# ---- mem_port_arbiter ----
### Placed standard cells, mem_port_arbiter

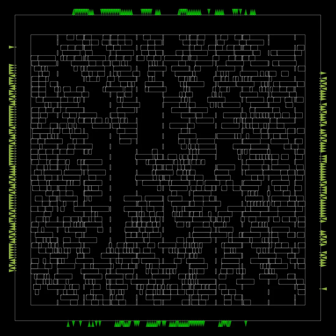
### The metal 3 layer, mem_port_arbiter

Scale bar: 50 um.
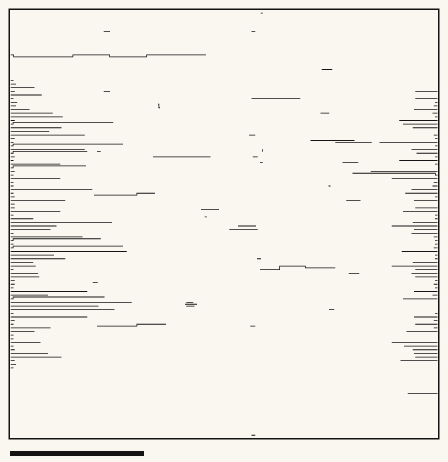
**config.mk**
```make
export PLATFORM = sky130hd
export DESIGN_NAME = mem_port_arbiter
export DESIGN_NICKNAME = d
export VERILOG_FILES = /design/src/rtl/mem_port_arbiter.sv
export SDC_FILE = /design/constraint.sdc
export NUM_CORES = 1
export LEC_CHECK = 0
export CORE_MARGIN = 8
export CORE_UTILIZATION = 30
export DETAILED_ROUTE_END_ITERATION = 16
export PLACE_DENSITY_LB_ADDON = 0.05
export SYNTH_ARGS = -nofsm -noshare
export SYNTH_HDL_FRONTEND = slang
export SYNTH_SLANG_ARGS = --single-unit
```
**constraint.sdc**
```tcl
create_clock -name clk_i -period 1.9 [get_ports clk_i]
set_input_delay 0.285 -clock clk_i [delete_from_list [all_inputs] [get_ports clk_i]]
set_output_delay 0.285 -clock clk_i [all_outputs]
set_load 0.005 [all_outputs]
```
**src/rtl/mem_port_arbiter.sv**
```systemverilog
// Shares one variable-latency memory port between instruction fetch and data access.
// Fetch is forced a grant after MAX_DATA_STREAK consecutive data grants; stalled transfers abort after TIMEOUT cycles.
module mem_port_arbiter #(
  parameter int MAX_DATA_STREAK = 4,
  parameter int TIMEOUT         = 255
) (
  input  logic        clk_i,
  input  logic        rst_i,
  input  logic        if_req_i,
  input  logic [31:0] if_addr_i,
  output logic        if_ready_o,
  output logic [31:0] if_rdata_o,
  input  logic        dm_req_i,
  input  logic        dm_we_i,
  input  logic [31:0] dm_addr_i,
  input  logic [31:0] dm_wdata_i,
  input  logic [1:0]  dm_width_i,
  output logic        dm_ready_o,
  output logic [31:0] dm_rdata_o,
  output logic        mem_req_o,
  output logic        mem_we_o,
  output logic [31:0] mem_addr_o,
  output logic [31:0] mem_wdata_o,
  output logic [1:0]  mem_width_o,
  input  logic        mem_ack_i,
  input  logic [31:0] mem_rdata_i,
  output logic        err_o
);

  // state | meaning
  // IDLE  | no transfer; arbitrate and latch the owner's fields
  // WAIT  | mem_req_o high, waiting for mem_ack_i or timeout
  // DONE  | owner's ready pulses; no arbitration (old request may still be high)
  typedef enum logic [1:0] {ST_IDLE, ST_WAIT, ST_DONE} state_t;

  localparam int SW = $clog2(MAX_DATA_STREAK + 1);
  localparam logic [SW-1:0] STREAK_MAX = SW'(MAX_DATA_STREAK);
  localparam logic [7:0]    TMO_LAST   = 8'(TIMEOUT - 1);

  state_t        r_state;
  state_t        w_state_nxt;
  logic [SW-1:0] r_streak;
  logic [7:0]    r_tmo;
  logic          r_own_fetch;
  logic          w_grant;
  logic          w_grant_fetch;
  logic          w_ack_done;
  logic          w_tmo_done;

  always_ff @(posedge clk_i or negedge rst_i) begin
    if (!rst_i) r_state <= ST_IDLE;
    else        r_state <= w_state_nxt;
  end

  always_comb begin
    w_state_nxt   = r_state;
    w_grant       = 1'b0;
    w_grant_fetch = 1'b0;
    w_ack_done    = 1'b0;
    w_tmo_done    = 1'b0;
    case (r_state)
      ST_IDLE: begin
        if (if_req_i || dm_req_i) begin
          w_grant       = 1'b1;
          w_grant_fetch = if_req_i && (!dm_req_i || (r_streak == STREAK_MAX));
          w_state_nxt   = ST_WAIT;
        end
      end
      ST_WAIT: begin
        // an ack in the last allowed cycle wins over the timeout
        if (mem_ack_i) begin
          w_ack_done  = 1'b1;
          w_state_nxt = ST_DONE;
        end else if (r_tmo == TMO_LAST) begin
          w_tmo_done  = 1'b1;
          w_state_nxt = ST_DONE;
        end
      end
      ST_DONE: w_state_nxt = ST_IDLE;
      default: w_state_nxt = ST_IDLE;
    endcase
  end

  always_ff @(posedge clk_i or negedge rst_i) begin
    if (!rst_i) begin
      mem_req_o   <= 1'b0;
      mem_we_o    <= 1'b0;
      mem_addr_o  <= 32'h0;
      mem_wdata_o <= 32'h0;
      mem_width_o <= 2'b00;
      r_own_fetch <= 1'b0;
      r_streak    <= '0;
      r_tmo       <= 8'h0;
      if_ready_o  <= 1'b0;
      dm_ready_o  <= 1'b0;
      if_rdata_o  <= 32'h0;
      dm_rdata_o  <= 32'h0;
      err_o       <= 1'b0;
    end else begin
      if_ready_o <= (w_ack_done || w_tmo_done) && r_own_fetch;
      dm_ready_o <= (w_ack_done || w_tmo_done) && !r_own_fetch;
      if (w_grant) begin
        mem_req_o   <= 1'b1;
        mem_we_o    <= w_grant_fetch ? 1'b0 : dm_we_i;
        mem_addr_o  <= w_grant_fetch ? if_addr_i : dm_addr_i;
        mem_wdata_o <= w_grant_fetch ? 32'h0 : dm_wdata_i;
        mem_width_o <= w_grant_fetch ? 2'b10 : dm_width_i;
        r_own_fetch <= w_grant_fetch;
        r_tmo       <= 8'h0;
        if (!w_grant_fetch && if_req_i)
          r_streak <= (r_streak == STREAK_MAX) ? r_streak : r_streak + 1'b1;
        else
          r_streak <= '0;
      end
      if (w_ack_done) begin
        mem_req_o <= 1'b0;
        if (r_own_fetch)    if_rdata_o <= mem_rdata_i;
        else if (!mem_we_o) dm_rdata_o <= mem_rdata_i;
      end else if (w_tmo_done) begin
        mem_req_o <= 1'b0;
        err_o     <= 1'b1;
        // fetch gets a NOP so the pipeline keeps executing something harmless
        if (r_own_fetch) if_rdata_o <= 32'h0000_0013;
        else             dm_rdata_o <= 32'h0;
      end else if (r_state == ST_WAIT) begin
        r_tmo <= r_tmo + 8'd1;
      end
    end
  end

endmodule

```
==> results.toml <==
# yosys + openroad results
[die]
num_io_pins = 271
dieHeight_um = 160

[power_and_ir_drop]
pwr-share-seq = 0.364
p_int_uw = 9960
switchingPower_uw = 4870
vdd_drop_max_mv = 0.671

[logic_synthesis]
synth_seq_share = 0.600
ys_ff = 149
synthesis.area_sq_um = 6220
fp_nets = 734

[worst_setup_path]
crit_fanout = 29
worstPathArrival_ns = 2.15
crit_family = "simple AND/OR/NAND/NOR gates"
endpoint_kind = "register"
reg2reg_from = "r_tmo[1]"

[global_routing]
grt_max_degree = 62
grt_use_met3 = 0.0666

[clock_network]
post-cts-setup-buffers = 0
cts_buffers = 17
clock_latency_ns = 0.43

[finish]
top_area_cell_class = "registers"
lay_top_count = "clkdlybuf4s50_1"
final-clk-cell-share = 0.0567
bufAreaShareNonClock = 0.305

[detailed_routing]
wl_per_cell_um = 16.9
wl_met3_mm = 1.80

[run_status]
status = "complete, no violations"

[timing]
slew_violations = 0
max_freq_ghz = 0.558

[placed_design]
post-place-cells = 1121

[run]
drv_cap = 0
warnings = 28
Notes on 'Placed standard cells' of mem_port_arbiter above:
Non-Filler Instances: 1154
TAP cells: 270
Seq area share: 0.376
Finished Core Util: 0.488
FFs & Latches: 149

Notes on 'The metal 3 layer' of mem_port_arbiter above:
main direction: horizontal
nets with wire on the layer: 165
wire length on this layer: 1800 um
longest straight run: 44.9 um
share of all routed wire: 9.3%
Routed Wire Length: 19.5 mm
via count: 5300


# ---- l1_l2_arbiter_flat ----
### Signal wires by layer, l1_l2_arbiter_flat

Scale bar: 200 um.
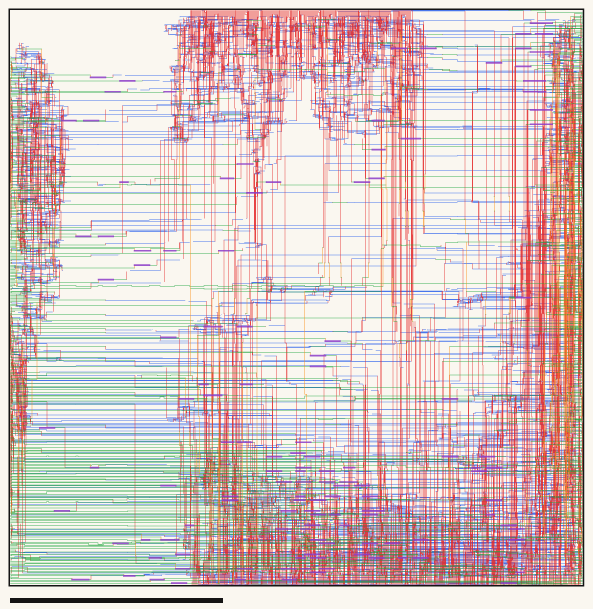
### The metal 3 layer, l1_l2_arbiter_flat

Scale bar: 200 um.
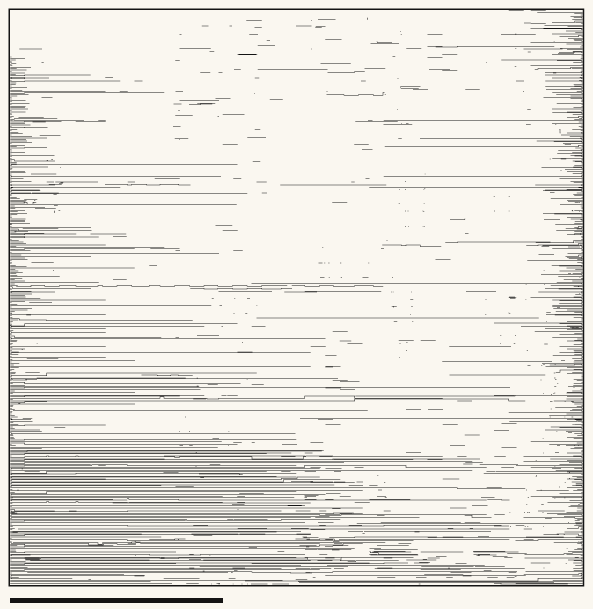
`config.mk`:
```
export PLATFORM = sky130hd
export DESIGN_NAME = l1_l2_arbiter_flat
export DESIGN_NICKNAME = d
export VERILOG_FILES = /design/src/rtl/l1_l2_arbiter_if.sv /design/src/rtl/l1_l2_arbiter.sv /design/src/flat_wrapper.sv
export SDC_FILE = /design/constraint.sdc
export NUM_CORES = 1
export LEC_CHECK = 0
export CAP_MARGIN = 20
export CORE_AREA = 4 4 535 537
export CTS_BUF_LIST = sky130_fd_sc_hd__clkbuf_4 sky130_fd_sc_hd__clkbuf_8
export DETAILED_ROUTE_END_ITERATION = 10
export DIE_AREA = 0 0 539 541
export PLACE_DENSITY = 0.34
export SYNTH_ARGS = -nofsm -noshare
export SYNTH_HDL_FRONTEND = slang
export SYNTH_SLANG_ARGS = --single-unit
export TNS_END_PERCENT = 10
```
`constraint.sdc`:
```
create_clock -name clk -period 5.48 [get_ports clk]
set_clock_uncertainty 0.1 [all_clocks]
set_input_delay 0.822 -clock clk [delete_from_list [all_inputs] [get_ports clk]]
set_output_delay 0.822 -clock clk [all_outputs]
set_load 0.1 [all_outputs]
```
`src/rtl/l1_l2_arbiter_if.sv`:
```
// Bundle between the two L1 miss paths, the shared arbiter and the L2 port.
// The arbiter sits on the slave modport, the L1/L2 environment on master.
interface l1_l2_arbiter_if #(
    parameter int ADDR_W = 32,
    parameter int LINE_W = 256
);
    logic              l1i_arbi_read;
    logic [ADDR_W-1:0] l1i_arbi_addr;
    logic              l1i_arbi_resp;
    logic [LINE_W-1:0] l1i_arbi_rdata;

    logic              l1d_arbi_read;
    logic              l1d_arbi_write;
    logic [ADDR_W-1:0] l1d_arbi_addr;
    logic [LINE_W-1:0] l1d_arbi_wdata;
    logic              l1d_arbi_resp;
    logic [LINE_W-1:0] l1d_arbi_rdata;

    logic              arbi_l2_read;
    logic              arbi_l2_write;
    logic [ADDR_W-1:0] arbi_l2_addr;
    logic [LINE_W-1:0] arbi_l2_wdata;
    logic              l2_arbi_resp;
    logic [LINE_W-1:0] l2_arbi_rdata;

    modport slave (
        input  l1i_arbi_read, l1i_arbi_addr,
        input  l1d_arbi_read, l1d_arbi_write,
        input  l1d_arbi_addr, l1d_arbi_wdata,
        input  l2_arbi_resp, l2_arbi_rdata,
        output l1i_arbi_resp, l1i_arbi_rdata,
        output l1d_arbi_resp, l1d_arbi_rdata,
        output arbi_l2_read, arbi_l2_write,
        output arbi_l2_addr, arbi_l2_wdata
    );

    modport master (
        output l1i_arbi_read, l1i_arbi_addr,
        output l1d_arbi_read, l1d_arbi_write,
        output l1d_arbi_addr, l1d_arbi_wdata,
        output l2_arbi_resp, l2_arbi_rdata,
        input  l1i_arbi_resp, l1i_arbi_rdata,
        input  l1d_arbi_resp, l1d_arbi_rdata,
        input  arbi_l2_read, arbi_l2_write,
        input  arbi_l2_addr, arbi_l2_wdata
    );
endinterface

```
`src/rtl/l1_l2_arbiter.sv`:
```
// Shares the single L2 port between the L1 I-cache and D-cache miss paths,
// latching the granted request and routing the L2 response back to it.
module l1_l2_arbiter #(
    parameter int ADDR_W = 32,
    parameter int LINE_W = 256
) (
    input  logic            clk,
    input  logic            rst,
    l1_l2_arbiter_if.slave  bus,
    output logic            arbi_conflict
);

    typedef enum logic [1:0] {
        IDLE,
        SERVE_I,
        SERVE_D
    } state_e;

    state_e            state_q, state_d;
    logic              last_d_q, last_d_d;
    logic              op_wr_q, op_wr_d;
    logic [ADDR_W-1:0] addr_q, addr_d;
    logic [LINE_W-1:0] wdata_q, wdata_d;

    logic req_i;
    logic req_d;
    logic grant_d;

    always_ff @(posedge clk) begin
        if (rst) begin
            state_q  <= IDLE;
            last_d_q <= 1'b1;
            op_wr_q  <= 1'b0;
            addr_q   <= '0;
            wdata_q  <= '0;
        end else begin
            state_q  <= state_d;
            last_d_q <= last_d_d;
            op_wr_q  <= op_wr_d;
            addr_q   <= addr_d;
            wdata_q  <= wdata_d;
        end
    end

    // On a tie, D wins only if I was the last tie winner
    assign req_i   = bus.l1i_arbi_read;
    assign req_d   = bus.l1d_arbi_read | bus.l1d_arbi_write;
    assign grant_d = req_d & (~req_i | ~last_d_q);

    always_comb begin
        state_d            = state_q;
        last_d_d           = last_d_q;
        op_wr_d            = op_wr_q;
        addr_d             = addr_q;
        wdata_d            = wdata_q;
        arbi_conflict      = 1'b0;
        bus.arbi_l2_read   = 1'b0;
        bus.arbi_l2_write  = 1'b0;
        bus.arbi_l2_addr   = '0;
        bus.arbi_l2_wdata  = '0;
        bus.l1i_arbi_resp  = 1'b0;
        bus.l1i_arbi_rdata = '0;
        bus.l1d_arbi_resp  = 1'b0;
        bus.l1d_arbi_rdata = '0;

        if (!rst) begin
            unique case (state_q)
                IDLE: begin
                    if (req_i && req_d) begin
                        arbi_conflict = 1'b1;
                        last_d_d      = grant_d;
                    end
                    // Write-back wins over a simultaneous D read
                    if (grant_d) begin
                        state_d = SERVE_D;
                        op_wr_d = bus.l1d_arbi_write;
                        addr_d  = bus.l1d_arbi_addr;
                        wdata_d = bus.l1d_arbi_wdata;
                    end else if (req_i) begin
                        state_d = SERVE_I;
                        op_wr_d = 1'b0;
                        addr_d  = bus.l1i_arbi_addr;
                        wdata_d = '0;
                    end
                end
                SERVE_I, SERVE_D: begin
                    bus.arbi_l2_read  = ~op_wr_q;
                    bus.arbi_l2_write = op_wr_q;
                    bus.arbi_l2_addr  = addr_q;
                    bus.arbi_l2_wdata = wdata_q;
                    if (state_q == SERVE_I) begin
                        bus.l1i_arbi_resp  = bus.l2_arbi_resp;
                        bus.l1i_arbi_rdata = bus.l2_arbi_rdata;
                    end else begin
                        bus.l1d_arbi_resp  = bus.l2_arbi_resp;
                        bus.l1d_arbi_rdata = bus.l2_arbi_rdata;
                    end
                    if (bus.l2_arbi_resp) begin
                        state_d = IDLE;
                    end
                end
                default: state_d = IDLE;
            endcase
        end
    end

endmodule

```
`src/flat_wrapper.sv`:
```
// flat-port wrapper written by rule: the top's interface ports become plain ports
module l1_l2_arbiter_flat 
#(
    parameter int ADDR_W = 32,
    parameter int LINE_W = 256
)
  (clk, rst, arbi_conflict, bus_l1i_arbi_read, bus_l1i_arbi_addr, bus_l1d_arbi_read, bus_l1d_arbi_write, bus_l1d_arbi_addr, bus_l1d_arbi_wdata, bus_l2_arbi_resp, bus_l2_arbi_rdata, bus_l1i_arbi_resp, bus_l1i_arbi_rdata, bus_l1d_arbi_resp, bus_l1d_arbi_rdata, bus_arbi_l2_read, bus_arbi_l2_write, bus_arbi_l2_addr, bus_arbi_l2_wdata);
  l1_l2_arbiter_if #(.ADDR_W(ADDR_W), .LINE_W(LINE_W)) bus_i ();
  input  logic clk;
  input  logic rst;
  output logic arbi_conflict;
  input wire logic [$bits(bus_i.l1i_arbi_read)-1:0] bus_l1i_arbi_read;
  input wire logic [$bits(bus_i.l1i_arbi_addr)-1:0] bus_l1i_arbi_addr;
  input wire logic [$bits(bus_i.l1d_arbi_read)-1:0] bus_l1d_arbi_read;
  input wire logic [$bits(bus_i.l1d_arbi_write)-1:0] bus_l1d_arbi_write;
  input wire logic [$bits(bus_i.l1d_arbi_addr)-1:0] bus_l1d_arbi_addr;
  input wire logic [$bits(bus_i.l1d_arbi_wdata)-1:0] bus_l1d_arbi_wdata;
  input wire logic [$bits(bus_i.l2_arbi_resp)-1:0] bus_l2_arbi_resp;
  input wire logic [$bits(bus_i.l2_arbi_rdata)-1:0] bus_l2_arbi_rdata;
  output wire logic [$bits(bus_i.l1i_arbi_resp)-1:0] bus_l1i_arbi_resp;
  output wire logic [$bits(bus_i.l1i_arbi_rdata)-1:0] bus_l1i_arbi_rdata;
  output wire logic [$bits(bus_i.l1d_arbi_resp)-1:0] bus_l1d_arbi_resp;
  output wire logic [$bits(bus_i.l1d_arbi_rdata)-1:0] bus_l1d_arbi_rdata;
  output wire logic [$bits(bus_i.arbi_l2_read)-1:0] bus_arbi_l2_read;
  output wire logic [$bits(bus_i.arbi_l2_write)-1:0] bus_arbi_l2_write;
  output wire logic [$bits(bus_i.arbi_l2_addr)-1:0] bus_arbi_l2_addr;
  output wire logic [$bits(bus_i.arbi_l2_wdata)-1:0] bus_arbi_l2_wdata;
  assign bus_i.l1i_arbi_read = bus_l1i_arbi_read;
  assign bus_i.l1i_arbi_addr = bus_l1i_arbi_addr;
  assign bus_i.l1d_arbi_read = bus_l1d_arbi_read;
  assign bus_i.l1d_arbi_write = bus_l1d_arbi_write;
  assign bus_i.l1d_arbi_addr = bus_l1d_arbi_addr;
  assign bus_i.l1d_arbi_wdata = bus_l1d_arbi_wdata;
  assign bus_i.l2_arbi_resp = bus_l2_arbi_resp;
  assign bus_i.l2_arbi_rdata = bus_l2_arbi_rdata;
  assign bus_l1i_arbi_resp = bus_i.l1i_arbi_resp;
  assign bus_l1i_arbi_rdata = bus_i.l1i_arbi_rdata;
  assign bus_l1d_arbi_resp = bus_i.l1d_arbi_resp;
  assign bus_l1d_arbi_rdata = bus_i.l1d_arbi_rdata;
  assign bus_arbi_l2_read = bus_i.arbi_l2_read;
  assign bus_arbi_l2_write = bus_i.arbi_l2_write;
  assign bus_arbi_l2_addr = bus_i.arbi_l2_addr;
  assign bus_arbi_l2_wdata = bus_i.arbi_l2_wdata;
  l1_l2_arbiter #(.ADDR_W(ADDR_W), .LINE_W(LINE_W)) u_core (.clk(clk), .rst(rst), .bus(bus_i), .arbi_conflict(arbi_conflict));
endmodule
```
==> results.toml <==
# yosys + openroad results
[worst_setup_path]
path_buffers = 3
r2r_cells = 6
crit_family = "buffers and inverters"

[global_routing]
grt_first_pass_wirelength_mm = 320

[finish]
most-common-layout-cells = "754 x buf_4, 634 x clkdlybuf4s50_1, 546 x and2_1, 292 x dfxtp_1, 291 x nor2_1"
largest_register_ff_count = 256
n_all_inverters = 2
final-clk-cell-share = 0.0464

[clock_network]
cts_resized = 0
cts_buffers = 73

[logic_synthesis]
fp_nets = 2601

[placed_design]
post-place-cells = 6928

[run_status]
status = "complete, no violations"

[die]
design.core.area_sq_um = 282000

[detailed_routing]
dr_wl_met2_mm = 115
first_iter_violations = 1596

[power_and_ir_drop]
power_frac_clock = 0.273
power.density_nw_per_um2 = 333
clk-power_uw = 3100

[timing]
setup_slack_ns = 0.903

[min_path]
worstHoldStart = "rst"
Notes on 'Signal wires by layer' of l1_l2_arbiter_flat above:
| color | layer | wire length |
|---|---|---|
| blue | M1 | 92.8 mm |
| green | M3 | 50.3 mm |
| purple | M5 | 1700 um |
| red | M2 | 115 mm |
| orange | M4 | 9710 um |
GRT Total Usage: 0.176
via count: 22800
routed len/inst: 37.5 um
Routed Wire Length: 270 mm

Notes on 'The metal 3 layer' of l1_l2_arbiter_flat above:
longest straight run: 462 um
wire length on this layer: 50.3 mm
met3 GRT Util: 0.151


# ---- approx_div_32by16 ----
### Sizing map, approx_div_32by16

Scale bar: 50 um.
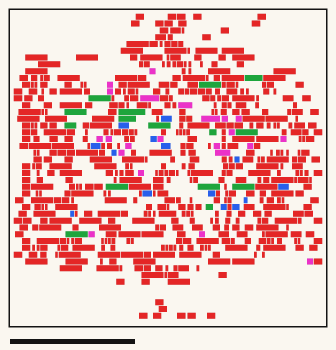
### The metal 3 layer, approx_div_32by16

Scale bar: 50 um.
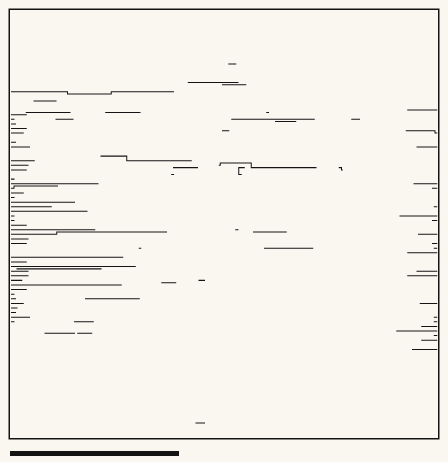
<file path="src/rtl/approx_div_32by16.sv">
// Sequential restoring 32/16 divider; the last APPROX_BITS quotient bits are
// skipped to save latency and switching, and come out as zero.
module approx_div_32by16 #(
  parameter int APPROX_BITS = 0
) (
  input  logic        clk,
  input  logic        rst_n,
  input  logic        in_valid,
  output logic        in_ready,
  input  logic [31:0] dividend,
  input  logic [15:0] divisor,
  output logic        out_valid,
  input  logic        out_ready,
  output logic [15:0] quotient,
  output logic [15:0] remainder,
  output logic        div_by_zero,
  output logic        overflow
);

  localparam int         STEPS = 16 - APPROX_BITS;
  localparam logic [3:0] LAST  = 4'(STEPS - 1);

  typedef enum logic [1:0] {IDLE, BUSY, DONE} state_t;

  typedef struct packed {
    logic [15:0] q;
    logic [15:0] r;
    logic        dz;
    logic        ov;
  } result_t;

  state_t      state, state_nxt;
  logic [15:0] r_q, q_q, d_q;
  logic [3:0]  cnt;
  result_t     res, res_nxt;

  logic        accept, step_en, last_step, early, dz_in, ov_in;
  logic [16:0] t;
  logic        qbit;
  logic [15:0] r_nxt, q_nxt;

  // Requests that cannot yield a 16-bit quotient short-circuit straight to DONE.
  assign dz_in = (divisor == 16'd0);
  assign ov_in = !dz_in && (dividend[31:16] >= divisor);
  assign early = dz_in | ov_in;

  // ---------------- FSM ----------------
  always_ff @(posedge clk or negedge rst_n) begin
    if (!rst_n) state <= IDLE;
    else        state <= state_nxt;
  end

  always_comb begin
    state_nxt = state;
    case (state)
      IDLE:    if (in_valid)   state_nxt = early ? DONE : BUSY;
      BUSY:    if (cnt == LAST) state_nxt = DONE;
      DONE:    if (out_ready)  state_nxt = IDLE;
      default:                 state_nxt = IDLE;
    endcase
  end

  always_comb begin
    in_ready  = (state == IDLE);
    out_valid = (state == DONE);
    accept    = in_ready & in_valid;
    step_en   = (state == BUSY);
    last_step = step_en & (cnt == LAST);
  end

  // ---------------- restoring step ----------------
  // R < D is invariant, so the 17-bit partial remainder fits in 16 bits of state.
  always_comb begin
    t     = {r_q, q_q[15]};
    qbit  = (t >= {1'b0, d_q});
    r_nxt = qbit ? 16'(t - {1'b0, d_q}) : t[15:0];
    q_nxt = {q_q[14:0], qbit};
  end

  always_ff @(posedge clk or negedge rst_n) begin
    if (!rst_n) begin
      r_q <= '0;
      q_q <= '0;
      d_q <= '0;
      cnt <= '0;
    end else if (accept && !early) begin
      r_q <= dividend[31:16];
      q_q <= dividend[15:0];
      d_q <= divisor;
      cnt <= '0;
    end else if (step_en) begin
      r_q <= r_nxt;
      q_q <= q_nxt;
      cnt <= cnt + 4'd1;
    end
  end

  // ---------------- result registers ----------------
  // The skipped low bits are zero; the partial remainder is meaningless then.
  always_comb begin
    res_nxt = '0;
    if (state == IDLE) begin
      res_nxt.q  = 16'hFFFF;
      res_nxt.dz = dz_in;
      res_nxt.ov = ov_in;
    end else begin
      res_nxt.q = 16'(q_nxt << APPROX_BITS);
      res_nxt.r = (APPROX_BITS == 0) ? r_nxt : 16'd0;
    end
  end

  always_ff @(posedge clk or negedge rst_n) begin
    if (!rst_n)                           res <= '0;
    else if ((accept && early) || last_step) res <= res_nxt;
  end

  assign quotient    = res.q;
  assign remainder   = res.r;
  assign div_by_zero = res.dz;
  assign overflow    = res.ov;

endmodule

</file>
<file path="config.mk">
export PLATFORM = sky130hd
export DESIGN_NAME = approx_div_32by16
export DESIGN_NICKNAME = d
export VERILOG_FILES = /design/src/rtl/approx_div_32by16.sv
export SDC_FILE = /design/constraint.sdc
export NUM_CORES = 1
export LEC_CHECK = 0
export CAP_MARGIN = 10
export CELL_PAD_IN_SITES_DETAIL_PLACEMENT = 0
export CELL_PAD_IN_SITES_GLOBAL_PLACEMENT = 2
export CORE_UTILIZATION = 32
export CTS_CLUSTER_SIZE = 10
export DETAILED_ROUTE_END_ITERATION = 10
export PLACE_DENSITY = 0.9
export SYNTH_ARGS = -nofsm -noshare
export SYNTH_HDL_FRONTEND = slang
export SYNTH_SLANG_ARGS = --single-unit
</file>
<file path="constraint.sdc">
create_clock -name clk -period 3.72 [get_ports clk]
set_clock_uncertainty 0.05 [all_clocks]
set_input_delay 0.93 -clock clk [delete_from_list [all_inputs] [get_ports clk]]
set_output_delay 0.93 -clock clk [all_outputs]
set_load 0.01 [all_outputs]
</file>
==> results.toml <==
# yosys + openroad results
[run_status]
status = "complete, no violations"

[logic_synthesis]
ys_cells = 499
avgSynthCellArea_sq_um = 9.94
ys_top_logic_family = "AND-OR/OR-AND gates"
mux_area_frac = 0.0371

[clock_network]
clockBufferDepth = 2
ctsHoldBuffers = 0
cts_buffers = 9

[finish]
lay_top_count = "dfrtp_1"
seqAreaFraction = 0.344
seq_cells = 88

[die]
taps = 188

[worst_setup_path]
start_kind = "input pin"
path_buffers = 4
crit_required_ns = 3.95

[placed_design]
io_buffers = 87

[timing]
setup_violations = 0
slew_violations = 0

[power_and_ir_drop]
p_int_uw = 3040

[global_routing]
met2_usage = 0.281
## Picture notes: 'Sizing map' of approx_div_32by16
| color | size | cells | share |
|---|---|---|---|
| red | x1 and smaller | 544 | 91% |
| green | x6 and larger | 15 | 2.5% |
| magenta | x3 and x4 | 22 | 3.7% |
| blue | x2 | 14 | 2.4% |
nonclk buf count: 105
worst setup margin: 0.139 ns
final instance area: 6400 sq um
Area Overhead vs Synth: 29.0%

## Picture notes: 'The metal 3 layer' of approx_div_32by16
nets with wire on the layer: 82
main direction: horizontal
met3 GRT Util: 0.0447
Routed Wire Length: 14.0 mm
via count: 4125


# ---- if_stage_flat ----
### Sizing map, if_stage_flat

Scale bar: 50 um.
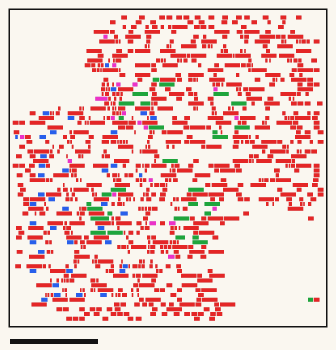
$ cat src/rtl/if_stage_pkg.sv
// Shared MIPS pipeline definitions: fetch FSM states, nop encoding,
// opcode field bounds and the default reset PC.
package mips_pkg;

  typedef enum logic [1:0] {
    ST_BOOT  = 2'd0,
    ST_FETCH = 2'd1,
    ST_HOLD  = 2'd2,
    ST_DROP  = 2'd3
  } fetch_state_t;

  localparam logic [31:0] NOP_INSTR        = 32'h0000_0000;
  localparam int          OPCODE_MSB       = 31;
  localparam int          OPCODE_LSB       = 26;
  localparam logic [31:0] DEFAULT_RESET_PC = 32'h0000_0000;

  // Sequential fetch address; wraps modulo 2^32.
  function automatic logic [31:0] pc_plus4(input logic [31:0] pc);
    return pc + 32'd4;
  endfunction

endpackage

$ cat src/rtl/if_stage_if.sv
// Instruction-memory req/ack handshake between the fetch stage and imem.
interface imem_if;
  logic        req;
  logic [31:0] addr;
  logic        ack;
  logic [31:0] rdata;

  modport master (output req, output addr, input ack, input rdata);
  modport slave  (input req, input addr, output ack, output rdata);
endinterface

$ cat src/rtl/if_stage_ifid_reg.sv
// IF/ID pipeline register: flush-to-nop, load, bubble, otherwise hold.
module ifid_reg
  import mips_pkg::*;
(
  input  logic        clk,
  input  logic        rst,
  input  logic        flush,
  input  logic        load,
  input  logic        bubble,
  input  logic [31:0] load_instr,
  input  logic [31:0] load_pc4,
  output logic        valid,
  output logic [31:0] instr,
  output logic [31:0] pc4,
  output logic [5:0]  opcode
);

  // Flush beats load; a stalled cycle asserts none of the controls and holds.
  always_ff @(posedge clk or posedge rst) begin
    if (rst) begin
      valid <= 1'b0;
      instr <= NOP_INSTR;
      pc4   <= 32'h0000_0000;
    end else if (flush) begin
      valid <= 1'b0;
      instr <= NOP_INSTR;
      pc4   <= 32'h0000_0000;
    end else if (load) begin
      valid <= 1'b1;
      instr <= load_instr;
      pc4   <= load_pc4;
    end else if (bubble) begin
      valid <= 1'b0;
      instr <= NOP_INSTR;
      pc4   <= 32'h0000_0000;
    end else begin
      valid <= valid;
      instr <= instr;
      pc4   <= pc4;
    end
  end

  assign opcode = instr[OPCODE_MSB:OPCODE_LSB];

endmodule

$ cat src/rtl/if_stage.sv
// MIPS instruction-fetch stage: PC, one-outstanding imem fetch FSM with a
// one-entry skid buffer, redirect handling, and the IF/ID register.
module if_stage
  import mips_pkg::*;
#(
  parameter logic [31:0] RESET_PC = DEFAULT_RESET_PC
) (
  input  logic        clk,
  input  logic        rst,
  imem_if.master      imem,
  input  logic        stall,
  input  logic        redirect,
  input  logic [31:0] redirect_pc,
  output logic        ifid_valid,
  output logic [31:0] ifid_instr,
  output logic [31:0] ifid_pc4,
  output logic [5:0]  opcode
);

  fetch_state_t state_r;
  logic [31:0]  pc_r;
  logic [31:0]  redir_buf_r;
  logic [31:0]  skid_r;
  logic         req_r;

  logic         load_s;
  logic         bubble_s;
  logic [31:0]  load_instr_s;
  logic [31:0]  pc4_s;

  assign imem.req  = req_r;
  assign imem.addr = pc_r;
  assign pc4_s     = pc_plus4(pc_r);

  // IF/ID controls; the pc4 of a loaded instruction is always pc+4 since the
  // PC only advances once the instruction has entered IF/ID.
  always_comb begin
    load_s       = 1'b0;
    bubble_s     = 1'b0;
    load_instr_s = imem.rdata;
    case (state_r)
      ST_FETCH: begin
        if (redirect) begin
          load_s = 1'b0;
        end else if (imem.ack) begin
          load_s = !stall || !ifid_valid;
        end else begin
          bubble_s = !stall;
        end
      end
      ST_HOLD: begin
        load_instr_s = skid_r;
        if (!redirect && !stall) begin
          load_s = 1'b1;
        end else begin
          load_s = 1'b0;
        end
      end
      default: begin
        load_s = 1'b0;
      end
    endcase
  end

  // Fetch FSM; req_r is high exactly in FETCH and DROP.
  always_ff @(posedge clk or posedge rst) begin
    if (rst) begin
      state_r     <= ST_BOOT;
      pc_r        <= RESET_PC;
      redir_buf_r <= 32'h0000_0000;
      skid_r      <= 32'h0000_0000;
      req_r       <= 1'b0;
    end else begin
      case (state_r)
        ST_BOOT: begin
          state_r <= ST_FETCH;
          req_r   <= 1'b1;
        end
        ST_FETCH: begin
          if (redirect) begin
            if (imem.ack) begin
              pc_r <= redirect_pc;
            end else begin
              redir_buf_r <= redirect_pc;
              state_r     <= ST_DROP;
            end
          end else if (imem.ack) begin
            if (!stall || !ifid_valid) begin
              pc_r <= pc4_s;
            end else begin
              skid_r  <= imem.rdata;
              state_r <= ST_HOLD;
              req_r   <= 1'b0;
            end
          end
        end
        ST_HOLD: begin
          if (redirect) begin
            skid_r  <= 32'h0000_0000;
            pc_r    <= redirect_pc;
            state_r <= ST_FETCH;
            req_r   <= 1'b1;
          end else if (!stall) begin
            skid_r  <= 32'h0000_0000;
            pc_r    <= pc4_s;
            state_r <= ST_FETCH;
            req_r   <= 1'b1;
          end
        end
        ST_DROP: begin
          // The squashed request must finish at its original address first.
          if (imem.ack) begin
            pc_r    <= redirect ? redirect_pc : redir_buf_r;
            state_r <= ST_FETCH;
          end else if (redirect) begin
            redir_buf_r <= redirect_pc;
          end
        end
        default: begin
          state_r <= ST_BOOT;
          req_r   <= 1'b0;
        end
      endcase
    end
  end

  ifid_reg u_ifid_reg (
    .clk        (clk),
    .rst        (rst),
    .flush      (redirect),
    .load       (load_s),
    .bubble     (bubble_s),
    .load_instr (load_instr_s),
    .load_pc4   (pc4_s),
    .valid      (ifid_valid),
    .instr      (ifid_instr),
    .pc4        (ifid_pc4),
    .opcode     (opcode)
  );

endmodule

$ cat src/flat_wrapper.sv
// flat-port wrapper written by rule: the top's interface ports become plain ports
module if_stage_flat import mips_pkg::*;
#(
  parameter logic [31:0] RESET_PC = DEFAULT_RESET_PC
)
  (clk, rst, stall, redirect, redirect_pc, ifid_valid, ifid_instr, ifid_pc4, opcode, imem_req, imem_addr, imem_ack, imem_rdata);
  imem_if imem_i ();
  input  logic clk;
  input  logic rst;
  input  logic stall;
  input  logic redirect;
  input  logic [31:0] redirect_pc;
  output logic ifid_valid;
  output logic [31:0] ifid_instr;
  output logic [31:0] ifid_pc4;
  output logic [5:0] opcode;
  output wire logic [$bits(imem_i.req)-1:0] imem_req;
  output wire logic [$bits(imem_i.addr)-1:0] imem_addr;
  input wire logic [$bits(imem_i.ack)-1:0] imem_ack;
  input wire logic [$bits(imem_i.rdata)-1:0] imem_rdata;
  assign imem_req = imem_i.req;
  assign imem_addr = imem_i.addr;
  assign imem_i.ack = imem_ack;
  assign imem_i.rdata = imem_rdata;
  if_stage #(.RESET_PC(RESET_PC)) u_core (.clk(clk), .rst(rst), .imem(imem_i), .stall(stall), .redirect(redirect), .redirect_pc(redirect_pc), .ifid_valid(ifid_valid), .ifid_instr(ifid_instr), .ifid_pc4(ifid_pc4), .opcode(opcode));
endmodule
$ cat config.mk
export PLATFORM = sky130hd
export DESIGN_NAME = if_stage_flat
export DESIGN_NICKNAME = d
export VERILOG_FILES = /design/src/rtl/if_stage_pkg.sv /design/src/rtl/if_stage_if.sv /design/src/rtl/if_stage_ifid_reg.sv /design/src/rtl/if_stage.sv /design/src/flat_wrapper.sv
export SDC_FILE = /design/constraint.sdc
export NUM_CORES = 1
export LEC_CHECK = 0
export CORE_UTILIZATION = 25
export CTS_BUF_LIST = sky130_fd_sc_hd__clkbuf_8 sky130_fd_sc_hd__clkbuf_16
export DETAILED_ROUTE_END_ITERATION = 6
export PLACE_DENSITY = 0.43
export SYNTH_ARGS = -nofsm -noshare
export SYNTH_HDL_FRONTEND = slang
export SYNTH_SLANG_ARGS = --single-unit
$ cat constraint.sdc
create_clock -name clk -period 8.5 [get_ports clk]
set_clock_uncertainty 0.15 [all_clocks]
set_input_delay 2.125 -clock clk [delete_from_list [all_inputs] [get_ports clk]]
set_output_delay 2.125 -clock clk [all_outputs]
set_load 0.01 [all_outputs]
==> results.toml <==
# yosys + openroad results
[worst_setup_path]
r2r_cells = 9
reg2reg_to = "u_core.imem.addr[14]"
path_class = "input pin to register"
slowest_stage = "a211oi_4"

[finish]
most-common-layout-cells = "171 x clkdlybuf4s50_1, 164 x dfrtp_1, 71 x o21ai_0, 66 x nand2_1, 49 x o2bb2ai_1"
seq_cells = 164

[logic_synthesis]
fp_nets = 838
yosys_warnings = 0
ys_ff = 164
ys_sh_aoi = 0.219
yosys.area.top_type_share = 0.520

[min_path]
hold_class = "register to register"

[timing]
worst_pin_slew_ns = 1.07

[placed_design]
io_buffers = 172

[detailed_routing]
drc = 13
drt-vias-per-instance = 4.89

[power_and_ir_drop]
pwr-share-seq = 0.375
leakage_uw = 0.00441
vdd_drop_max_mv = 0.146

[global_routing]
use_met1 = 0.240

[run_status]
status = "finished with violations"
failed_checks = "design-rule violations"

[die]
num_io_pins = 173
About 'Sizing map' of if_stage_flat:
| color | size | cells | share |
|---|---|---|---|
| red | x1 and smaller | 830 | 90% |
| green | x6 and larger | 30 | 3.3% |
| magenta | x3 and x4 | 19 | 2.1% |
| blue | x2 | 39 | 4.2% |
nonclk buf count: 184
final instance area: 10600 sq um
worst setup margin: 4.09 ns
Area Overhead vs Synth: 34.0%


# ---- sim_periph_bridge ----
<file path="config.mk">
export PLATFORM = sky130hd
export DESIGN_NAME = sim_periph_bridge
export DESIGN_NICKNAME = d
export VERILOG_FILES = /design/src/rtl/sim_periph_bridge.sv
export SDC_FILE = /design/constraint.sdc
export NUM_CORES = 1
export LEC_CHECK = 0
export ABC_AREA = 1
export CELL_PAD_IN_SITES_DETAIL_PLACEMENT = 0
export CELL_PAD_IN_SITES_GLOBAL_PLACEMENT = 1
export CORE_ASPECT_RATIO = 1.2
export CORE_UTILIZATION = 23
export CTS_BUF_LIST = sky130_fd_sc_hd__clkbuf_8
export CTS_CLUSTER_DIAMETER = 200
export DETAILED_ROUTE_END_ITERATION = 12
export PLACE_DENSITY = 0.74
export SYNTH_ARGS = -nofsm -noshare
export SYNTH_HDL_FRONTEND = slang
export SYNTH_SLANG_ARGS = --single-unit
</file>
<file path="constraint.sdc">
create_clock -name clk -period 4.5 [get_ports clk]
set_input_delay 0.675 -clock clk [delete_from_list [all_inputs] [get_ports clk]]
set_output_delay 0.675 -clock clk [all_outputs]
set_load 0.05 [all_outputs]
</file>
<file path="src/rtl/sim_periph_bridge.sv">
// AXI slave bridge from the core's M_AXI port to the simulation peripherals.
// One transaction in flight; round-robin read/write arbitration; one-hot peripheral request with timeout.
module sim_periph_bridge #(
  parameter logic [23:0] UART_BASE   = 24'h9a1000,
  parameter logic [23:0] SD_BASE     = 24'h9a1010,
  parameter int unsigned TIMEOUT_CYC = 16
) (
  input  logic        clk,
  input  logic        resetn,
  input  logic [31:0] S_AXI_AWADDR,
  input  logic [7:0]  S_AXI_AWLEN,
  input  logic        S_AXI_AWVALID,
  output logic        S_AXI_AWREADY,
  input  logic [31:0] S_AXI_WDATA,
  input  logic [3:0]  S_AXI_WSTRB,
  input  logic        S_AXI_WLAST,
  input  logic        S_AXI_WVALID,
  output logic        S_AXI_WREADY,
  output logic [1:0]  S_AXI_BRESP,
  output logic        S_AXI_BVALID,
  input  logic        S_AXI_BREADY,
  input  logic [31:0] S_AXI_ARADDR,
  input  logic [7:0]  S_AXI_ARLEN,
  input  logic        S_AXI_ARVALID,
  output logic        S_AXI_ARREADY,
  output logic [31:0] S_AXI_RDATA,
  output logic [1:0]  S_AXI_RRESP,
  output logic        S_AXI_RLAST,
  output logic        S_AXI_RVALID,
  input  logic        S_AXI_RREADY,
  output logic [1:0]  p_req,
  output logic        p_we,
  output logic [31:0] p_addr,
  output logic [3:0]  p_be,
  output logic [31:0] p_wdata,
  input  logic [31:0] p_rdata0,
  input  logic [31:0] p_rdata1,
  input  logic [1:0]  p_rvalid
);

  localparam int unsigned CNT_W = $clog2(TIMEOUT_CYC + 1);
  // Last WAIT count before timeout, so the SLVERR response lands TIMEOUT_CYC cycles after p_req.
  localparam logic [CNT_W-1:0] CNT_LAST = CNT_W'(TIMEOUT_CYC - 2);
  localparam logic [1:0] RESP_OKAY   = 2'b00;
  localparam logic [1:0] RESP_SLVERR = 2'b10;
  localparam logic [1:0] RESP_DECERR = 2'b11;

  typedef enum logic [1:0] {
    S_IDLE = 2'd0,
    S_REQ  = 2'd1,
    S_WAIT = 2'd2,
    S_RESP = 2'd3
  } state_t;

  state_t state;
  state_t state_nx;

  logic             rr_wr;
  logic             is_rd;
  logic             sel;
  logic [CNT_W-1:0] cnt;

  logic        wr_pend;
  logic        grant_rd;
  logic        grant_wr;
  logic        accept;
  logic [31:0] acc_addr;
  logic        hit0;
  logic        hit1;
  logic        len_bad;
  logic        acc_err;
  logic [1:0]  acc_resp;
  logic        slv_done;
  logic        slv_timeout;
  logic [1:0]  fin_resp;
  logic [31:0] fin_data;
  logic        resp_hs;

  assign wr_pend       = S_AXI_AWVALID & S_AXI_WVALID;
  assign S_AXI_ARREADY = grant_rd;
  assign S_AXI_AWREADY = grant_wr;
  assign S_AXI_WREADY  = grant_wr;

  // State register
  always_ff @(posedge clk or negedge resetn) begin
    if (!resetn) state <= S_IDLE;
    else         state <= state_nx;
  end

  // Next-state logic
  always_comb begin
    state_nx = state;
    case (state)
      S_IDLE: if (accept) state_nx = acc_err ? S_RESP : S_REQ;
      S_REQ:  state_nx = slv_done ? S_RESP : S_WAIT;
      S_WAIT: if (slv_done || slv_timeout) state_nx = S_RESP;
      S_RESP: if (resp_hs) state_nx = S_IDLE;
      default: state_nx = S_IDLE;
    endcase
  end

  // Arbitration, decode, completion and handshake strobes
  always_comb begin
    grant_rd    = 1'b0;
    grant_wr    = 1'b0;
    slv_done    = 1'b0;
    slv_timeout = 1'b0;
    resp_hs     = 1'b0;
    acc_addr    = S_AXI_ARADDR;
    hit0        = 1'b0;
    hit1        = 1'b0;
    len_bad     = 1'b0;
    acc_err     = 1'b0;
    acc_resp    = RESP_OKAY;
    fin_resp    = RESP_OKAY;
    fin_data    = '0;
    case (state)
      S_IDLE: begin
        if (resetn) begin
          grant_rd = S_AXI_ARVALID & (~wr_pend | ~rr_wr);
          grant_wr = wr_pend & (~S_AXI_ARVALID | rr_wr);
        end
      end
      S_REQ:  slv_done = p_rvalid[sel];
      S_WAIT: begin
        slv_done    = p_rvalid[sel];
        slv_timeout = ~p_rvalid[sel] & (cnt == CNT_LAST);
      end
      S_RESP: resp_hs = is_rd ? (S_AXI_RVALID & S_AXI_RREADY)
                              : (S_AXI_BVALID & S_AXI_BREADY);
      default: ;
    endcase
    accept = grant_rd | grant_wr;
    if (grant_wr) begin
      acc_addr = S_AXI_AWADDR;
      len_bad  = (S_AXI_AWLEN != 8'd0) | ~S_AXI_WLAST;
    end else begin
      len_bad  = (S_AXI_ARLEN != 8'd0);
    end
    hit0 = (acc_addr[31:8] == UART_BASE);
    hit1 = (acc_addr[31:8] == SD_BASE);
    if (len_bad) begin
      acc_err  = 1'b1;
      acc_resp = RESP_SLVERR;
    end else if (!hit0 && !hit1) begin
      acc_err  = 1'b1;
      acc_resp = RESP_DECERR;
    end
    if (slv_done) fin_data = sel ? p_rdata1 : p_rdata0;
    else          fin_resp = RESP_SLVERR;
  end

  // Transaction bookkeeping: arbitration pointer, direction, target, timeout counter
  always_ff @(posedge clk or negedge resetn) begin
    if (!resetn) begin
      rr_wr <= 1'b0;
      is_rd <= 1'b0;
      sel   <= 1'b0;
      cnt   <= '0;
    end else begin
      if (accept) begin
        rr_wr <= grant_rd;
        is_rd <= grant_rd;
        sel   <= hit1;
      end
      if (state == S_REQ)       cnt <= '0;
      else if (state == S_WAIT) cnt <= cnt + CNT_W'(1);
    end
  end

  // Peripheral request side; p_req is a one-cycle pulse, the rest holds until the next accept
  always_ff @(posedge clk or negedge resetn) begin
    if (!resetn) begin
      p_req   <= '0;
      p_we    <= 1'b0;
      p_addr  <= '0;
      p_be    <= '0;
      p_wdata <= '0;
    end else begin
      p_req <= '0;
      if (accept) begin
        if (!acc_err) p_req <= hit1 ? 2'b10 : 2'b01;
        p_we   <= grant_wr;
        p_addr <= acc_addr;
        p_be   <= grant_wr ? S_AXI_WSTRB : 4'hF;
        if (grant_wr) p_wdata <= S_AXI_WDATA;
      end
    end
  end

  // AXI response channels
  always_ff @(posedge clk or negedge resetn) begin
    if (!resetn) begin
      S_AXI_RVALID <= 1'b0;
      S_AXI_RLAST  <= 1'b0;
      S_AXI_RDATA  <= '0;
      S_AXI_RRESP  <= '0;
      S_AXI_BVALID <= 1'b0;
      S_AXI_BRESP  <= '0;
    end else if (accept && acc_err) begin
      if (grant_rd) begin
        S_AXI_RVALID <= 1'b1;
        S_AXI_RLAST  <= 1'b1;
        S_AXI_RDATA  <= '0;
        S_AXI_RRESP  <= acc_resp;
      end else begin
        S_AXI_BVALID <= 1'b1;
        S_AXI_BRESP  <= acc_resp;
      end
    end else if (slv_done || slv_timeout) begin
      if (is_rd) begin
        S_AXI_RVALID <= 1'b1;
        S_AXI_RLAST  <= 1'b1;
        S_AXI_RDATA  <= fin_data;
        S_AXI_RRESP  <= fin_resp;
      end else begin
        S_AXI_BVALID <= 1'b1;
        S_AXI_BRESP  <= fin_resp;
      end
    end else if (resp_hs) begin
      S_AXI_RVALID <= 1'b0;
      S_AXI_RLAST  <= 1'b0;
      S_AXI_BVALID <= 1'b0;
    end
  end

endmodule

</file>
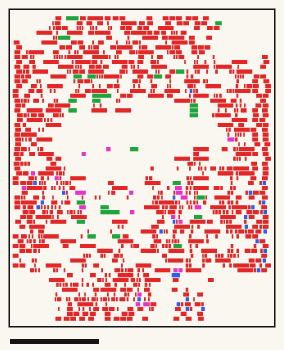
*Sizing map, sim_periph_bridge*
Scale bar: 50 um.
| color | size | cells | share |
|---|---|---|---|
| magenta | x3 and x4 | 21 | 2.0% |
| red | x1 and smaller | 953 | 93% |
| green | x6 and larger | 25 | 2.4% |
| blue | x2 | 26 | 2.5% |
worst setup margin: 0.640 ns
nonclk buf count: 315
final instance area: 9570 sq um

==> results.toml <==
# yosys + openroad results
[detailed_routing]
first_iter_violations = 215
wl_per_cell_um = 15.4
dr.max_layer_used = "met4"

[worst_setup_path]
start_kind = "register"
worstSetupStartpoint = "state[0]"
r2r_cells = 18
worstPathArrival_ns = 4.18

[logic_synthesis]
flop_cell = "dfrtp_1"
ys_cells = 725
synth_cells = 725
mux_area_frac = 0.0295
yosys_warnings = 0

[clock_network]
htreeDepth = 4
cts.sink_count = 118

[global_routing]
use_met1 = 0.188
grt_pass1_vias = 5858
grt_use_met3 = 0.0483
grt_max_degree = 64

[power_and_ir_drop]
pwr-share-seq = 0.278
seq-power_uw = 1730
power_frac_comb = 0.571

[timing]
rsz0062_at_grt = "false"
setup_violations = 0
hold-worst-slack_ns = 0.449
finalSetupTns_ns = 0
finalClockPeriodUsage = 0.858

[run_status]
status = "complete, no violations"

[die]
design.core.area_sq_um = 24900
chipWidth_um = 148

[finish]
n_all_inverters = 29
mi_logic_area_sq_um = 2600
bufAreaShareNonClock = 0.328
fin_util = 0.384

[placed_design]
hpwl_mm = 15.5
dpl_cell_area_sq_um = 9210
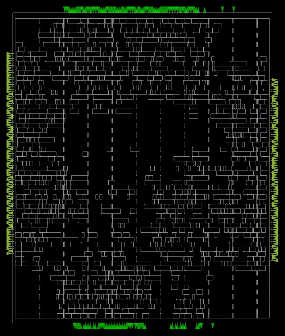
*Placed standard cells, sim_periph_bridge*
TAP cells: 325
Seq area share: 0.308


# ---- video_timing_gen ----
### The metal 3 layer, video_timing_gen

Scale bar: 20 um.
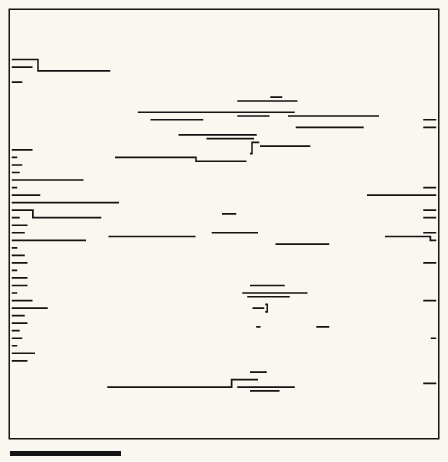
`src/rtl/video_timing_gen.sv`:
```
// Raster timing generator: pixel/line counters, blanking, syncs, strobes and blank-gated RGB.
// Latency: HPOS/VPOS are combinational (0); HBLK/VBLK/HSYN/VSYN/oRGB lag them by one ce_pix; strobes lag the wrap edge by one clk_sys.
// Backpressure: none; free-running raster that advances only on ce_pix and holds all state otherwise.
//
// Ports:
//   clk_sys      system clock
//   RESET_N      asynchronous active-low reset
//   ce_pix       pixel clock-enable
//   hshift       signed hsync offset in pixels (-8..+7), latched at frame start
//   vshift       signed vsync offset in lines  (-8..+7), latched at frame start
//   flip         mirror HPOS/VPOS inside the active area, latched at frame start
//   iRGB         pixel data for the current HPOS/VPOS
//   HPOS/VPOS    flip-mapped raster position
//   oRGB         registered pixel, forced to zero in blanking
//   HBLK/VBLK    registered horizontal/vertical blank
//   HSYN/VSYN    registered syncs, active level selected by SYNC_POL
//   line_start   one-clk_sys strobe after the ce_pix on which hcnt wraps
//   frame_start  one-clk_sys strobe after the ce_pix on which hcnt and vcnt both wrap
module video_timing_gen #(
    parameter int H_ACTIVE = 288,
    parameter int H_FP     = 24,
    parameter int H_SYNC   = 32,
    parameter int H_BP     = 40,
    parameter int V_ACTIVE = 224,
    parameter int V_FP     = 11,
    parameter int V_SYNC   = 7,
    parameter int V_BP     = 22,
    parameter int CNT_W    = 9,
    parameter int RGB_W    = 12,
    parameter bit SYNC_POL = 1'b0
) (
    input  logic             clk_sys,
    input  logic             RESET_N,
    input  logic             ce_pix,
    input  logic [3:0]       hshift,
    input  logic [3:0]       vshift,
    input  logic             flip,
    input  logic [RGB_W-1:0] iRGB,
    output logic [CNT_W-1:0] HPOS,
    output logic [CNT_W-1:0] VPOS,
    output logic [RGB_W-1:0] oRGB,
    output logic             HBLK,
    output logic             VBLK,
    output logic             HSYN,
    output logic             VSYN,
    output logic             line_start,
    output logic             frame_start
);

    localparam int H_TOTAL = H_ACTIVE + H_FP + H_SYNC + H_BP;
    localparam int V_TOTAL = V_ACTIVE + V_FP + V_SYNC + V_BP;

    // Two spare bits so a shifted sync window can be compared as a signed
    // quantity without any overflow concerns.
    localparam int SW = CNT_W + 2;

    localparam logic [CNT_W-1:0] H_LAST   = CNT_W'(H_TOTAL - 1);
    localparam logic [CNT_W-1:0] V_LAST   = CNT_W'(V_TOTAL - 1);
    localparam logic [CNT_W-1:0] H_ACT_C  = CNT_W'(H_ACTIVE);
    localparam logic [CNT_W-1:0] V_ACT_C  = CNT_W'(V_ACTIVE);
    localparam logic [CNT_W-1:0] H_MIRROR = CNT_W'(H_ACTIVE - 1);
    localparam logic [CNT_W-1:0] V_MIRROR = CNT_W'(V_ACTIVE - 1);

    localparam logic signed [SW-1:0] HS_BEGIN = SW'(H_ACTIVE + H_FP);
    localparam logic signed [SW-1:0] HS_END   = SW'(H_ACTIVE + H_FP + H_SYNC);
    localparam logic signed [SW-1:0] VS_BEGIN = SW'(V_ACTIVE + V_FP);
    localparam logic signed [SW-1:0] VS_END   = SW'(V_ACTIVE + V_FP + V_SYNC);

    // Sync outputs drive the inverse of SYNC_POL while idle.
    localparam logic SYNC_IDLE = ~SYNC_POL;

    // ------------------------------------------------------------------
    // Raster counters and per-frame latched controls
    // ------------------------------------------------------------------
    logic [CNT_W-1:0]  hcnt;
    logic [CNT_W-1:0]  vcnt;
    logic signed [3:0] hsh_l;
    logic signed [3:0] vsh_l;
    logic              flip_l;

    logic h_wrap;
    logic v_wrap;
    logic frame_wrap;

    assign h_wrap     = (hcnt == H_LAST);
    assign v_wrap     = (vcnt == V_LAST);
    assign frame_wrap = h_wrap & v_wrap;

    always_ff @(posedge clk_sys or negedge RESET_N) begin
        if (!RESET_N) begin
            hcnt   <= '0;
            vcnt   <= '0;
            hsh_l  <= '0;
            vsh_l  <= '0;
            flip_l <= 1'b0;
        end else if (ce_pix) begin
            if (h_wrap) begin
                hcnt <= '0;
                vcnt <= v_wrap ? '0 : vcnt + 1'b1;
            end else begin
                hcnt <= hcnt + 1'b1;
            end
            // Controls sampled on the very edge that starts the new frame, so
            // a change coinciding with the wrap applies to the new frame.
            if (frame_wrap) begin
                hsh_l  <= hshift;
                vsh_l  <= vshift;
                flip_l <= flip;
            end
        end
    end

    // ------------------------------------------------------------------
    // Combinational decode
    // ------------------------------------------------------------------
    logic hb;
    logic vb;

    assign hb = (hcnt >= H_ACT_C);
    assign vb = (vcnt >= V_ACT_C);

    logic signed [SW-1:0] hcnt_s;
    logic signed [SW-1:0] vcnt_s;
    logic signed [SW-1:0] hsh_ext;
    logic signed [SW-1:0] vsh_ext;
    logic signed [SW-1:0] hs_lo;
    logic signed [SW-1:0] hs_hi;
    logic signed [SW-1:0] vs_lo;
    logic signed [SW-1:0] vs_hi;
    logic                 hs_act;
    logic                 vs_act;

    assign hcnt_s  = {2'b00, hcnt};
    assign vcnt_s  = {2'b00, vcnt};
    assign hsh_ext = {{(SW-4){hsh_l[3]}}, hsh_l};
    assign vsh_ext = {{(SW-4){vsh_l[3]}}, vsh_l};

    // Porches of at least 8 keep the shifted window inside blanking, so the
    // window never straddles the counter wrap.
    assign hs_lo  = HS_BEGIN + hsh_ext;
    assign hs_hi  = HS_END   + hsh_ext;
    assign vs_lo  = VS_BEGIN + vsh_ext;
    assign vs_hi  = VS_END   + vsh_ext;

    assign hs_act = (hcnt_s >= hs_lo) && (hcnt_s < hs_hi);
    assign vs_act = (vcnt_s >= vs_lo) && (vcnt_s < vs_hi);

    // Mirroring only inside the active area; blanking positions pass through
    // so downstream blank-region logic still sees the raw counter.
    assign HPOS = (flip_l && !hb) ? (H_MIRROR - hcnt) : hcnt;
    assign VPOS = (flip_l && !vb) ? (V_MIRROR - vcnt) : vcnt;

    // ------------------------------------------------------------------
    // Registered pixel stage: blanks, syncs and gated RGB stay aligned
    // ------------------------------------------------------------------
    always_ff @(posedge clk_sys or negedge RESET_N) begin
        if (!RESET_N) begin
            HBLK <= 1'b1;
            VBLK <= 1'b1;
            HSYN <= SYNC_IDLE;
            VSYN <= SYNC_IDLE;
            oRGB <= '0;
        end else if (ce_pix) begin
            HBLK <= hb;
            VBLK <= vb;
            HSYN <= hs_act ^ SYNC_IDLE;
            VSYN <= vs_act ^ SYNC_IDLE;
            oRGB <= (hb || vb) ? '0 : iRGB;
        end
    end

    // ------------------------------------------------------------------
    // Strobes: updated every clk_sys so they are exactly one cycle wide
    // even when ce_pix is held high.
    // ------------------------------------------------------------------
    always_ff @(posedge clk_sys or negedge RESET_N) begin
        if (!RESET_N) begin
            line_start  <= 1'b0;
            frame_start <= 1'b0;
        end else begin
            line_start  <= ce_pix & h_wrap;
            frame_start <= ce_pix & frame_wrap;
        end
    end

endmodule

```
`config.mk`:
```
export PLATFORM = sky130hd
export DESIGN_NAME = video_timing_gen
export DESIGN_NICKNAME = d
export VERILOG_FILES = /design/src/rtl/video_timing_gen.sv
export SDC_FILE = /design/constraint.sdc
export NUM_CORES = 1
export LEC_CHECK = 0
export CAP_MARGIN = 20
export CORE_UTILIZATION = 47
export CTS_BUF_LIST = sky130_fd_sc_hd__clkbuf_8
export CTS_CLUSTER_SIZE = 24
export DETAILED_ROUTE_END_ITERATION = 12
export PLACE_DENSITY = 0.78
export SYNTH_ARGS = -nofsm -noshare
export SYNTH_HDL_FRONTEND = slang
export SYNTH_SLANG_ARGS = --single-unit
```
`constraint.sdc`:
```
create_clock -name clk_sys -period 2.5 [get_ports clk_sys]
set_clock_uncertainty 0.2 [all_clocks]
set_input_delay 0.625 -clock clk_sys [delete_from_list [all_inputs] [get_ports clk_sys]]
set_output_delay 0.625 -clock clk_sys [all_outputs]
set_load 0.1 [all_outputs]
```
==> results.toml <==
# yosys + openroad results
[worst_setup_path]
path_buffers = 4
r2r_slack_ns = 0.07
start_kind = "register"
crit_fanout = 3

[global_routing]
top_usage_layer = "met2"
grt_pass1_vias = 2338
use_met1 = 0.296

[finish]
seqCellArea_sq_um = 1130
mi_logic_area_sq_um = 1780
nNetsFinal = 413
clock_buffers = 5
nMultiInputCombCells = 186
top_register = "oRGB"
stdcell_area_sq_um = 4330
area_growth_pct = 62.7
n_antenna_cell = 0
drive_above_1_share = 0.361

[logic_synthesis]
avgSynthCellArea_sq_um = 10.2
synth_seq_share = 0.425
mux_area_frac = 0.0310
simple_gate_share = 0.144
async_reset_ff_frac = 1.00

[power_and_ir_drop]
power.density_nw_per_um2 = 709
top_power_group = "combinational logic"
power_frac_comb = 0.535
fin_total_pwr_uw = 3070
comb_cell_power_uw = 1640

[run_status]
failed_checks = "negative setup slack"
status = "finished with violations"

[die]
fp_util = 0.487
row_count = 27
dieHeight_um = 77.3
design.core.area_sq_um = 5470

[clock_network]
htreeDepth = 2
post-cts-setup-buffers = 9
ctsHoldBuffers = 0

[placed_design]
io_buffers = 59
place.gp.congestion = 0.811

[timing]
setup_violations = 14
setup_slack_ns = -0.400
max_freq_ghz = 0.345

[detailed_routing]
dr_wl_met2_mm = 3.54
About 'The metal 3 layer' of video_timing_gen:
share of all routed wire: 6.3%
longest straight run: 28.1 um
main direction: horizontal
wire length on this layer: 436 um
via count: 2334
Routed Wire Length: 6.93 mm


# ---- mul_div_unit ----
<file path="src/rtl/mul_div_unit_pkg.sv">
// Shared ALU control codes and mul/div FSM state encoding.
// Imported by the execute-side datapath and the mul/div engine.
package mul_div_unit_pkg;

   localparam logic [3:0] ALU_AND = 4'b0000;
   localparam logic [3:0] ALU_OR  = 4'b0001;
   localparam logic [3:0] ALU_ADD = 4'b0010;
   localparam logic [3:0] ALU_SUB = 4'b0110;
   localparam logic [3:0] ALU_SLT = 4'b0111;
   localparam logic [3:0] ALU_NOR = 4'b1000;
   localparam logic [3:0] ALU_MUL = 4'b1011;
   localparam logic [3:0] ALU_DIV = 4'b1100;

   localparam logic [1:0] ST_IDLE = 2'b00;
   localparam logic [1:0] ST_MUL  = 2'b01;
   localparam logic [1:0] ST_DIV  = 2'b10;
   localparam logic [1:0] ST_DONE = 2'b11;

endpackage

</file>
<file path="src/rtl/mul_div_unit_signfix.sv">
// Operand magnitudes and result sign correction for mul_div_unit.
// The most-negative input maps to the unsigned magnitude 2^(WIDTH-1).
module muldiv_signfix #(
   parameter int WIDTH = 32
) (
   input  logic [WIDTH-1:0]   a,
   input  logic [WIDTH-1:0]   b,
   input  logic               neg_q,
   input  logic               neg_r,
   input  logic [2*WIDTH-1:0] prod,
   input  logic [WIDTH-1:0]   quot,
   input  logic [WIDTH-1:0]   rem,
   output logic [WIDTH-1:0]   abs_a,
   output logic [WIDTH-1:0]   abs_b,
   output logic [2*WIDTH-1:0] prod_fix,
   output logic [WIDTH-1:0]   quot_fix,
   output logic [WIDTH-1:0]   rem_fix
);

   assign abs_a    = a[WIDTH-1] ? -a : a;
   assign abs_b    = b[WIDTH-1] ? -b : b;
   assign prod_fix = neg_q ? -prod : prod;
   assign quot_fix = neg_q ? -quot : quot;
   assign rem_fix  = neg_r ? -rem : rem;

endmodule

</file>
<file path="src/rtl/mul_div_unit.sv">
// Multi-cycle signed multiply / restoring divide engine holding HI/LO.
// One bit per cycle on magnitudes; sign fix applied on the edge into DONE.
module mul_div_unit
   import mul_div_unit_pkg::*;
#(
   parameter int WIDTH = 32
) (
   input  logic             clk,
   input  logic             reset,
   input  logic             start,
   input  logic [3:0]       ALUCtr,
   input  logic [WIDTH-1:0] A,
   input  logic [WIDTH-1:0] B,
   output logic             busy,
   output logic             done,
   output logic             divByZero,
   output logic [WIDTH-1:0] HI,
   output logic [WIDTH-1:0] LO
);

   localparam int CW = $clog2(WIDTH);

   logic [1:0]       state;
   logic [CW-1:0]    counter;
   logic [WIDTH-1:0] opb;
   logic [WIDTH-1:0] acc_hi;
   logic [WIDTH-1:0] acc_lo;
   logic             neg_q;
   logic             neg_r;

   logic [WIDTH-1:0]   abs_a;
   logic [WIDTH-1:0]   abs_b;
   logic [2*WIDTH-1:0] prod_fix;
   logic [WIDTH-1:0]   quot_fix;
   logic [WIDTH-1:0]   rem_fix;

   logic [WIDTH:0]     mul_sum;
   logic [2*WIDTH-1:0] mul_nxt;
   logic [WIDTH:0]     div_sh;
   logic [WIDTH:0]     div_diff;
   logic               div_ge;
   logic [WIDTH-1:0]   rem_nxt;
   logic [WIDTH-1:0]   quo_nxt;

   logic is_mul;
   logic div_go;
   logic div_zero;
   logic last;

   assign busy = (state == ST_MUL) || (state == ST_DIV);
   assign done = (state == ST_DONE);

   assign is_mul   = (ALUCtr == ALU_MUL);
   assign div_go   = (ALUCtr == ALU_DIV) && (B != '0);
   assign div_zero = (ALUCtr == ALU_DIV) && (B == '0);
   assign last     = (counter == CW'(WIDTH - 1));

   // Multiplier sits in acc_lo and shifts out as product bits shift in.
   assign mul_sum = {1'b0, acc_hi}
                  + (acc_lo[0] ? {1'b0, opb} : '0);
   assign mul_nxt = {mul_sum, acc_lo[WIDTH-1:1]};

   // Dividend sits in acc_lo and shifts into the remainder.
   assign div_sh   = {acc_hi, acc_lo[WIDTH-1]};
   assign div_diff = div_sh - {1'b0, opb};
   assign div_ge   = ~div_diff[WIDTH];
   assign rem_nxt  = div_ge ? div_diff[WIDTH-1:0]
                            : div_sh[WIDTH-1:0];
   assign quo_nxt  = {acc_lo[WIDTH-2:0], div_ge};

   muldiv_signfix #(.WIDTH(WIDTH)) u_signfix (
      .a        (A),
      .b        (B),
      .neg_q    (neg_q),
      .neg_r    (neg_r),
      .prod     (mul_nxt),
      .quot     (quo_nxt),
      .rem      (rem_nxt),
      .abs_a    (abs_a),
      .abs_b    (abs_b),
      .prod_fix (prod_fix),
      .quot_fix (quot_fix),
      .rem_fix  (rem_fix)
   );

   always_ff @(posedge clk or posedge reset) begin
      if (reset) begin
         state     <= ST_IDLE;
         counter   <= '0;
         opb       <= '0;
         acc_hi    <= '0;
         acc_lo    <= '0;
         neg_q     <= 1'b0;
         neg_r     <= 1'b0;
         divByZero <= 1'b0;
         HI        <= '0;
         LO        <= '0;
      end else begin
         case (state)
            ST_MUL: begin
               {acc_hi, acc_lo} <= mul_nxt;
               counter <= counter + CW'(1);
               if (last) begin
                  state <= ST_DONE;
                  HI    <= prod_fix[2*WIDTH-1:WIDTH];
                  LO    <= prod_fix[WIDTH-1:0];
               end
            end
            ST_DIV: begin
               acc_hi  <= rem_nxt;
               acc_lo  <= quo_nxt;
               counter <= counter + CW'(1);
               if (last) begin
                  state <= ST_DONE;
                  HI    <= rem_fix;
                  LO    <= quot_fix;
               end
            end
            default: begin
               state     <= ST_IDLE;
               divByZero <= 1'b0;
               if (start) begin
                  unique case (1'b1)
                     is_mul: begin
                        state   <= ST_MUL;
                        counter <= '0;
                        acc_hi  <= '0;
                        acc_lo  <= abs_b;
                        opb     <= abs_a;
                        neg_q   <= A[WIDTH-1] ^ B[WIDTH-1];
                        neg_r   <= A[WIDTH-1];
                     end
                     div_go: begin
                        state   <= ST_DIV;
                        counter <= '0;
                        acc_hi  <= '0;
                        acc_lo  <= abs_a;
                        opb     <= abs_b;
                        neg_q   <= A[WIDTH-1] ^ B[WIDTH-1];
                        neg_r   <= A[WIDTH-1];
                     end
                     div_zero: begin
                        state     <= ST_DONE;
                        divByZero <= 1'b1;
                        HI        <= A;
                        LO        <= '1;
                     end
                     default: ;
                  endcase
               end
            end
         endcase
      end
   end

endmodule
</file>
<file path="config.mk">
export PLATFORM = sky130hd
export DESIGN_NAME = mul_div_unit
export DESIGN_NICKNAME = d
export VERILOG_FILES = /design/src/rtl/mul_div_unit_pkg.sv /design/src/rtl/mul_div_unit_signfix.sv /design/src/rtl/mul_div_unit.sv
export SDC_FILE = /design/constraint.sdc
export NUM_CORES = 1
export LEC_CHECK = 0
export CAP_MARGIN = 20
export CORE_AREA = 2 2 185 187
export CTS_BUF_LIST = sky130_fd_sc_hd__clkbuf_4
export DETAILED_ROUTE_END_ITERATION = 8
export DIE_AREA = 0 0 187 189
export PLACE_DENSITY_LB_ADDON = 0.1
export SETUP_SLACK_MARGIN = 0.02
export SYNTH_ARGS = -nofsm -noshare
export SYNTH_HDL_FRONTEND = slang
export SYNTH_HIERARCHICAL = 1
export SYNTH_SLANG_ARGS = --single-unit
export TNS_END_PERCENT = 50
</file>
<file path="constraint.sdc">
create_clock -name clk -period 5.7 [get_ports clk]
set_input_delay 0.57 -clock clk [delete_from_list [all_inputs] [get_ports clk]]
set_output_delay 0.57 -clock clk [all_outputs]
set_load 0.005 [all_outputs]
</file>
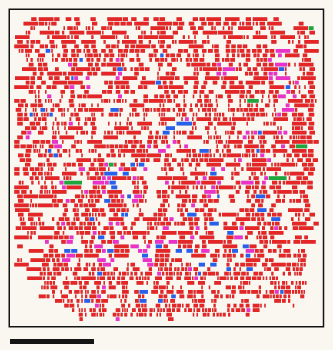
*Sizing map, mul_div_unit*
Scale bar: 50 um.
| color | size | cells | share |
|---|---|---|---|
| green | x6 and larger | 6 | 0.28% |
| magenta | x3 and x4 | 121 | 5.7% |
| red | x1 and smaller | 1952 | 91% |
| blue | x2 | 62 | 2.9% |
Area Overhead vs Synth: 14.0%
worst setup margin: 0.147 ns

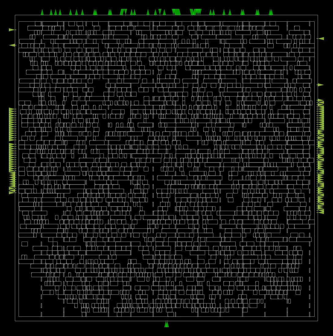
*Placed standard cells, mul_div_unit*
TAP cells: 448
Finished Core Util: 0.567

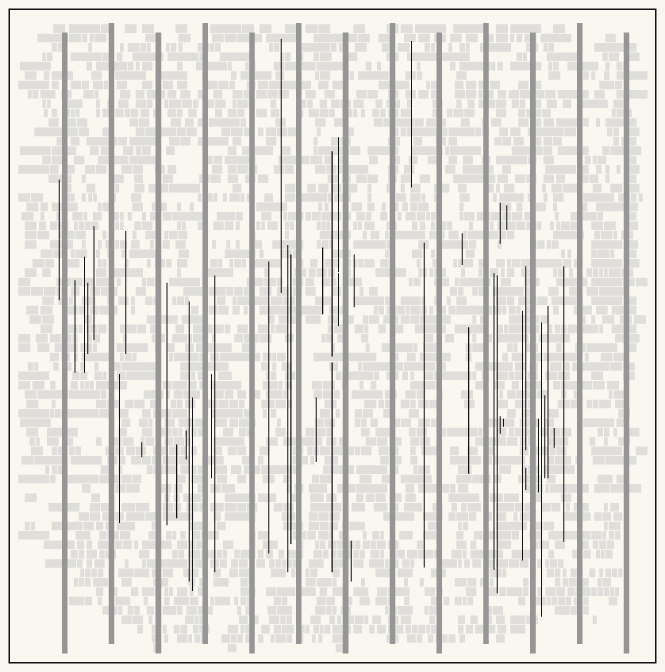
*Signal wires on met4, mul_div_unit*
Supply wires on this layer in gray.
longest straight run: 94.5 um
share of all routed wire: 3.3%
nets with wire on the layer: 46
via count: 16900
Routed Wire Length: 58.6 mm

==> results.toml <==
# yosys + openroad results
[detailed_routing]
met1_length_mm = 25.6

[die]
row_count = 67
fp_util = 0.497
num_io_pins = 138

[global_routing]
grt_max_degree = 101
met2_usage = 0.503
grt_usage = 0.326
grt_overflow = 0

[logic_synthesis]
top_cell = "nand2_1"
synth_cell_types = 77
ys_chip_area_sq_um = 16500
synth_seq_share = 0.257
yosys_warnings = 6
ys_cells = 2043
synth_cells = 2043
synthTopCellsByCount = "259 x nand2_1, 217 x xnor2_1, 170 x dfrtp_1, 170 x o21ai_0, 118 x clkbuf_1"

[power_and_ir_drop]
switching_share = 0.527
seq-power_uw = 2190
leakage_uw = 0.00778
clk-power_uw = 735

[timing]
max_freq_ghz = 0.180

[run]
drv_cap = 0

[worst_setup_path]
reg2reg_from = "acc_lo[31]"
path_class = "register to register"
start_kind = "register"

[clock_network]
root_buffer = "clkbuf_4"
cts_buffers = 17

[finish]
seqCellArea_sq_um = 4260
nNetsFinal = 2276
final_cells = 2590

[placed_design]
dpl_cell_area_sq_um = 18400
hpwl_mm = 44.3

[min_path]
worstHoldStart = "HI[24]"

[run_status]
status = "complete, no violations"

# ---- uart_echo_buffer ----
**src/rtl/uart_echo_buffer.sv**
```systemverilog
// uart_echo_buffer: captures characters from a serial receiver handshake into
// a FIFO and drains them to an LCD character writer, which has a minimum
// spacing between writes. Optionally it also echoes them to the transmitter.
// Build macro UART_ECHO_TX_EN: when defined, the transmitter echo path is
// included; otherwise TX_SEND/TX_DATA stay low.
module uart_echo_buffer #(
   parameter int DATA_W     = 8,
   parameter int DEPTH_LOG2 = 4,
   parameter int LCD_COLS   = 16,
   parameter int LCD_GAP    = 2500
) (
   input  logic                CLK,
   input  logic                RST,
   input  logic [DATA_W-1:0]   RX_DATA,
   input  logic                RX_RDY,
   output logic                RX_ACK,
   output logic [DATA_W-1:0]   TX_DATA,
   output logic                TX_SEND,
   input  logic                TX_DONE,
   output logic [8:0]          LCD_DATA,
   output logic                LCD_WR,
   output logic [7:0]          LED,
   output logic [DEPTH_LOG2:0] COUNT,
   output logic                OVERFLOW
);

   localparam int DEPTH = 2**DEPTH_LOG2;
   localparam int COL_W = $clog2(2*LCD_COLS+1);
   localparam int GAP_W = $clog2(LCD_GAP+1);

   localparam logic [DEPTH_LOG2:0]   FULL_CNT = (DEPTH_LOG2+1)'(DEPTH);
   localparam logic [DEPTH_LOG2:0]   CNT_ONE  = (DEPTH_LOG2+1)'(1);
   localparam logic [DEPTH_LOG2-1:0] PTR_ONE  = DEPTH_LOG2'(1);
   localparam logic [COL_W-1:0]      COL_L2   = COL_W'(LCD_COLS);
   localparam logic [COL_W-1:0]      COL_CLR  = COL_W'(2*LCD_COLS);
   localparam logic [COL_W-1:0]      COL_ONE  = COL_W'(1);
   localparam logic [GAP_W-1:0]      GAP_LOAD = GAP_W'(LCD_GAP-1);
   localparam logic [GAP_W-1:0]      GAP_ONE  = GAP_W'(1);

`ifdef UART_ECHO_TX_EN
   localparam bit TX_EN = 1'b1;
`else
   localparam bit TX_EN = 1'b0;
`endif

   typedef enum logic [1:0] {C_IDLE, C_PUSH, C_ACK} cap_t;
   typedef enum logic [2:0] {P_INIT, P_IDLE, P_LCD, P_GAP, P_TX, P_TXWAIT} drn_t;

   // synchronisers
   logic rx_rdy_p0, rx_rdy_s;
   logic tx_done_p0, tx_done_s;

   // capture side
   cap_t c_state, c_next;
   logic push_req, push, full;
   logic [7:0] led_nx;

   // FIFO
   logic [DATA_W-1:0]     mem [DEPTH];
   logic [DEPTH_LOG2-1:0] wr_ptr, rd_ptr;

   // drain side
   drn_t              p_state, p_next;
   logic              pop;
   logic [DATA_W-1:0] char_q;
   logic [7:0]        char8;
   logic              char_pend, ctl_sent, init_done;
   logic [COL_W-1:0]  col;
   logic [GAP_W-1:0]  gap_cnt;
   logic              gap_done, need_ctl;
   logic              lcd_wr_c;
   logic [8:0]        lcd_data_c;

   // Two-flop synchronisers for the foreign-domain handshake levels
   always_ff @(posedge CLK or negedge RST) begin
      if (!RST) begin
         rx_rdy_p0  <= 1'b0;
         rx_rdy_s   <= 1'b0;
         tx_done_p0 <= 1'b1;
         tx_done_s  <= 1'b1;
      end else begin
         rx_rdy_p0  <= RX_RDY;
         rx_rdy_s   <= rx_rdy_p0;
         tx_done_p0 <= TX_DONE;
         tx_done_s  <= tx_done_p0;
      end
   end

   // Capture FSM state register
   always_ff @(posedge CLK or negedge RST) begin
      if (!RST) c_state <= C_IDLE;
      else      c_state <= c_next;
   end

   // Capture FSM next state: one push per receiver handshake
   always_comb begin
      c_next = c_state;
      case (c_state)
         C_IDLE:  if (rx_rdy_s) c_next = C_PUSH;
         C_PUSH:  c_next = C_ACK;
         C_ACK:   if (!rx_rdy_s) c_next = C_IDLE;
         default: c_next = C_IDLE;
      endcase
   end

   // Capture FSM outputs; a full FIFO still gets the acknowledge
   always_comb begin
      RX_ACK   = (c_state == C_ACK);
      push_req = (c_state == C_PUSH);
      full     = (COUNT == FULL_CNT);
      push     = push_req && !full;
      led_nx   = '0;
      led_nx[DATA_W-1:0] = RX_DATA;
   end

   // FIFO storage holds data only and needs no reset
   always_ff @(posedge CLK) begin
      if (push) mem[wr_ptr] <= RX_DATA;
   end

   // FIFO pointers, occupancy, last-character LED and sticky overflow
   always_ff @(posedge CLK or negedge RST) begin
      if (!RST) begin
         wr_ptr   <= '0;
         rd_ptr   <= '0;
         COUNT    <= '0;
         LED      <= '0;
         OVERFLOW <= 1'b0;
      end else begin
         if (push) begin
            wr_ptr <= wr_ptr + PTR_ONE;
            LED    <= led_nx;
         end
         if (pop) rd_ptr <= rd_ptr + PTR_ONE;
         case ({push, pop})
            2'b10:   COUNT <= COUNT + CNT_ONE;
            2'b01:   COUNT <= COUNT - CNT_ONE;
            default: COUNT <= COUNT;
         endcase
         if (push_req && full) OVERFLOW <= 1'b1;
      end
   end

   // Drain FSM state register
   always_ff @(posedge CLK or negedge RST) begin
      if (!RST) p_state <= P_INIT;
      else      p_state <= p_next;
   end

   // Drain FSM next state; a pending character loops P_LCD/P_GAP behind control writes
   always_comb begin
      p_next = p_state;
      case (p_state)
         P_INIT:   if (init_done && gap_done) p_next = P_IDLE;
         P_IDLE:   if (COUNT != '0) p_next = P_LCD;
         P_LCD:    p_next = P_GAP;
         P_GAP:    if (gap_done) begin
                      if (char_pend)  p_next = P_LCD;
                      else if (TX_EN) p_next = P_TX;
                      else            p_next = P_IDLE;
                   end
         P_TX:     if (!tx_done_s) p_next = P_TXWAIT;
         P_TXWAIT: if (tx_done_s) p_next = P_IDLE;
         default:  p_next = P_INIT;
      endcase
   end

   // Drain FSM outputs: LCD write requests and FIFO pop
   always_comb begin
      gap_done   = (gap_cnt == '0);
      need_ctl   = ((col == COL_L2) && !ctl_sent) || (col == COL_CLR);
      char8      = '0;
      char8[DATA_W-1:0] = char_q;
      lcd_wr_c   = 1'b0;
      lcd_data_c = '0;
      pop        = 1'b0;
      case (p_state)
         P_INIT: if (!init_done) begin
                    lcd_wr_c   = 1'b1;
                    lcd_data_c = 9'h001;
                 end
         P_IDLE: pop = (COUNT != '0);
         P_LCD:  begin
                    lcd_wr_c = 1'b1;
                    if (col == COL_CLR) lcd_data_c = 9'h001;
                    else if (need_ctl)  lcd_data_c = 9'h0C0;
                    else                lcd_data_c = {1'b1, char8};
                 end
         default: ;
      endcase
   end

   // Popped character register: data only
   always_ff @(posedge CLK) begin
      if (pop) char_q <= mem[rd_ptr];
   end

   // LCD strobe, write spacing counter and column tracking
   always_ff @(posedge CLK or negedge RST) begin
      if (!RST) begin
         LCD_WR    <= 1'b0;
         LCD_DATA  <= '0;
         gap_cnt   <= '0;
         init_done <= 1'b0;
         char_pend <= 1'b0;
         ctl_sent  <= 1'b0;
         col       <= '0;
      end else begin
         LCD_WR <= lcd_wr_c;
         if (lcd_wr_c) begin
            LCD_DATA <= lcd_data_c;
            gap_cnt  <= GAP_LOAD;
         end else if (!gap_done) begin
            gap_cnt  <= gap_cnt - GAP_ONE;
         end
         if (p_state == P_INIT && lcd_wr_c) init_done <= 1'b1;
         if (pop) char_pend <= 1'b1;
         if (p_state == P_LCD) begin
            if (col == COL_CLR) begin
               col <= '0;
            end else if (need_ctl) begin
               ctl_sent <= 1'b1;
            end else begin
               col       <= col + COL_ONE;
               ctl_sent  <= 1'b0;
               char_pend <= 1'b0;
            end
         end
      end
   end

`ifdef UART_ECHO_TX_EN
   // Echo request and character held for the whole P_TX state
   always_comb begin
      TX_SEND = (p_state == P_TX);
      TX_DATA = (p_state == P_TX) ? char_q : '0;
   end
`else
   // Echo path absent: transmitter outputs tied low
   always_comb begin
      TX_SEND = 1'b0;
      TX_DATA = '0;
   end
`endif

endmodule

```
**config.mk**
```make
export PLATFORM = sky130hd
export DESIGN_NAME = uart_echo_buffer
export DESIGN_NICKNAME = d
export VERILOG_FILES = /design/src/rtl/uart_echo_buffer.sv
export SDC_FILE = /design/constraint.sdc
export NUM_CORES = 1
export LEC_CHECK = 0
export CAP_MARGIN = 20
export CELL_PAD_IN_SITES_DETAIL_PLACEMENT = 1
export CELL_PAD_IN_SITES_GLOBAL_PLACEMENT = 1
export CORE_ASPECT_RATIO = 0.75
export CORE_MARGIN = 2
export CORE_UTILIZATION = 35
export CTS_CLUSTER_DIAMETER = 60
export DETAILED_ROUTE_END_ITERATION = 10
export GPL_TIMING_DRIVEN = 0
export PLACE_DENSITY = 0.6
export SYNTH_ARGS = -nofsm -noshare
export SYNTH_HDL_FRONTEND = slang
export SYNTH_SLANG_ARGS = --single-unit
```
**constraint.sdc**
```tcl
create_clock -name CLK -period 8.6 [get_ports CLK]
set_input_delay 0.86 -clock CLK [delete_from_list [all_inputs] [get_ports CLK]]
set_output_delay 0.86 -clock CLK [all_outputs]
set_load 0.02 [all_outputs]
```
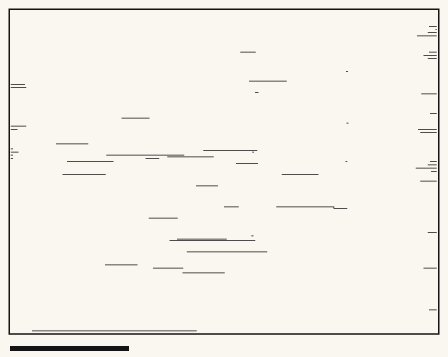
*The metal 3 layer, uart_echo_buffer*
Scale bar: 50 um.
main direction: horizontal
share of all routed wire: 3.2%
via count: 4513
met3 GRT Util: 0.0324

==> results.toml <==
# yosys + openroad results
[min_path]
min_path_cells = 0
min_to = "tx_done_s"
worstHoldStart = "tx_done_p0"

[worst_setup_path]
path_cells = "clkbuf_1 -> or4_1 -> o2111a_1 -> clkbuf_1 -> ha_1 -> clkbuf_1 -> xor2_1 -> ha_1 -> or2_2 -> a31oi_1 -> o31ai_1 -> xor2_1"
crit_fanout = 16
r2r_slack_ns = 4.86
cp-endpoint = "COUNT[4]"
crit_cells = 12
endpoint_kind = "register"

[clock_network]
cts_tree = "built"
root_buffer = "clkbuf_16"
ctsHoldBuffers = 0

[timing]
hold-worst-slack_ns = 0.359
rsz0062_at_grt = "false"
max_freq_ghz = 0.267
setup_slack_ns = 4.86
slew_violations = 0
finalClockPeriodUsage = 0.435
worst_pin_slew_ns = 1.02
finalSetupTns_ns = 0

[global_routing]
antenna_found_initial = 0

[power_and_ir_drop]
switching_share = 0.273
fin_total_pwr_uw = 2280
seq-power_uw = 1140
switchingPower_uw = 624
comb_cell_power_uw = 358

[detailed_routing]
first_pass_iters = 4
dr_wl_met2_mm = 8.43
wl_mm = 17.6

[logic_synthesis]
synth_cells = 506
ys_chip_area_sq_um = 8180
ys_ff = 198
avgSynthCellArea_sq_um = 16.2
mux_area_frac = 0.109
ys_sh_aoi = 0.0586

[placed_design]
post-place-cells = 854
place_ws_ns = 4.85
place.gp.congestion = 0.755

[run_status]
status = "complete, no violations"

[die]
row_count = 48

[finish]
area_growth_pct = 17.1
fill_cells = 2311
drive_above_1_share = 0.187
n_all_inverters = 10
stdcell_area_sq_um = 9580

# ---- seg_scan_ctrl ----
File: src/rtl/seg_pkg.sv
// seg_pkg
//  Shared constants and types for the 3-digit multiplexed 7-segment scanner.
//  Segment patterns are {a,b,c,d,e,f,g}, active-low. Digit enables are
//  {SE0,SE1,SE2}, active-low.
package seg_pkg;

    localparam logic [6:0] SEG_0   = 7'b0000001;
    localparam logic [6:0] SEG_1   = 7'b1001111;
    localparam logic [6:0] SEG_2   = 7'b0010010;
    localparam logic [6:0] SEG_3   = 7'b0000110;
    localparam logic [6:0] SEG_4   = 7'b1001100;
    localparam logic [6:0] SEG_5   = 7'b0100100;
    localparam logic [6:0] SEG_6   = 7'b0100000;
    localparam logic [6:0] SEG_7   = 7'b0001111;
    localparam logic [6:0] SEG_8   = 7'b0000000;
    localparam logic [6:0] SEG_9   = 7'b0000100;
    localparam logic [6:0] SEG_A   = 7'b0001000;
    localparam logic [6:0] SEG_B   = 7'b1100000;
    localparam logic [6:0] SEG_C   = 7'b0110001;
    localparam logic [6:0] SEG_D   = 7'b1000010;
    localparam logic [6:0] SEG_E   = 7'b0110000;
    localparam logic [6:0] SEG_F   = 7'b0111000;
    localparam logic [6:0] SEG_OFF = 7'h7F;

    localparam logic [2:0] SE_OFF  = 3'b111;
    localparam logic [2:0] SE_DIG0 = 3'b011;
    localparam logic [2:0] SE_DIG1 = 3'b101;
    localparam logic [2:0] SE_DIG2 = 3'b110;

    // [4] = blank flag, [3:0] = hex value
    localparam logic [4:0] BLANK_VAL = 5'b10000;

    // Digit-slot state, one-hot encoded.
    typedef enum logic [2:0] {
        DIG0 = 3'b001,
        DIG1 = 3'b010,
        DIG2 = 3'b100
    } idx_e;

endpackage

File: src/rtl/seg_hex_decode.sv
// seg_hex_decode
//  Combinational 4-bit hex to 7-segment decoder (active-low outputs).
//  Ports:
//    hex_i  in  4  hex value 0..F
//    seg_o  out 7  {a,b,c,d,e,f,g}, active-low
module seg_hex_decode
    import seg_pkg::*;
(
    input  logic [3:0] hex_i,
    output logic [6:0] seg_o
);

    always_comb begin
        seg_o = SEG_OFF;
        case (hex_i)
            4'h0: seg_o = SEG_0;
            4'h1: seg_o = SEG_1;
            4'h2: seg_o = SEG_2;
            4'h3: seg_o = SEG_3;
            4'h4: seg_o = SEG_4;
            4'h5: seg_o = SEG_5;
            4'h6: seg_o = SEG_6;
            4'h7: seg_o = SEG_7;
            4'h8: seg_o = SEG_8;
            4'h9: seg_o = SEG_9;
            4'hA: seg_o = SEG_A;
            4'hB: seg_o = SEG_B;
            4'hC: seg_o = SEG_C;
            4'hD: seg_o = SEG_D;
            4'hE: seg_o = SEG_E;
            4'hF: seg_o = SEG_F;
            default: seg_o = SEG_OFF;
        endcase
    end

endmodule

File: src/rtl/seg_scan_ctrl.sv
// seg_scan_ctrl
//  Scan scheduler for a 3-digit multiplexed 7-segment display. Each digit
//  gets a slot of SCAN_DIV clocks; the first DEAD_CYC clocks of every slot
//  are dark to avoid ghosting. Digit values are written into a shadow copy
//  and copied to the displayed (active) copy only at the end of a frame, so
//  a frame never mixes old and new digits.
//  Ports:
//    clk         in   1  system clock
//    reset       in   1  asynchronous, active-high reset
//    enable      in   1  1 = scanning, 0 = dark with scan held at slot 0
//    wr_en       in   1  single-cycle shadow write strobe
//    wr_digit    in   2  target digit 0..2 (3 is ignored)
//    wr_data     in   5  [4]=blank, [3:0]=hex value
//    SE0..SE2    out  1  digit enables, active-low
//    seg         out  7  {a,b,c,d,e,f,g}, active-low
//    frame_tick  out  1  one-cycle pulse after a shadow->active commit
module seg_scan_ctrl
    import seg_pkg::*;
#(
    parameter logic [15:0] SCAN_DIV = 16'd50000,
    parameter logic [15:0] DEAD_CYC = 16'd500
) (
    input  logic       clk,
    input  logic       reset,
    input  logic       enable,
    input  logic       wr_en,
    input  logic [1:0] wr_digit,
    input  logic [4:0] wr_data,
    output logic       SE0,
    output logic       SE1,
    output logic       SE2,
    output logic [6:0] seg,
    output logic       frame_tick
);

    localparam logic [15:0] CNT_MAX = SCAN_DIV - 16'd1;

    logic [15:0] cnt_q, cnt_d;
    idx_e        idx_q, idx_d;
    logic [4:0]  shadow_q [3];
    logic [4:0]  shadow_d [3];
    logic [4:0]  active_q [3];
    logic [4:0]  active_d [3];
    logic [2:0]  se_q, se_d;
    logic [6:0]  seg_q, seg_d;
    logic        tick_q, tick_d;

    logic        wrap;
    logic        commit;
    logic        lit_window;
    logic [4:0]  cur_val;
    logic [2:0]  cur_se;
    logic [6:0]  cur_seg;

    assign wrap   = (cnt_q == CNT_MAX);
    assign commit = enable && (idx_q == DIG2) && wrap;

    // cnt >= DEAD_CYC, written as cnt+1 > DEAD_CYC in 17 bits so the
    // expression stays well-formed when DEAD_CYC is zero.
    assign lit_window = ((17'(cnt_q) + 17'd1) > 17'(DEAD_CYC));

    // Per-digit shadow/active storage. The commit (and the follow-while-
    // disabled path) copies shadow_d, so a write landing on the commit
    // cycle is included in the frame that follows.
    for (genvar gi = 0; gi < 3; gi++) begin : g_digit
        assign shadow_d[gi] = (wr_en && (wr_digit == 2'(gi))) ? wr_data : shadow_q[gi];
        assign active_d[gi] = (!enable || commit) ? shadow_d[gi] : active_q[gi];

        always_ff @(posedge clk or posedge reset) begin
            if (reset) begin
                shadow_q[gi] <= BLANK_VAL;
                active_q[gi] <= BLANK_VAL;
            end else begin
                shadow_q[gi] <= shadow_d[gi];
                active_q[gi] <= active_d[gi];
            end
        end
    end

    // Slot FSM and prescaler next state.
    always_comb begin
        cnt_d = cnt_q;
        idx_d = idx_q;
        if (!enable) begin
            cnt_d = '0;
            idx_d = DIG0;
        end else if (wrap) begin
            cnt_d = '0;
            case (idx_q)
                DIG0:    idx_d = DIG1;
                DIG1:    idx_d = DIG2;
                DIG2:    idx_d = DIG0;
                default: idx_d = DIG0;
            endcase
        end else begin
            cnt_d = cnt_q + 16'd1;
        end
    end

    // Value and enable pattern for the slot currently being scanned.
    always_comb begin
        cur_val = BLANK_VAL;
        cur_se  = SE_OFF;
        case (idx_q)
            DIG0: begin
                cur_val = active_q[0];
                cur_se  = SE_DIG0;
            end
            DIG1: begin
                cur_val = active_q[1];
                cur_se  = SE_DIG1;
            end
            DIG2: begin
                cur_val = active_q[2];
                cur_se  = SE_DIG2;
            end
            default: begin
                cur_val = BLANK_VAL;
                cur_se  = SE_OFF;
            end
        endcase
    end

    seg_hex_decode u_dec (
        .hex_i (cur_val[3:0]),
        .seg_o (cur_seg)
    );

    // Output registers. Only one pattern is ever loaded per cycle, so at
    // most one enable is low even across a slot change.
    always_comb begin
        se_d   = SE_OFF;
        seg_d  = SEG_OFF;
        tick_d = commit;
        if (enable && lit_window && !cur_val[4]) begin
            se_d  = cur_se;
            seg_d = cur_seg;
        end
    end

    always_ff @(posedge clk or posedge reset) begin
        if (reset) begin
            cnt_q  <= '0;
            idx_q  <= DIG0;
            se_q   <= SE_OFF;
            seg_q  <= SEG_OFF;
            tick_q <= 1'b0;
        end else begin
            cnt_q  <= cnt_d;
            idx_q  <= idx_d;
            se_q   <= se_d;
            seg_q  <= seg_d;
            tick_q <= tick_d;
        end
    end

    assign {SE0, SE1, SE2} = se_q;
    assign seg             = seg_q;
    assign frame_tick      = tick_q;

endmodule

File: config.mk
export PLATFORM = sky130hd
export DESIGN_NAME = seg_scan_ctrl
export DESIGN_NICKNAME = d
export VERILOG_FILES = /design/src/rtl/seg_pkg.sv /design/src/rtl/seg_hex_decode.sv /design/src/rtl/seg_scan_ctrl.sv
export SDC_FILE = /design/constraint.sdc
export NUM_CORES = 1
export LEC_CHECK = 0
export CAP_MARGIN = 20
export CORE_ASPECT_RATIO = 1.4
export CORE_UTILIZATION = 50
export CTS_CLUSTER_DIAMETER = 200
export DETAILED_ROUTE_END_ITERATION = 10
export HOLD_SLACK_MARGIN = 0.06
export PLACE_DENSITY_LB_ADDON = 0.15
export SETUP_SLACK_MARGIN = 0.02
export SLEW_MARGIN = 20
export SYNTH_ARGS = -nofsm -noshare
export SYNTH_HDL_FRONTEND = slang
export SYNTH_SLANG_ARGS = --single-unit
File: constraint.sdc
create_clock -name clk -period 2.9 [get_ports clk]
set_input_delay 0.58 -clock clk [delete_from_list [all_inputs] [get_ports clk]]
set_output_delay 0.58 -clock clk [all_outputs]
set_load 0.1 [all_outputs]
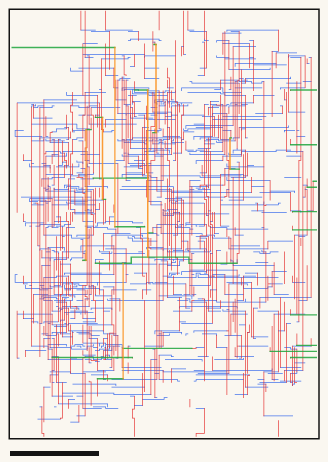
*Signal wires by layer, seg_scan_ctrl*
Scale bar: 20 um.
| color | layer | wire length |
|---|---|---|
| orange | M4 | 178 um |
| blue | M1 | 2550 um |
| green | M3 | 178 um |
| red | M2 | 3220 um |
GRT Total Usage: 0.220
Routed Wire Length: 6.12 mm
routed len/inst: 16.4 um
via count: 2094

==> results.toml <==
# yosys + openroad results
[finish]
mi_logic_area_sq_um = 1530
most-common-layout-cells = "43 x dfrtp_1, 28 x nor2_1, 23 x mux2_2, 20 x nand2_1"

[timing]
setup_violations = 0

[placed_design]
place.gp.congestion = 0.833
hpwl_mm = 4.39

[power_and_ir_drop]
seq-power_uw = 991
comb_cell_power_uw = 353

[run]
warnings = 32

[logic_synthesis]
top_cell = "dfrtp_1"
async_reset_ff_frac = 1.00

[detailed_routing]
dr.max_layer_used = "met4"
met1_length_mm = 2.55

[run_status]
status = "complete, no violations"

[worst_setup_path]
reg2reg_from = "idx_q[2]"

[die]
dieHeight_um = 95.8
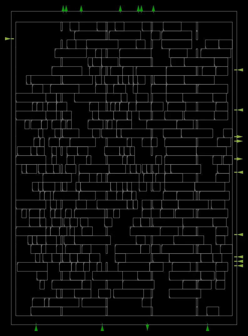
*Placed standard cells, seg_scan_ctrl*
TAP cells: 70
Seq area share: 0.422


# ---- dest_fifo_drain ----
$ cat src/rtl/dest_fifo_drain.sv
// dest_fifo_drain: drains destination FIFOs D0/D1 into one valid/ready stream with per-source
// delivery counters and sticky error flags. Define DRAIN_STRICT_PRIO_EN for fixed D0 priority.
module dest_fifo_drain #(
  parameter int BW    = 6,
  parameter int CNT_W = 8
) (
  input  logic             clk,
  input  logic             reset_L,
  input  logic             init,
  input  logic             D0_empty,
  input  logic             D0_error_output,
  input  logic [BW-1:0]    D0_data_out,
  input  logic             D1_empty,
  input  logic             D1_error_output,
  input  logic [BW-1:0]    D1_data_out,
  output logic             D0_rd,
  output logic             D1_rd,
  input  logic             out_ready,
  output logic             out_valid,
  output logic [BW-1:0]    out_data,
  output logic             out_src,
  output logic [CNT_W-1:0] D0_count,
  output logic [CNT_W-1:0] D1_count,
  output logic [1:0]       error_flags
);

  typedef enum logic {
    IDLE = 1'b0,
    RUN  = 1'b1
  } state_t;

  localparam logic [CNT_W-1:0] CNT_ONE = {{(CNT_W-1){1'b0}}, 1'b1};

  state_t           state_q, state_d;
  logic             pending_q, pending_d;
  logic             rd_prev_q, rd_prev_d;
  logic             src_q, src_d;
  logic             last_src_q, last_src_d;
  logic             out_valid_q, out_valid_d;
  logic [BW-1:0]    out_data_q, out_data_d;
  logic             out_src_q, out_src_d;
  logic [CNT_W-1:0] d0_count_q, d0_count_d;
  logic [CNT_W-1:0] d1_count_q, d1_count_d;
  logic [1:0]       error_flags_q, error_flags_d;
  logic             elig0, elig1, pick, issue, accept;
  logic             d0_rd_s, d1_rd_s;

  // Next-state: arbitration, read issue, capture/handshake, counters, FSM and error flags
  always_comb begin
    state_d       = state_q;
    pending_d     = pending_q;
    rd_prev_d     = 1'b0;
    src_d         = src_q;
    last_src_d    = last_src_q;
    out_valid_d   = out_valid_q;
    out_data_d    = out_data_q;
    out_src_d     = out_src_q;
    d0_count_d    = d0_count_q;
    d1_count_d    = d1_count_q;
    error_flags_d = error_flags_q;
    d0_rd_s       = 1'b0;
    d1_rd_s       = 1'b0;

    elig0  = ~D0_empty & ~D0_error_output & ~error_flags_q[0];
    elig1  = ~D1_empty & ~D1_error_output & ~error_flags_q[1];
    accept = out_valid_q & out_ready;
    issue  = (state_q == RUN) & init & ~pending_q & ~rd_prev_q
           & (~out_valid_q | out_ready) & (elig0 | elig1);

`ifdef DRAIN_STRICT_PRIO_EN
    pick = ~elig0;
`else
    if (elig0 && elig1) begin
      pick = ~last_src_q;
    end else begin
      pick = ~elig0;
    end
`endif

    if (issue) begin
      pending_d = 1'b1;
      rd_prev_d = 1'b1;
      src_d     = pick;
      d0_rd_s   = ~pick;
      d1_rd_s   = pick;
`ifndef DRAIN_STRICT_PRIO_EN
      last_src_d = pick;
`endif
    end else begin
      rd_prev_d = 1'b0;
    end

    if (accept) begin
      out_valid_d = 1'b0;
      if (out_src_q) begin
        d1_count_d = d1_count_q + CNT_ONE;
      end else begin
        d0_count_d = d0_count_q + CNT_ONE;
      end
    end else begin
      out_valid_d = out_valid_q;
    end

    // Capture is evaluated after accept so a same-edge capture keeps out_valid high
    if (rd_prev_q) begin
      out_valid_d = 1'b1;
      out_data_d  = src_q ? D1_data_out : D0_data_out;
      out_src_d   = src_q;
      pending_d   = 1'b0;
    end else begin
      out_data_d  = out_data_q;
    end

    case (state_q)
      IDLE: begin
        if (init) begin
          state_d = RUN;
        end else begin
          state_d = IDLE;
        end
      end
      RUN: begin
        if (!init && !pending_q) begin
          state_d       = IDLE;
          error_flags_d = 2'b00;
        end else begin
          state_d = RUN;
        end
      end
      default: state_d = IDLE;
    endcase

    error_flags_d = error_flags_d | {D1_error_output, D0_error_output};
  end

  // State register with synchronous active-low reset
  always_ff @(posedge clk) begin
    if (!reset_L) begin
      state_q       <= IDLE;
      pending_q     <= 1'b0;
      rd_prev_q     <= 1'b0;
      src_q         <= 1'b0;
      last_src_q    <= 1'b1;
      out_valid_q   <= 1'b0;
      out_data_q    <= {BW{1'b0}};
      out_src_q     <= 1'b0;
      d0_count_q    <= {CNT_W{1'b0}};
      d1_count_q    <= {CNT_W{1'b0}};
      error_flags_q <= 2'b00;
    end else begin
      state_q       <= state_d;
      pending_q     <= pending_d;
      rd_prev_q     <= rd_prev_d;
      src_q         <= src_d;
      last_src_q    <= last_src_d;
      out_valid_q   <= out_valid_d;
      out_data_q    <= out_data_d;
      out_src_q     <= out_src_d;
      d0_count_q    <= d0_count_d;
      d1_count_q    <= d1_count_d;
      error_flags_q <= error_flags_d;
    end
  end

  assign D0_rd       = d0_rd_s;
  assign D1_rd       = d1_rd_s;
  assign out_valid   = out_valid_q;
  assign out_data    = out_data_q;
  assign out_src     = out_src_q;
  assign D0_count    = d0_count_q;
  assign D1_count    = d1_count_q;
  assign error_flags = error_flags_q;

endmodule

$ cat config.mk
export PLATFORM = sky130hd
export DESIGN_NAME = dest_fifo_drain
export DESIGN_NICKNAME = d
export VERILOG_FILES = /design/src/rtl/dest_fifo_drain.sv
export SDC_FILE = /design/constraint.sdc
export NUM_CORES = 1
export LEC_CHECK = 0
export ABC_CLOCK_PERIOD_IN_PS = 3700
export CORE_MARGIN = 1
export CORE_UTILIZATION = 49
export CTS_BUF_LIST = sky130_fd_sc_hd__clkbuf_8
export DETAILED_ROUTE_END_ITERATION = 10
export PLACE_DENSITY = 0.86
export SLEW_MARGIN = 20
export SYNTH_ARGS = -nofsm -noshare
export SYNTH_HDL_FRONTEND = slang
export SYNTH_SLANG_ARGS = --single-unit
$ cat constraint.sdc
create_clock -name clk -period 3.7 [get_ports clk]
set_clock_uncertainty 0.1 [all_clocks]
set_input_delay 0.555 -clock clk [delete_from_list [all_inputs] [get_ports clk]]
set_output_delay 0.555 -clock clk [all_outputs]
set_load 0.05 [all_outputs]
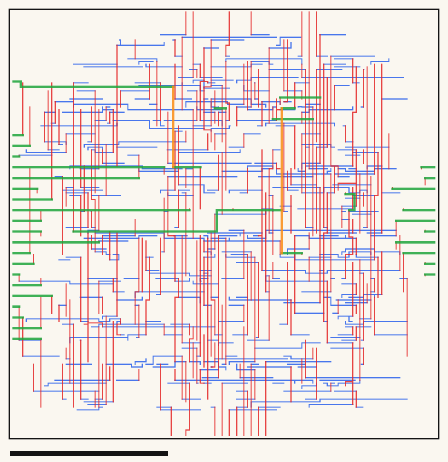
*Signal wires by layer, dest_fifo_drain*
Scale bar: 20 um.
| color | layer | wire length |
|---|---|---|
| blue | M1 | 1300 um |
| red | M2 | 1610 um |
| orange | M4 | 28.6 um |
| green | M3 | 211 um |
routed len/inst: 14.0 um
via count: 1271
GRT Total Usage: 0.245
Routed Wire Length: 3.15 mm

==> results.toml <==
# yosys + openroad results
[run_status]
status = "complete, no violations"

[worst_setup_path]
r2r_cells = 3
worstPathArrival_ns = 2.50
crit_path_frequent_cell = "clkdlybuf4s50_1"
crit_path_max_incr_delay_ns = 0.81
r2r_slack_ns = 2.10
slowest_stage = "clkdlybuf4s50_1"
path_cells = "clkdlybuf4s50_1 -> nor3_1 -> nand4_1 -> nor2_1 -> clkdlybuf4s50_1"
worstSetupStartpoint = "D0_error_output"

[logic_synthesis]
simple_gate_share = 0.231
ys_chip_area_sq_um = 1340
synth_seq_share = 0.463
ys_sh_aoi = 0.159
synthTopCellsByCount = "31 x dfxtp_1, 18 x nor2_1, 13 x a21oi_1"

[finish]
lay_top_count = "clkdlybuf4s50_1"
nMultiInputCombCells = 104
most-common-layout-cells = "47 x clkdlybuf4s50_1, 31 x dfxtp_1, 18 x nor2_1, 13 x a21oi_1, 10 x mux2i_1"
n_all_inverters = 5
final-clk-cell-share = 0.0517
fill_cells = 197

[global_routing]
grt_overflow = 0
met2_usage = 0.447
top_usage_layer = "met2"

[detailed_routing]
dr_wl_met2_mm = 1.61
first_iter_violations = 37

[timing]
max_freq_ghz = 0.317
hold_viol = 0

[power_and_ir_drop]
top_power_group = "registers"
switchingPower_uw = 148
leakage_uw = 0.000684
vdd_drop_max_mv = 0.404

[clock_network]
cts_resized = 0
clk_pin_slew_ns = 0.06
root_buffer = "clkbuf_8"

[placed_design]
place.gp.congestion = 0.845
post-place-cells = 218

[die]
dieHeight_um = 54.3
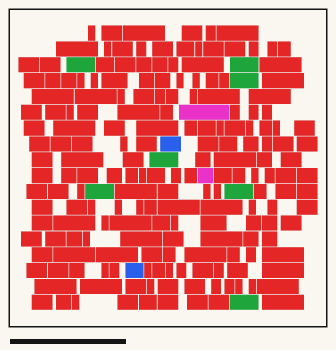
*Sizing map, dest_fifo_drain*
Scale bar: 20 um.
| color | size | cells | share |
|---|---|---|---|
| green | x6 and larger | 7 | 3.6% |
| red | x1 and smaller | 185 | 94% |
| magenta | x3 and x4 | 2 | 1.0% |
| blue | x2 | 2 | 1.0% |
worst setup margin: 0.545 ns
Area Overhead vs Synth: 44.5%
nonclk buf count: 48
final instance area: 1940 sq um


# ---- uart_rx_core ----
### Signal wires by layer, uart_rx_core

Scale bar: 20 um.
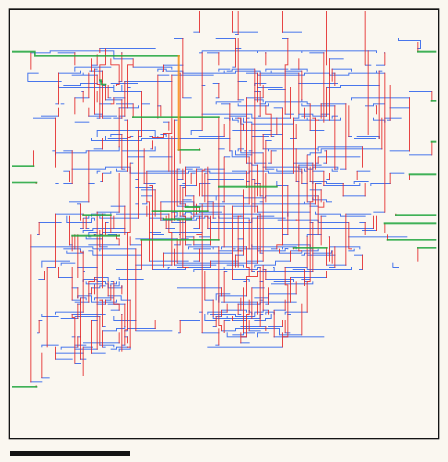
### I/O pins on the die edge, uart_rx_core

Scale bar: 20 um. Pins as bars across the die edge, other pins in gray.
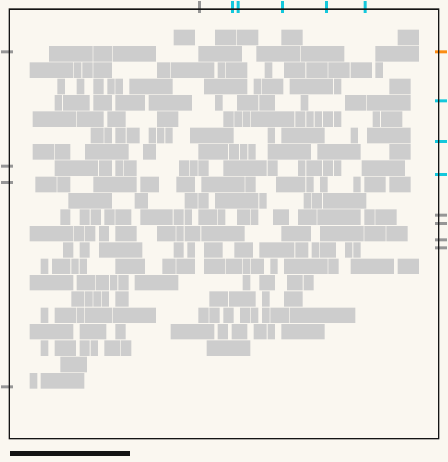
### src/rtl/uart_pkg.sv
// Shared UART definitions: parity modes, receiver FSM states and the baud divider math.
package uart_pkg;

    localparam int PAR_NONE = 0;
    localparam int PAR_ODD  = 1;
    localparam int PAR_EVEN = 2;

    typedef enum logic [2:0] {
        RX_IDLE,
        RX_START,
        RX_DATA,
        RX_PARITY,
        RX_STOP,
        RX_BREAK_WAIT
    } rx_state_e;

    // Clocks per oversample tick, shared with the transmitter so both ends agree on the rate.
    function automatic int calc_div(input int clk_freq, input int baud, input int oversample);
        return clk_freq / (baud * oversample);
    endfunction

endpackage

### src/rtl/uart_baud_tick.sv
// Oversample tick divider: one-cycle tick every DIV clocks, realignable by restart_i.
module uart_baud_tick #(
    parameter int DIV = 1
) (
    input  logic clk_i,
    input  logic rst_i,
    input  logic restart_i,
    output logic tick_o
);

    localparam int            CW   = (DIV > 1) ? $clog2(DIV) : 1;
    localparam logic [CW-1:0] LAST = CW'(DIV - 1);

    logic [CW-1:0] cnt_q, cnt_d;

    always_comb begin
        cnt_d = cnt_q + 1'b1;
        if (restart_i || (cnt_q == LAST)) begin
            cnt_d = '0;
        end
    end

    always_ff @(posedge clk_i) begin
        if (rst_i) begin
            cnt_q <= '0;
        end else begin
            cnt_q <= cnt_d;
        end
    end

    // A restart swallows any tick due in the same cycle so the new frame starts a full period.
    assign tick_o = (cnt_q == LAST) && !restart_i;

endmodule

### src/rtl/uart_rx_core.sv
// Oversampling UART receiver: majority-voted bit recovery feeding the rx FIFO write port,
// with framing, parity, overrun and break reported as single-cycle pulses.
module uart_rx_core
    import uart_pkg::*;
#(
    parameter int CLK_FREQ   = 50_000_000,
    parameter int BAUD       = 115_200,
    parameter int OVERSAMPLE = 16,
    parameter int DATA_BITS  = 8,
    parameter int PARITY     = 0
) (
    input  logic       clk,
    input  logic       rst,
    input  logic       i_rx,
    output logic       o_wen,
    output logic [7:0] o_wdata,
    input  logic       i_full,
    output logic       o_busy,
    output logic       o_frame_err,
    output logic       o_parity_err,
    output logic       o_overrun,
    output logic       o_break
);

    localparam int             DIV      = calc_div(CLK_FREQ, BAUD, OVERSAMPLE);
    localparam int             SCW      = $clog2(OVERSAMPLE);
    localparam logic [SCW-1:0] S_LAST   = SCW'(OVERSAMPLE - 1);
    localparam logic [SCW-1:0] S_FIRST  = SCW'(OVERSAMPLE / 2 - 1);
    localparam logic [SCW-1:0] S_THIRD  = SCW'(OVERSAMPLE / 2 + 1);
    localparam logic [3:0]     BIT_LAST = 4'(DATA_BITS - 1);

    logic                 rx_meta_q, rx_sync_q, rx_prev_q;
    logic                 start_edge;
    logic                 tick;
    logic [SCW-1:0]       smp_cnt_q;
    logic [2:0]           votes_q;
    logic                 vote_q;
    logic                 bit_val;
    logic                 par_ok;
    rx_state_e            state_q;
    logic [DATA_BITS-1:0] shift_q;
    logic [3:0]           bit_cnt_q;
    logic                 par_bit_q;

    always_ff @(posedge clk) begin
        if (rst) begin
            rx_meta_q <= 1'b1;
            rx_sync_q <= 1'b1;
            rx_prev_q <= 1'b1;
        end else begin
            rx_meta_q <= i_rx;
            rx_sync_q <= rx_meta_q;
            rx_prev_q <= rx_sync_q;
        end
    end

    assign start_edge = (state_q == RX_IDLE) && rx_prev_q && !rx_sync_q;

    uart_baud_tick #(
        .DIV(DIV)
    ) u_tick (
        .clk_i    (clk),
        .rst_i    (rst),
        .restart_i(start_edge),
        .tick_o   (tick)
    );

    // Three samples around mid-bit; vote_q flags the cycle after the last one so the FSM acts on it.
    always_ff @(posedge clk) begin
        if (rst || start_edge) begin
            smp_cnt_q <= '0;
            votes_q   <= '0;
            vote_q    <= 1'b0;
        end else begin
            vote_q <= 1'b0;
            if (tick) begin
                smp_cnt_q <= (smp_cnt_q == S_LAST) ? '0 : smp_cnt_q + 1'b1;
                if ((smp_cnt_q >= S_FIRST) && (smp_cnt_q <= S_THIRD)) begin
                    votes_q <= {votes_q[1:0], rx_sync_q};
                end
                if (smp_cnt_q == S_THIRD) begin
                    vote_q <= 1'b1;
                end
            end
        end
    end

    assign bit_val = (votes_q[0] & votes_q[1]) | (votes_q[0] & votes_q[2]) | (votes_q[1] & votes_q[2]);

    assign par_ok = (PARITY == PAR_ODD)  ?  ((^shift_q) ^ par_bit_q) :
                    (PARITY == PAR_EVEN) ? !((^shift_q) ^ par_bit_q) : 1'b1;

    always_ff @(posedge clk) begin
        if (rst) begin
            state_q      <= RX_IDLE;
            shift_q      <= '0;
            bit_cnt_q    <= '0;
            par_bit_q    <= 1'b0;
            o_wen        <= 1'b0;
            o_wdata      <= '0;
            o_busy       <= 1'b0;
            o_frame_err  <= 1'b0;
            o_parity_err <= 1'b0;
            o_overrun    <= 1'b0;
            o_break      <= 1'b0;
        end else begin
            o_wen        <= 1'b0;
            o_frame_err  <= 1'b0;
            o_parity_err <= 1'b0;
            o_overrun    <= 1'b0;
            o_break      <= 1'b0;
            case (state_q)
                RX_IDLE: begin
                    if (start_edge) begin
                        state_q <= RX_START;
                        o_busy  <= 1'b1;
                    end
                end
                RX_START: begin
                    if (vote_q) begin
                        if (bit_val) begin
                            state_q <= RX_IDLE;
                            o_busy  <= 1'b0;
                        end else begin
                            state_q   <= RX_DATA;
                            bit_cnt_q <= '0;
                        end
                    end
                end
                RX_DATA: begin
                    if (vote_q) begin
                        shift_q <= {bit_val, shift_q[DATA_BITS-1:1]};
                        if (bit_cnt_q == BIT_LAST) begin
                            state_q <= (PARITY != PAR_NONE) ? RX_PARITY : RX_STOP;
                        end else begin
                            bit_cnt_q <= bit_cnt_q + 1'b1;
                        end
                    end
                end
                RX_PARITY: begin
                    if (vote_q) begin
                        par_bit_q <= bit_val;
                        state_q   <= RX_STOP;
                    end
                end
                RX_STOP: begin
                    // Leaving at mid stop bit gives half a bit of slack before a back-to-back start edge.
                    if (vote_q) begin
                        if (bit_val) begin
                            if (i_full) begin
                                o_overrun <= 1'b1;
                            end else begin
                                o_wen        <= 1'b1;
                                o_wdata      <= 8'(shift_q);
                                o_parity_err <= !par_ok;
                            end
                            state_q <= RX_IDLE;
                            o_busy  <= 1'b0;
                        end else if ((shift_q == '0) && par_ok) begin
                            o_break <= 1'b1;
                            state_q <= RX_BREAK_WAIT;
                        end else begin
                            o_frame_err <= 1'b1;
                            state_q     <= RX_IDLE;
                            o_busy      <= 1'b0;
                        end
                    end
                end
                RX_BREAK_WAIT: begin
                    if (rx_sync_q) begin
                        state_q <= RX_IDLE;
                        o_busy  <= 1'b0;
                    end
                end
                default: begin
                    state_q <= RX_IDLE;
                    o_busy  <= 1'b0;
                end
            endcase
        end
    end

endmodule

### config.mk
export PLATFORM = sky130hd
export DESIGN_NAME = uart_rx_core
export DESIGN_NICKNAME = d
export VERILOG_FILES = /design/src/rtl/uart_pkg.sv /design/src/rtl/uart_baud_tick.sv /design/src/rtl/uart_rx_core.sv
export SDC_FILE = /design/constraint.sdc
export NUM_CORES = 1
export LEC_CHECK = 0
export CAP_MARGIN = 30
export CORE_MARGIN = 3
export CORE_UTILIZATION = 45
export CTS_BUF_LIST = sky130_fd_sc_hd__clkbuf_8
export CTS_CLUSTER_DIAMETER = 30
export CTS_CLUSTER_SIZE = 24
export DETAILED_ROUTE_END_ITERATION = 8
export PLACE_DENSITY = 0.7
export SYNTH_ARGS = -nofsm -noshare
export SYNTH_HDL_FRONTEND = slang
export SYNTH_HIERARCHICAL = 1
export SYNTH_SLANG_ARGS = --single-unit
export TNS_END_PERCENT = 50
### constraint.sdc
create_clock -name clk -period 4.9 [get_ports clk]
set_input_delay 0.98 -clock clk [delete_from_list [all_inputs] [get_ports clk]]
set_output_delay 0.98 -clock clk [all_outputs]
set_load 0.03 [all_outputs]
==> results.toml <==
# yosys + openroad results
[worst_setup_path]
crit_family = "buffers and inverters"
path_class = "register to output pin"
worstPathArrival_ns = 1.31
path_cells = "clkdlybuf4s50_1"
r2r_slack_ns = 2.83

[run_status]
status = "complete, no violations"

[power_and_ir_drop]
seq-power_uw = 369
power_frac_comb = 0.050
switching_share = 0.219

[logic_synthesis]
yosys.area.top_type_share = 0.460
fp_nets = 228
synthTopCellsByCount = "44 x dfxtp_1, 31 x nor2_1, 24 x nand2_1"
topCellsByArea = "dfxtp_1 46%, nor2_1 6.1%, mux2i_1 5.8%"

[finish]
n_all_inverters = 7
largest_registers = "o_wdata: 8 flops, shift_q: 8 flops, u_tick/cnt_q: 5 flops"

[placed_design]
post-place-cells = 275

[die]
fp_util = 0.471

[min_path]
min_to = "rx_sync_q"

[timing]
worst_pin_slew_ns = 0.563

[global_routing]
use_met1 = 0.175

[clock_network]
cts_resized = 0
About 'Signal wires by layer' of uart_rx_core:
| color | layer | wire length |
|---|---|---|
| blue | M1 | 1650 um |
| orange | M4 | 15.6 um |
| green | M3 | 150 um |
| red | M2 | 1550 um |
Routed Wire Length: 3.36 mm
GRT Total Usage: 0.141
via count: 1521
routed len/inst: 11.9 um

About 'I/O pins on the die edge' of uart_rx_core:
| color | port | pins | direction | edge |
|---|---|---|---|---|
| cyan | o_wdata | 8 | output | 5 north, 3 east |
| orange | o_wen | 1 | output | east |
Die Y: 71.2 um
Die Span X: 71.2 um
IO Port Bufs: 16


# ---- display_bcd_mux ----
### Placed standard cells, display_bcd_mux

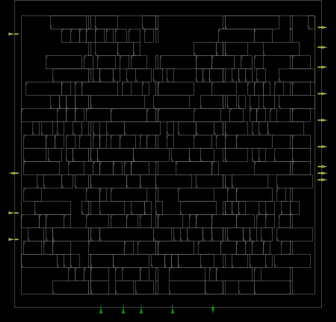
### Signal wires by layer, display_bcd_mux

Scale bar: 20 um.
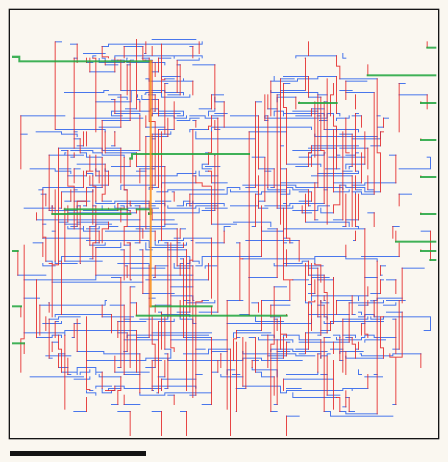
===== src/rtl/display_bcd_mux.sv =====
// display_bcd_mux: latched double-dabble BCD converter driving a multiplexed seven-segment bank; DISPLAY_BCD_MUX_LZB_EN enables leading-zero blanking
module display_bcd_mux #(
  parameter int WIDTH    = 4,
  parameter int DIGITS   = 2,
  parameter int SCAN_DIV = 1000
) (
  input  logic              clk,
  input  logic              reset,
  input  logic [WIDTH-1:0]  value,
  input  logic              ready,
  output logic [0:6]        seg,
  output logic [DIGITS-1:0] an,
  output logic              busy,
  output logic              ovf
);
  localparam int BW = 4 * DIGITS;
  localparam int CW = $clog2(WIDTH + 1);
  localparam int DW = SCAN_DIV > 1 ? $clog2(SCAN_DIV) : 1;
  localparam int IW = DIGITS > 1 ? $clog2(DIGITS) : 1;
  localparam logic [3:0] DASH  = 4'hE;
  localparam logic [3:0] BLANK = 4'hF;

  function automatic logic [63:0] pow10(input int n);
    pow10 = 64'd1;
    for (int i = 0; i < n; i++) pow10 = pow10 * 64'd10;
  endfunction

  localparam logic [63:0] LIMIT = pow10(DIGITS);

  function automatic logic [0:6] decode(input logic [3:0] d);
    case (d)
      4'd0:    decode = 7'b1111110;
      4'd1:    decode = 7'b0110000;
      4'd2:    decode = 7'b1101101;
      4'd3:    decode = 7'b1111001;
      4'd4:    decode = 7'b0110011;
      4'd5:    decode = 7'b1011011;
      4'd6:    decode = 7'b1011111;
      4'd7:    decode = 7'b1110000;
      4'd8:    decode = 7'b1111111;
      4'd9:    decode = 7'b1110011;
      DASH:    decode = 7'b0000001;
      default: decode = 7'b0000000;
    endcase
  endfunction

  typedef enum logic {IDLE, CONVERT} state_t;

  state_t           state, state_n;
  logic [WIDTH-1:0] sh;
  logic [BW-1:0]    bcd, adj, bcd_n;
  logic [CW-1:0]    cnt;
  logic             ovf_next, done;
  logic [3:0]       dig   [DIGITS];
  logic [3:0]       dig_n [DIGITS];
  logic [DW-1:0]    div;
  logic [IW-1:0]    idx;

  assign busy = state == CONVERT;
  assign done = busy && cnt == CW'(1);

  always_ff @(posedge clk) state <= reset ? IDLE : state_n;

  always_comb state_n = state == IDLE ? (ready ? CONVERT : IDLE) : (done ? IDLE : CONVERT);

  always_comb begin
    adj = bcd;
    for (int i = 0; i < DIGITS; i++)
      adj[4*i +: 4] = bcd[4*i +: 4] >= 4'd5 ? bcd[4*i +: 4] + 4'd3 : bcd[4*i +: 4];
    bcd_n = BW'({adj, sh[WIDTH-1]});
  end

`ifdef DISPLAY_BCD_MUX_LZB_EN
  logic lead;

  always_comb begin
    lead = 1'b1;
    for (int i = DIGITS - 1; i >= 0; i--) begin
      lead = lead && bcd_n[4*i +: 4] == 4'd0 && i > 0;
      dig_n[i] = ovf_next ? DASH : lead ? BLANK : bcd_n[4*i +: 4];
    end
  end
`else
  always_comb
    for (int i = 0; i < DIGITS; i++) dig_n[i] = ovf_next ? DASH : bcd_n[4*i +: 4];
`endif

  always_ff @(posedge clk) begin
    if (reset) begin
      sh       <= '0;
      bcd      <= '0;
      cnt      <= '0;
      ovf_next <= 1'b0;
      ovf      <= 1'b0;
      dig      <= '{default: 4'd0};
    end else if (state == IDLE && ready) begin
      sh       <= value;
      bcd      <= '0;
      cnt      <= CW'(WIDTH);
      ovf_next <= 64'(value) >= LIMIT;
    end else if (busy) begin
      sh  <= sh << 1;
      bcd <= bcd_n;
      cnt <= cnt - CW'(1);
      if (done) begin
        ovf <= ovf_next;
        dig <= dig_n;
      end
    end
  end

  always_ff @(posedge clk) begin
    if (reset) begin
      div <= '0;
      idx <= '0;
      an  <= '0;
      seg <= 7'b0000000;
    end else begin
      div <= div == DW'(SCAN_DIV - 1) ? '0 : div + DW'(1);
      idx <= div != DW'(SCAN_DIV - 1) ? idx : idx == IW'(DIGITS - 1) ? '0 : idx + IW'(1);
      an  <= DIGITS'(1) << idx;
      seg <= decode(dig[idx]);
    end
  end
endmodule


===== config.mk =====
export PLATFORM = sky130hd
export DESIGN_NAME = display_bcd_mux
export DESIGN_NICKNAME = d
export VERILOG_FILES = /design/src/rtl/display_bcd_mux.sv
export SDC_FILE = /design/constraint.sdc
export NUM_CORES = 1
export LEC_CHECK = 0
export CORE_UTILIZATION = 57
export CTS_BUF_LIST = sky130_fd_sc_hd__clkbuf_8 sky130_fd_sc_hd__clkbuf_16
export CTS_CLUSTER_SIZE = 8
export DETAILED_ROUTE_END_ITERATION = 8
export PLACE_DENSITY = 0.79
export SYNTH_ARGS = -nofsm -noshare
export SYNTH_HDL_FRONTEND = slang
export SYNTH_SLANG_ARGS = --single-unit

===== constraint.sdc =====
create_clock -name clk -period 2.4 [get_ports clk]
set_input_delay 0.36 -clock clk [delete_from_list [all_inputs] [get_ports clk]]
set_output_delay 0.36 -clock clk [all_outputs]
set_load 0.02 [all_outputs]

==> results.toml <==
# yosys + openroad results
[run_status]
status = "complete, no violations"

[logic_synthesis]
ys_chip_area_sq_um = 2120
fp_nets = 268
ys_sh_adder = 0.0767
yosys.area.top_type_share = 0.415
synth-edff-count = 0
ys_ff = 44

[finish]
nNetsFinal = 280
final-clk-cell-share = 0.0648
final_cells = 307
n_antenna_cell = 0
n_all_inverters = 15
seqAreaFraction = 0.359
lay_top_count = "dfxtp_1"
largest_registers = "div: 10 flops, bcd: 8 flops, dig: 8 flops"

[run]
drv_cap = 0

[timing]
finalSetupTns_ns = 0
hold_viol = 0
setup_slack_ns = 0.317
worst_pin_slew_ns = 0.749
setup_violations = 0

[power_and_ir_drop]
fin_total_pwr_uw = 1680
p_int_uw = 1340
power.density_nw_per_um2 = 687
top_power_group = "registers"

[global_routing]
met2_usage = 0.351

[min_path]
worstHoldStart = "div[0]"
min_path_cells = 1

[placed_design]
place_ws_ns = 0.526
place.gp.congestion = 0.794

[clock_network]
post-cts-setup-buffers = 0

[worst_setup_path]
crit_cells = 1

[detailed_routing]
drt-vias-per-instance = 5.51
Notes on 'Placed standard cells' of display_bcd_mux above:
number of fill cells: 264
FFs & Latches: 44
TAP cells: 46

Notes on 'Signal wires by layer' of display_bcd_mux above:
| color | layer | wire length |
|---|---|---|
| green | M3 | 131 um |
| red | M2 | 1770 um |
| blue | M1 | 1800 um |
| orange | M4 | 36.0 um |
Routed Wire Length: 3.74 mm
routed len/inst: 12.2 um
via count: 1691
GRT Total Usage: 0.210


# ---- weight_pingpong_buf_flat ----
<file path="src/rtl/weight_pingpong_buf_if.sv">
// weight_pingpong_buf_if: write, swap and read signals of the ping-pong weight buffer
interface weight_pingpong_buf_if #(
  parameter int DATA_W = 72,
  parameter int IDX_W = 3
);
  logic wr_valid;
  logic wr_ready;
  logic [DATA_W-1:0] datain;
  logic swap;
  logic rd_en;
  logic [IDX_W-1:0] rd_idx;
  logic [DATA_W-1:0] dataout;
  logic rd_valid;
  logic [IDX_W-1:0] fill_cnt;
  logic act_valid;
  logic swap_err;
  modport master (
    output wr_valid, datain, swap, rd_en, rd_idx,
    input wr_ready, dataout, rd_valid, fill_cnt, act_valid, swap_err
  );
  modport slave (
    input wr_valid, datain, swap, rd_en, rd_idx,
    output wr_ready, dataout, rd_valid, fill_cnt, act_valid, swap_err
  );
endinterface

</file>
<file path="src/rtl/weight_pingpong_buf.sv">
// weight_pingpong_buf: two weight banks, one filling while the other serves registered reads
module weight_pingpong_buf #(
  parameter int DATA_W = 72,
  parameter int DEPTH = 6,
  parameter int IDX_W = 3
) (
  input logic clk,
  input logic rst,
  weight_pingpong_buf_if.slave bus
);
  logic [DATA_W-1:0] mem [2][DEPTH];
  logic sel;
  logic [IDX_W-1:0] fill_cnt;
  logic act_valid;
  logic full;
  logic wr_fire;
  logic rd_fire;
  assign full = fill_cnt == IDX_W'(DEPTH);
  assign bus.wr_ready = rst && !full;
  assign wr_fire = bus.wr_valid && bus.wr_ready;
  assign rd_fire = bus.rd_en && act_valid && (bus.rd_idx < IDX_W'(DEPTH));
  assign bus.fill_cnt = fill_cnt;
  assign bus.act_valid = act_valid;
  // Writes land only in the fill bank (!sel); contents survive reset
  always_ff @(posedge clk)
    if (wr_fire) mem[~sel][fill_cnt] <= bus.datain;
  // Bank select, fill count and registered read port; reads see the pre-swap active bank
  always_ff @(posedge clk)
    if (!rst) begin
      sel <= 1'b0;
      fill_cnt <= '0;
      act_valid <= 1'b0;
      bus.dataout <= '0;
      bus.rd_valid <= 1'b0;
      bus.swap_err <= 1'b0;
    end else begin
      bus.rd_valid <= rd_fire;
      if (rd_fire) bus.dataout <= mem[sel][bus.rd_idx];
      bus.swap_err <= bus.swap && !full;
      if (bus.swap && full) begin
        sel <= ~sel;
        fill_cnt <= '0;
        act_valid <= 1'b1;
      end else if (wr_fire) fill_cnt <= fill_cnt + 1'b1;
    end
endmodule

</file>
<file path="src/flat_wrapper.sv">
// flat-port wrapper written by rule: the top's interface ports become plain ports
module weight_pingpong_buf_flat 
#(
  parameter int DATA_W = 72,
  parameter int DEPTH = 6,
  parameter int IDX_W = 3
)
  (clk, rst, bus_wr_valid, bus_datain, bus_swap, bus_rd_en, bus_rd_idx, bus_wr_ready, bus_dataout, bus_rd_valid, bus_fill_cnt, bus_act_valid, bus_swap_err);
  weight_pingpong_buf_if #(.DATA_W(DATA_W), .IDX_W(IDX_W)) bus_i ();
  input logic clk;
  input logic rst;
  input wire logic [$bits(bus_i.wr_valid)-1:0] bus_wr_valid;
  input wire logic [$bits(bus_i.datain)-1:0] bus_datain;
  input wire logic [$bits(bus_i.swap)-1:0] bus_swap;
  input wire logic [$bits(bus_i.rd_en)-1:0] bus_rd_en;
  input wire logic [$bits(bus_i.rd_idx)-1:0] bus_rd_idx;
  output wire logic [$bits(bus_i.wr_ready)-1:0] bus_wr_ready;
  output wire logic [$bits(bus_i.dataout)-1:0] bus_dataout;
  output wire logic [$bits(bus_i.rd_valid)-1:0] bus_rd_valid;
  output wire logic [$bits(bus_i.fill_cnt)-1:0] bus_fill_cnt;
  output wire logic [$bits(bus_i.act_valid)-1:0] bus_act_valid;
  output wire logic [$bits(bus_i.swap_err)-1:0] bus_swap_err;
  assign bus_i.wr_valid = bus_wr_valid;
  assign bus_i.datain = bus_datain;
  assign bus_i.swap = bus_swap;
  assign bus_i.rd_en = bus_rd_en;
  assign bus_i.rd_idx = bus_rd_idx;
  assign bus_wr_ready = bus_i.wr_ready;
  assign bus_dataout = bus_i.dataout;
  assign bus_rd_valid = bus_i.rd_valid;
  assign bus_fill_cnt = bus_i.fill_cnt;
  assign bus_act_valid = bus_i.act_valid;
  assign bus_swap_err = bus_i.swap_err;
  weight_pingpong_buf #(.DATA_W(DATA_W), .DEPTH(DEPTH), .IDX_W(IDX_W)) u_core (.clk(clk), .rst(rst), .bus(bus_i));
endmodule
</file>
<file path="config.mk">
export PLATFORM = sky130hd
export DESIGN_NAME = weight_pingpong_buf_flat
export DESIGN_NICKNAME = d
export VERILOG_FILES = /design/src/rtl/weight_pingpong_buf_if.sv /design/src/rtl/weight_pingpong_buf.sv /design/src/flat_wrapper.sv
export SDC_FILE = /design/constraint.sdc
export NUM_CORES = 1
export LEC_CHECK = 0
export CELL_PAD_IN_SITES_DETAIL_PLACEMENT = 0
export CELL_PAD_IN_SITES_GLOBAL_PLACEMENT = 2
export CORE_MARGIN = 4
export CORE_UTILIZATION = 35
export CTS_BUF_LIST = sky130_fd_sc_hd__clkbuf_4 sky130_fd_sc_hd__clkbuf_8 sky130_fd_sc_hd__clkbuf_16
export CTS_CLUSTER_SIZE = 8
export DETAILED_ROUTE_END_ITERATION = 6
export GPL_TIMING_DRIVEN = 0
export PLACE_DENSITY = 0.64
export SKIP_CTS_REPAIR_TIMING = 1
export SLEW_MARGIN = 40
export SYNTH_ARGS = -nofsm -noshare
export SYNTH_HDL_FRONTEND = slang
export SYNTH_SLANG_ARGS = --single-unit
</file>
<file path="constraint.sdc">
create_clock -name clk -period 25.6 [get_ports clk]
set_input_delay 6.4 -clock clk [delete_from_list [all_inputs] [get_ports clk]]
set_output_delay 6.4 -clock clk [all_outputs]
set_load 0.02 [all_outputs]
</file>
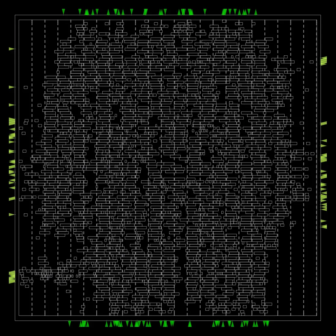
*Placed standard cells, weight_pingpong_buf_flat*
Seq area share: 0.620
Non-Filler Instances: 3576

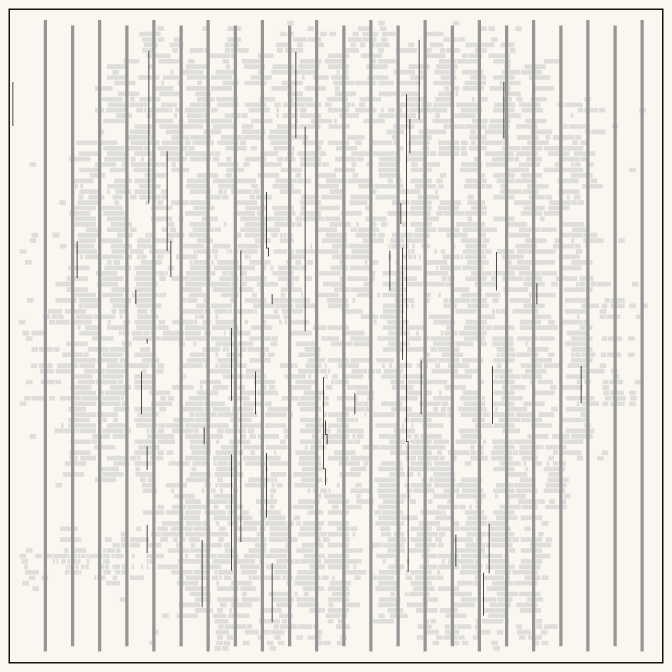
*Signal wires on met4, weight_pingpong_buf_flat*
Supply wires on this layer in gray.
share of all routed wire: 1.6%
longest straight run: 174 um
Routed Wire Length: 88.9 mm
via count: 17700

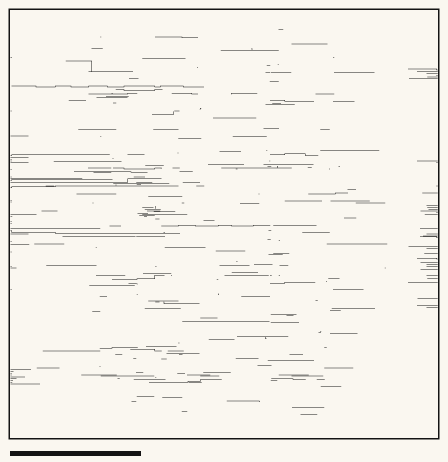
*The metal 3 layer, weight_pingpong_buf_flat*
Scale bar: 100 um.
nets with wire on the layer: 167
longest straight run: 95.0 um
met3 GRT Util: 0.0374

==> results.toml <==
# yosys + openroad results
[worst_setup_path]
cp-endpoint = "bus_wr_ready"
crit_fanout = 8
path_cells = "clkdlybuf4s50_1 -> inv_2 -> a21oi_1 -> clkdlybuf4s50_1"
r2r_slack_ns = 21.81
path_class = "input pin to output pin"
worstPathArrival_ns = 8.10

[finish]
n_antenna_cell = 3
drive_above_1_share = 0.279
largest_registers = "u_core.mem: 864 flops, u_core.bus.dataout: 72 flops, u_core.bus.fill_cnt: 3 flops"
bufAreaShareNonClock = 0.0793

[run]
drv_cap = 0

[timing]
max_freq_ghz = 0.0689
rsz0062_at_grt = "false"
hold-worst-slack_ns = 0.475
worst_pin_slew_ns = 0.880

[detailed_routing]
wl_per_cell_um = 24.8
drc = 0
first_pass_iters = 7
dr.max_layer_used = "met5"
dr_wl_met2_mm = 45.2

[clock_network]
clockBufferDepth = 3
clock_latency_ns = 0.71
cts.sink_count = 944
root_buffer = "clkbuf_16"

[global_routing]
met2_usage = 0.287
grt_pass1_vias = 19200

[logic_synthesis]
flop_cell = "edfxtp_1"
synth_cells = 1664

[placed_design]
place_ws_ns = 11.11

[power_and_ir_drop]
seq-power_uw = 1700
p_int_uw = 2830
switchingPower_uw = 694
pwr-share-seq = 0.482

[die]
dieHeight_um = 326
chipWidth_um = 326

[run_status]
status = "complete, no violations"

# ---- cordic_mac_seq ----
### Signal wires on met4, cordic_mac_seq

Supply wires on this layer in gray.
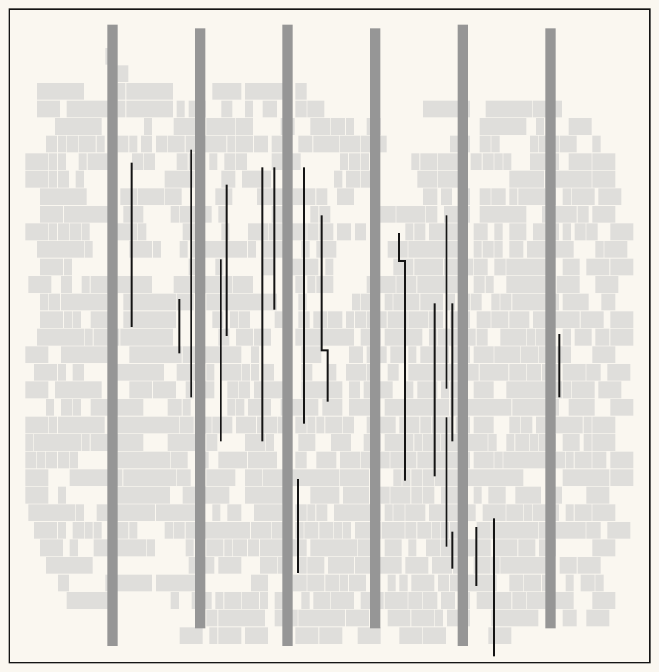
### Sizing map, cordic_mac_seq

Scale bar: 20 um.
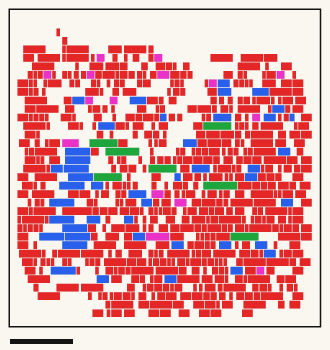
### Placed standard cells, cordic_mac_seq

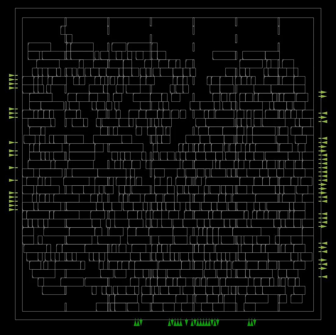
### config.mk
export PLATFORM = sky130hd
export DESIGN_NAME = cordic_mac_seq
export DESIGN_NICKNAME = d
export VERILOG_FILES = /design/src/rtl/cordic_mac_seq.sv
export SDC_FILE = /design/constraint.sdc
export NUM_CORES = 1
export LEC_CHECK = 0
export CAP_MARGIN = 20
export CORE_AREA = 2 2 97 99
export CTS_BUF_LIST = sky130_fd_sc_hd__clkbuf_16
export DETAILED_ROUTE_END_ITERATION = 12
export DIE_AREA = 0 0 99 101
export PLACE_DENSITY = 0.92
export RECOVER_POWER = 50
export SLEW_MARGIN = 20
export SYNTH_ARGS = -nofsm -noshare
export SYNTH_HDL_FRONTEND = slang
export SYNTH_SLANG_ARGS = --single-unit
### constraint.sdc
create_clock -name clk -period 6.3 [get_ports clk]
set_clock_uncertainty 0.1 [all_clocks]
set_input_delay 1.26 -clock clk [delete_from_list [all_inputs] [get_ports clk]]
set_output_delay 1.26 -clock clk [all_outputs]
set_load 0.01 [all_outputs]
### src/rtl/cordic_mac_seq.sv
// cordic_mac_seq: iterative linear-mode CORDIC MAC (y = acc + x*z), one shared add_sub; define CORDIC_EARLY_TERM_EN to stop once z reaches 0
module add_sub #(
    parameter int WIDTH = 15
) (
    input  logic [WIDTH:0] a,
    input  logic [WIDTH:0] b,
    input  logic           sel,
    output logic [WIDTH:0] result
);
    logic [WIDTH+1:0] sum;
    // widened add/subtract; keep the true sign and drop magnitude bit WIDTH on overflow
    always_comb begin
        sum = sel ? {a[WIDTH], a} - {b[WIDTH], b} : {a[WIDTH], a} + {b[WIDTH], b};
        result = {sum[WIDTH+1], sum[WIDTH-1:0]};
    end
endmodule

module cordic_mac_seq #(
    parameter int WIDTH = 15,
    parameter int FRAC  = 12,
    parameter int ITER  = 13
) (
    input  logic           clk,
    input  logic           rst,
    input  logic           in_valid,
    output logic           in_ready,
    input  logic [WIDTH:0] x_in,
    input  logic [WIDTH:0] z_in,
    input  logic [WIDTH:0] acc_in,
    output logic           out_valid,
    input  logic           out_ready,
    output logic [WIDTH:0] y_out,
    output logic           busy
);
    localparam int IW = $clog2(FRAC + 2);

    if (ITER < 1 || ITER > FRAC + 1) begin : g_bad_iter
        $error("cordic_mac_seq: ITER must lie in 1..FRAC+1");
    end

    typedef enum logic [1:0] {IDLE, Y_OP, Z_OP, DONE} state_t;

    state_t                state, nxt;
    logic signed [WIDTH:0] x;
    logic [WIDTH:0]        y, z;
    logic [IW-1:0]         i;
    logic [WIDTH:0]        xs, step, op_a, op_b, res;
    logic                  op_sel, term;

    add_sub #(.WIDTH(WIDTH)) u_add_sub (
        .a      (op_a),
        .b      (op_b),
        .sel    (op_sel),
        .result (res)
    );

    // state register
    always_ff @(posedge clk) begin
        if (rst) state <= IDLE;
        else     state <= nxt;
    end

    // operand steering for the shared adder, termination test, next state and handshake outputs
    always_comb begin
        xs        = x >>> i;
        step      = {{WIDTH{1'b0}}, 1'b1} << (IW'(FRAC) - i);
        op_a      = (state == Z_OP) ? z : y;
        op_b      = (state == Z_OP) ? step : xs;
        op_sel    = (state == Z_OP) ? ~z[WIDTH] : z[WIDTH];
        term      = (i == IW'(ITER - 1));
`ifdef CORDIC_EARLY_TERM_EN
        term      = term || (res == '0);
`else
        term      = term;
`endif
        nxt       = (state == IDLE) ? (in_valid ? Y_OP : IDLE) :
                    (state == Y_OP) ? Z_OP :
                    (state == Z_OP) ? (term ? DONE : Y_OP) :
                    (out_ready ? IDLE : DONE);
        in_ready  = (state == IDLE);
        out_valid = (state == DONE);
        busy      = (state == Y_OP) || (state == Z_OP);
        y_out     = y;
    end

    // datapath: capture operands, y-update in Y_OP, z-update and iteration advance in Z_OP
    always_ff @(posedge clk) begin
        if (rst) begin
            x <= '0;
            y <= '0;
            z <= '0;
            i <= '0;
        end else begin
            if (state == IDLE && in_valid) begin
                x <= x_in;
                y <= acc_in;
                z <= z_in;
                i <= '0;
            end
            if (state == Y_OP) y <= res;
            if (state == Z_OP) begin
                z <= res;
                if (!term) i <= i + IW'(1);
            end
        end
    end
endmodule

==> results.toml <==
# yosys + openroad results
[detailed_routing]
final_antenna_net_count = 0
dr.max_layer_used = "met4"
wl_per_cell_um = 17.7

[finish]
lay_top_count = "nand2_1"
seq_cells = 54
nMultiInputCombCells = 497

[timing]
hold-worst-slack_ns = 0.362
max_freq_ghz = 0.172
slew_violations = 41
finalSetupTns_ns = 0

[global_routing]
grt_max_degree = 57
grt_pass1_vias = 4702
grt_first_pass_wirelength_mm = 22.5
grt_usage = 0.271

[run]
warnings = 34
drv_cap = 1

[logic_synthesis]
synth_cell_types = 75
ys_chip_area_sq_um = 4830
top_cell = "nand2_1"
yosys_warnings = 0
mux_area_frac = 0.131
fp_nets = 694
ys_sh_adder = 0.0742

[worst_setup_path]
worstSetupStartpoint = "i[0]"
path_cells = "buf_4 -> mux2_2 -> mux4_2 -> nor2_1 -> o32ai_1 -> inv_1 -> ha_1 -> inv_1 -> nor4_1 -> and4_4 -> a21oi_1 -> xnor2_1 -> ha_1 -> nand2_1 -> a2111oi_1 -> nor2_1 -> a211o_1 -> o21ai_0 -> xnor2_2 -> and4bb_1 -> or3_1"
crit_fanout = 19
endpoint_kind = "register"

[min_path]
min_to = "x[0]"
hold_class = "register to register"

[die]
chipWidth_um = 99

[run_status]
failed_checks = "max-capacitance violations, max-slew violations"
status = "finished with violations"

[placed_design]
post-place-cells = 760

[clock_network]
htreeDepth = 2
cts_buffers = 5
## Picture notes: 'Signal wires on met4' of cordic_mac_seq
wire length on this layer: 447 um
longest straight run: 42.2 um
Routed Wire Length: 13.6 mm
via count: 4832

## Picture notes: 'Sizing map' of cordic_mac_seq
| color | size | cells | share |
|---|---|---|---|
| red | x1 and smaller | 591 | 90% |
| magenta | x3 and x4 | 15 | 2.3% |
| blue | x2 | 44 | 6.7% |
| green | x6 and larger | 7 | 1.1% |
worst setup margin: 0.486 ns
nonclk buf count: 81
Area Overhead vs Synth: 18.6%
final instance area: 5720 sq um

## Picture notes: 'Placed standard cells' of cordic_mac_seq
Non-Filler Instances: 768
number of fill cells: 732
row count: 35
Seq area share: 0.189


# ---- mc_move_legal ----
### Signal wires by layer, mc_move_legal

Scale bar: 20 um.
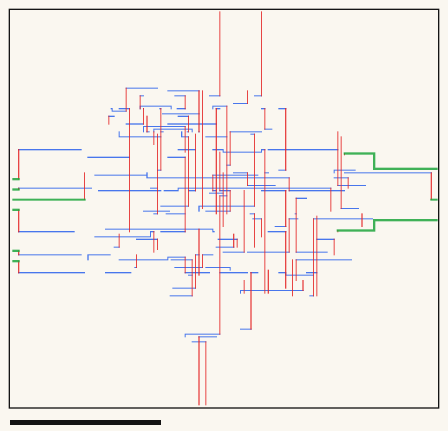
### Placed standard cells, mc_move_legal

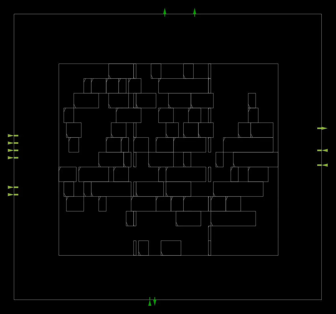
File: config.mk
export PLATFORM = sky130hd
export DESIGN_NAME = mc_move_legal
export DESIGN_NICKNAME = d
export VERILOG_FILES = /design/src/rtl/mc_pkg.sv /design/src/rtl/mc_move_legal.sv
export SDC_FILE = /design/constraint.sdc
export NUM_CORES = 1
export LEC_CHECK = 0
export CAP_MARGIN = 0
export CELL_PAD_IN_SITES_DETAIL_PLACEMENT = 0
export CELL_PAD_IN_SITES_GLOBAL_PLACEMENT = 1
export CORE_ASPECT_RATIO = 0.9
export CORE_MARGIN = 8
export CORE_UTILIZATION = 24
export DETAILED_ROUTE_END_ITERATION = 12
export GPL_ROUTABILITY_DRIVEN = 0
export PLACE_DENSITY = 0.69
export SKIP_LAST_GASP = 1
export SYNTH_ARGS = -nofsm -noshare
export SYNTH_HDL_FRONTEND = slang
export SYNTH_SLANG_ARGS = --single-unit
export TNS_END_PERCENT = 100
File: constraint.sdc
create_clock -name vclk -period 2.8
set_input_delay 0.28 -clock vclk [all_inputs]
set_output_delay 0.28 -clock vclk [all_outputs]
set_load 0.01 [all_outputs]
File: src/rtl/mc_pkg.sv
// Shared definitions for the missionaries-and-cannibals move checker.
//   mc_state_e  : checker FSM states
//   ERR_*       : failure cause codes reported on error_code
//   TOTAL       : people of each kind in the puzzle
//   FINISH_DONE : finish value while a run is complete
package mc_pkg;

    typedef enum logic [1:0] {
        ST_WAIT_INIT = 2'd0,
        ST_RUN       = 2'd1,
        ST_DONE      = 2'd2,
        ST_FAIL      = 2'd3
    } mc_state_e;

    localparam logic [2:0] ERR_NONE     = 3'b000;
    localparam logic [2:0] ERR_BAD_INIT = 3'b001;
    localparam logic [2:0] ERR_BAD_DIR  = 3'b010;
    localparam logic [2:0] ERR_BAD_LOAD = 3'b011;
    localparam logic [2:0] ERR_UNSAFE   = 3'b100;
    localparam logic [2:0] ERR_STEP_OVF = 3'b101;

    localparam logic [1:0] TOTAL       = 2'd3;
    localparam logic [2:0] FINISH_DONE = 3'b001;

endpackage

File: src/rtl/mc_move_legal.sv
// Pure combinational legality check of one move.
//   prev_m/prev_c : left-bank counts before the move
//   cur_m/cur_c   : left-bank counts after the move
//   boat_side     : 0 = boat on left (people leave left), 1 = boat on right
//   legal         : move is legal
//   err_code      : highest-priority failure (BAD_DIR > BAD_LOAD > UNSAFE), NONE if legal
module mc_move_legal
    import mc_pkg::*;
(
    input  logic [1:0] prev_m,
    input  logic [1:0] prev_c,
    input  logic [1:0] cur_m,
    input  logic [1:0] cur_c,
    input  logic       boat_side,
    output logic       legal,
    output logic [2:0] err_code
);

    logic signed [2:0] dm, dc;
    logic [2:0] neg_dm, neg_dc;
    logic [1:0] abs_dm, abs_dc;
    logic [2:0] load;
    logic [1:0] right_m, right_c;
    logic       dir_ok, load_ok, left_safe, right_safe;

    always_comb begin
        dm      = $signed({1'b0, prev_m} - {1'b0, cur_m});
        dc      = $signed({1'b0, prev_c} - {1'b0, cur_c});
        neg_dm  = 3'd0 - dm;
        neg_dc  = 3'd0 - dc;
        abs_dm  = dm[2] ? neg_dm[1:0] : dm[1:0];
        abs_dc  = dc[2] ? neg_dc[1:0] : dc[1:0];
        load    = {1'b0, abs_dm} + {1'b0, abs_dc};

        // boat on the left carries people away from the left bank, and back again otherwise
        dir_ok  = boat_side ? (dm <= 3'sd0 && dc <= 3'sd0)
                            : (dm >= 3'sd0 && dc >= 3'sd0);
        load_ok = (load == 3'd1) || (load == 3'd2);

        right_m    = TOTAL - cur_m;
        right_c    = TOTAL - cur_c;
        left_safe  = (cur_m == 2'd0) || (cur_m >= cur_c);
        right_safe = (right_m == 2'd0) || (right_m >= right_c);

        err_code = ERR_NONE;
        if (!dir_ok)                        err_code = ERR_BAD_DIR;
        else if (!load_ok)                  err_code = ERR_BAD_LOAD;
        else if (!(left_safe && right_safe)) err_code = ERR_UNSAFE;
        legal = (err_code == ERR_NONE);
    end

endmodule

==> results.toml <==
# yosys + openroad results
[timing]
finalSetupTns_ns = -0.826
setup_violations = 4
setup_slack_ns = -0.306
max_freq_ghz = 0.322
rsz0062_at_grt = "true"

[detailed_routing]
first_pass_iters = 1
drt-vias-per-instance = 4.32
drc = 0
wl_met3_um = 42

[finish]
seqAreaFraction = 0
mi_logic_area_sq_um = 385
comb_area_share = 0.598
n_antenna_cell = 0
stdcell_area_sq_um = 644

[power_and_ir_drop]
comb_cell_power_uw = 250
power.density_nw_per_um2 = 388
fin_total_pwr_uw = 250

[worst_setup_path]
path_cells = "buf_6 -> inv_4 -> ha_4 -> inv_2 -> fa_2 -> inv_2 -> ha_4 -> mux2i_4 -> fa_1 -> xnor2_2 -> nand2_2 -> buf_6 -> nor4bb_4 -> buf_2"
crit_required_ns = 2.52
crit_cells = 14
start_kind = "input pin"
worstPathArrival_ns = 2.83
worstSetupStartpoint = "prev_m[0]"

[die]
design.core.area_sq_um = 1430

[logic_synthesis]
fp_nets = 62
mux_area_frac = 0.0557
ys_chip_area_sq_um = 359
synth_cell_types = 15
avgSynthCellArea_sq_um = 8.76
yosys.area.top_type_share = 0.314

[global_routing]
grt_overflow = 0
use_met1 = 0.0672

[run_status]
status = "finished with violations"
failed_checks = "negative setup slack"

[clock_network]
post-cts-setup-buffers = 2
About 'Signal wires by layer' of mc_move_legal:
| color | layer | wire length |
|---|---|---|
| green | M3 | 42.3 um |
| red | M2 | 405 um |
| blue | M1 | 414 um |
Routed Wire Length: 860 um
via count: 350
GRT Total Usage: 0.0560

About 'Placed standard cells' of mc_move_legal:
Non-Filler Instances: 81
TAP cells: 15


# ---- setpoint_sequencer ----
[config.mk]
export PLATFORM = sky130hd
export DESIGN_NAME = setpoint_sequencer
export DESIGN_NICKNAME = d
export VERILOG_FILES = /design/src/rtl/setpoint_sequencer.sv
export SDC_FILE = /design/constraint.sdc
export NUM_CORES = 1
export LEC_CHECK = 0
export CAP_MARGIN = 0
export CORE_MARGIN = 1
export CORE_UTILIZATION = 30
export DETAILED_ROUTE_END_ITERATION = 6
export GPL_TIMING_DRIVEN = 0
export MAX_ROUTING_LAYER = met4
export PLACE_DENSITY = 0.6
export SETUP_SLACK_MARGIN = 0.5
export SYNTH_ARGS = -nofsm -noshare
export SYNTH_HDL_FRONTEND = slang
export SYNTH_SLANG_ARGS = --single-unit
[constraint.sdc]
create_clock -name clk -period 2.2 [get_ports clk]
set_input_delay 0.44 -clock clk [delete_from_list [all_inputs] [get_ports clk]]
set_output_delay 0.44 -clock clk [all_outputs]
set_load 0.005 [all_outputs]
[src/rtl/setpoint_sequencer.sv]
// rtl/setpoint_sequencer.sv - steps the current-reference solver through a table of Q setpoints
// and reports the converged (or timed-out) i_ref for each point.
module setpoint_sequencer #(
  parameter int BUS_WIDTH      = 10,
  parameter int DEPTH          = 16,
  parameter int SETTLE_CYCLES  = 4,
  parameter int TIMEOUT_CYCLES = 64
) (
  input  logic                       clk,
  input  logic                       rst,
  input  logic                       cfg_we,
  input  logic [$clog2(DEPTH)-1:0]   cfg_addr,
  input  logic [BUS_WIDTH-1:0]       cfg_data,
  input  logic [$clog2(DEPTH):0]     num_points,
  input  logic                       start,
  input  logic                       abort,
  output logic [BUS_WIDTH-1:0]       q_desired,
  output logic                       solver_rst,
  output logic                       solver_ready,
  input  logic                       solver_converged,
  input  logic [BUS_WIDTH-1:0]       solver_i_ref,
  output logic                       res_valid,
  output logic [$clog2(DEPTH)-1:0]   res_index,
  output logic [BUS_WIDTH-1:0]       res_i_ref,
  output logic                       res_timeout,
  output logic                       busy,
  output logic                       done
);

  localparam int AW = $clog2(DEPTH);
  localparam int SW = (SETTLE_CYCLES > 1) ? $clog2(SETTLE_CYCLES) : 1;
  localparam int TW = $clog2(TIMEOUT_CYCLES);
  localparam logic [SW-1:0] S_LAST = SW'(SETTLE_CYCLES - 1);
  localparam logic [TW-1:0] T_LAST = TW'(TIMEOUT_CYCLES - 1);
  localparam logic [AW:0]   N_MAX  = (AW+1)'(DEPTH);

  typedef enum logic [2:0] {
    IDLE,
    LOAD,
    SRST,
    SETTLE,
    RUN,
    CAPTURE
  } state_t;

  state_t               state;
  logic [BUS_WIDTH-1:0] mem [DEPTH];
  logic [AW:0]          n_lat;
  logic [AW:0]          idx;
  logic [AW:0]          n_req;
  logic [SW-1:0]        scnt;
  logic [TW-1:0]        tcnt;
  logic [BUS_WIDTH-1:0] i_ref_prev;
  logic                 rec_prev;
  logic                 decide;

  assign n_req  = (num_points > N_MAX) ? N_MAX : num_points;
  assign decide = solver_converged || (tcnt == T_LAST);

  // The table has no reset; it is only meaningful once written.
  always_ff @(posedge clk) begin
    if (cfg_we && state == IDLE) begin
      mem[cfg_addr] <= cfg_data;
    end
  end

  always_ff @(posedge clk or posedge rst) begin
    if (rst) begin
      state        <= IDLE;
      n_lat        <= '0;
      idx          <= '0;
      scnt         <= '0;
      tcnt         <= '0;
      i_ref_prev   <= '0;
      rec_prev     <= 1'b0;
      q_desired    <= '0;
      solver_rst   <= 1'b0;
      solver_ready <= 1'b0;
      res_valid    <= 1'b0;
      res_index    <= '0;
      res_i_ref    <= '0;
      res_timeout  <= 1'b0;
      busy         <= 1'b0;
      done         <= 1'b0;
    end else begin
      solver_rst <= 1'b0;
      res_valid  <= 1'b0;
      if (abort && state != IDLE) begin
        state        <= IDLE;
        busy         <= 1'b0;
        solver_ready <= 1'b0;
        rec_prev     <= 1'b0;
      end else begin
        if ((state == SETTLE || state == RUN) && tcnt != T_LAST) begin
          tcnt <= tcnt + TW'(1);
        end
        case (state)
          IDLE: begin
            if (start) begin
              n_lat <= n_req;
              idx   <= '0;
              done  <= (n_req == '0);
              if (n_req != '0) begin
                busy  <= 1'b1;
                state <= LOAD;
              end
            end
          end
          LOAD: begin
            q_desired  <= mem[idx[AW-1:0]];
            tcnt       <= '0;
            solver_rst <= 1'b1;
            state      <= SRST;
          end
          SRST: begin
            scnt     <= '0;
            rec_prev <= 1'b1;
            state    <= SETTLE;
          end
          SETTLE: begin
            // The solver's post-reset i_ref is the baseline for change detection.
            if (rec_prev) begin
              i_ref_prev <= solver_i_ref;
              rec_prev   <= 1'b0;
            end
            if (scnt == S_LAST) begin
              solver_ready <= 1'b1;
              state        <= RUN;
            end else begin
              scnt <= scnt + SW'(1);
            end
          end
          RUN: begin
            if (decide) begin
              res_valid    <= 1'b1;
              res_index    <= idx[AW-1:0];
              res_i_ref    <= solver_i_ref;
              res_timeout  <= !solver_converged;
              solver_ready <= 1'b0;
              state        <= CAPTURE;
            end else if (solver_i_ref != i_ref_prev) begin
              // New i_ref: let the measured Q settle before the solver looks again.
              i_ref_prev   <= solver_i_ref;
              scnt         <= '0;
              solver_ready <= 1'b0;
              state        <= SETTLE;
            end
          end
          CAPTURE: begin
            if (idx == n_lat - (AW+1)'(1)) begin
              done  <= 1'b1;
              busy  <= 1'b0;
              state <= IDLE;
            end else begin
              idx   <= idx + (AW+1)'(1);
              state <= LOAD;
            end
          end
          default: state <= IDLE;
        endcase
      end
    end
  end

endmodule

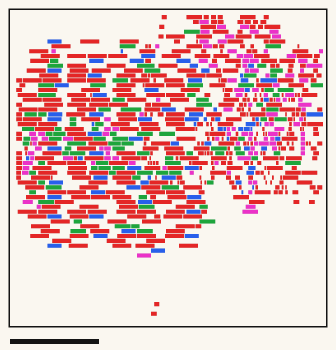
*Sizing map, setpoint_sequencer*
Scale bar: 50 um.
| color | size | cells | share |
|---|---|---|---|
| green | x6 and larger | 94 | 13% |
| red | x1 and smaller | 457 | 62% |
| magenta | x3 and x4 | 114 | 15% |
| blue | x2 | 78 | 10% |
worst setup margin: 0.191 ns
nonclk buf count: 177
Area Overhead vs Synth: 39.2%
final instance area: 12700 sq um

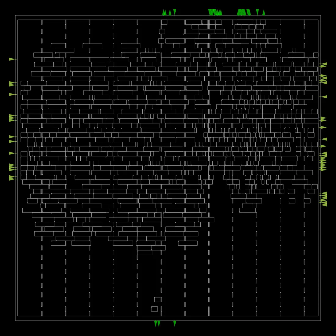
*Placed standard cells, setpoint_sequencer*
TAP cells: 390
row count: 63
Placeable Area: 29800 sq um

==> results.toml <==
# yosys + openroad results
[run_status]
status = "complete, no violations"

[logic_synthesis]
ys_sh_aoi = 0.0410
flop_cell = "edfxtp_1"

[die]
die-area_sq_um = 31200

[global_routing]
met2_usage = 0.228
use_met1 = 0.195
top_usage_layer = "met2"

[placed_design]
place_ws_ns = -0.355

[worst_setup_path]
reg2reg_from = "state[1]"
path_cells = "buf_6 -> nor3_4 -> buf_12 -> nand2_4 -> buf_6 -> nor2_4 -> nand2_4 -> buf_6 -> nor2_4 -> clkbuf_16"

[finish]
fin_util = 0.428

[detailed_routing]
first_iter_violations = 357

[clock_network]
post-cts-setup-buffers = 62

[power_and_ir_drop]
seq-power_uw = 5140

[timing]
worst_pin_slew_ns = 0.824
maxSlewHeadroom = 0.449

# ---- seq_scan_ctrl ----
<file path="src/rtl/seq_scan_ctrl.sv">
// Serial 4-bit pattern scanner: accepts a 16-bit word, shifts it out MSB first
// through a Mealy detector and reports the match count and first match position.
module seq_scan_ctrl (
   input  logic        clk,
   input  logic        rst,
   input  logic        cfg_we,
   input  logic [3:0]  cfg_pattern,
   input  logic        cfg_overlap,
   input  logic        in_valid,
   output logic        in_ready,
   input  logic [15:0] in_data,
   output logic        busy,
   output logic        ser_bit,
   output logic        hit,
   output logic        done,
   output logic [4:0]  match_cnt,
   output logic [4:0]  first_pos
);

   typedef enum logic [1:0] {
      IDLE   = 2'd0,
      SCAN   = 2'd1,
      REPORT = 2'd2
   } state_t;

   state_t      state_r;
   logic [15:0] word_r;
   logic [3:0]  bit_idx_r;
   logic [2:0]  hist_r;      // only the three most recent bits are ever needed
   logic [2:0]  seen_r;
   logic [3:0]  pattern_r;
   logic        overlap_r;
   logic        in_ready_r;
   logic        busy_r;
   logic        done_r;
   logic [4:0]  match_cnt_r;
   logic [4:0]  first_pos_r;

   logic        ser_bit_s;
   logic [3:0]  hist_next_s;
   logic        hit_s;
   logic [2:0]  seen_sat_s;

   // Detector datapath: current bit, next history window and Mealy match
   always_comb begin
      ser_bit_s   = 1'b0;
      hist_next_s = 4'd0;
      hit_s       = 1'b0;
      if (state_r == SCAN) begin
         ser_bit_s   = word_r[4'd15 - bit_idx_r];
         hist_next_s = {hist_r, ser_bit_s};
         hit_s       = (seen_r >= 3'd3) && (hist_next_s == pattern_r);
      end else begin
         ser_bit_s   = 1'b0;
         hist_next_s = 4'd0;
         hit_s       = 1'b0;
      end
      if (seen_r >= 3'd4) begin
         seen_sat_s = 3'd4;
      end else begin
         seen_sat_s = seen_r + 3'd1;
      end
   end

   // Control FSM, configuration registers and result registers
   always_ff @(posedge clk or posedge rst) begin
      if (rst) begin
         state_r     <= IDLE;
         word_r      <= 16'd0;
         bit_idx_r   <= 4'd0;
         hist_r      <= 3'd0;
         seen_r      <= 3'd0;
         pattern_r   <= 4'b1101;
         overlap_r   <= 1'b1;
         in_ready_r  <= 1'b1;
         busy_r      <= 1'b0;
         done_r      <= 1'b0;
         match_cnt_r <= 5'd0;
         first_pos_r <= 5'd31;
      end else begin
         case (state_r)
            IDLE: begin
               if (cfg_we) begin
                  pattern_r <= cfg_pattern;
                  overlap_r <= cfg_overlap;
               end
               if (in_valid) begin
                  word_r      <= in_data;
                  bit_idx_r   <= 4'd0;
                  hist_r      <= 3'd0;
                  seen_r      <= 3'd0;
                  match_cnt_r <= 5'd0;
                  first_pos_r <= 5'd31;
                  in_ready_r  <= 1'b0;
                  busy_r      <= 1'b1;
                  state_r     <= SCAN;
               end
            end
            SCAN: begin
               if (hit_s) begin
                  match_cnt_r <= match_cnt_r + 5'd1;
                  if (first_pos_r == 5'd31) begin
                     first_pos_r <= {1'b0, bit_idx_r};
                  end
                  // Non-overlapping mode needs four fresh bits after a match
                  if (overlap_r) begin
                     hist_r <= hist_next_s[2:0];
                     seen_r <= seen_sat_s;
                  end else begin
                     hist_r <= 3'd0;
                     seen_r <= 3'd0;
                  end
               end else begin
                  hist_r <= hist_next_s[2:0];
                  seen_r <= seen_sat_s;
               end
               if (bit_idx_r == 4'd15) begin
                  busy_r  <= 1'b0;
                  done_r  <= 1'b1;
                  state_r <= REPORT;
               end else begin
                  bit_idx_r <= bit_idx_r + 4'd1;
               end
            end
            REPORT: begin
               done_r     <= 1'b0;
               in_ready_r <= 1'b1;
               state_r    <= IDLE;
            end
            default: begin
               busy_r     <= 1'b0;
               done_r     <= 1'b0;
               in_ready_r <= 1'b1;
               state_r    <= IDLE;
            end
         endcase
      end
   end

   assign in_ready  = in_ready_r;
   assign busy      = busy_r;
   assign done      = done_r;
   assign ser_bit   = ser_bit_s;
   assign hit       = hit_s;
   assign match_cnt = match_cnt_r;
   assign first_pos = first_pos_r;

endmodule
</file>
<file path="config.mk">
export PLATFORM = sky130hd
export DESIGN_NAME = seq_scan_ctrl
export DESIGN_NICKNAME = d
export VERILOG_FILES = /design/src/rtl/seq_scan_ctrl.sv
export SDC_FILE = /design/constraint.sdc
export NUM_CORES = 1
export LEC_CHECK = 0
export CORE_MARGIN = 2
export CORE_UTILIZATION = 51
export DETAILED_ROUTE_END_ITERATION = 10
export PLACE_DENSITY = 0.91
export SLEW_MARGIN = 5
export SYNTH_ARGS = -nofsm -noshare
export SYNTH_HDL_FRONTEND = slang
export SYNTH_SLANG_ARGS = --single-unit
</file>
<file path="constraint.sdc">
create_clock -name clk -period 2.6 [get_ports clk]
set_input_delay 0.52 -clock clk [delete_from_list [all_inputs] [get_ports clk]]
set_output_delay 0.52 -clock clk [all_outputs]
set_load 0.01 [all_outputs]
</file>
==> results.toml <==
# yosys + openroad results
[run_status]
status = "finished with violations"
failed_checks = "negative setup slack"

[run]
warnings = 28

[logic_synthesis]
ys_sh_aoi = 0.0590
synthesis.area_sq_um = 2100
flop_cell = "dfrtp_1"
top_cell = "nand2_1"

[detailed_routing]
dr_wl_met2_mm = 2.48

[clock_network]
root_buffer = "clkbuf_8"

[die]
die-area_sq_um = 4650
chipWidth_um = 68.2
design.core.area_sq_um = 3970

[power_and_ir_drop]
top_power_group = "combinational logic"

[worst_setup_path]
crit_cells = 6
slowest_stage = "mux4_2"

[timing]
setup_violations = 2
setup_slack_ns = -0.206
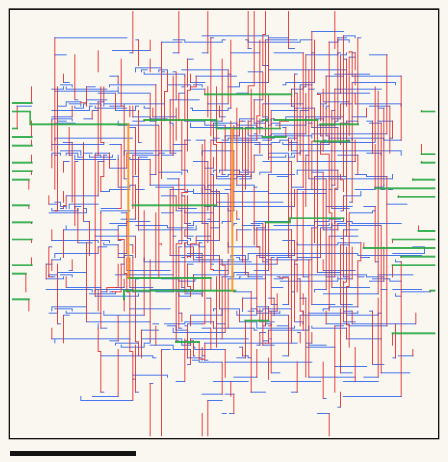
*Signal wires by layer, seq_scan_ctrl*
Scale bar: 20 um.
| color | layer | wire length |
|---|---|---|
| green | M3 | 245 um |
| red | M2 | 2480 um |
| blue | M1 | 1940 um |
| orange | M4 | 50.3 um |
Routed Wire Length: 4.71 mm
via count: 1643
GRT Total Usage: 0.213


# ---- spi_slave_sync ----
### The metal 3 layer, spi_slave_sync

Scale bar: 20 um.
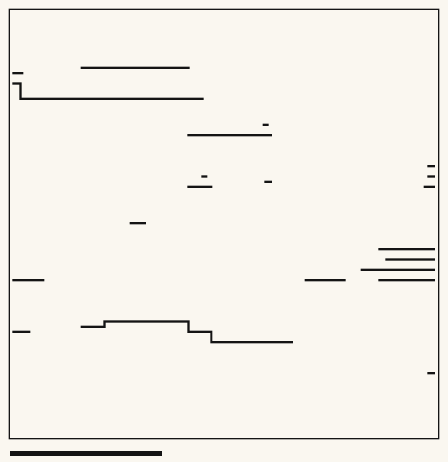
**src/rtl/spi_slave_sync_pkg.sv**
```systemverilog
// Shared types and constants for the spi_slave_sync block.
package spi_slave_sync_pkg;

  // Word-level FSM state encoding.
  typedef enum logic [1:0] {
    StIdle   = 2'd0,
    StActive = 2'd1,
    StDone   = 2'd2
  } state_e;

  // SCLK idle level selection.
  localparam int unsigned CpolIdleLow  = 0;
  localparam int unsigned CpolIdleHigh = 1;

  // Phase selection: which SCLK edge samples MOSI.
  localparam int unsigned CphaLeadSample  = 0;
  localparam int unsigned CphaTrailSample = 1;

endpackage

```
**src/rtl/spi_sync_edge.sv**
```systemverilog
// Two-flop synchronizer with rise/fall detection on the synchronized value.
module spi_sync_edge #(
  parameter logic RstVal = 1'b0
) (
  input  logic clk_i,
  input  logic rst_ni,
  input  logic d_i,
  output logic level_o,
  output logic rise_o,
  output logic fall_o
);

  logic [1:0] sync_q, sync_d;
  logic       prev_q, prev_d;

  // Shift the raw input through the synchronizer; keep one more stage for edges.
  always_comb begin
    sync_d = {sync_q[0], d_i};
    prev_d = sync_q[1];
  end

  // Synchronizer and edge-history registers.
  always_ff @(posedge clk_i or negedge rst_ni) begin
    if (!rst_ni) begin
      sync_q <= {2{RstVal}};
      prev_q <= RstVal;
    end else begin
      sync_q <= sync_d;
      prev_q <= prev_d;
    end
  end

  // Edge strobes are one clk wide.
  always_comb begin
    level_o = sync_q[1];
    rise_o  = sync_q[1] & ~prev_q;
    fall_o  = ~sync_q[1] & prev_q;
  end

endmodule

```
**src/rtl/spi_slave_sync.sv**
```systemverilog
// SPI slave sampled in the clk domain. Optional miso_oe output is enabled by
// defining SPI_SLAVE_MISO_OE_EN.
module spi_slave_sync
  import spi_slave_sync_pkg::*;
#(
  parameter int unsigned DATA_WIDTH = 8,
  parameter int unsigned CPOL       = CpolIdleLow,
  parameter int unsigned CPHA       = CphaTrailSample
) (
  input  logic                  clk,
  input  logic                  arstn,
  input  logic                  sclk,
  input  logic                  cs_n,
  input  logic                  mosi,
  output logic                  miso,
`ifdef SPI_SLAVE_MISO_OE_EN
  output logic                  miso_oe,
`endif
  input  logic [DATA_WIDTH-1:0] data_send,
  output logic [DATA_WIDTH-1:0] data_recv,
  output logic                  spi_done
);

  localparam int unsigned     CntW          = (DATA_WIDTH > 1) ? $clog2(DATA_WIDTH) : 1;
  localparam logic [CntW-1:0] LastBit       = CntW'(DATA_WIDTH - 1);
  localparam logic            SclkIdle      = (CPOL == CpolIdleHigh);
  localparam logic            SampleOnTrail = (CPHA == CphaTrailSample);

  logic                  sclk_s, sclk_rise, sclk_fall, sclk_edge;
  logic                  cs_n_s, cs_rise, cs_fall;
  logic [1:0]            mosi_sync_q, mosi_sync_d;
  logic                  mosi_s;
  state_e                state_q, state_d;
  logic [DATA_WIDTH-1:0] tx_q, tx_d, rx_q, rx_d, recv_q, recv_d;
  logic [CntW-1:0]       cnt_q, cnt_d;
  logic                  miso_q, miso_d;
  logic                  lead_edge, trail_edge, sample_edge, shift_edge;
  logic                  load, last_sample;

  spi_sync_edge #(
    .RstVal(SclkIdle)
  ) u_sync_sclk (
    .clk_i  (clk),
    .rst_ni (arstn),
    .d_i    (sclk),
    .level_o(sclk_s),
    .rise_o (sclk_rise),
    .fall_o (sclk_fall)
  );

  spi_sync_edge #(
    .RstVal(1'b1)
  ) u_sync_cs (
    .clk_i  (clk),
    .rst_ni (arstn),
    .d_i    (cs_n),
    .level_o(cs_n_s),
    .rise_o (cs_rise),
    .fall_o (cs_fall)
  );

  // MOSI synchronizer, same latency as the SCLK path so samples line up.
  always_comb begin
    mosi_sync_d = {mosi_sync_q[0], mosi};
    mosi_s      = mosi_sync_q[1];
  end

  // Classify SCLK edges relative to the idle level, then map to sample/shift.
  always_comb begin
    sclk_edge   = sclk_rise | sclk_fall;
    lead_edge   = sclk_edge & (sclk_s != SclkIdle);
    trail_edge  = sclk_edge & (sclk_s == SclkIdle);
    sample_edge = SampleOnTrail ? trail_edge : lead_edge;
    shift_edge  = SampleOnTrail ? lead_edge : trail_edge;
  end

  // Next-state, shift register and counter logic.
  always_comb begin
    state_d     = state_q;
    tx_d        = tx_q;
    rx_d        = rx_q;
    cnt_d       = cnt_q;
    miso_d      = miso_q;
    recv_d      = recv_q;
    load        = 1'b0;
    last_sample = sample_edge && (cnt_q == LastBit);

    unique case (state_q)
      StIdle: begin
        if (cs_fall) begin
          state_d = StActive;
          load    = 1'b1;
        end
      end
      StActive: begin
        if (sample_edge) begin
          rx_d  = {rx_q[DATA_WIDTH-2:0], mosi_s};
          cnt_d = last_sample ? '0 : cnt_q + CntW'(1);
          if (last_sample) begin
            recv_d  = rx_d;
            state_d = StDone;
          end
        end
        // A completing sample wins over a simultaneous deselect.
        if (cs_rise && !last_sample) begin
          state_d = StIdle;
        end
        // With CPHA=0 the trailing edge after the last sample belongs to the old
        // word (count already wrapped to 0) and must not shift the reloaded word.
        if (shift_edge && (SampleOnTrail || (cnt_q != '0))) begin
          miso_d = tx_q[DATA_WIDTH-1];
          tx_d   = {tx_q[DATA_WIDTH-2:0], 1'b0};
        end
      end
      StDone: begin
        if (cs_n_s) begin
          state_d = StIdle;
        end else begin
          state_d = StActive;
          load    = 1'b1;
        end
      end
      default: state_d = StIdle;
    endcase

    if (load) begin
      if (SampleOnTrail) begin
        tx_d = data_send;
      end else begin
        tx_d   = {data_send[DATA_WIDTH-2:0], 1'b0};
        miso_d = data_send[DATA_WIDTH-1];
      end
    end

    // Leaving for IDLE drops any partial word and silences miso.
    if (state_d == StIdle) begin
      tx_d   = '0;
      rx_d   = '0;
      cnt_d  = '0;
      miso_d = 1'b0;
    end
  end

  // State registers.
  always_ff @(posedge clk or negedge arstn) begin
    if (!arstn) begin
      mosi_sync_q <= 2'b00;
      state_q     <= StIdle;
      tx_q        <= '0;
      rx_q        <= '0;
      recv_q      <= '0;
      cnt_q       <= '0;
      miso_q      <= 1'b0;
    end else begin
      mosi_sync_q <= mosi_sync_d;
      state_q     <= state_d;
      tx_q        <= tx_d;
      rx_q        <= rx_d;
      recv_q      <= recv_d;
      cnt_q       <= cnt_d;
      miso_q      <= miso_d;
    end
  end

  // Outputs.
  always_comb begin
    miso      = miso_q;
    data_recv = recv_q;
    spi_done  = (state_q == StDone);
`ifdef SPI_SLAVE_MISO_OE_EN
    miso_oe   = (state_q != StIdle);
`endif
  end

endmodule

```
**config.mk**
```make
export PLATFORM = sky130hd
export DESIGN_NAME = spi_slave_sync
export DESIGN_NICKNAME = d
export VERILOG_FILES = /design/src/rtl/spi_slave_sync_pkg.sv /design/src/rtl/spi_sync_edge.sv /design/src/rtl/spi_slave_sync.sv
export SDC_FILE = /design/constraint.sdc
export NUM_CORES = 1
export LEC_CHECK = 0
export CAP_MARGIN = 20
export CORE_UTILIZATION = 52
export CTS_CLUSTER_DIAMETER = 80
export DETAILED_ROUTE_END_ITERATION = 8
export MAX_ROUTING_LAYER = met4
export PLACE_DENSITY_LB_ADDON = 0.2
export SLEW_MARGIN = 0
export SYNTH_ARGS = -nofsm -noshare
export SYNTH_HDL_FRONTEND = slang
export SYNTH_SLANG_ARGS = --single-unit
export TNS_END_PERCENT = 50
```
**constraint.sdc**
```tcl
create_clock -name clk -period 1.8 [get_ports clk]
set_input_delay 0.36 -clock clk [delete_from_list [all_inputs] [get_ports clk]]
set_output_delay 0.36 -clock clk [all_outputs]
set_load 0.005 [all_outputs]
```
==> results.toml <==
# yosys + openroad results
[worst_setup_path]
path_cells = "nor2b_2 -> clkdlybuf4s50_1"
start_kind = "register"
reg2reg_to = "data_recv[0]"
cp-endpoint = "spi_done"
r2r_slack_ns = 0.15
path_class = "register to output pin"
crit_path_max_incr_delay_ns = 0.50

[timing]
max_freq_ghz = 0.580
period_minus_slack_ns = 1.72
setup_slack_ns = 0.0757
finalClockSkew_ns = 0.00719
hold-worst-slack_ns = 0.362

[finish]
nMultiInputCombCells = 71
stdcell_area_sq_um = 1840
n_antenna_cell = 0
n_all_inverters = 1
seqAreaFraction = 0.505
comb_area_share = 0.298
buffers = 28
mi_logic_area_sq_um = 549

[clock_network]
htreeDepth = 2

[global_routing]
antenna_found_initial = 0
grt_first_pass_wirelength_mm = 4.47
top_usage_layer = "met2"

[logic_synthesis]
synth-edff-count = 0
ys_sh_aoi = 0.164
synthesis.area_sq_um = 1530
fp_nets = 130
synth_cell_types = 31
synth_seq_share = 0.608
ys_ff = 37
ys_chip_area_sq_um = 1530

[power_and_ir_drop]
power_frac_comb = 0.128
power.density_nw_per_um2 = 814
seq-power_uw = 890
switchingPower_uw = 398

[die]
taps = 31
fp_util = 0.550
chipWidth_um = 56.2
design.core.area_sq_um = 2780

[run_status]
status = "complete, no violations"

[detailed_routing]
met1_length_mm = 1.15
drc = 0

[placed_design]
io_buffers = 22
Notes on 'The metal 3 layer' of spi_slave_sync above:
longest straight run: 23.9 um
nets with wire on the layer: 16
via count: 993
met3 GRT Util: 0.0721
Routed Wire Length: 2.50 mm


# ---- xif_coproc_arbiter ----
### I/O pins on the die edge, xif_coproc_arbiter

Scale bar: 50 um. Pins as bars across the die edge, other pins in gray.
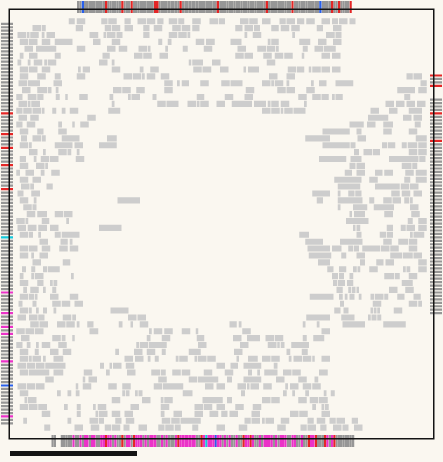
### Signal wires by layer, xif_coproc_arbiter

Scale bar: 50 um.
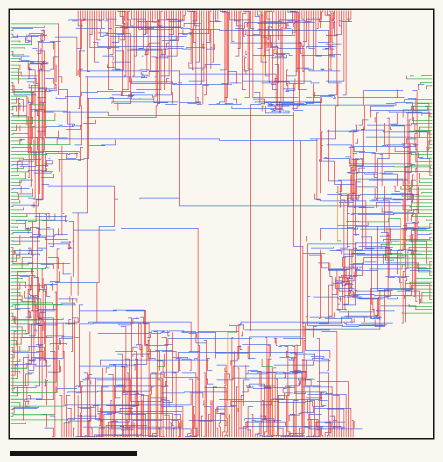
===== src/rtl/xif_coproc_arbiter.sv =====
// Shares one CORE-V-XIF coprocessor between NUM_REQ CPU ports (issue/commit/result).
// One transaction in flight at a time, granted round-robin and owned until it completes.
module xif_coproc_arbiter #(
    parameter int NUM_REQ    = 2,
    parameter int X_ID_WIDTH = 4,
    parameter int X_NUM_RS   = 2
) (
    input  logic                             clk_i,
    input  logic                             rst_i,

    input  logic [NUM_REQ-1:0]               req_issue_valid_i,
    output logic [NUM_REQ-1:0]               req_issue_ready_o,
    input  logic [NUM_REQ*32-1:0]            req_issue_instr_i,
    input  logic [NUM_REQ*X_ID_WIDTH-1:0]    req_issue_id_i,
    input  logic [NUM_REQ*X_NUM_RS*32-1:0]   req_issue_rs_i,
    input  logic [NUM_REQ*X_NUM_RS-1:0]      req_issue_rs_valid_i,
    output logic [NUM_REQ-1:0]               req_issue_accept_o,
    output logic [NUM_REQ-1:0]               req_issue_writeback_o,

    input  logic [NUM_REQ-1:0]               req_commit_valid_i,
    input  logic [NUM_REQ-1:0]               req_commit_kill_i,
    input  logic [NUM_REQ*X_ID_WIDTH-1:0]    req_commit_id_i,

    output logic [NUM_REQ-1:0]               req_result_valid_o,
    input  logic [NUM_REQ-1:0]               req_result_ready_i,
    output logic [X_ID_WIDTH-1:0]            req_result_id_o,
    output logic [31:0]                      req_result_data_o,
    output logic [4:0]                       req_result_rd_o,
    output logic                             req_result_we_o,

    output logic                             cop_issue_valid_o,
    input  logic                             cop_issue_ready_i,
    output logic [31:0]                      cop_issue_instr_o,
    output logic [X_ID_WIDTH-1:0]            cop_issue_id_o,
    output logic [X_NUM_RS*32-1:0]           cop_issue_rs_o,
    output logic [X_NUM_RS-1:0]              cop_issue_rs_valid_o,
    input  logic                             cop_issue_accept_i,
    input  logic                             cop_issue_writeback_i,

    output logic                             cop_commit_valid_o,
    output logic [X_ID_WIDTH-1:0]            cop_commit_id_o,
    output logic                             cop_commit_kill_o,

    input  logic                             cop_result_valid_i,
    output logic                             cop_result_ready_o,
    input  logic [X_ID_WIDTH-1:0]            cop_result_id_i,
    input  logic [31:0]                      cop_result_data_i,
    input  logic [4:0]                       cop_result_rd_i,
    input  logic                             cop_result_we_i,

    output logic                             busy_o,
    output logic [$clog2(NUM_REQ)-1:0]       owner_o
);

    localparam int OW = $clog2(NUM_REQ);

    typedef enum logic [1:0] {IDLE, ISSUE, WAIT_COMMIT, WAIT_RESULT} state_t;

    state_t                  state_q, state_d;
    logic [OW-1:0]           owner_q, owner_d;
    logic [OW-1:0]           prio_q, prio_d;
    logic [OW-1:0]           winner, cand, next_prio;
    logic                    found;
    logic                    wb_q, wb_d;
    logic [X_ID_WIDTH-1:0]   id_q;
    logic [X_ID_WIDTH-1:0]   owner_issue_id, owner_commit_id;
    logic                    issue_hs, commit_match, result_hs;

    // First valid requester at or after prio_q, scanning upward with wrap.
    always_comb begin
        found  = 1'b0;
        winner = prio_q;
        cand   = '0;
        for (int i = 0; i < NUM_REQ; i++) begin
            cand = OW'((int'(prio_q) + i) % NUM_REQ);
            if (!found && req_issue_valid_i[cand]) begin
                found  = 1'b1;
                winner = cand;
            end
        end
    end

    assign next_prio       = (owner_q == OW'(NUM_REQ - 1)) ? '0 : owner_q + 1'b1;
    assign owner_issue_id  = req_issue_id_i[owner_q*X_ID_WIDTH +: X_ID_WIDTH];
    assign owner_commit_id = req_commit_id_i[owner_q*X_ID_WIDTH +: X_ID_WIDTH];

    assign issue_hs     = (state_q == ISSUE) && cop_issue_ready_i;
    assign commit_match = (state_q == WAIT_COMMIT) && req_commit_valid_i[owner_q] &&
                          (owner_commit_id == id_q);
    assign result_hs    = (state_q == WAIT_RESULT) && cop_result_valid_i &&
                          req_result_ready_i[owner_q];

    always_ff @(posedge clk_i or posedge rst_i) begin
        if (rst_i) begin
            state_q <= IDLE;
            owner_q <= '0;
            prio_q  <= '0;
            wb_q    <= 1'b0;
        end else begin
            state_q <= state_d;
            owner_q <= owner_d;
            prio_q  <= prio_d;
            wb_q    <= wb_d;
        end
    end

    // The ID is only compared while a transaction is active, so it needs no reset.
    always_ff @(posedge clk_i) begin
        if (issue_hs) begin
            id_q <= owner_issue_id;
        end
    end

    always_comb begin
        state_d               = state_q;
        owner_d               = owner_q;
        prio_d                = prio_q;
        wb_d                  = wb_q;
        req_issue_ready_o     = '0;
        req_issue_accept_o    = '0;
        req_issue_writeback_o = '0;
        req_result_valid_o    = '0;
        cop_issue_valid_o     = 1'b0;
        cop_issue_instr_o     = '0;
        cop_issue_id_o        = '0;
        cop_issue_rs_o        = '0;
        cop_issue_rs_valid_o  = '0;
        cop_commit_valid_o    = 1'b0;
        cop_commit_id_o       = '0;
        cop_commit_kill_o     = 1'b0;
        cop_result_ready_o    = 1'b0;

        case (state_q)
            IDLE: begin
                if (found) begin
                    owner_d = winner;
                    state_d = ISSUE;
                end
            end
            ISSUE: begin
                cop_issue_valid_o              = 1'b1;
                cop_issue_instr_o              = req_issue_instr_i[owner_q*32 +: 32];
                cop_issue_id_o                 = owner_issue_id;
                cop_issue_rs_o                 = req_issue_rs_i[owner_q*X_NUM_RS*32 +: X_NUM_RS*32];
                cop_issue_rs_valid_o           = req_issue_rs_valid_i[owner_q*X_NUM_RS +: X_NUM_RS];
                req_issue_ready_o[owner_q]     = cop_issue_ready_i;
                req_issue_accept_o[owner_q]    = cop_issue_accept_i;
                req_issue_writeback_o[owner_q] = cop_issue_writeback_i;
                if (issue_hs) begin
                    wb_d = cop_issue_writeback_i;
                    if (cop_issue_accept_i) begin
                        state_d = WAIT_COMMIT;
                    end else begin
                        state_d = IDLE;
                        prio_d  = next_prio;
                    end
                end
            end
            WAIT_COMMIT: begin
                cop_commit_valid_o = commit_match;
                cop_commit_id_o    = id_q;
                cop_commit_kill_o  = commit_match && req_commit_kill_i[owner_q];
                if (commit_match) begin
                    if (req_commit_kill_i[owner_q] || !wb_q) begin
                        state_d = IDLE;
                        prio_d  = next_prio;
                    end else begin
                        state_d = WAIT_RESULT;
                    end
                end
            end
            WAIT_RESULT: begin
                req_result_valid_o[owner_q] = cop_result_valid_i;
                cop_result_ready_o          = req_result_ready_i[owner_q];
                if (result_hs) begin
                    state_d = IDLE;
                    prio_d  = next_prio;
                end
            end
            default: begin
                state_d = IDLE;
            end
        endcase
    end

    // Result payload is broadcast; only the owner ever sees valid.
    assign req_result_id_o   = cop_result_id_i;
    assign req_result_data_o = cop_result_data_i;
    assign req_result_rd_o   = cop_result_rd_i;
    assign req_result_we_o   = cop_result_we_i;

    assign busy_o  = (state_q != IDLE);
    assign owner_o = owner_q;

endmodule

===== config.mk =====
export PLATFORM = sky130hd
export DESIGN_NAME = xif_coproc_arbiter
export DESIGN_NICKNAME = d
export VERILOG_FILES = /design/src/rtl/xif_coproc_arbiter.sv
export SDC_FILE = /design/constraint.sdc
export NUM_CORES = 1
export LEC_CHECK = 0
export CAP_MARGIN = 20
export CORE_AREA = 2 2 165 167
export DETAILED_ROUTE_END_ITERATION = 10
export DIE_AREA = 0 0 167 169
export GPL_TIMING_DRIVEN = 0
export PLACE_DENSITY = 0.41
export SLEW_MARGIN = 20
export SYNTH_ARGS = -nofsm -noshare
export SYNTH_HDL_FRONTEND = slang
export SYNTH_SLANG_ARGS = --single-unit
export TNS_END_PERCENT = 20

===== constraint.sdc =====
create_clock -name clk_i -period 2.15 [get_ports clk_i]
set_clock_uncertainty 0.05 [all_clocks]
set_input_delay 0.3225 -clock clk_i [delete_from_list [all_inputs] [get_ports clk_i]]
set_output_delay 0.3225 -clock clk_i [all_outputs]
set_load 0.005 [all_outputs]

==> results.toml <==
# yosys + openroad results
[timing]
setup_slack_ns = -0.142
max_freq_ghz = 0.436
setup_violations = 13
rsz0062_at_grt = "true"
slew_violations = 0

[power_and_ir_drop]
top_power_group = "combinational logic"
power_frac_comb = 0.894
power_frac_clock = 0.056
fin_total_pwr_uw = 5980
vdd_drop_max_mv = 0.502
p_int_uw = 3660
comb_cell_power_uw = 5340

[detailed_routing]
drc = 0
wl_met3_mm = 1.27
first_iter_violations = 87
wl_mm = 17.4
dr_wl_met2_mm = 9.29

[finish]
n_all_inverters = 7
top_register = "id_q"
area_growth_pct = 196
largest_register_ff_count = 4
lay_top_count = "clkdlybuf4s50_1"
bufAreaShareNonClock = 0.620
fill_cells = 2911

[logic_synthesis]
ys_top_logic_family = "multiplexers"
synthTopCellsByCount = "106 x nor2_1, 102 x mux2i_1, 42 x buf_4"
synth-edff-count = 4

[run]
drv_cap = 0

[global_routing]
grt_max_degree = 11
met2_usage = 0.221

[clock_network]
cts.sink_count = 9
ctsHoldBuffers = 0
cts_tree = "built"

[placed_design]
hpwl_mm = 14.9
post-place-cells = 1072

[die]
die-area_sq_um = 28200
taps = 341

[worst_setup_path]
path_cells = "buf_6 -> mux2i_4 -> xnor2_2 -> nor4_2 -> and2_1 -> nor2b_4 -> clkbuf_2"

[run_status]
status = "finished with violations"
failed_checks = "negative setup slack"
## Picture notes: 'I/O pins on the die edge' of xif_coproc_arbiter
| color | port | pins | direction | edge |
|---|---|---|---|---|
| red | req_result_data_o | 32 | output | 12 north, 11 south, 5 west, 4 east |
| blue | req_result_id_o | 4 | output | 2 north, 1 south, 1 west |
| cyan | cop_issue_rs_valid_o | 2 | output | 1 west, 1 south |
| magenta | req_issue_instr_i | 64 | input | 58 south, 6 west |
Die Span X: 167 um
Die Y: 169 um
IO Port Bufs: 387

## Picture notes: 'Signal wires by layer' of xif_coproc_arbiter
| color | layer | wire length |
|---|---|---|
| red | M2 | 9290 um |
| orange | M4 | 178 um |
| green | M3 | 1270 um |
| blue | M1 | 6700 um |
GRT Total Usage: 0.116
via count: 3841
routed len/inst: 15.8 um


# ---- alu_seq_ctrl ----
**src/rtl/alu_seq_pkg.sv**
```systemverilog
// ---------------------------------------------------------------------------
// alu_seq_pkg
// Shared definitions for the byte-serial ALU sequencer:
//   - req_op_e   : request operation codes (values 5-7 are illegal)
//   - ALU_*      : opcodes understood by the 8-bit ALU sub-module
//   - state_e    : sequencer FSM states
//   - isLegalOp  : helper that tells legal request opcodes from illegal ones
// ---------------------------------------------------------------------------
package alu_seq_pkg;

  typedef enum logic [2:0] {
    OP_ADD = 3'd0,
    OP_SUB = 3'd1,
    OP_AND = 3'd2,
    OP_OR  = 3'd3,
    OP_XOR = 3'd4
  } req_op_e;

  localparam logic [3:0] ALU_ADDC = 4'b0000;
  localparam logic [3:0] ALU_AND  = 4'b0010;
  localparam logic [3:0] ALU_OR   = 4'b0011;
  localparam logic [3:0] ALU_XOR  = 4'b0100;

  typedef enum logic [1:0] {
    ST_IDLE = 2'd0,
    ST_EXEC = 2'd1,
    ST_DONE = 2'd2
  } state_e;

  // Anything above XOR has no meaning to the datapath
  function automatic logic isLegalOp(input logic [2:0] op);
    return (op <= 3'd4);
  endfunction

endpackage

```
**src/rtl/alu_seq_ctrl_alu.sv**
```systemverilog
// ---------------------------------------------------------------------------
// ALU
// Purely combinational W-bit ALU used one byte at a time by the sequencer.
// Ports:
//   InputA, InputB : operand bytes
//   OpCode         : 0000 add-with-carry, 0010 AND, 0011 OR, 0100 XOR
//   SC_in          : carry into the adder
//   Result         : W-bit result
//   SC_out         : adder carry out (0 for logical operations)
//   Parity, Odd    : even-parity of Result, and Result LSB
// ---------------------------------------------------------------------------
module ALU
  import alu_seq_pkg::*;
#(
  parameter int W = 8
) (
  input  logic [W-1:0] InputA,
  input  logic [W-1:0] InputB,
  input  logic [3:0]   OpCode,
  input  logic         SC_in,
  output logic [W-1:0] Result,
  output logic         SC_out,
  output logic         Parity,
  output logic         Odd
);

  logic [W:0] sum;

  // One extra bit on the adder captures the carry out; unknown opcodes
  // produce zero so an unexpected code never leaks stale data
  always_comb begin
    sum    = {1'b0, InputA} + {1'b0, InputB} + (W+1)'(SC_in);
    Result = '0;
    SC_out = 1'b0;
    case (OpCode)
      ALU_ADDC: begin
        Result = sum[W-1:0];
        SC_out = sum[W];
      end
      ALU_AND: Result = InputA & InputB;
      ALU_OR:  Result = InputA | InputB;
      ALU_XOR: Result = InputA ^ InputB;
      default: Result = '0;
    endcase
  end

  assign Parity = ^Result;
  assign Odd    = Result[0];

endmodule

```
**src/rtl/alu_seq_ctrl.sv**
```systemverilog
// ---------------------------------------------------------------------------
// alu_seq_ctrl
// Runs multi-byte ADD/SUB/AND/OR/XOR through a single 8-bit ALU, one byte per
// cycle, least significant byte first, rippling the carry through a register.
// Ports:
//   Clk, Reset           : clock, synchronous active-high reset
//   req_valid/req_ready  : request handshake (ready only while idle)
//   req_op, req_len      : operation, operand length minus one in bytes
//   req_a, req_b         : little-endian operands
//   rsp_valid/rsp_ready  : response handshake (valid only while done)
//   rsp_result           : result, bytes above the length are zero
//   rsp_carry/zero/neg/err : final carry, zero, sign and illegal-op flags
// ---------------------------------------------------------------------------
module alu_seq_ctrl
  import alu_seq_pkg::*;
#(
  parameter int W      = 8,
  parameter int NBYTES = 4
) (
  input  logic              Clk,
  input  logic              Reset,
  input  logic              req_valid,
  output logic              req_ready,
  input  logic [2:0]        req_op,
  input  logic [1:0]        req_len,
  input  logic [W*NBYTES-1:0] req_a,
  input  logic [W*NBYTES-1:0] req_b,
  output logic              rsp_valid,
  input  logic              rsp_ready,
  output logic [W*NBYTES-1:0] rsp_result,
  output logic              rsp_carry,
  output logic              rsp_zero,
  output logic              rsp_neg,
  output logic              rsp_err
);

  state_e              state_q, state_d;
  logic [2:0]          op_q, op_d;
  logic [1:0]          len_q, len_d;
  logic [1:0]          idx_q, idx_d;
  logic [W*NBYTES-1:0] a_q, a_d, b_q, b_d, result_q, result_d;
  logic                carry_q, carry_d;
  logic                flagCarry_q, flagCarry_d, flagZero_q, flagZero_d;
  logic                flagNeg_q, flagNeg_d, flagErr_q, flagErr_d;

  logic [W-1:0]        aluA, aluB, aluY;
  logic [3:0]          aluOp;
  logic                aluCin, aluCout, isArith;

  // Feed the ALU with the current byte; SUB is A + ~B + 1, so B is inverted
  // and the first byte gets a carry-in of one instead of zero
  always_comb begin
    isArith = (op_q == OP_ADD) || (op_q == OP_SUB);
    aluA    = a_q[int'(idx_q)*W +: W];
    aluB    = b_q[int'(idx_q)*W +: W];
    if (op_q == OP_SUB) aluB = ~aluB;
    aluCin  = (idx_q == 2'd0) ? (op_q == OP_SUB) : carry_q;
    case (op_q)
      OP_AND:  aluOp = ALU_AND;
      OP_OR:   aluOp = ALU_OR;
      OP_XOR:  aluOp = ALU_XOR;
      default: aluOp = ALU_ADDC;
    endcase
  end

  ALU #(.W(8)) uAlu (
    .InputA (aluA),
    .InputB (aluB),
    .OpCode (aluOp),
    .SC_in  (aluCin),
    .Result (aluY),
    .SC_out (aluCout),
    .Parity (),
    .Odd    ()
  );

  // Next-state logic: capture in IDLE, one byte per EXEC cycle, then hold
  // the response in DONE until the consumer takes it. Zero is judged on the
  // updated result, which is safe because unprocessed bytes were cleared.
  always_comb begin
    state_d     = state_q;
    op_d        = op_q;
    len_d       = len_q;
    idx_d       = idx_q;
    a_d         = a_q;
    b_d         = b_q;
    result_d    = result_q;
    carry_d     = carry_q;
    flagCarry_d = flagCarry_q;
    flagZero_d  = flagZero_q;
    flagNeg_d   = flagNeg_q;
    flagErr_d   = flagErr_q;
    case (state_q)
      ST_IDLE: begin
        if (req_valid) begin
          op_d        = req_op;
          len_d       = req_len;
          a_d         = req_a;
          b_d         = req_b;
          idx_d       = 2'd0;
          result_d    = '0;
          carry_d     = 1'b0;
          flagCarry_d = 1'b0;
          flagZero_d  = 1'b0;
          flagNeg_d   = 1'b0;
          flagErr_d   = !isLegalOp(req_op);
          state_d     = isLegalOp(req_op) ? ST_EXEC : ST_DONE;
        end
      end
      ST_EXEC: begin
        result_d[int'(idx_q)*W +: W] = aluY;
        carry_d = aluCout;
        idx_d   = idx_q + 2'd1;
        if (idx_q == len_q) begin
          idx_d       = 2'd0;
          flagCarry_d = isArith & aluCout;
          flagZero_d  = (result_d == '0);
          flagNeg_d   = aluY[W-1];
          state_d     = ST_DONE;
        end
      end
      ST_DONE: begin
        if (rsp_ready) state_d = ST_IDLE;
      end
      default: state_d = ST_IDLE;
    endcase
  end

  // State register with synchronous reset; reset drops any operation in flight
  always_ff @(posedge Clk) begin
    if (Reset) begin
      state_q     <= ST_IDLE;
      op_q        <= 3'd0;
      len_q       <= 2'd0;
      idx_q       <= 2'd0;
      a_q         <= '0;
      b_q         <= '0;
      result_q    <= '0;
      carry_q     <= 1'b0;
      flagCarry_q <= 1'b0;
      flagZero_q  <= 1'b0;
      flagNeg_q   <= 1'b0;
      flagErr_q   <= 1'b0;
    end else begin
      state_q     <= state_d;
      op_q        <= op_d;
      len_q       <= len_d;
      idx_q       <= idx_d;
      a_q         <= a_d;
      b_q         <= b_d;
      result_q    <= result_d;
      carry_q     <= carry_d;
      flagCarry_q <= flagCarry_d;
      flagZero_q  <= flagZero_d;
      flagNeg_q   <= flagNeg_d;
      flagErr_q   <= flagErr_d;
    end
  end

  assign req_ready  = (state_q == ST_IDLE);
  assign rsp_valid  = (state_q == ST_DONE);
  assign rsp_result = result_q;
  assign rsp_carry  = flagCarry_q;
  assign rsp_zero   = flagZero_q;
  assign rsp_neg    = flagNeg_q;
  assign rsp_err    = flagErr_q;

endmodule

```
**config.mk**
```make
export PLATFORM = sky130hd
export DESIGN_NAME = alu_seq_ctrl
export DESIGN_NICKNAME = d
export VERILOG_FILES = /design/src/rtl/alu_seq_pkg.sv /design/src/rtl/alu_seq_ctrl_alu.sv /design/src/rtl/alu_seq_ctrl.sv
export SDC_FILE = /design/constraint.sdc
export NUM_CORES = 1
export LEC_CHECK = 0
export ABC_AREA = 1
export CAP_MARGIN = 25
export CORE_ASPECT_RATIO = 1.2
export CORE_MARGIN = 5
export CORE_UTILIZATION = 48
export DETAILED_ROUTE_END_ITERATION = 8
export HOLD_SLACK_MARGIN = 0.03
export PLACE_DENSITY = 0.82
export RECOVER_POWER = 50
export SYNTH_ARGS = -nofsm -noshare
export SYNTH_HDL_FRONTEND = slang
export SYNTH_HIERARCHICAL = 1
export SYNTH_SLANG_ARGS = --single-unit
export TNS_END_PERCENT = 30
```
**constraint.sdc**
```tcl
create_clock -name Clk -period 10.44 [get_ports Clk]
set_input_delay 1.566 -clock Clk [delete_from_list [all_inputs] [get_ports Clk]]
set_output_delay 1.566 -clock Clk [all_outputs]
set_load 0.05 [all_outputs]
```
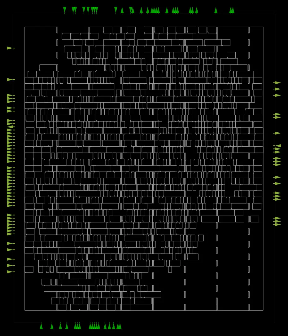
*Placed standard cells, alu_seq_ctrl*
FFs & Latches: 110
Seq area share: 0.292
number of fill cells: 1229
Placeable Area: 12600 sq um
row count: 45

==> results.toml <==
# yosys + openroad results
[clock_network]
clk_pin_slew_ns = 0.08
post-cts-setup-buffers = 0
cts_tree = "built"
root_buffer = "clkbuf_16"

[finish]
bufAreaShareNonClock = 0.152
n_antenna_cell = 0

[min_path]
hold_class = "register to register"

[placed_design]
dpl_cell_area_sq_um = 7270

[worst_setup_path]
path_class = "input pin to register"
r2r_cells = 7
start_kind = "input pin"
slowest_stage = "clkbuf_1"

[timing]
finalClockSkew_ns = 0.0117
period_minus_slack_ns = 5.96
finalSetupTns_ns = 0
slew_violations = 125

[run_status]
status = "finished with violations"
failed_checks = "max-capacitance violations, max-slew violations"

[logic_synthesis]
avgSynthCellArea_sq_um = 6.43

[run]
drv_cap = 2
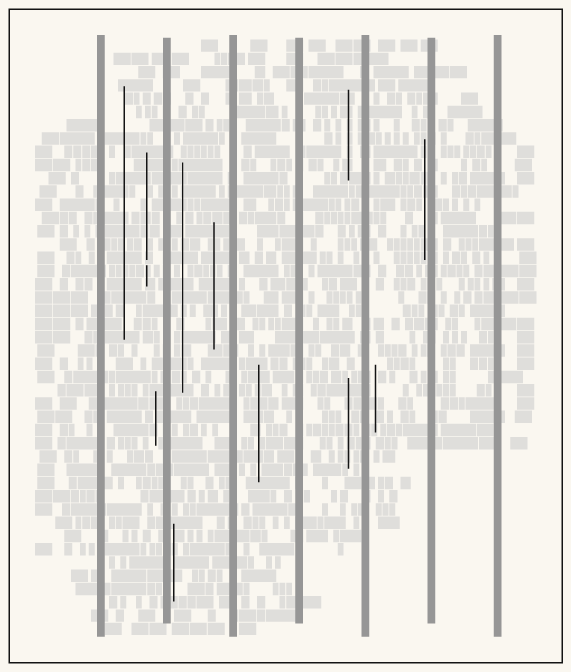
*Signal wires on met4, alu_seq_ctrl*
Supply wires on this layer in gray.
main direction: vertical
wire length on this layer: 275 um
share of all routed wire: 1.8%
nets with wire on the layer: 10
longest straight run: 51.7 um
via count: 6188
Routed Wire Length: 15.7 mm


# ---- serial_sub_ctrl ----
### I/O pins on the die edge, serial_sub_ctrl

Scale bar: 20 um. Pins as bars across the die edge, other pins in gray.
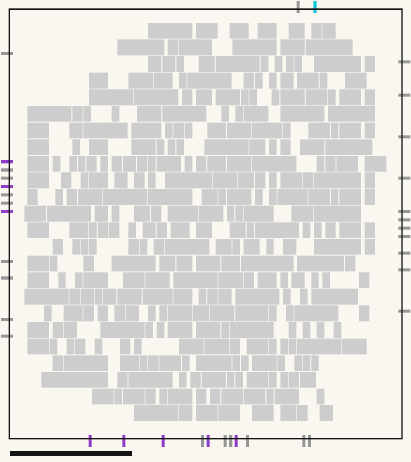
`config.mk`:
```
export PLATFORM = sky130hd
export DESIGN_NAME = serial_sub_ctrl
export DESIGN_NICKNAME = d
export VERILOG_FILES = /design/src/rtl/serial_sub_ctrl.sv
export SDC_FILE = /design/constraint.sdc
export NUM_CORES = 1
export LEC_CHECK = 0
export ABC_AREA = 1
export CORE_ASPECT_RATIO = 1.1
export CORE_MARGIN = 2
export CORE_UTILIZATION = 45
export DETAILED_ROUTE_END_ITERATION = 10
export GPL_TIMING_DRIVEN = 0
export PLACE_DENSITY = 0.71
export SETUP_SLACK_MARGIN = 0.2
export SLEW_MARGIN = 20
export SYNTH_ARGS = -nofsm -noshare
export SYNTH_HDL_FRONTEND = slang
export SYNTH_SLANG_ARGS = --single-unit
```
`constraint.sdc`:
```
create_clock -name clk -period 1.4 [get_ports clk]
set_clock_uncertainty 0.05 [all_clocks]
set_input_delay 0.35 -clock clk [delete_from_list [all_inputs] [get_ports clk]]
set_output_delay 0.35 -clock clk [all_outputs]
set_load 0.005 [all_outputs]
```
`src/rtl/serial_sub_ctrl.sv`:
```
// serial_sub_ctrl: bit-serial A - B - Bin controller driving one external
// 1-bit full subtractor cell. Operands are latched on an accepted start,
// fed LSB-first one bit per clock, and the borrow recirculates through a
// register. The N-bit difference and final borrow appear WIDTH+1 cycles
// after acceptance, flagged by a one-cycle done pulse.
//
// Optional feature: define SERIAL_SUB_OVF_EN to add a registered signed
// overflow flag (ovf) that is updated together with diff.
//
// Handshake: start is a request that is only accepted while idle (busy=0,
// done=0); requests during RUN or DONE are dropped, never queued. done is a
// single-cycle strobe and diff/bout/ovf are valid from that cycle on and
// hold until the next operation's final bit edge.
module serial_sub_ctrl #(
    parameter int WIDTH = 8
) (
    input  logic             clk,
    input  logic             rst,
    input  logic             start,
    input  logic [WIDTH-1:0] a,
    input  logic [WIDTH-1:0] b,
    input  logic             bin,
    output logic             busy,
    output logic             done,
    output logic [WIDTH-1:0] diff,
    output logic             bout,
`ifdef SERIAL_SUB_OVF_EN
    output logic             ovf,
`endif
    output logic             fs_a,
    output logic             fs_b,
    output logic             fs_bin,
    input  logic             fs_diff,
    input  logic             fs_bout
);

    localparam int CW = $clog2(WIDTH) + 1;

    typedef enum logic [1:0] {
        IDLE = 2'd0,
        RUN  = 2'd1,
        DONE = 2'd2
    } state_t;

    state_t           state;
    state_t           state_n;

    logic [WIDTH-1:0] a_sh;
    logic [WIDTH-1:0] b_sh;
    logic             brw;
    logic [CW-1:0]    cnt;
    // Only the upper WIDTH-1 result bits need storage: the lowest collected
    // bit would be shifted out on the very edge that assembles the result.
    logic [WIDTH-2:0] res_sh;
    logic [WIDTH-1:0] res_n;
    logic             last_bit;
    logic             accept;

`ifdef SERIAL_SUB_OVF_EN
    logic             a_msb;
    logic             b_msb;
`endif

    assign accept   = (state == IDLE) && start;
    assign last_bit = (cnt == CW'(WIDTH - 1));
    assign res_n    = {fs_diff, res_sh};

    // Cell operands come straight from the shift/borrow registers and are
    // forced to zero outside RUN so the cell sees a quiet input when idle.
    assign fs_a   = (state == RUN) & a_sh[0];
    assign fs_b   = (state == RUN) & b_sh[0];
    assign fs_bin = (state == RUN) & brw;

    // State register.
    always_ff @(posedge clk) begin
        if (rst) begin
            state <= IDLE;
        end else begin
            state <= state_n;
        end
    end

    // Next-state and status decode.
    always_comb begin
        state_n = state;
        busy    = 1'b0;
        done    = 1'b0;
        case (state)
            IDLE: begin
                if (start) begin
                    state_n = RUN;
                end
            end
            RUN: begin
                busy = 1'b1;
                if (last_bit) begin
                    state_n = DONE;
                end
            end
            DONE: begin
                done    = 1'b1;
                state_n = IDLE;
            end
            default: begin
                state_n = IDLE;
            end
        endcase
    end

    // Operand latch, bit-serial shifting and result capture.
    always_ff @(posedge clk) begin
        if (rst) begin
            a_sh   <= '0;
            b_sh   <= '0;
            brw    <= 1'b0;
            cnt    <= '0;
            res_sh <= '0;
            diff   <= '0;
            bout   <= 1'b0;
`ifdef SERIAL_SUB_OVF_EN
            a_msb  <= 1'b0;
            b_msb  <= 1'b0;
            ovf    <= 1'b0;
`endif
        end else if (accept) begin
            a_sh   <= a;
            b_sh   <= b;
            brw    <= bin;
            cnt    <= '0;
            res_sh <= '0;
`ifdef SERIAL_SUB_OVF_EN
            // Sign bits are kept aside because a_sh/b_sh shift them away.
            a_msb  <= a[WIDTH-1];
            b_msb  <= b[WIDTH-1];
`endif
        end else if (state == RUN) begin
            res_sh <= res_n[WIDTH-1:1];
            brw    <= fs_bout;
            a_sh   <= a_sh >> 1;
            b_sh   <= b_sh >> 1;
            cnt    <= cnt + CW'(1);
            if (last_bit) begin
                diff <= res_n;
                bout <= fs_bout;
`ifdef SERIAL_SUB_OVF_EN
                ovf  <= (a_msb != b_msb) && (fs_diff != a_msb);
`endif
            end
        end
    end

endmodule

```
==> results.toml <==
# yosys + openroad results
[detailed_routing]
drc = 0
wl_mm = 4.73
vias = 1866

[timing]
maxSlewHeadroom = 0.710
setup_violations = 22
hold_viol = 0
setup_slack_ns = -0.164
worst_pin_slew_ns = 0.434
finalClockPeriodUsage = 1.12

[logic_synthesis]
ys_top_logic_family = "simple AND/OR/NAND/NOR gates"
top_cell = "nand2_1"
flop_cell = "dfxtp_1"
synth_cell_types = 20
yosys_warnings = 0
topCellsByArea = "dfxtp_1 44%, nand2_1 17%, nand3_1 12%"
ys_chip_area_sq_um = 1780

[finish]
mi_logic_area_sq_um = 1040
largest_registers = "a_sh: 8 flops, b_sh: 8 flops, diff: 8 flops"
seq_cells = 39
top_area_cell_class = "combinational gates"
drive_above_1_share = 0.410
nMultiInputCombCells = 177
final_cells = 374
most-common-layout-cells = "67 x nand2_1, 28 x nand3_1, 27 x dfxtp_1, 21 x inv_1"
comb_area_share = 0.377
lay_top_count = "nand2_1"

[die]
die-area_sq_um = 4490
taps = 52

[power_and_ir_drop]
top_power_group = "registers"
clk-power_uw = 916

[clock_network]
root_buffer = "clkbuf_8"

[worst_setup_path]
path_buffers = 4
crit_path_max_incr_delay_ns = 0.32
reg2reg_from = "state[0]"

[run_status]
status = "finished with violations"
failed_checks = "negative setup slack"

[global_routing]
grt_overflow = 0
antenna_found_initial = 0

[placed_design]
dpl_cell_area_sq_um = 2210
About 'I/O pins on the die edge' of serial_sub_ctrl:
| color | port | pins | direction | edge |
|---|---|---|---|---|
| cyan | busy | 1 | output | north |
| purple | b | 8 | input | 5 south, 3 west |
all pins by edge: 12 west, 11 south, 11 east, 2 north
Die Span X: 64.0 um
Die Y: 70.0 um
IO Port Bufs: 34


# ---- prng_scheduler ----
**src/rtl/prng_sched_pkg.sv**
```systemverilog
// Shared types and defaults for the Lehmer PRNG scheduler.
// Holds the FSM state encoding, the default generator constants and the watchdog sizing helper.
package prng_sched_pkg;

    typedef enum logic [2:0] {
        S_IDLE    = 3'd0,
        S_GRANT   = 3'd1,
        S_START   = 3'd2,
        S_RELEASE = 3'd3,
        S_DELIVER = 3'd4
    } state_e;

    localparam logic [31:0] DEF_INIT_SEED = 32'd1;
    localparam logic [31:0] DEF_MULT_A    = 32'd16807;
    localparam logic [31:0] DEF_MOD_M     = 32'h7FFFFFFF;
    localparam int          DEF_TIMEOUT   = 1024;

    function automatic int wd_width(input int timeout);
        return (timeout < 2) ? 1 : $clog2(timeout + 1);
    endfunction

endpackage

```
**src/rtl/rr_arbiter.sv**
```systemverilog
// Round-robin pick: first set request at or after ptr_i, wrapping, as one-hot plus index.
module rr_arbiter #(
    parameter int NREQ  = 4,
    parameter int PTR_W = 2
) (
    input  logic [NREQ-1:0]  req_i,
    input  logic [PTR_W-1:0] ptr_i,
    output logic [NREQ-1:0]  gnt_o,
    output logic [PTR_W-1:0] idx_o,
    output logic             any_o
);

    always_comb begin
        int j;
        gnt_o = '0;
        idx_o = '0;
        any_o = 1'b0;
        j     = 0;
        for (int i = 0; i < NREQ; i++) begin
            j = int'(ptr_i) + i;
            if (j >= NREQ) begin
                j = j - NREQ;
            end
            if (!any_o && req_i[j]) begin
                any_o    = 1'b1;
                gnt_o[j] = 1'b1;
                idx_o    = PTR_W'(j);
            end
        end
    end

endmodule

```
**src/rtl/prng_scheduler.sv**
```systemverilog
// Arbitrates NREQ requesters onto one Lehmer core, chaining every result back in as the next seed.
// Includes a watchdog on the core handshake and deferred seed loading while a draw is in flight.
module prng_scheduler
    import prng_sched_pkg::*;
#(
    parameter int               NREQ      = 4,
    parameter int               WIDTH     = 32,
    parameter logic [WIDTH-1:0] INIT_SEED = WIDTH'(DEF_INIT_SEED),
    parameter logic [WIDTH-1:0] MULT_A    = WIDTH'(DEF_MULT_A),
    parameter logic [WIDTH-1:0] MOD_M     = WIDTH'(DEF_MOD_M),
    parameter int               TIMEOUT   = DEF_TIMEOUT
) (
    input  logic             clk,
    input  logic             rst,
    input  logic [NREQ-1:0]  req,
    output logic [NREQ-1:0]  ack,
    output logic [WIDTH-1:0] rnd_out,
    input  logic             seed_load,
    input  logic [WIDTH-1:0] seed_in,
    output logic             busy,
    output logic             timeout_err,
    output logic [WIDTH-1:0] prng_m,
    output logic [WIDTH-1:0] prng_a,
    output logic [WIDTH-1:0] prng_seed,
    output logic             prng_start,
    output logic             prng_cont,
    input  logic             prng_done,
    input  logic [WIDTH-1:0] prng_rand
);

    localparam int              PTR_W   = (NREQ < 2) ? 1 : $clog2(NREQ);
    localparam int              WD_W    = wd_width(TIMEOUT);
    localparam logic [WD_W-1:0] WD_LAST = WD_W'(TIMEOUT - 1);

    state_e           state_q, state_d;
    logic [PTR_W-1:0] ptr_q, ptr_d;
    logic [PTR_W-1:0] win_idx_q, win_idx_d;
    logic [NREQ-1:0]  win_oh_q, win_oh_d;
    logic [WIDTH-1:0] seed_q, seed_d;
    logic [WIDTH-1:0] rnd_q, rnd_d;
    logic [WIDTH-1:0] pend_q, pend_d;
    logic             pend_vld_q, pend_vld_d;
    logic             err_q, err_d;
    logic [WD_W-1:0]  wd_q, wd_d;

    logic [NREQ-1:0]  pick_oh;
    logic [PTR_W-1:0] pick_idx;
    logic             pick_any;
    logic             wd_expired;

    // Zero is a fixed point of the generator and values >= m are outside its range.
    function automatic logic [WIDTH-1:0] sanitize_seed(input logic [WIDTH-1:0] v);
        return (v == '0 || v >= MOD_M) ? {{(WIDTH-1){1'b0}}, 1'b1} : v;
    endfunction

    rr_arbiter #(
        .NREQ  (NREQ),
        .PTR_W (PTR_W)
    ) u_arb (
        .req_i (req),
        .ptr_i (ptr_q),
        .gnt_o (pick_oh),
        .idx_o (pick_idx),
        .any_o (pick_any)
    );

    assign wd_expired = (wd_q == WD_LAST);

    always_comb begin
        state_d    = state_q;
        ptr_d      = ptr_q;
        win_idx_d  = win_idx_q;
        win_oh_d   = win_oh_q;
        seed_d     = seed_q;
        rnd_d      = rnd_q;
        pend_d     = pend_q;
        pend_vld_d = pend_vld_q;
        err_d      = err_q;

        if (seed_load && state_q != S_IDLE) begin
            pend_d     = sanitize_seed(seed_in);
            pend_vld_d = 1'b1;
        end

        case (state_q)
            S_IDLE: begin
                if (seed_load) begin
                    seed_d = sanitize_seed(seed_in);
                end else if (pend_vld_q) begin
                    seed_d = pend_q;
                end
                pend_vld_d = 1'b0;
                if (pick_any) begin
                    win_idx_d = pick_idx;
                    win_oh_d  = pick_oh;
                    state_d   = S_GRANT;
                end
            end
            S_GRANT: begin
                state_d = S_START;
            end
            S_START: begin
                if (prng_done) begin
                    state_d = S_RELEASE;
                end else if (wd_expired) begin
                    err_d   = 1'b1;
                    state_d = S_IDLE;
                end
            end
            S_RELEASE: begin
                if (!prng_done) begin
                    seed_d  = prng_rand;
                    rnd_d   = prng_rand;
                    state_d = S_DELIVER;
                end else if (wd_expired) begin
                    err_d   = 1'b1;
                    state_d = S_IDLE;
                end
            end
            S_DELIVER: begin
                ptr_d   = (win_idx_q == PTR_W'(NREQ - 1)) ? '0 : win_idx_q + PTR_W'(1);
                state_d = S_IDLE;
            end
            default: begin
                state_d = S_IDLE;
            end
        endcase

        // Watchdog measures time spent in the current state only.
        wd_d = (state_d != state_q) ? '0 : wd_q + WD_W'(1);
    end

    always_ff @(posedge clk or posedge rst) begin
        if (rst) begin
            state_q    <= S_IDLE;
            ptr_q      <= '0;
            win_idx_q  <= '0;
            win_oh_q   <= '0;
            seed_q     <= INIT_SEED;
            rnd_q      <= '0;
            pend_q     <= '0;
            pend_vld_q <= 1'b0;
            err_q      <= 1'b0;
            wd_q       <= '0;
        end else begin
            state_q    <= state_d;
            ptr_q      <= ptr_d;
            win_idx_q  <= win_idx_d;
            win_oh_q   <= win_oh_d;
            seed_q     <= seed_d;
            rnd_q      <= rnd_d;
            pend_q     <= pend_d;
            pend_vld_q <= pend_vld_d;
            err_q      <= err_d;
            wd_q       <= wd_d;
        end
    end

    assign ack         = (state_q == S_DELIVER) ? win_oh_q : '0;
    assign rnd_out     = rnd_q;
    assign busy        = (state_q != S_IDLE);
    assign timeout_err = err_q;
    assign prng_m      = MOD_M;
    assign prng_a      = MULT_A;
    assign prng_seed   = seed_q;
    assign prng_start  = (state_q == S_START);
    assign prng_cont   = 1'b0;

endmodule

```
**config.mk**
```make
export PLATFORM = sky130hd
export DESIGN_NAME = prng_scheduler
export DESIGN_NICKNAME = d
export VERILOG_FILES = /design/src/rtl/prng_sched_pkg.sv /design/src/rtl/rr_arbiter.sv /design/src/rtl/prng_scheduler.sv
export SDC_FILE = /design/constraint.sdc
export NUM_CORES = 1
export LEC_CHECK = 0
export CAP_MARGIN = 20
export CORE_UTILIZATION = 51
export CTS_CLUSTER_DIAMETER = 80
export DETAILED_ROUTE_END_ITERATION = 12
export PLACE_DENSITY = 0.95
export SYNTH_ARGS = -nofsm -noshare
export SYNTH_HDL_FRONTEND = slang
export SYNTH_SLANG_ARGS = --single-unit
```
**constraint.sdc**
```tcl
create_clock -name clk -period 9.9 [get_ports clk]
set_clock_uncertainty 0.2 [all_clocks]
set_input_delay 0.99 -clock clk [delete_from_list [all_inputs] [get_ports clk]]
set_output_delay 0.99 -clock clk [all_outputs]
set_load 0.05 [all_outputs]
```
==> results.toml <==
# yosys + openroad results
[placed_design]
hpwl_mm = 10.8

[finish]
n_all_inverters = 6
drive_above_1_share = 0.104
top_area_cell_class = "combinational gates"
fin_util = 0.672

[timing]
slew_violations = 0

[power_and_ir_drop]
vdd_drop_max_mv = 0.217
seq-power_uw = 825

[global_routing]
use_met1 = 0.338
antenna_found_initial = 0
grt_overflow = 0

[clock_network]
ctsHoldBuffers = 0
clock_latency_ns = 0.43
post-cts-setup-buffers = 0

[run_status]
status = "complete, no violations"

[min_path]
worstHoldStart = "timeout_err"
hold_class = "register to register"

[detailed_routing]
met1_length_mm = 6.96
wl_met3_mm = 1.28

[worst_setup_path]
crit_cells = 3
worstPathArrival_ns = 2.34
worstSetupStartpoint = "state_q[0]"
r2r_cells = 4
reg2reg_to = "rnd_out[0]"

[logic_synthesis]
ys_top_logic_family = "simple AND/OR/NAND/NOR gates"
ys_sh_adder = 0.0189
topCellsByArea = "dfrtp_1 45%, buf_4 7.4%, mux2_2 5.6%"
ys_chip_area_sq_um = 6610
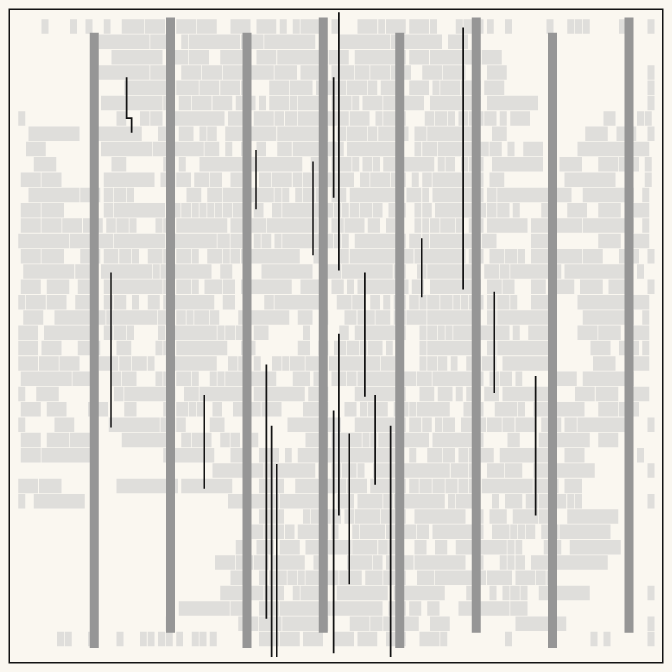
*Signal wires on met4, prng_scheduler*
Supply wires on this layer in gray.
nets with wire on the layer: 14
longest straight run: 46.2 um
share of all routed wire: 3.2%
wire length on this layer: 545 um
via count: 5585
Routed Wire Length: 16.9 mm

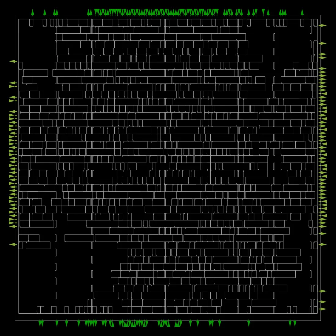
*Placed standard cells, prng_scheduler*
FFs & Latches: 120
row count: 41

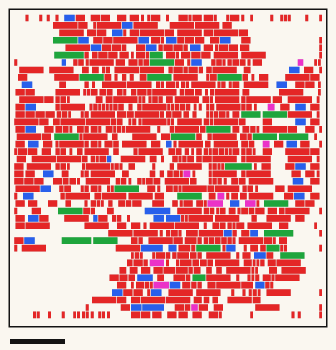
*Sizing map, prng_scheduler*
Scale bar: 20 um.
| color | size | cells | share |
|---|---|---|---|
| blue | x2 | 49 | 6.0% |
| green | x6 and larger | 26 | 3.2% |
| red | x1 and smaller | 734 | 90% |
| magenta | x3 and x4 | 10 | 1.2% |
final instance area: 8480 sq um
nonclk buf count: 148
worst setup margin: 6.37 ns
Area Overhead vs Synth: 28.3%


# ---- uart_rx ----
### config.mk
export PLATFORM = sky130hd
export DESIGN_NAME = uart_rx
export DESIGN_NICKNAME = d
export VERILOG_FILES = /design/src/rtl/uart_pkg.sv /design/src/rtl/uart_rx_sync_2ff.sv /design/src/rtl/uart_rx.sv
export SDC_FILE = /design/constraint.sdc
export NUM_CORES = 1
export LEC_CHECK = 0
export CAP_MARGIN = 20
export CORE_UTILIZATION = 59
export CTS_BUF_LIST = sky130_fd_sc_hd__clkbuf_16
export DETAILED_ROUTE_END_ITERATION = 8
export HOLD_SLACK_MARGIN = 0.08
export PLACE_DENSITY = 0.82
export SLEW_MARGIN = 20
export SYNTH_ARGS = -nofsm -noshare
export SYNTH_HDL_FRONTEND = slang
export SYNTH_SLANG_ARGS = --single-unit
### constraint.sdc
create_clock -name clk -period 4.75 [get_ports clk]
set_input_delay 0.7125 -clock clk [delete_from_list [all_inputs] [get_ports clk]]
set_output_delay 0.7125 -clock clk [all_outputs]
set_load 0.05 [all_outputs]
### src/rtl/uart_pkg.sv
// uart_pkg: shared UART state encodings and default frame constants
package uart_pkg;
  localparam logic [1:0] ST_IDLE  = 2'd0;
  localparam logic [1:0] ST_START = 2'd1;
  localparam logic [1:0] ST_DATA  = 2'd2;
  localparam logic [1:0] ST_STOP  = 2'd3;
  localparam int UART_DATA_BITS  = 8;
  localparam int UART_OVERSAMPLE = 16;
endpackage

### src/rtl/uart_rx_sync_2ff.sv
// sync_2ff: two-flop synchroniser (clk, rst active-low sync, d async in, q synced out) resetting to RST_VAL
module sync_2ff #(
  parameter int WIDTH = 1,
  parameter logic [WIDTH-1:0] RST_VAL = '1
) (
  input  logic             clk,
  input  logic             rst,
  input  logic [WIDTH-1:0] d,
  output logic [WIDTH-1:0] q
);
  logic [WIDTH-1:0] m;
  always_ff @(posedge clk) {q, m} <= !rst ? {RST_VAL, RST_VAL} : {m, d};
endmodule

### src/rtl/uart_rx.sv
// uart_rx: 8N1 receiver on os_tick oversampling (clk, rst active-low sync, os_tick, rx in; rx_data, rx_valid, frame_err, busy out)
module uart_rx import uart_pkg::*; #(
  parameter int DATA_BITS  = UART_DATA_BITS,
  parameter int OVERSAMPLE = UART_OVERSAMPLE
) (
  input  logic                 clk,
  input  logic                 rst,
  input  logic                 os_tick,
  input  logic                 rx,
  output logic [DATA_BITS-1:0] rx_data,
  output logic                 rx_valid,
  output logic                 frame_err,
  output logic                 busy
);
  localparam int TW = $clog2(OVERSAMPLE);
  localparam int BW = $clog2(DATA_BITS + 1);
  localparam logic [TW-1:0] T_MID  = TW'(OVERSAMPLE / 2 - 1);
  localparam logic [TW-1:0] T_END  = TW'(OVERSAMPLE - 1);
  localparam logic [BW-1:0] B_LAST = BW'(DATA_BITS - 1);
  logic [1:0] state;
  logic [TW-1:0] tick_cnt;
  logic [BW-1:0] bit_cnt;
  logic [DATA_BITS-1:0] shreg;
  logic armed, rx_s;
  sync_2ff #(.WIDTH(1), .RST_VAL(1'b1)) u_sync (.clk(clk), .rst(rst), .d(rx), .q(rx_s));
  assign busy = state != ST_IDLE;
  always_ff @(posedge clk) begin
    if (!rst) begin
      state     <= ST_IDLE;
      tick_cnt  <= '0;
      bit_cnt   <= '0;
      shreg     <= '0;
      armed     <= 1'b1;
      rx_data   <= '0;
      rx_valid  <= 1'b0;
      frame_err <= 1'b0;
    end else begin
      rx_valid  <= 1'b0;
      frame_err <= 1'b0;
      if (os_tick) begin
        tick_cnt <= tick_cnt == T_END ? '0 : tick_cnt + 1'b1;
        case (state)
          ST_IDLE: begin
            tick_cnt <= '0;
            if (rx_s) armed <= 1'b1;
            else if (armed) state <= ST_START;
          end
          ST_START: if (tick_cnt == T_MID) begin
            tick_cnt <= '0;
            bit_cnt  <= '0;
            state    <= rx_s ? ST_IDLE : ST_DATA;
          end
          ST_DATA: if (tick_cnt == T_END) begin
            shreg   <= {rx_s, shreg[DATA_BITS-1:1]};
            bit_cnt <= bit_cnt + 1'b1;
            if (bit_cnt == B_LAST) state <= ST_STOP;
          end
          default: if (tick_cnt == T_END) begin
            rx_valid  <= rx_s;
            frame_err <= !rx_s;
            if (rx_s) rx_data <= shreg;
            else armed <= 1'b0;
            state <= ST_IDLE;
          end
        endcase
      end
    end
  end
endmodule

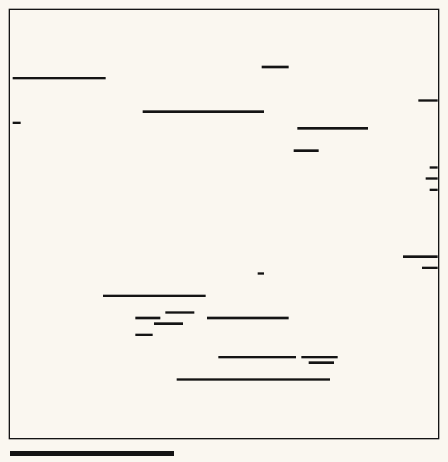
*The metal 3 layer, uart_rx*
Scale bar: 20 um.
nets with wire on the layer: 18
share of all routed wire: 4.1%
Routed Wire Length: 2.87 mm
via count: 1151
met3 GRT Util: 0.0841

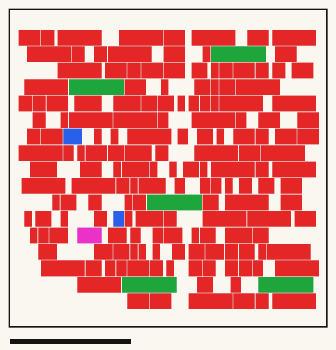
*Sizing map, uart_rx*
Scale bar: 20 um.
| color | size | cells | share |
|---|---|---|---|
| red | x1 and smaller | 165 | 95% |
| blue | x2 | 2 | 1.2% |
| green | x6 and larger | 5 | 2.9% |
| magenta | x3 and x4 | 1 | 0.58% |
nonclk buf count: 14
Area Overhead vs Synth: 17.5%

==> results.toml <==
# yosys + openroad results
[clock_network]
cts.sink_count = 31
cts_buffers = 5
cts_resized = 0
ctsHoldBuffers = 0
clock_latency_ns = 0.27

[finish]
n_antenna_cell = 0
fill_cells = 167
final-clk-cell-share = 0.0789
n_all_inverters = 5
top_area_cell_class = "combinational gates"
fin_util = 0.760
largest_registers = "rx_data: 8 flops, shreg: 8 flops"

[power_and_ir_drop]
power_frac_clock = 0.495
fin_total_pwr_uw = 591
comb_cell_power_uw = 33.5
leakage_uw = 0.000618
clk-power_uw = 293
p_int_uw = 466
switchingPower_uw = 126

[logic_synthesis]
synth-edff-count = 0
synthesis.area_sq_um = 1490
ys_sh_adder = 0.0674
async_reset_ff_frac = 0
synth_seq_share = 0.418
ys_top_logic_family = "simple AND/OR/NAND/NOR gates"
simple_gate_share = 0.247
flop_cell = "dfxtp_1"

[die]
row_count = 17
dieHeight_um = 52.2
chipWidth_um = 52.2

[worst_setup_path]
path_buffers = 3
crit_path_frequent_cell = "inv_1"
path_cells = "inv_1 -> ha_1 -> inv_1 -> clkdlybuf4s50_1"
reg2reg_from = "tick_cnt[0]"

[global_routing]
top_usage_layer = "met2"
grt_max_degree = 32
grt_first_pass_wirelength_mm = 4.77

[placed_design]
post-place-cells = 193

[timing]
hold_viol = 0
hold-worst-slack_ns = 0.403

[detailed_routing]
drt-vias-per-instance = 5.73

[min_path]
min_path_cells = 1

[run_status]
status = "complete, no violations"

# ---- word_packer_flat ----
## src/rtl/word_packer_if.sv

```systemverilog
`timescale 1ns/1ps
`default_nettype none
// ============================================================================
// Module   : word_packer_if
// Purpose  : Upstream word stream and downstream packed-beat stream bundle.
// Revision : 1.0 - initial release
// ============================================================================
interface word_packer_if #(
    parameter int WORD_WIDTH = 8,
    parameter int RATIO      = 4
);
    logic                        s_valid;
    logic                        s_ready;
    logic [WORD_WIDTH-1:0]       s_data;
    logic                        s_last;
    logic                        m_valid;
    logic                        m_ready;
    logic [WORD_WIDTH*RATIO-1:0] m_data;
    logic [RATIO-1:0]            m_keep;
    logic                        m_last;

    // The packer itself: consumes words, produces beats.
    modport slave (
        input  s_valid, s_data, s_last, m_ready,
        output s_ready, m_valid, m_data, m_keep, m_last
    );

    // The environment around the packer: word source and beat sink.
    modport master (
        output s_valid, s_data, s_last, m_ready,
        input  s_ready, m_valid, m_data, m_keep, m_last
    );
endinterface
`default_nettype wire

```

## src/rtl/word_packer.sv

```systemverilog
`timescale 1ns/1ps
`default_nettype none
// ============================================================================
// Module   : word_packer
// Purpose  : Packs RATIO narrow words into one wide beat; s_last flushes early.
// Revision : 1.0 - initial release
// ============================================================================
module word_packer #(
    parameter int WORD_WIDTH = 8,
    parameter int RATIO      = 4
) (
    input  wire logic    clk,
    input  wire logic    rst,
    word_packer_if.slave bus,
    output logic [15:0]  beat_count
);
    localparam int c_cnt_w  = $clog2(RATIO);
    localparam int c_beat_w = WORD_WIDTH * RATIO;
    localparam logic [c_cnt_w-1:0] c_cnt_max = c_cnt_w'(RATIO - 1);

    logic [c_cnt_w-1:0]  cnt_q, cnt_d;
    logic [c_beat_w-1:0] asm_q, asm_d;
    logic                m_valid_q, m_valid_d;
    logic [c_beat_w-1:0] m_data_q, m_data_d;
    logic [RATIO-1:0]    m_keep_q, m_keep_d;
    logic                m_last_q, m_last_d;
    logic [15:0]         beat_count_q, beat_count_d;

    logic                w_s_ready;
    logic                w_word_xfer;
    logic                w_beat_xfer;
    logic                w_complete;
    logic [c_beat_w-1:0] w_fill;
    logic [RATIO-1:0]    w_keep_fill;

    always_comb begin
        w_s_ready   = !rst && (!m_valid_q || bus.m_ready);
        w_word_xfer = bus.s_valid && w_s_ready;
        w_beat_xfer = m_valid_q && bus.m_ready;
        w_complete  = w_word_xfer && (bus.s_last || (cnt_q == c_cnt_max));

        // Lanes above cnt are always zero in the assembly register, so the
        // merged image is directly usable as the outgoing beat.
        w_fill      = asm_q;
        w_keep_fill = '0;
        for (int i = 0; i < RATIO; i++) begin
            if (cnt_q == c_cnt_w'(i)) begin
                w_fill[i*WORD_WIDTH +: WORD_WIDTH] = bus.s_data;
            end
            w_keep_fill[i] = (c_cnt_w'(i) <= cnt_q);
        end
    end

    always_comb begin
        cnt_d        = cnt_q;
        asm_d        = asm_q;
        m_valid_d    = m_valid_q;
        m_data_d     = m_data_q;
        m_keep_d     = m_keep_q;
        m_last_d     = m_last_q;
        beat_count_d = beat_count_q + 16'(w_beat_xfer);

        if (w_beat_xfer) begin
            m_valid_d = 1'b0;
        end

        // Completion can only occur when the output slot is free or draining,
        // so it safely overrides the drop of m_valid above.
        if (w_complete) begin
            m_valid_d = 1'b1;
            m_data_d  = w_fill;
            m_keep_d  = w_keep_fill;
            m_last_d  = bus.s_last;
            cnt_d     = '0;
            asm_d     = '0;
        end else if (w_word_xfer) begin
            asm_d = w_fill;
            cnt_d = cnt_q + 1'b1;
        end
    end

    always_ff @(posedge clk or posedge rst) begin
        if (rst) begin
            cnt_q        <= '0;
            asm_q        <= '0;
            m_valid_q    <= 1'b0;
            m_data_q     <= '0;
            m_keep_q     <= '0;
            m_last_q     <= 1'b0;
            beat_count_q <= '0;
        end else begin
            cnt_q        <= cnt_d;
            asm_q        <= asm_d;
            m_valid_q    <= m_valid_d;
            m_data_q     <= m_data_d;
            m_keep_q     <= m_keep_d;
            m_last_q     <= m_last_d;
            beat_count_q <= beat_count_d;
        end
    end

    assign bus.s_ready = w_s_ready;
    assign bus.m_valid = m_valid_q;
    assign bus.m_data  = m_data_q;
    assign bus.m_keep  = m_keep_q;
    assign bus.m_last  = m_last_q;
    assign beat_count  = beat_count_q;
endmodule
`default_nettype wire

```

## src/flat_wrapper.sv

```systemverilog
// flat-port wrapper written by rule: the top's interface ports become plain ports
module word_packer_flat 
#(
    parameter int WORD_WIDTH = 8,
    parameter int RATIO      = 4
)
  (clk, rst, beat_count, bus_s_valid, bus_s_data, bus_s_last, bus_m_ready, bus_s_ready, bus_m_valid, bus_m_data, bus_m_keep, bus_m_last);
  word_packer_if #(.WORD_WIDTH(WORD_WIDTH), .RATIO(RATIO)) bus_i ();
  input  wire logic clk;
  input  wire logic rst;
  output logic [15:0] beat_count;
  input wire logic [$bits(bus_i.s_valid)-1:0] bus_s_valid;
  input wire logic [$bits(bus_i.s_data)-1:0] bus_s_data;
  input wire logic [$bits(bus_i.s_last)-1:0] bus_s_last;
  input wire logic [$bits(bus_i.m_ready)-1:0] bus_m_ready;
  output wire logic [$bits(bus_i.s_ready)-1:0] bus_s_ready;
  output wire logic [$bits(bus_i.m_valid)-1:0] bus_m_valid;
  output wire logic [$bits(bus_i.m_data)-1:0] bus_m_data;
  output wire logic [$bits(bus_i.m_keep)-1:0] bus_m_keep;
  output wire logic [$bits(bus_i.m_last)-1:0] bus_m_last;
  assign bus_i.s_valid = bus_s_valid;
  assign bus_i.s_data = bus_s_data;
  assign bus_i.s_last = bus_s_last;
  assign bus_i.m_ready = bus_m_ready;
  assign bus_s_ready = bus_i.s_ready;
  assign bus_m_valid = bus_i.m_valid;
  assign bus_m_data = bus_i.m_data;
  assign bus_m_keep = bus_i.m_keep;
  assign bus_m_last = bus_i.m_last;
  word_packer #(.WORD_WIDTH(WORD_WIDTH), .RATIO(RATIO)) u_core (.clk(clk), .rst(rst), .bus(bus_i), .beat_count(beat_count));
endmodule
```

## config.mk

```make
export PLATFORM = sky130hd
export DESIGN_NAME = word_packer_flat
export DESIGN_NICKNAME = d
export VERILOG_FILES = /design/src/rtl/word_packer_if.sv /design/src/rtl/word_packer.sv /design/src/flat_wrapper.sv
export SDC_FILE = /design/constraint.sdc
export NUM_CORES = 1
export LEC_CHECK = 0
export CAP_MARGIN = 0
export CORE_ASPECT_RATIO = 0.75
export CORE_MARGIN = 1
export CORE_UTILIZATION = 39
export CTS_CLUSTER_DIAMETER = 100
export DETAILED_ROUTE_END_ITERATION = 12
export PLACE_DENSITY_LB_ADDON = 0.08
export SETUP_SLACK_MARGIN = 0.05
export SLEW_MARGIN = 5
export SYNTH_ARGS = -nofsm -noshare
export SYNTH_HDL_FRONTEND = slang
export SYNTH_SLANG_ARGS = --single-unit
export TNS_END_PERCENT = 20
```

## constraint.sdc

```tcl
create_clock -name clk -period 3.2 [get_ports clk]
set_input_delay 0.48 -clock clk [delete_from_list [all_inputs] [get_ports clk]]
set_output_delay 0.48 -clock clk [all_outputs]
set_load 0.005 [all_outputs]
```

==> results.toml <==
# yosys + openroad results
[run_status]
status = "complete, no violations"

[worst_setup_path]
r2r_cells = 4
crit_path_frequent_cell = "clkdlybuf4s50_1"
path_class = "input pin to output pin"

[logic_synthesis]
ys_chip_area_sq_um = 3840
synthTopCellsByCount = "88 x dfrtp_1, 58 x mux2_2, 26 x a22o_1"
synth-edff-count = 0
ys_sh_adder = 0.0261
synth_cell_types = 29
ys_sh_aoi = 0.0740
mux_area_frac = 0.193

[min_path]
min_path_cells = 1
min_to = "u_core.bus.m_keep[0]"

[finish]
lay_top_count = "dfrtp_1"

[die]
taps = 128
design.core.area_sq_um = 9310

[timing]
hold_viol = 0
worst_pin_slew_ns = 1.10
setup_slack_ns = 0.994

[global_routing]
use_met1 = 0.274
top_usage_layer = "met1"

[power_and_ir_drop]
pwr-share-seq = 0.425
power_frac_comb = 0.242
power_frac_clock = 0.333

[detailed_routing]
drt-vias-per-instance = 5.06
final_antenna_net_count = 0

[clock_network]
clockBufferDepth = 2
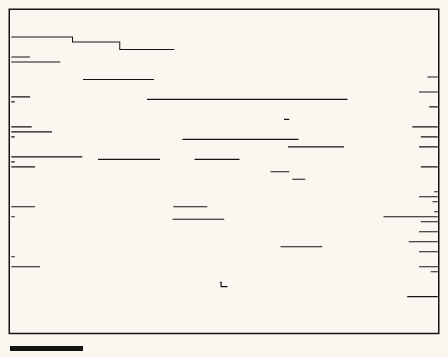
*The metal 3 layer, word_packer_flat*
Scale bar: 20 um.
longest straight run: 54.3 um
main direction: horizontal
share of all routed wire: 4.9%
met3 GRT Util: 0.0526
Routed Wire Length: 8.38 mm
via count: 2450

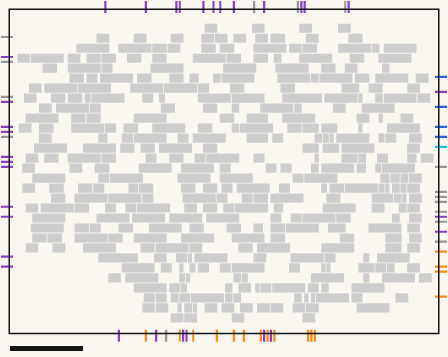
*I/O pins on the die edge, word_packer_flat*
Scale bar: 20 um. Pins as bars across the die edge, other pins in gray.
| color | port | pins | direction | edge |
|---|---|---|---|---|
| blue | bus_m_keep | 4 | output | east |
| purple | bus_m_data | 32 | output | 12 north, 11 west, 6 south, 3 east |
| orange | beat_count | 16 | output | 12 south, 4 east |
| cyan | bus_m_last | 1 | output | east |
all pins by edge: 19 east, 19 south, 15 north, 15 west
Die Y: 87.9 um
Die Span X: 117 um
IO Port Bufs: 67


# ---- hamming_serial_decoder ----
### I/O pins on the die edge, hamming_serial_decoder

Scale bar: 20 um. Pins as bars across the die edge, other pins in gray.
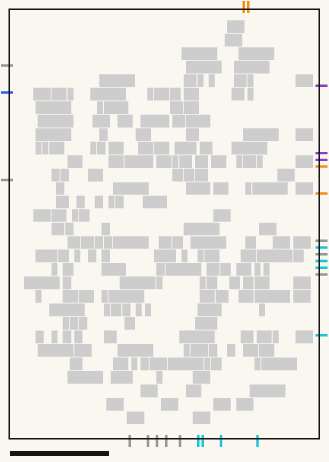
<file path="src/rtl/hamming_pkg.sv">
// Shared Hamming(7,4) definitions for the link encoder and decoder.
package hamming_pkg;

  localparam int unsigned CODE_W    = 7;
  localparam int unsigned DATA_W    = 4;
  localparam int unsigned SYN_W     = 3;
  localparam int unsigned BIT_CNT_W = 3;

  // Codeword bit indices (codeword position = index + 1)
  localparam int unsigned P1 = 0;
  localparam int unsigned P2 = 1;
  localparam int unsigned D0 = 2;
  localparam int unsigned P3 = 3;
  localparam int unsigned D1 = 4;
  localparam int unsigned D2 = 5;
  localparam int unsigned D3 = 6;

  typedef enum logic [1:0] {
    COLLECT = 2'd0,
    DECODE  = 2'd1,
    HOLD    = 2'd2
  } state_t;

  // Syndrome value is the 1-based position of a single flipped bit, 0 when clean.
  function automatic logic [SYN_W-1:0] calc_syndrome(input logic [CODE_W-1:0] c);
    calc_syndrome = {c[P3] ^ c[D1] ^ c[D2] ^ c[D3],
                     c[P2] ^ c[D0] ^ c[D2] ^ c[D3],
                     c[P1] ^ c[D0] ^ c[D1] ^ c[D3]};
  endfunction

endpackage

</file>
<file path="src/rtl/hamming_syndrome_corrector.sv">
// Combinational syndrome computation and single-bit correction of a 7-bit codeword.
module hamming_syndrome_corrector
  import hamming_pkg::*;
(
  input  logic [CODE_W-1:0] code,
  output logic [SYN_W-1:0]  syndrome_c,
  output logic [DATA_W-1:0] data_c,
  output logic              corrected_c
);

  logic [CODE_W-1:0] flip_mask;
  logic [CODE_W-1:0] fixed;

  // Flip the bit the syndrome points at, then extract the data positions.
  always_comb begin
    syndrome_c = calc_syndrome(code);
    flip_mask  = '0;
    if (syndrome_c != '0) begin
      flip_mask = CODE_W'(1) << (syndrome_c - SYN_W'(1));
    end
    fixed       = code ^ flip_mask;
    data_c      = {fixed[D3], fixed[D2], fixed[D1], fixed[D0]};
    corrected_c = (syndrome_c != '0);
  end

endmodule

</file>
<file path="src/rtl/hamming_serial_decoder.sv">
// Bit-serial Hamming(7,4) receiver with valid/ready output and a saturating correction counter.
module hamming_serial_decoder
  import hamming_pkg::*;
#(
  parameter int unsigned CNT_W = 8
) (
  input  logic              clk,
  input  logic              rst,
  input  logic              in_valid,
  input  logic              in_bit,
  input  logic              in_sof,
  output logic              in_ready,
  output logic              out_valid,
  input  logic              out_ready,
  output logic [DATA_W-1:0] out_data,
  output logic [SYN_W-1:0]  out_syndrome,
  output logic              out_corrected,
  output logic              sync_err,
  input  logic              clr_count,
  output logic [CNT_W-1:0]  corr_count
);

  localparam logic [CNT_W-1:0] CNT_MAX = '1;

  state_t               state;
  logic [BIT_CNT_W-1:0] bit_cnt;
  logic [CODE_W-1:0]    code_q;

  logic [SYN_W-1:0]     syndrome_c;
  logic [DATA_W-1:0]    data_c;
  logic                 corrected_c;

  hamming_syndrome_corrector u_corrector (
    .code        (code_q),
    .syndrome_c  (syndrome_c),
    .data_c      (data_c),
    .corrected_c (corrected_c)
  );

  // Input is accepted only while assembling a word.
  assign in_ready = (state == COLLECT);

  // Framing, decode registers, output handshake and correction counter.
  always_ff @(posedge clk) begin
    if (rst) begin
      state         <= COLLECT;
      bit_cnt       <= '0;
      code_q        <= '0;
      out_valid     <= 1'b0;
      out_data      <= '0;
      out_syndrome  <= '0;
      out_corrected <= 1'b0;
      sync_err      <= 1'b0;
      corr_count    <= '0;
    end else begin
      sync_err <= 1'b0;
      case (state)
        COLLECT: begin
          if (in_valid) begin
            if (in_sof && (bit_cnt != '0)) begin
              // Resynchronise: drop the partial word, this bit becomes c0.
              code_q   <= CODE_W'(in_bit);
              bit_cnt  <= BIT_CNT_W'(1);
              sync_err <= 1'b1;
            end else begin
              for (int i = 0; i < CODE_W; i++) begin
                if (bit_cnt == BIT_CNT_W'(i)) code_q[i] <= in_bit;
              end
              if (bit_cnt == BIT_CNT_W'(CODE_W - 1)) begin
                bit_cnt <= '0;
                state   <= DECODE;
              end else begin
                bit_cnt <= bit_cnt + BIT_CNT_W'(1);
              end
            end
          end
        end
        DECODE: begin
          out_data      <= data_c;
          out_syndrome  <= syndrome_c;
          out_corrected <= corrected_c;
          out_valid     <= 1'b1;
          state         <= HOLD;
        end
        HOLD: begin
          if (out_ready) begin
            out_valid <= 1'b0;
            state     <= COLLECT;
          end
        end
        default: state <= COLLECT;
      endcase

      if (clr_count) begin
        corr_count <= '0;
      end else if ((state == DECODE) && corrected_c && (corr_count != CNT_MAX)) begin
        corr_count <= corr_count + CNT_W'(1);
      end
    end
  end

endmodule

</file>
<file path="config.mk">
export PLATFORM = sky130hd
export DESIGN_NAME = hamming_serial_decoder
export DESIGN_NICKNAME = d
export VERILOG_FILES = /design/src/rtl/hamming_pkg.sv /design/src/rtl/hamming_syndrome_corrector.sv /design/src/rtl/hamming_serial_decoder.sv
export SDC_FILE = /design/constraint.sdc
export NUM_CORES = 1
export LEC_CHECK = 0
export CAP_MARGIN = 20
export CORE_ASPECT_RATIO = 1.4
export CORE_MARGIN = 1
export CORE_UTILIZATION = 30
export DETAILED_ROUTE_END_ITERATION = 7
export PLACE_DENSITY_LB_ADDON = 0.08
export SYNTH_ARGS = -nofsm -noshare
export SYNTH_HDL_FRONTEND = slang
export SYNTH_SLANG_ARGS = --single-unit
</file>
<file path="constraint.sdc">
create_clock -name clk -period 3.3 [get_ports clk]
set_input_delay 0.99 -clock clk [delete_from_list [all_inputs] [get_ports clk]]
set_output_delay 0.99 -clock clk [all_outputs]
set_load 0.005 [all_outputs]
</file>
==> results.toml <==
# yosys + openroad results
[run_status]
status = "complete, no violations"

[timing]
hold-worst-slack_ns = 0.493
worst_pin_slew_ns = 0.860
period_minus_slack_ns = 2.56
finalSetupTns_ns = 0
rsz0062_at_grt = "false"
max_freq_ghz = 0.391

[power_and_ir_drop]
switchingPower_uw = 173
fin_total_pwr_uw = 735
comb_cell_power_uw = 63.6
switching_share = 0.235

[finish]
final_cells = 265
largest_register_ff_count = 8
comb_area_share = 0.454
most-common-layout-cells = "30 x dfxtp_1, 29 x nor2_1, 25 x clkdlybuf4s50_1, 9 x o21ai_0"
area_growth_pct = 26.4
top_area_cell_class = "combinational gates"
bufAreaShareNonClock = 0.138
buffers = 27
nNetsFinal = 210
seqAreaFraction = 0.312
seqCellArea_sq_um = 601
mi_logic_area_sq_um = 875

[global_routing]
grt_overflow = 0
top_usage_layer = "met2"

[logic_synthesis]
synthesis.area_sq_um = 1520
yosys_warnings = 0
synth_top_cell_by_area = "dfxtp_1"
ys_sh_adder = 0.0246

[placed_design]
dpl_cell_area_sq_um = 1840

[clock_network]
cts.sink_count = 30
cts_tree = "built"

[run]
drv_cap = 0

[detailed_routing]
met1_length_mm = 1.47
final_antenna_net_count = 0
wl_mm = 3.41
drt-vias-per-instance = 5.02

[worst_setup_path]
slowest_stage = "dfxtp_1"
reg2reg_to = "out_data[1]"
crit_required_ns = 3.48
cp-endpoint = "out_data[1]"
r2r_cells = 7
path_buffers = 0

[min_path]
hold_class = "register to register"

[die]
die-area_sq_um = 5370
Notes on 'I/O pins on the die edge' of hamming_serial_decoder above:
| color | port | pins | direction | edge |
|---|---|---|---|---|
| cyan | corr_count | 8 | output | 4 south, 4 east |
| purple | out_syndrome | 3 | output | east |
| blue | in_bit | 1 | input | west |
| orange | out_data | 4 | output | 2 east, 2 north |
all pins by edge: 12 east, 9 south, 3 west, 2 north
Die Span X: 62.2 um
Die Y: 86.3 um
IO Port Bufs: 25


# ---- sseg_scan_dimmer_flat ----
$ cat src/rtl/sseg_scan_dimmer_if.sv
// Bundle of display-side signals for sseg_scan_dimmer.
// The master drives digits, decimal points and brightness; the slave (the
// scanner) drives the anode/segment lines and the frame snapshot pulse.
interface sseg_scan_dimmer_if #(
  parameter int PWM_W = 4
);
  logic [3:0]       d0;
  logic [3:0]       d1;
  logic [3:0]       d2;
  logic [3:0]       d3;
  logic [3:0]       dp;
  logic [PWM_W-1:0] duty;
  logic [3:0]       an;
  logic [7:0]       sseg;
  logic             frame_tick;

  modport master (
    output d0, d1, d2, d3, dp, duty,
    input  an, sseg, frame_tick
  );

  modport slave (
    input  d0, d1, d2, d3, dp, duty,
    output an, sseg, frame_tick
  );
endinterface

$ cat src/rtl/sseg_scan_dimmer.sv
// Time-multiplexed 4-digit common-anode seven-segment driver with PWM dimming.
// Digits and decimal points are snapshotted once per frame (on the 3->0 scan
// wrap) so a frame never mixes old and new values. Each digit slot starts with
// a short blanking window to stop ghosting between digits.
// Optional feature: define LZ_BLANK_EN to blank leading zeros (digits 3..1)
// based on the snapshotted values; digit 0 is always shown.
module sseg_scan_dimmer #(
  parameter int REFRESH_DIV = 12500,
  parameter int GUARD       = 16,
  parameter int PWM_W       = 4
) (
  input  logic                clk,
  input  logic                rst,
  sseg_scan_dimmer_if.slave   bus
);

  localparam int CNT_W = (REFRESH_DIV > 1) ? $clog2(REFRESH_DIV) : 1;

  logic [CNT_W-1:0] refresh_cnt;
  logic [CNT_W-1:0] refresh_nxt;
  logic [1:0]       scan_idx;
  logic [1:0]       scan_nxt;
  logic [PWM_W-1:0] pwm_cnt;
  logic [3:0][3:0]  shadow;
  logic [3:0]       dp_sh;
  logic [3:0]       blank;
  logic             slot_end;
  logic             frame_end;
  logic             pwm_on;
  logic             slot_en;
  logic [3:0]       an_nxt;
  logic [7:0]       sseg_nxt;
  logic [3:0]       an_q;
  logic [7:0]       sseg_q;
  logic             frame_tick_q;

  // Hex value to active-low g..a segment pattern.
  function automatic logic [6:0] hex7seg(input logic [3:0] v);
    logic [6:0] s;
    case (v)
      4'h0: s = 7'b1000000;
      4'h1: s = 7'b1111001;
      4'h2: s = 7'b0100100;
      4'h3: s = 7'b0110000;
      4'h4: s = 7'b0011001;
      4'h5: s = 7'b0010010;
      4'h6: s = 7'b0000010;
      4'h7: s = 7'b1111000;
      4'h8: s = 7'b0000000;
      4'h9: s = 7'b0010000;
      4'hA: s = 7'b0001000;
      4'hB: s = 7'b0000011;
      4'hC: s = 7'b1000110;
      4'hD: s = 7'b0100001;
      4'hE: s = 7'b0000110;
      default: s = 7'b0001110;
    endcase
    return s;
  endfunction

`ifdef LZ_BLANK_EN
  // Leading-zero mask from the snapshot; a lit decimal point keeps its digit visible.
  always_comb begin
    blank    = 4'b0000;
    blank[3] = (shadow[3] == 4'h0) && !dp_sh[3];
    blank[2] = (shadow[3] == 4'h0) && (shadow[2] == 4'h0) && !dp_sh[2];
    blank[1] = (shadow[3] == 4'h0) && (shadow[2] == 4'h0) &&
               (shadow[1] == 4'h0) && !dp_sh[1];
  end
`else
  assign blank = 4'b0000;
`endif

  // Next counter state and the drive pattern for the upcoming cycle.
  always_comb begin
    slot_end    = (refresh_cnt == CNT_W'(REFRESH_DIV - 1));
    frame_end   = slot_end && (scan_idx == 2'd3);
    refresh_nxt = slot_end ? '0 : refresh_cnt + 1'b1;
    scan_nxt    = slot_end ? scan_idx + 2'd1 : scan_idx;
    pwm_on      = (bus.duty == '1) || (pwm_cnt < bus.duty);
    slot_en     = (refresh_cnt >= CNT_W'(GUARD)) && pwm_on && !blank[scan_idx];
    an_nxt      = 4'b1111;
    sseg_nxt    = 8'hFF;
    if (slot_en) begin
      an_nxt   = ~(4'b0001 << scan_idx);
      sseg_nxt = {~dp_sh[scan_idx], hex7seg(shadow[scan_idx])};
    end
  end

  // Counters, frame snapshot and registered display outputs.
  always_ff @(posedge clk) begin
    if (rst) begin
      refresh_cnt  <= '0;
      scan_idx     <= 2'd0;
      pwm_cnt      <= '0;
      shadow       <= '0;
      dp_sh        <= 4'b0000;
      an_q         <= 4'b1111;
      sseg_q       <= 8'hFF;
      frame_tick_q <= 1'b0;
    end else begin
      refresh_cnt  <= refresh_nxt;
      scan_idx     <= scan_nxt;
      pwm_cnt      <= pwm_cnt + 1'b1;
      an_q         <= an_nxt;
      sseg_q       <= sseg_nxt;
      frame_tick_q <= frame_end;
      if (frame_end) begin
        shadow <= {bus.d3, bus.d2, bus.d1, bus.d0};
        dp_sh  <= bus.dp;
      end
    end
  end

  assign bus.an         = an_q;
  assign bus.sseg       = sseg_q;
  assign bus.frame_tick = frame_tick_q;

endmodule

$ cat src/flat_wrapper.sv
// flat-port wrapper written by rule: the top's interface ports become plain ports
module sseg_scan_dimmer_flat 
#(
  parameter int REFRESH_DIV = 12500,
  parameter int GUARD       = 16,
  parameter int PWM_W       = 4
)
  (clk, rst, bus_d0, bus_d1, bus_d2, bus_d3, bus_dp, bus_duty, bus_an, bus_sseg, bus_frame_tick);
  sseg_scan_dimmer_if #(.PWM_W(PWM_W)) bus_i ();
  input  logic clk;
  input  logic rst;
  input wire logic [$bits(bus_i.d0)-1:0] bus_d0;
  input wire logic [$bits(bus_i.d1)-1:0] bus_d1;
  input wire logic [$bits(bus_i.d2)-1:0] bus_d2;
  input wire logic [$bits(bus_i.d3)-1:0] bus_d3;
  input wire logic [$bits(bus_i.dp)-1:0] bus_dp;
  input wire logic [$bits(bus_i.duty)-1:0] bus_duty;
  output wire logic [$bits(bus_i.an)-1:0] bus_an;
  output wire logic [$bits(bus_i.sseg)-1:0] bus_sseg;
  output wire logic [$bits(bus_i.frame_tick)-1:0] bus_frame_tick;
  assign bus_i.d0 = bus_d0;
  assign bus_i.d1 = bus_d1;
  assign bus_i.d2 = bus_d2;
  assign bus_i.d3 = bus_d3;
  assign bus_i.dp = bus_dp;
  assign bus_i.duty = bus_duty;
  assign bus_an = bus_i.an;
  assign bus_sseg = bus_i.sseg;
  assign bus_frame_tick = bus_i.frame_tick;
  sseg_scan_dimmer #(.REFRESH_DIV(REFRESH_DIV), .GUARD(GUARD), .PWM_W(PWM_W)) u_core (.clk(clk), .rst(rst), .bus(bus_i));
endmodule
$ cat config.mk
export PLATFORM = sky130hd
export DESIGN_NAME = sseg_scan_dimmer_flat
export DESIGN_NICKNAME = d
export VERILOG_FILES = /design/src/rtl/sseg_scan_dimmer_if.sv /design/src/rtl/sseg_scan_dimmer.sv /design/src/flat_wrapper.sv
export SDC_FILE = /design/constraint.sdc
export NUM_CORES = 1
export LEC_CHECK = 0
export CAP_MARGIN = 25
export CORE_ASPECT_RATIO = 0.5
export CORE_MARGIN = 10
export CORE_UTILIZATION = 41
export DETAILED_ROUTE_END_ITERATION = 10
export PLACE_DENSITY = 0.65
export SYNTH_ARGS = -nofsm -noshare
export SYNTH_HDL_FRONTEND = slang
export SYNTH_SLANG_ARGS = --single-unit
$ cat constraint.sdc
create_clock -name clk -period 1.9 [get_ports clk]
set_input_delay 0.285 -clock clk [delete_from_list [all_inputs] [get_ports clk]]
set_output_delay 0.285 -clock clk [all_outputs]
set_load 0.02 [all_outputs]
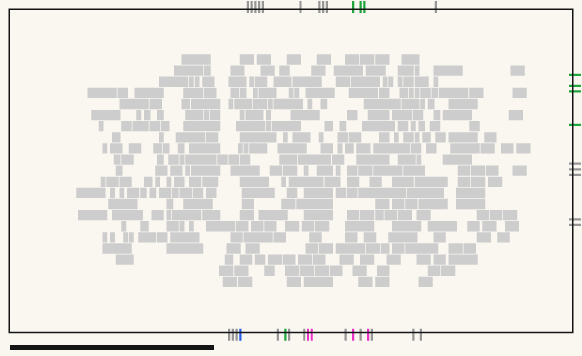
*I/O pins on the die edge, sseg_scan_dimmer_flat*
Scale bar: 50 um. Pins as bars across the die edge, other pins in gray.
| color | port | pins | direction | edge |
|---|---|---|---|---|
| blue | rst | 1 | input | south |
| magenta | bus_d2 | 4 | input | south |
| green | bus_sseg | 8 | output | 4 east, 3 north, 1 south |
all pins by edge: 17 south, 13 north, 9 east
IO Port Bufs: 38
Die Span X: 138 um

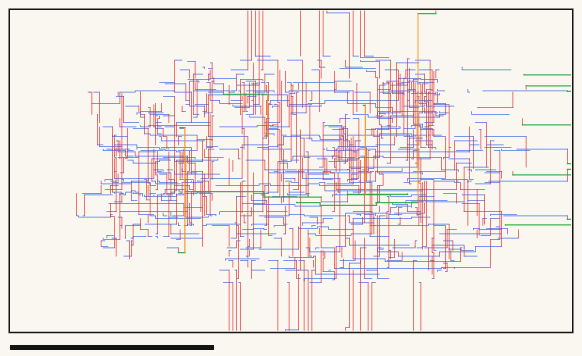
*Signal wires by layer, sseg_scan_dimmer_flat*
Scale bar: 50 um.
| color | layer | wire length |
|---|---|---|
| red | M2 | 2900 um |
| orange | M4 | 109 um |
| blue | M1 | 2720 um |
| green | M3 | 166 um |
GRT Total Usage: 0.115
Routed Wire Length: 5.89 mm
via count: 2066
routed len/inst: 13.8 um

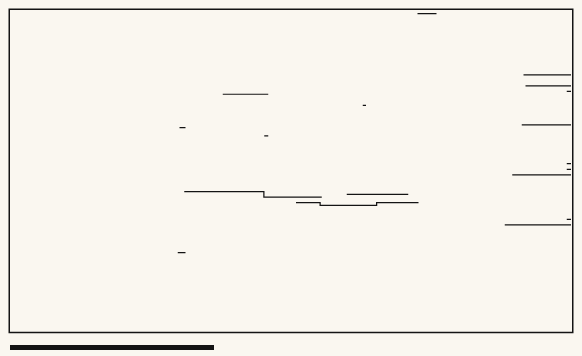
*The metal 3 layer, sseg_scan_dimmer_flat*
Scale bar: 50 um.
wire length on this layer: 166 um
nets with wire on the layer: 12
met3 GRT Util: 0.0302

==> results.toml <==
# yosys + openroad results
[power_and_ir_drop]
power_frac_clock = 0.426
vdd_drop_max_mv = 0.326
pwr-share-seq = 0.512

[finish]
nMultiInputCombCells = 198
drive_above_1_share = 0.290
n_antenna_cell = 0

[logic_synthesis]
ys_ff = 53
synthesis.area_sq_um = 2830
xor_share = 0.0464

[clock_network]
ctsHoldBuffers = 0
htreeDepth = 2
clk_pin_slew_ns = 0.07

[timing]
finalClockSkew_ns = 0.00619
setup_violations = 2
slew_violations = 0
setup_slack_ns = -0.0441

[min_path]
worstHoldStart = "u_core.refresh_cnt[0]"
min_to = "u_core.refresh_cnt[0]"

[worst_setup_path]
crit_path_max_incr_delay_ns = 0.58
crit_fanout = 4
cp-endpoint = "u_core.bus.sseg[3]"
worstSetupStartpoint = "u_core.scan_idx[0]"
path_class = "register to register"

[run_status]
failed_checks = "negative setup slack"
status = "finished with violations"

[die]
fp_util = 0.422

[detailed_routing]
first_iter_violations = 56

# ---- vec_lsu_flat ----
==> src/rtl/vec_lsu_pkg.sv <==
// Shared constants and FSM state type for the vector load/store sequencer.
package vlsu_pkg;
    localparam int DEF_VLMAX = 8;
    localparam int DEF_XLEN  = 32;
    localparam int IDX_W     = $clog2(DEF_VLMAX);
    localparam int CNT_W     = $clog2(DEF_VLMAX + 1);

    typedef enum logic [1:0] {
        IDLE  = 2'd0,
        ISSUE = 2'd1,
        DRAIN = 2'd2,
        DONE  = 2'd3
    } state_t;
endpackage

==> src/rtl/vec_lsu_if.sv <==
// Word-addressed data memory port. The sequencer is the master. Read data is
// registered by the memory and is valid one cycle after the address.
interface vec_lsu_if #(parameter int XLEN = vlsu_pkg::DEF_XLEN);
    logic [XLEN-1:0] mem_addr;
    logic [XLEN-1:0] mem_write_data;
    logic            mem_write_en;
    logic            stg_en;
    logic [XLEN-1:0] mem_data;

    modport master (output mem_addr, mem_write_data, mem_write_en, stg_en, input mem_data);
    modport slave  (input mem_addr, mem_write_data, mem_write_en, stg_en, output mem_data);
endinterface

==> src/rtl/vec_lsu_addr_gen.sv <==
// Element counter and strided address accumulator; addr is the address of the
// element currently on the bus and holds its value once the count is exhausted.
module vlsu_addr_gen #(
    parameter int VLMAX = vlsu_pkg::DEF_VLMAX,
    parameter int XLEN  = vlsu_pkg::DEF_XLEN,
    parameter int IW    = vlsu_pkg::IDX_W,
    parameter int CW    = vlsu_pkg::CNT_W
) (
    input  logic            clk,
    input  logic            rst,
    input  logic            load,
    input  logic            advance,
    input  logic [XLEN-1:0] base,
    input  logic [XLEN-1:0] stride,
    input  logic [CW-1:0]   count,
    output logic [XLEN-1:0] addr,
    output logic [IW-1:0]   idx,
    output logic            last
);
    logic [XLEN-1:0] stride_q;
    logic [CW-1:0]   count_q;

    always_ff @(posedge clk or posedge rst) begin
        if (rst) begin
            addr     <= '0;
            idx      <= '0;
            stride_q <= '0;
            count_q  <= '0;
        end else if (load) begin
            addr     <= base;
            idx      <= '0;
            stride_q <= stride;
            count_q  <= count;
        end else if (advance) begin
            // Modular accumulation: wrap past 2^XLEN is intentional and silent.
            addr <= addr + stride_q;
            idx  <= idx + IW'(1);
        end
    end

    assign last = ((CW'(idx) + CW'(1)) == count_q);
endmodule

==> src/rtl/vec_lsu.sv <==
// Vector load/store sequencer: one element per cycle on the data memory port.
// Optional per-element masking is enabled with the VLSU_MASK_EN macro.
module vec_lsu
    import vlsu_pkg::*;
#(
    parameter int VLMAX = DEF_VLMAX,
    parameter int XLEN  = DEF_XLEN
) (
    input  logic                     clk,
    input  logic                     rst,
    input  logic                     start,
    input  logic                     is_store,
    input  logic [XLEN-1:0]          base_addr,
    input  logic [XLEN-1:0]          stride,
    input  logic [$clog2(VLMAX+1)-1:0] vl,
    input  logic [VLMAX*XLEN-1:0]    vs_data,
`ifdef VLSU_MASK_EN
    input  logic [VLMAX-1:0]         vmask,
`endif
    output logic [VLMAX*XLEN-1:0]    vd_data,
    output logic                     busy,
    output logic                     done,
    output state_t                   state,
    vec_lsu_if.master                mem
);
    localparam int IW = (VLMAX > 1) ? $clog2(VLMAX) : 1;
    localparam int CW = $clog2(VLMAX + 1);

    state_t              state_nxt;
    logic                st_q;
    logic [VLMAX*XLEN-1:0] vs_q;
    logic [VLMAX-1:0]    mask_in;
    logic [VLMAX-1:0]    mask_q;
    logic [CW-1:0]       vl_clamp;
    logic                accept, launch, advance, last;
    logic [IW-1:0]       idx;
    logic [XLEN-1:0]     addr;
    logic                issue_next, nxt_store, nxt_act;
    logic [IW-1:0]       nxt_idx;
    logic [XLEN-1:0]     nxt_wdata;
    logic                stg_q, we_q;
    logic [XLEN-1:0]     wdata_q;
    logic                cap_valid;
    logic [IW-1:0]       cap_idx;

`ifdef VLSU_MASK_EN
    assign mask_in = vmask;
`else
    assign mask_in = '1;
`endif

    assign vl_clamp = (vl > CW'(VLMAX)) ? CW'(VLMAX) : vl;
    assign accept   = (state == IDLE) && start;
    assign launch   = accept && (vl_clamp != '0);
    assign advance  = (state == ISSUE) && !last;

    vlsu_addr_gen #(.VLMAX(VLMAX), .XLEN(XLEN), .IW(IW), .CW(CW)) u_addr_gen (
        .clk     (clk),
        .rst     (rst),
        .load    (launch),
        .advance (advance),
        .base    (base_addr),
        .stride  (stride),
        .count   (vl_clamp),
        .addr    (addr),
        .idx     (idx),
        .last    (last)
    );

    always_ff @(posedge clk or posedge rst) begin
        if (rst) state <= IDLE;
        else     state <= state_nxt;
    end

    always_comb begin
        state_nxt = state;
        case (state)
            IDLE:  if (start) state_nxt = (vl_clamp != '0) ? ISSUE : DONE;
            ISSUE: if (last)  state_nxt = st_q ? DONE : DRAIN;
            DRAIN: state_nxt = DONE;
            DONE:  state_nxt = IDLE;
            default: state_nxt = IDLE;
        endcase
    end

    always_comb begin
        busy = (state != IDLE);
        done = (state == DONE);
    end

    // Describe the element that will be on the bus next cycle, so that every
    // mem_* output can be a plain register.
    always_comb begin
        issue_next = launch;
        nxt_idx    = '0;
        nxt_store  = is_store;
        nxt_act    = mask_in[0];
        nxt_wdata  = vs_data[XLEN-1:0];
        if (state == ISSUE) begin
            issue_next = !last;
            nxt_idx    = idx + IW'(1);
            nxt_store  = st_q;
            nxt_act    = mask_q[nxt_idx];
            nxt_wdata  = vs_q[nxt_idx*XLEN +: XLEN];
        end
    end

    always_ff @(posedge clk or posedge rst) begin
        if (rst) begin
            st_q      <= 1'b0;
            vs_q      <= '0;
            mask_q    <= '0;
            stg_q     <= 1'b0;
            we_q      <= 1'b0;
            wdata_q   <= '0;
            cap_valid <= 1'b0;
            cap_idx   <= '0;
            vd_data   <= '0;
        end else begin
            if (accept) begin
                st_q   <= is_store;
                vs_q   <= vs_data;
                mask_q <= mask_in;
            end
            // Masked loads still occupy the stage; masked stores are fully idle.
            stg_q <= issue_next && (!nxt_store || nxt_act);
            we_q  <= issue_next && nxt_store && nxt_act;
            if (issue_next && nxt_store && nxt_act) wdata_q <= nxt_wdata;
            cap_valid <= (state == ISSUE) && !st_q && mask_q[idx];
            cap_idx   <= idx;
            if (cap_valid) vd_data[cap_idx*XLEN +: XLEN] <= mem.mem_data;
        end
    end

    assign mem.mem_addr       = addr;
    assign mem.mem_write_data = wdata_q;
    assign mem.mem_write_en   = we_q;
    assign mem.stg_en         = stg_q;
endmodule

==> src/flat_wrapper.sv <==
// flat-port wrapper written by rule: the top's interface ports become plain ports
module vec_lsu_flat import vlsu_pkg::*;
#(
    parameter int VLMAX = DEF_VLMAX,
    parameter int XLEN  = DEF_XLEN
)
  (clk, rst, start, is_store, base_addr, stride, vl, vs_data, vd_data, busy, done, state, mem_mem_addr, mem_mem_write_data, mem_mem_write_en, mem_stg_en, mem_mem_data);
  vec_lsu_if #(.XLEN(XLEN)) mem_i ();
  input  logic clk;
  input  logic rst;
  input  logic start;
  input  logic is_store;
  input  logic [XLEN-1:0] base_addr;
  input  logic [XLEN-1:0] stride;
  input  logic [$clog2(VLMAX+1)-1:0] vl;
  input  logic [VLMAX*XLEN-1:0] vs_data;
  output logic [VLMAX*XLEN-1:0] vd_data;
  output logic busy;
  output logic done;
  output state_t state;
  output wire logic [$bits(mem_i.mem_addr)-1:0] mem_mem_addr;
  output wire logic [$bits(mem_i.mem_write_data)-1:0] mem_mem_write_data;
  output wire logic [$bits(mem_i.mem_write_en)-1:0] mem_mem_write_en;
  output wire logic [$bits(mem_i.stg_en)-1:0] mem_stg_en;
  input wire logic [$bits(mem_i.mem_data)-1:0] mem_mem_data;
  assign mem_mem_addr = mem_i.mem_addr;
  assign mem_mem_write_data = mem_i.mem_write_data;
  assign mem_mem_write_en = mem_i.mem_write_en;
  assign mem_stg_en = mem_i.stg_en;
  assign mem_i.mem_data = mem_mem_data;
  vec_lsu #(.VLMAX(VLMAX), .XLEN(XLEN)) u_core (.clk(clk), .rst(rst), .start(start), .is_store(is_store), .base_addr(base_addr), .stride(stride), .vl(vl), .vs_data(vs_data), .vd_data(vd_data), .busy(busy), .done(done), .state(state), .mem(mem_i));
endmodule
==> config.mk <==
export PLATFORM = sky130hd
export DESIGN_NAME = vec_lsu_flat
export DESIGN_NICKNAME = d
export VERILOG_FILES = /design/src/rtl/vec_lsu_pkg.sv /design/src/rtl/vec_lsu_if.sv /design/src/rtl/vec_lsu_addr_gen.sv /design/src/rtl/vec_lsu.sv /design/src/flat_wrapper.sv
export SDC_FILE = /design/constraint.sdc
export NUM_CORES = 1
export LEC_CHECK = 0
export CAP_MARGIN = 20
export CORE_UTILIZATION = 30
export DETAILED_ROUTE_END_ITERATION = 8
export PLACE_DENSITY = 0.52
export REMOVE_ABC_BUFFERS = 1
export SYNTH_ARGS = -nofsm -noshare
export SYNTH_HDL_FRONTEND = slang
export SYNTH_SLANG_ARGS = --single-unit
export TNS_END_PERCENT = 10
==> constraint.sdc <==
create_clock -name clk -period 32.2 [get_ports clk]
set_input_delay 6.44 -clock clk [delete_from_list [all_inputs] [get_ports clk]]
set_output_delay 6.44 -clock clk [all_outputs]
set_load 0.02 [all_outputs]
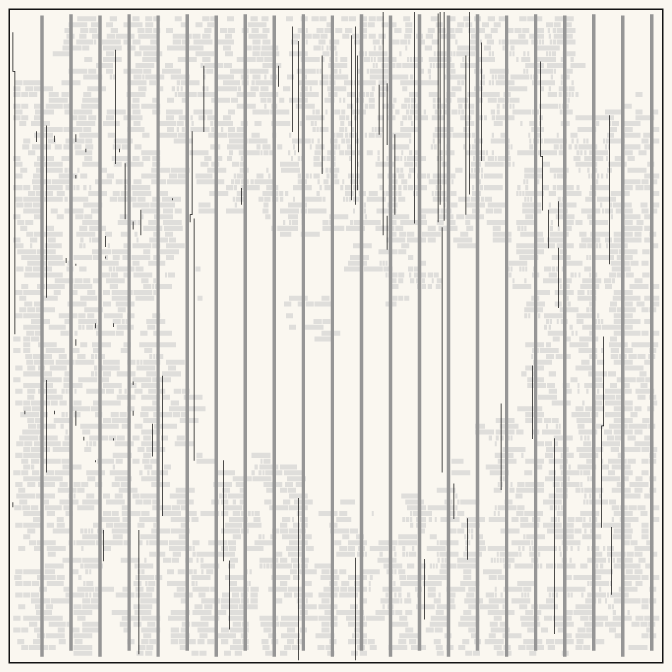
*Signal wires on met4, vec_lsu_flat*
Supply wires on this layer in gray.
wire length on this layer: 2810 um
share of all routed wire: 3.2%
Routed Wire Length: 88.9 mm
via count: 19900

==> results.toml <==
# yosys + openroad results
[logic_synthesis]
simple_gate_share = 0.0924
async_reset_ff_frac = 1.00
yosys_warnings = 0
synth_cell_types = 74
ys_ff = 625

[worst_setup_path]
r2r_cells = 9
path_class = "register to output pin"
crit_fanout = 4
start_kind = "register"
worstPathArrival_ns = 2.36

[die]
dieHeight_um = 305
row_count = 110

[timing]
slew_violations = 0
setup_slack_ns = 23.40
period_minus_slack_ns = 8.80
finalSetupTns_ns = 0
rsz0062_at_grt = "false"

[finish]
nNetsFinal = 3264
bufAreaShareNonClock = 0.187
seq_cells = 625
final-clk-cell-share = 0.0642

[detailed_routing]
wl_met3_mm = 6.79
drc = 0

[power_and_ir_drop]
p_int_uw = 2670
clk-power_uw = 846
switchingPower_uw = 1600

[global_routing]
grt_usage = 0.190

[clock_network]
cts_buffers = 75
root_buffer = "clkbuf_16"

[run_status]
status = "complete, no violations"
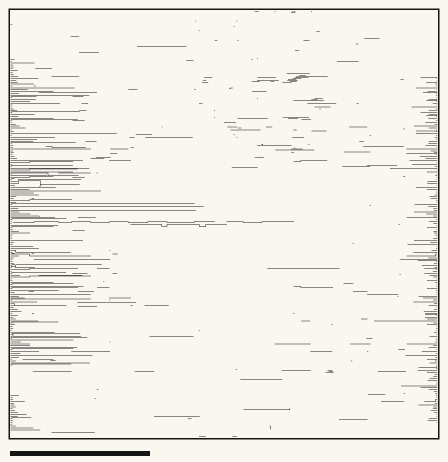
*The metal 3 layer, vec_lsu_flat*
Scale bar: 100 um.
longest straight run: 137 um
share of all routed wire: 7.6%
met3 GRT Util: 0.0629



==> screenshots <==
Placed standard cells.
Plate I
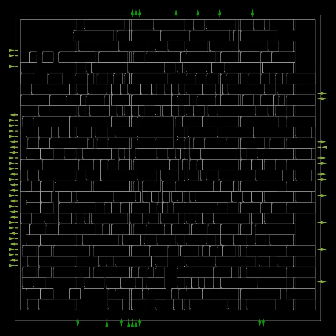
Plate II
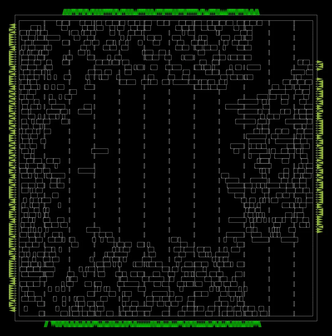
Plate III
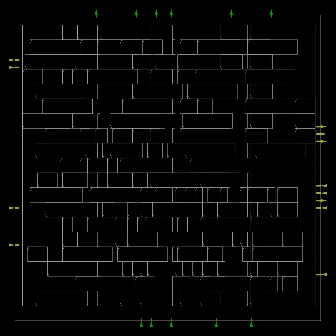
Plate IV
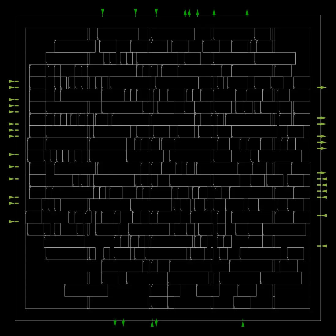
Plate V
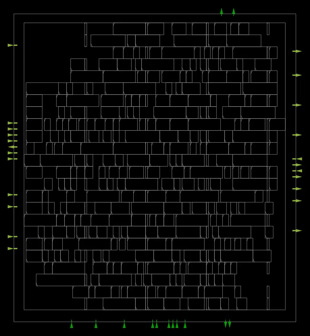
Plate VI
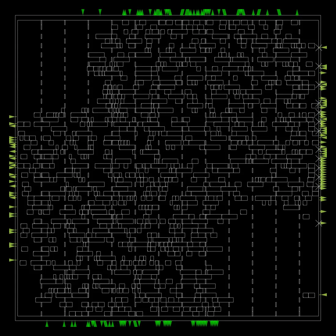
- serial_sub_ctrl = Plate V
- video_timing_gen = Plate I
- if_stage_flat = Plate VI
- spi_slave_sync = Plate III
- xif_coproc_arbiter = Plate II
- seq_scan_ctrl = Plate IV
- most cells: Plate VI
- lowest utilization: Plate II


==> notes/layouts.md <==
Pictures saved along the way, in no particular order.

Sizing map.
shot_01.png
Scale bar: 20 um.
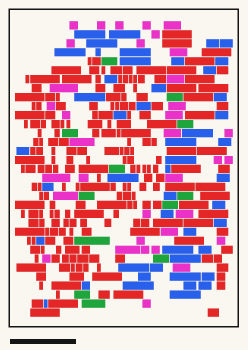
shot_02.png
Scale bar: 20 um.
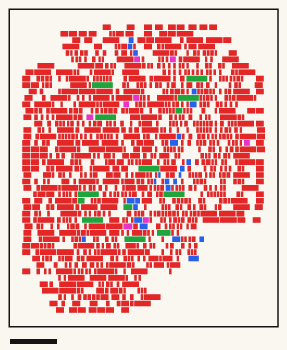
shot_03.png
Scale bar: 20 um.
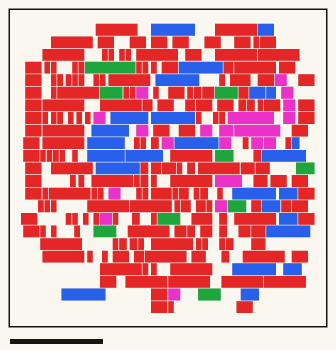
shot_04.png
Scale bar: 20 um.
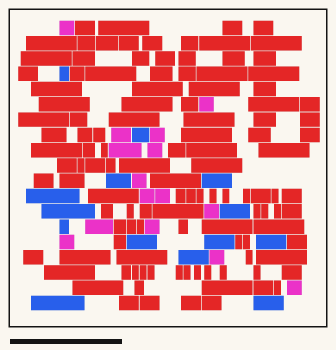
shot_05.png
Scale bar: 50 um.
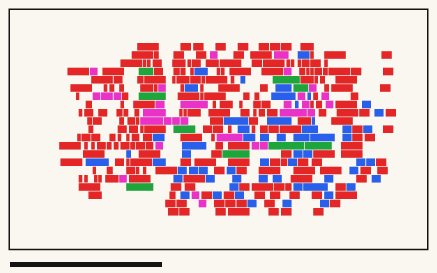
shot_06.png
Scale bar: 20 um.
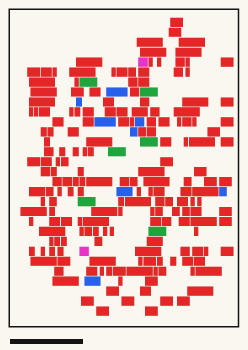
- sseg_scan_dimmer_flat = shot_05.png
- hamming_serial_decoder = shot_06.png
- alu_seq_ctrl = shot_02.png
- seg_scan_ctrl = shot_01.png
- spi_slave_sync = shot_04.png
- seq_scan_ctrl = shot_03.png

Key to shot_05.png:
| color | size | cells | share |
|---|---|---|---|
| magenta | x3 and x4 | 30 | 9.0% |
| blue | x2 | 58 | 17% |
| red | x1 and smaller | 237 | 71% |
| green | x6 and larger | 9 | 2.7% |

No activity file was given, so power comes from the tool's default toggle rates.
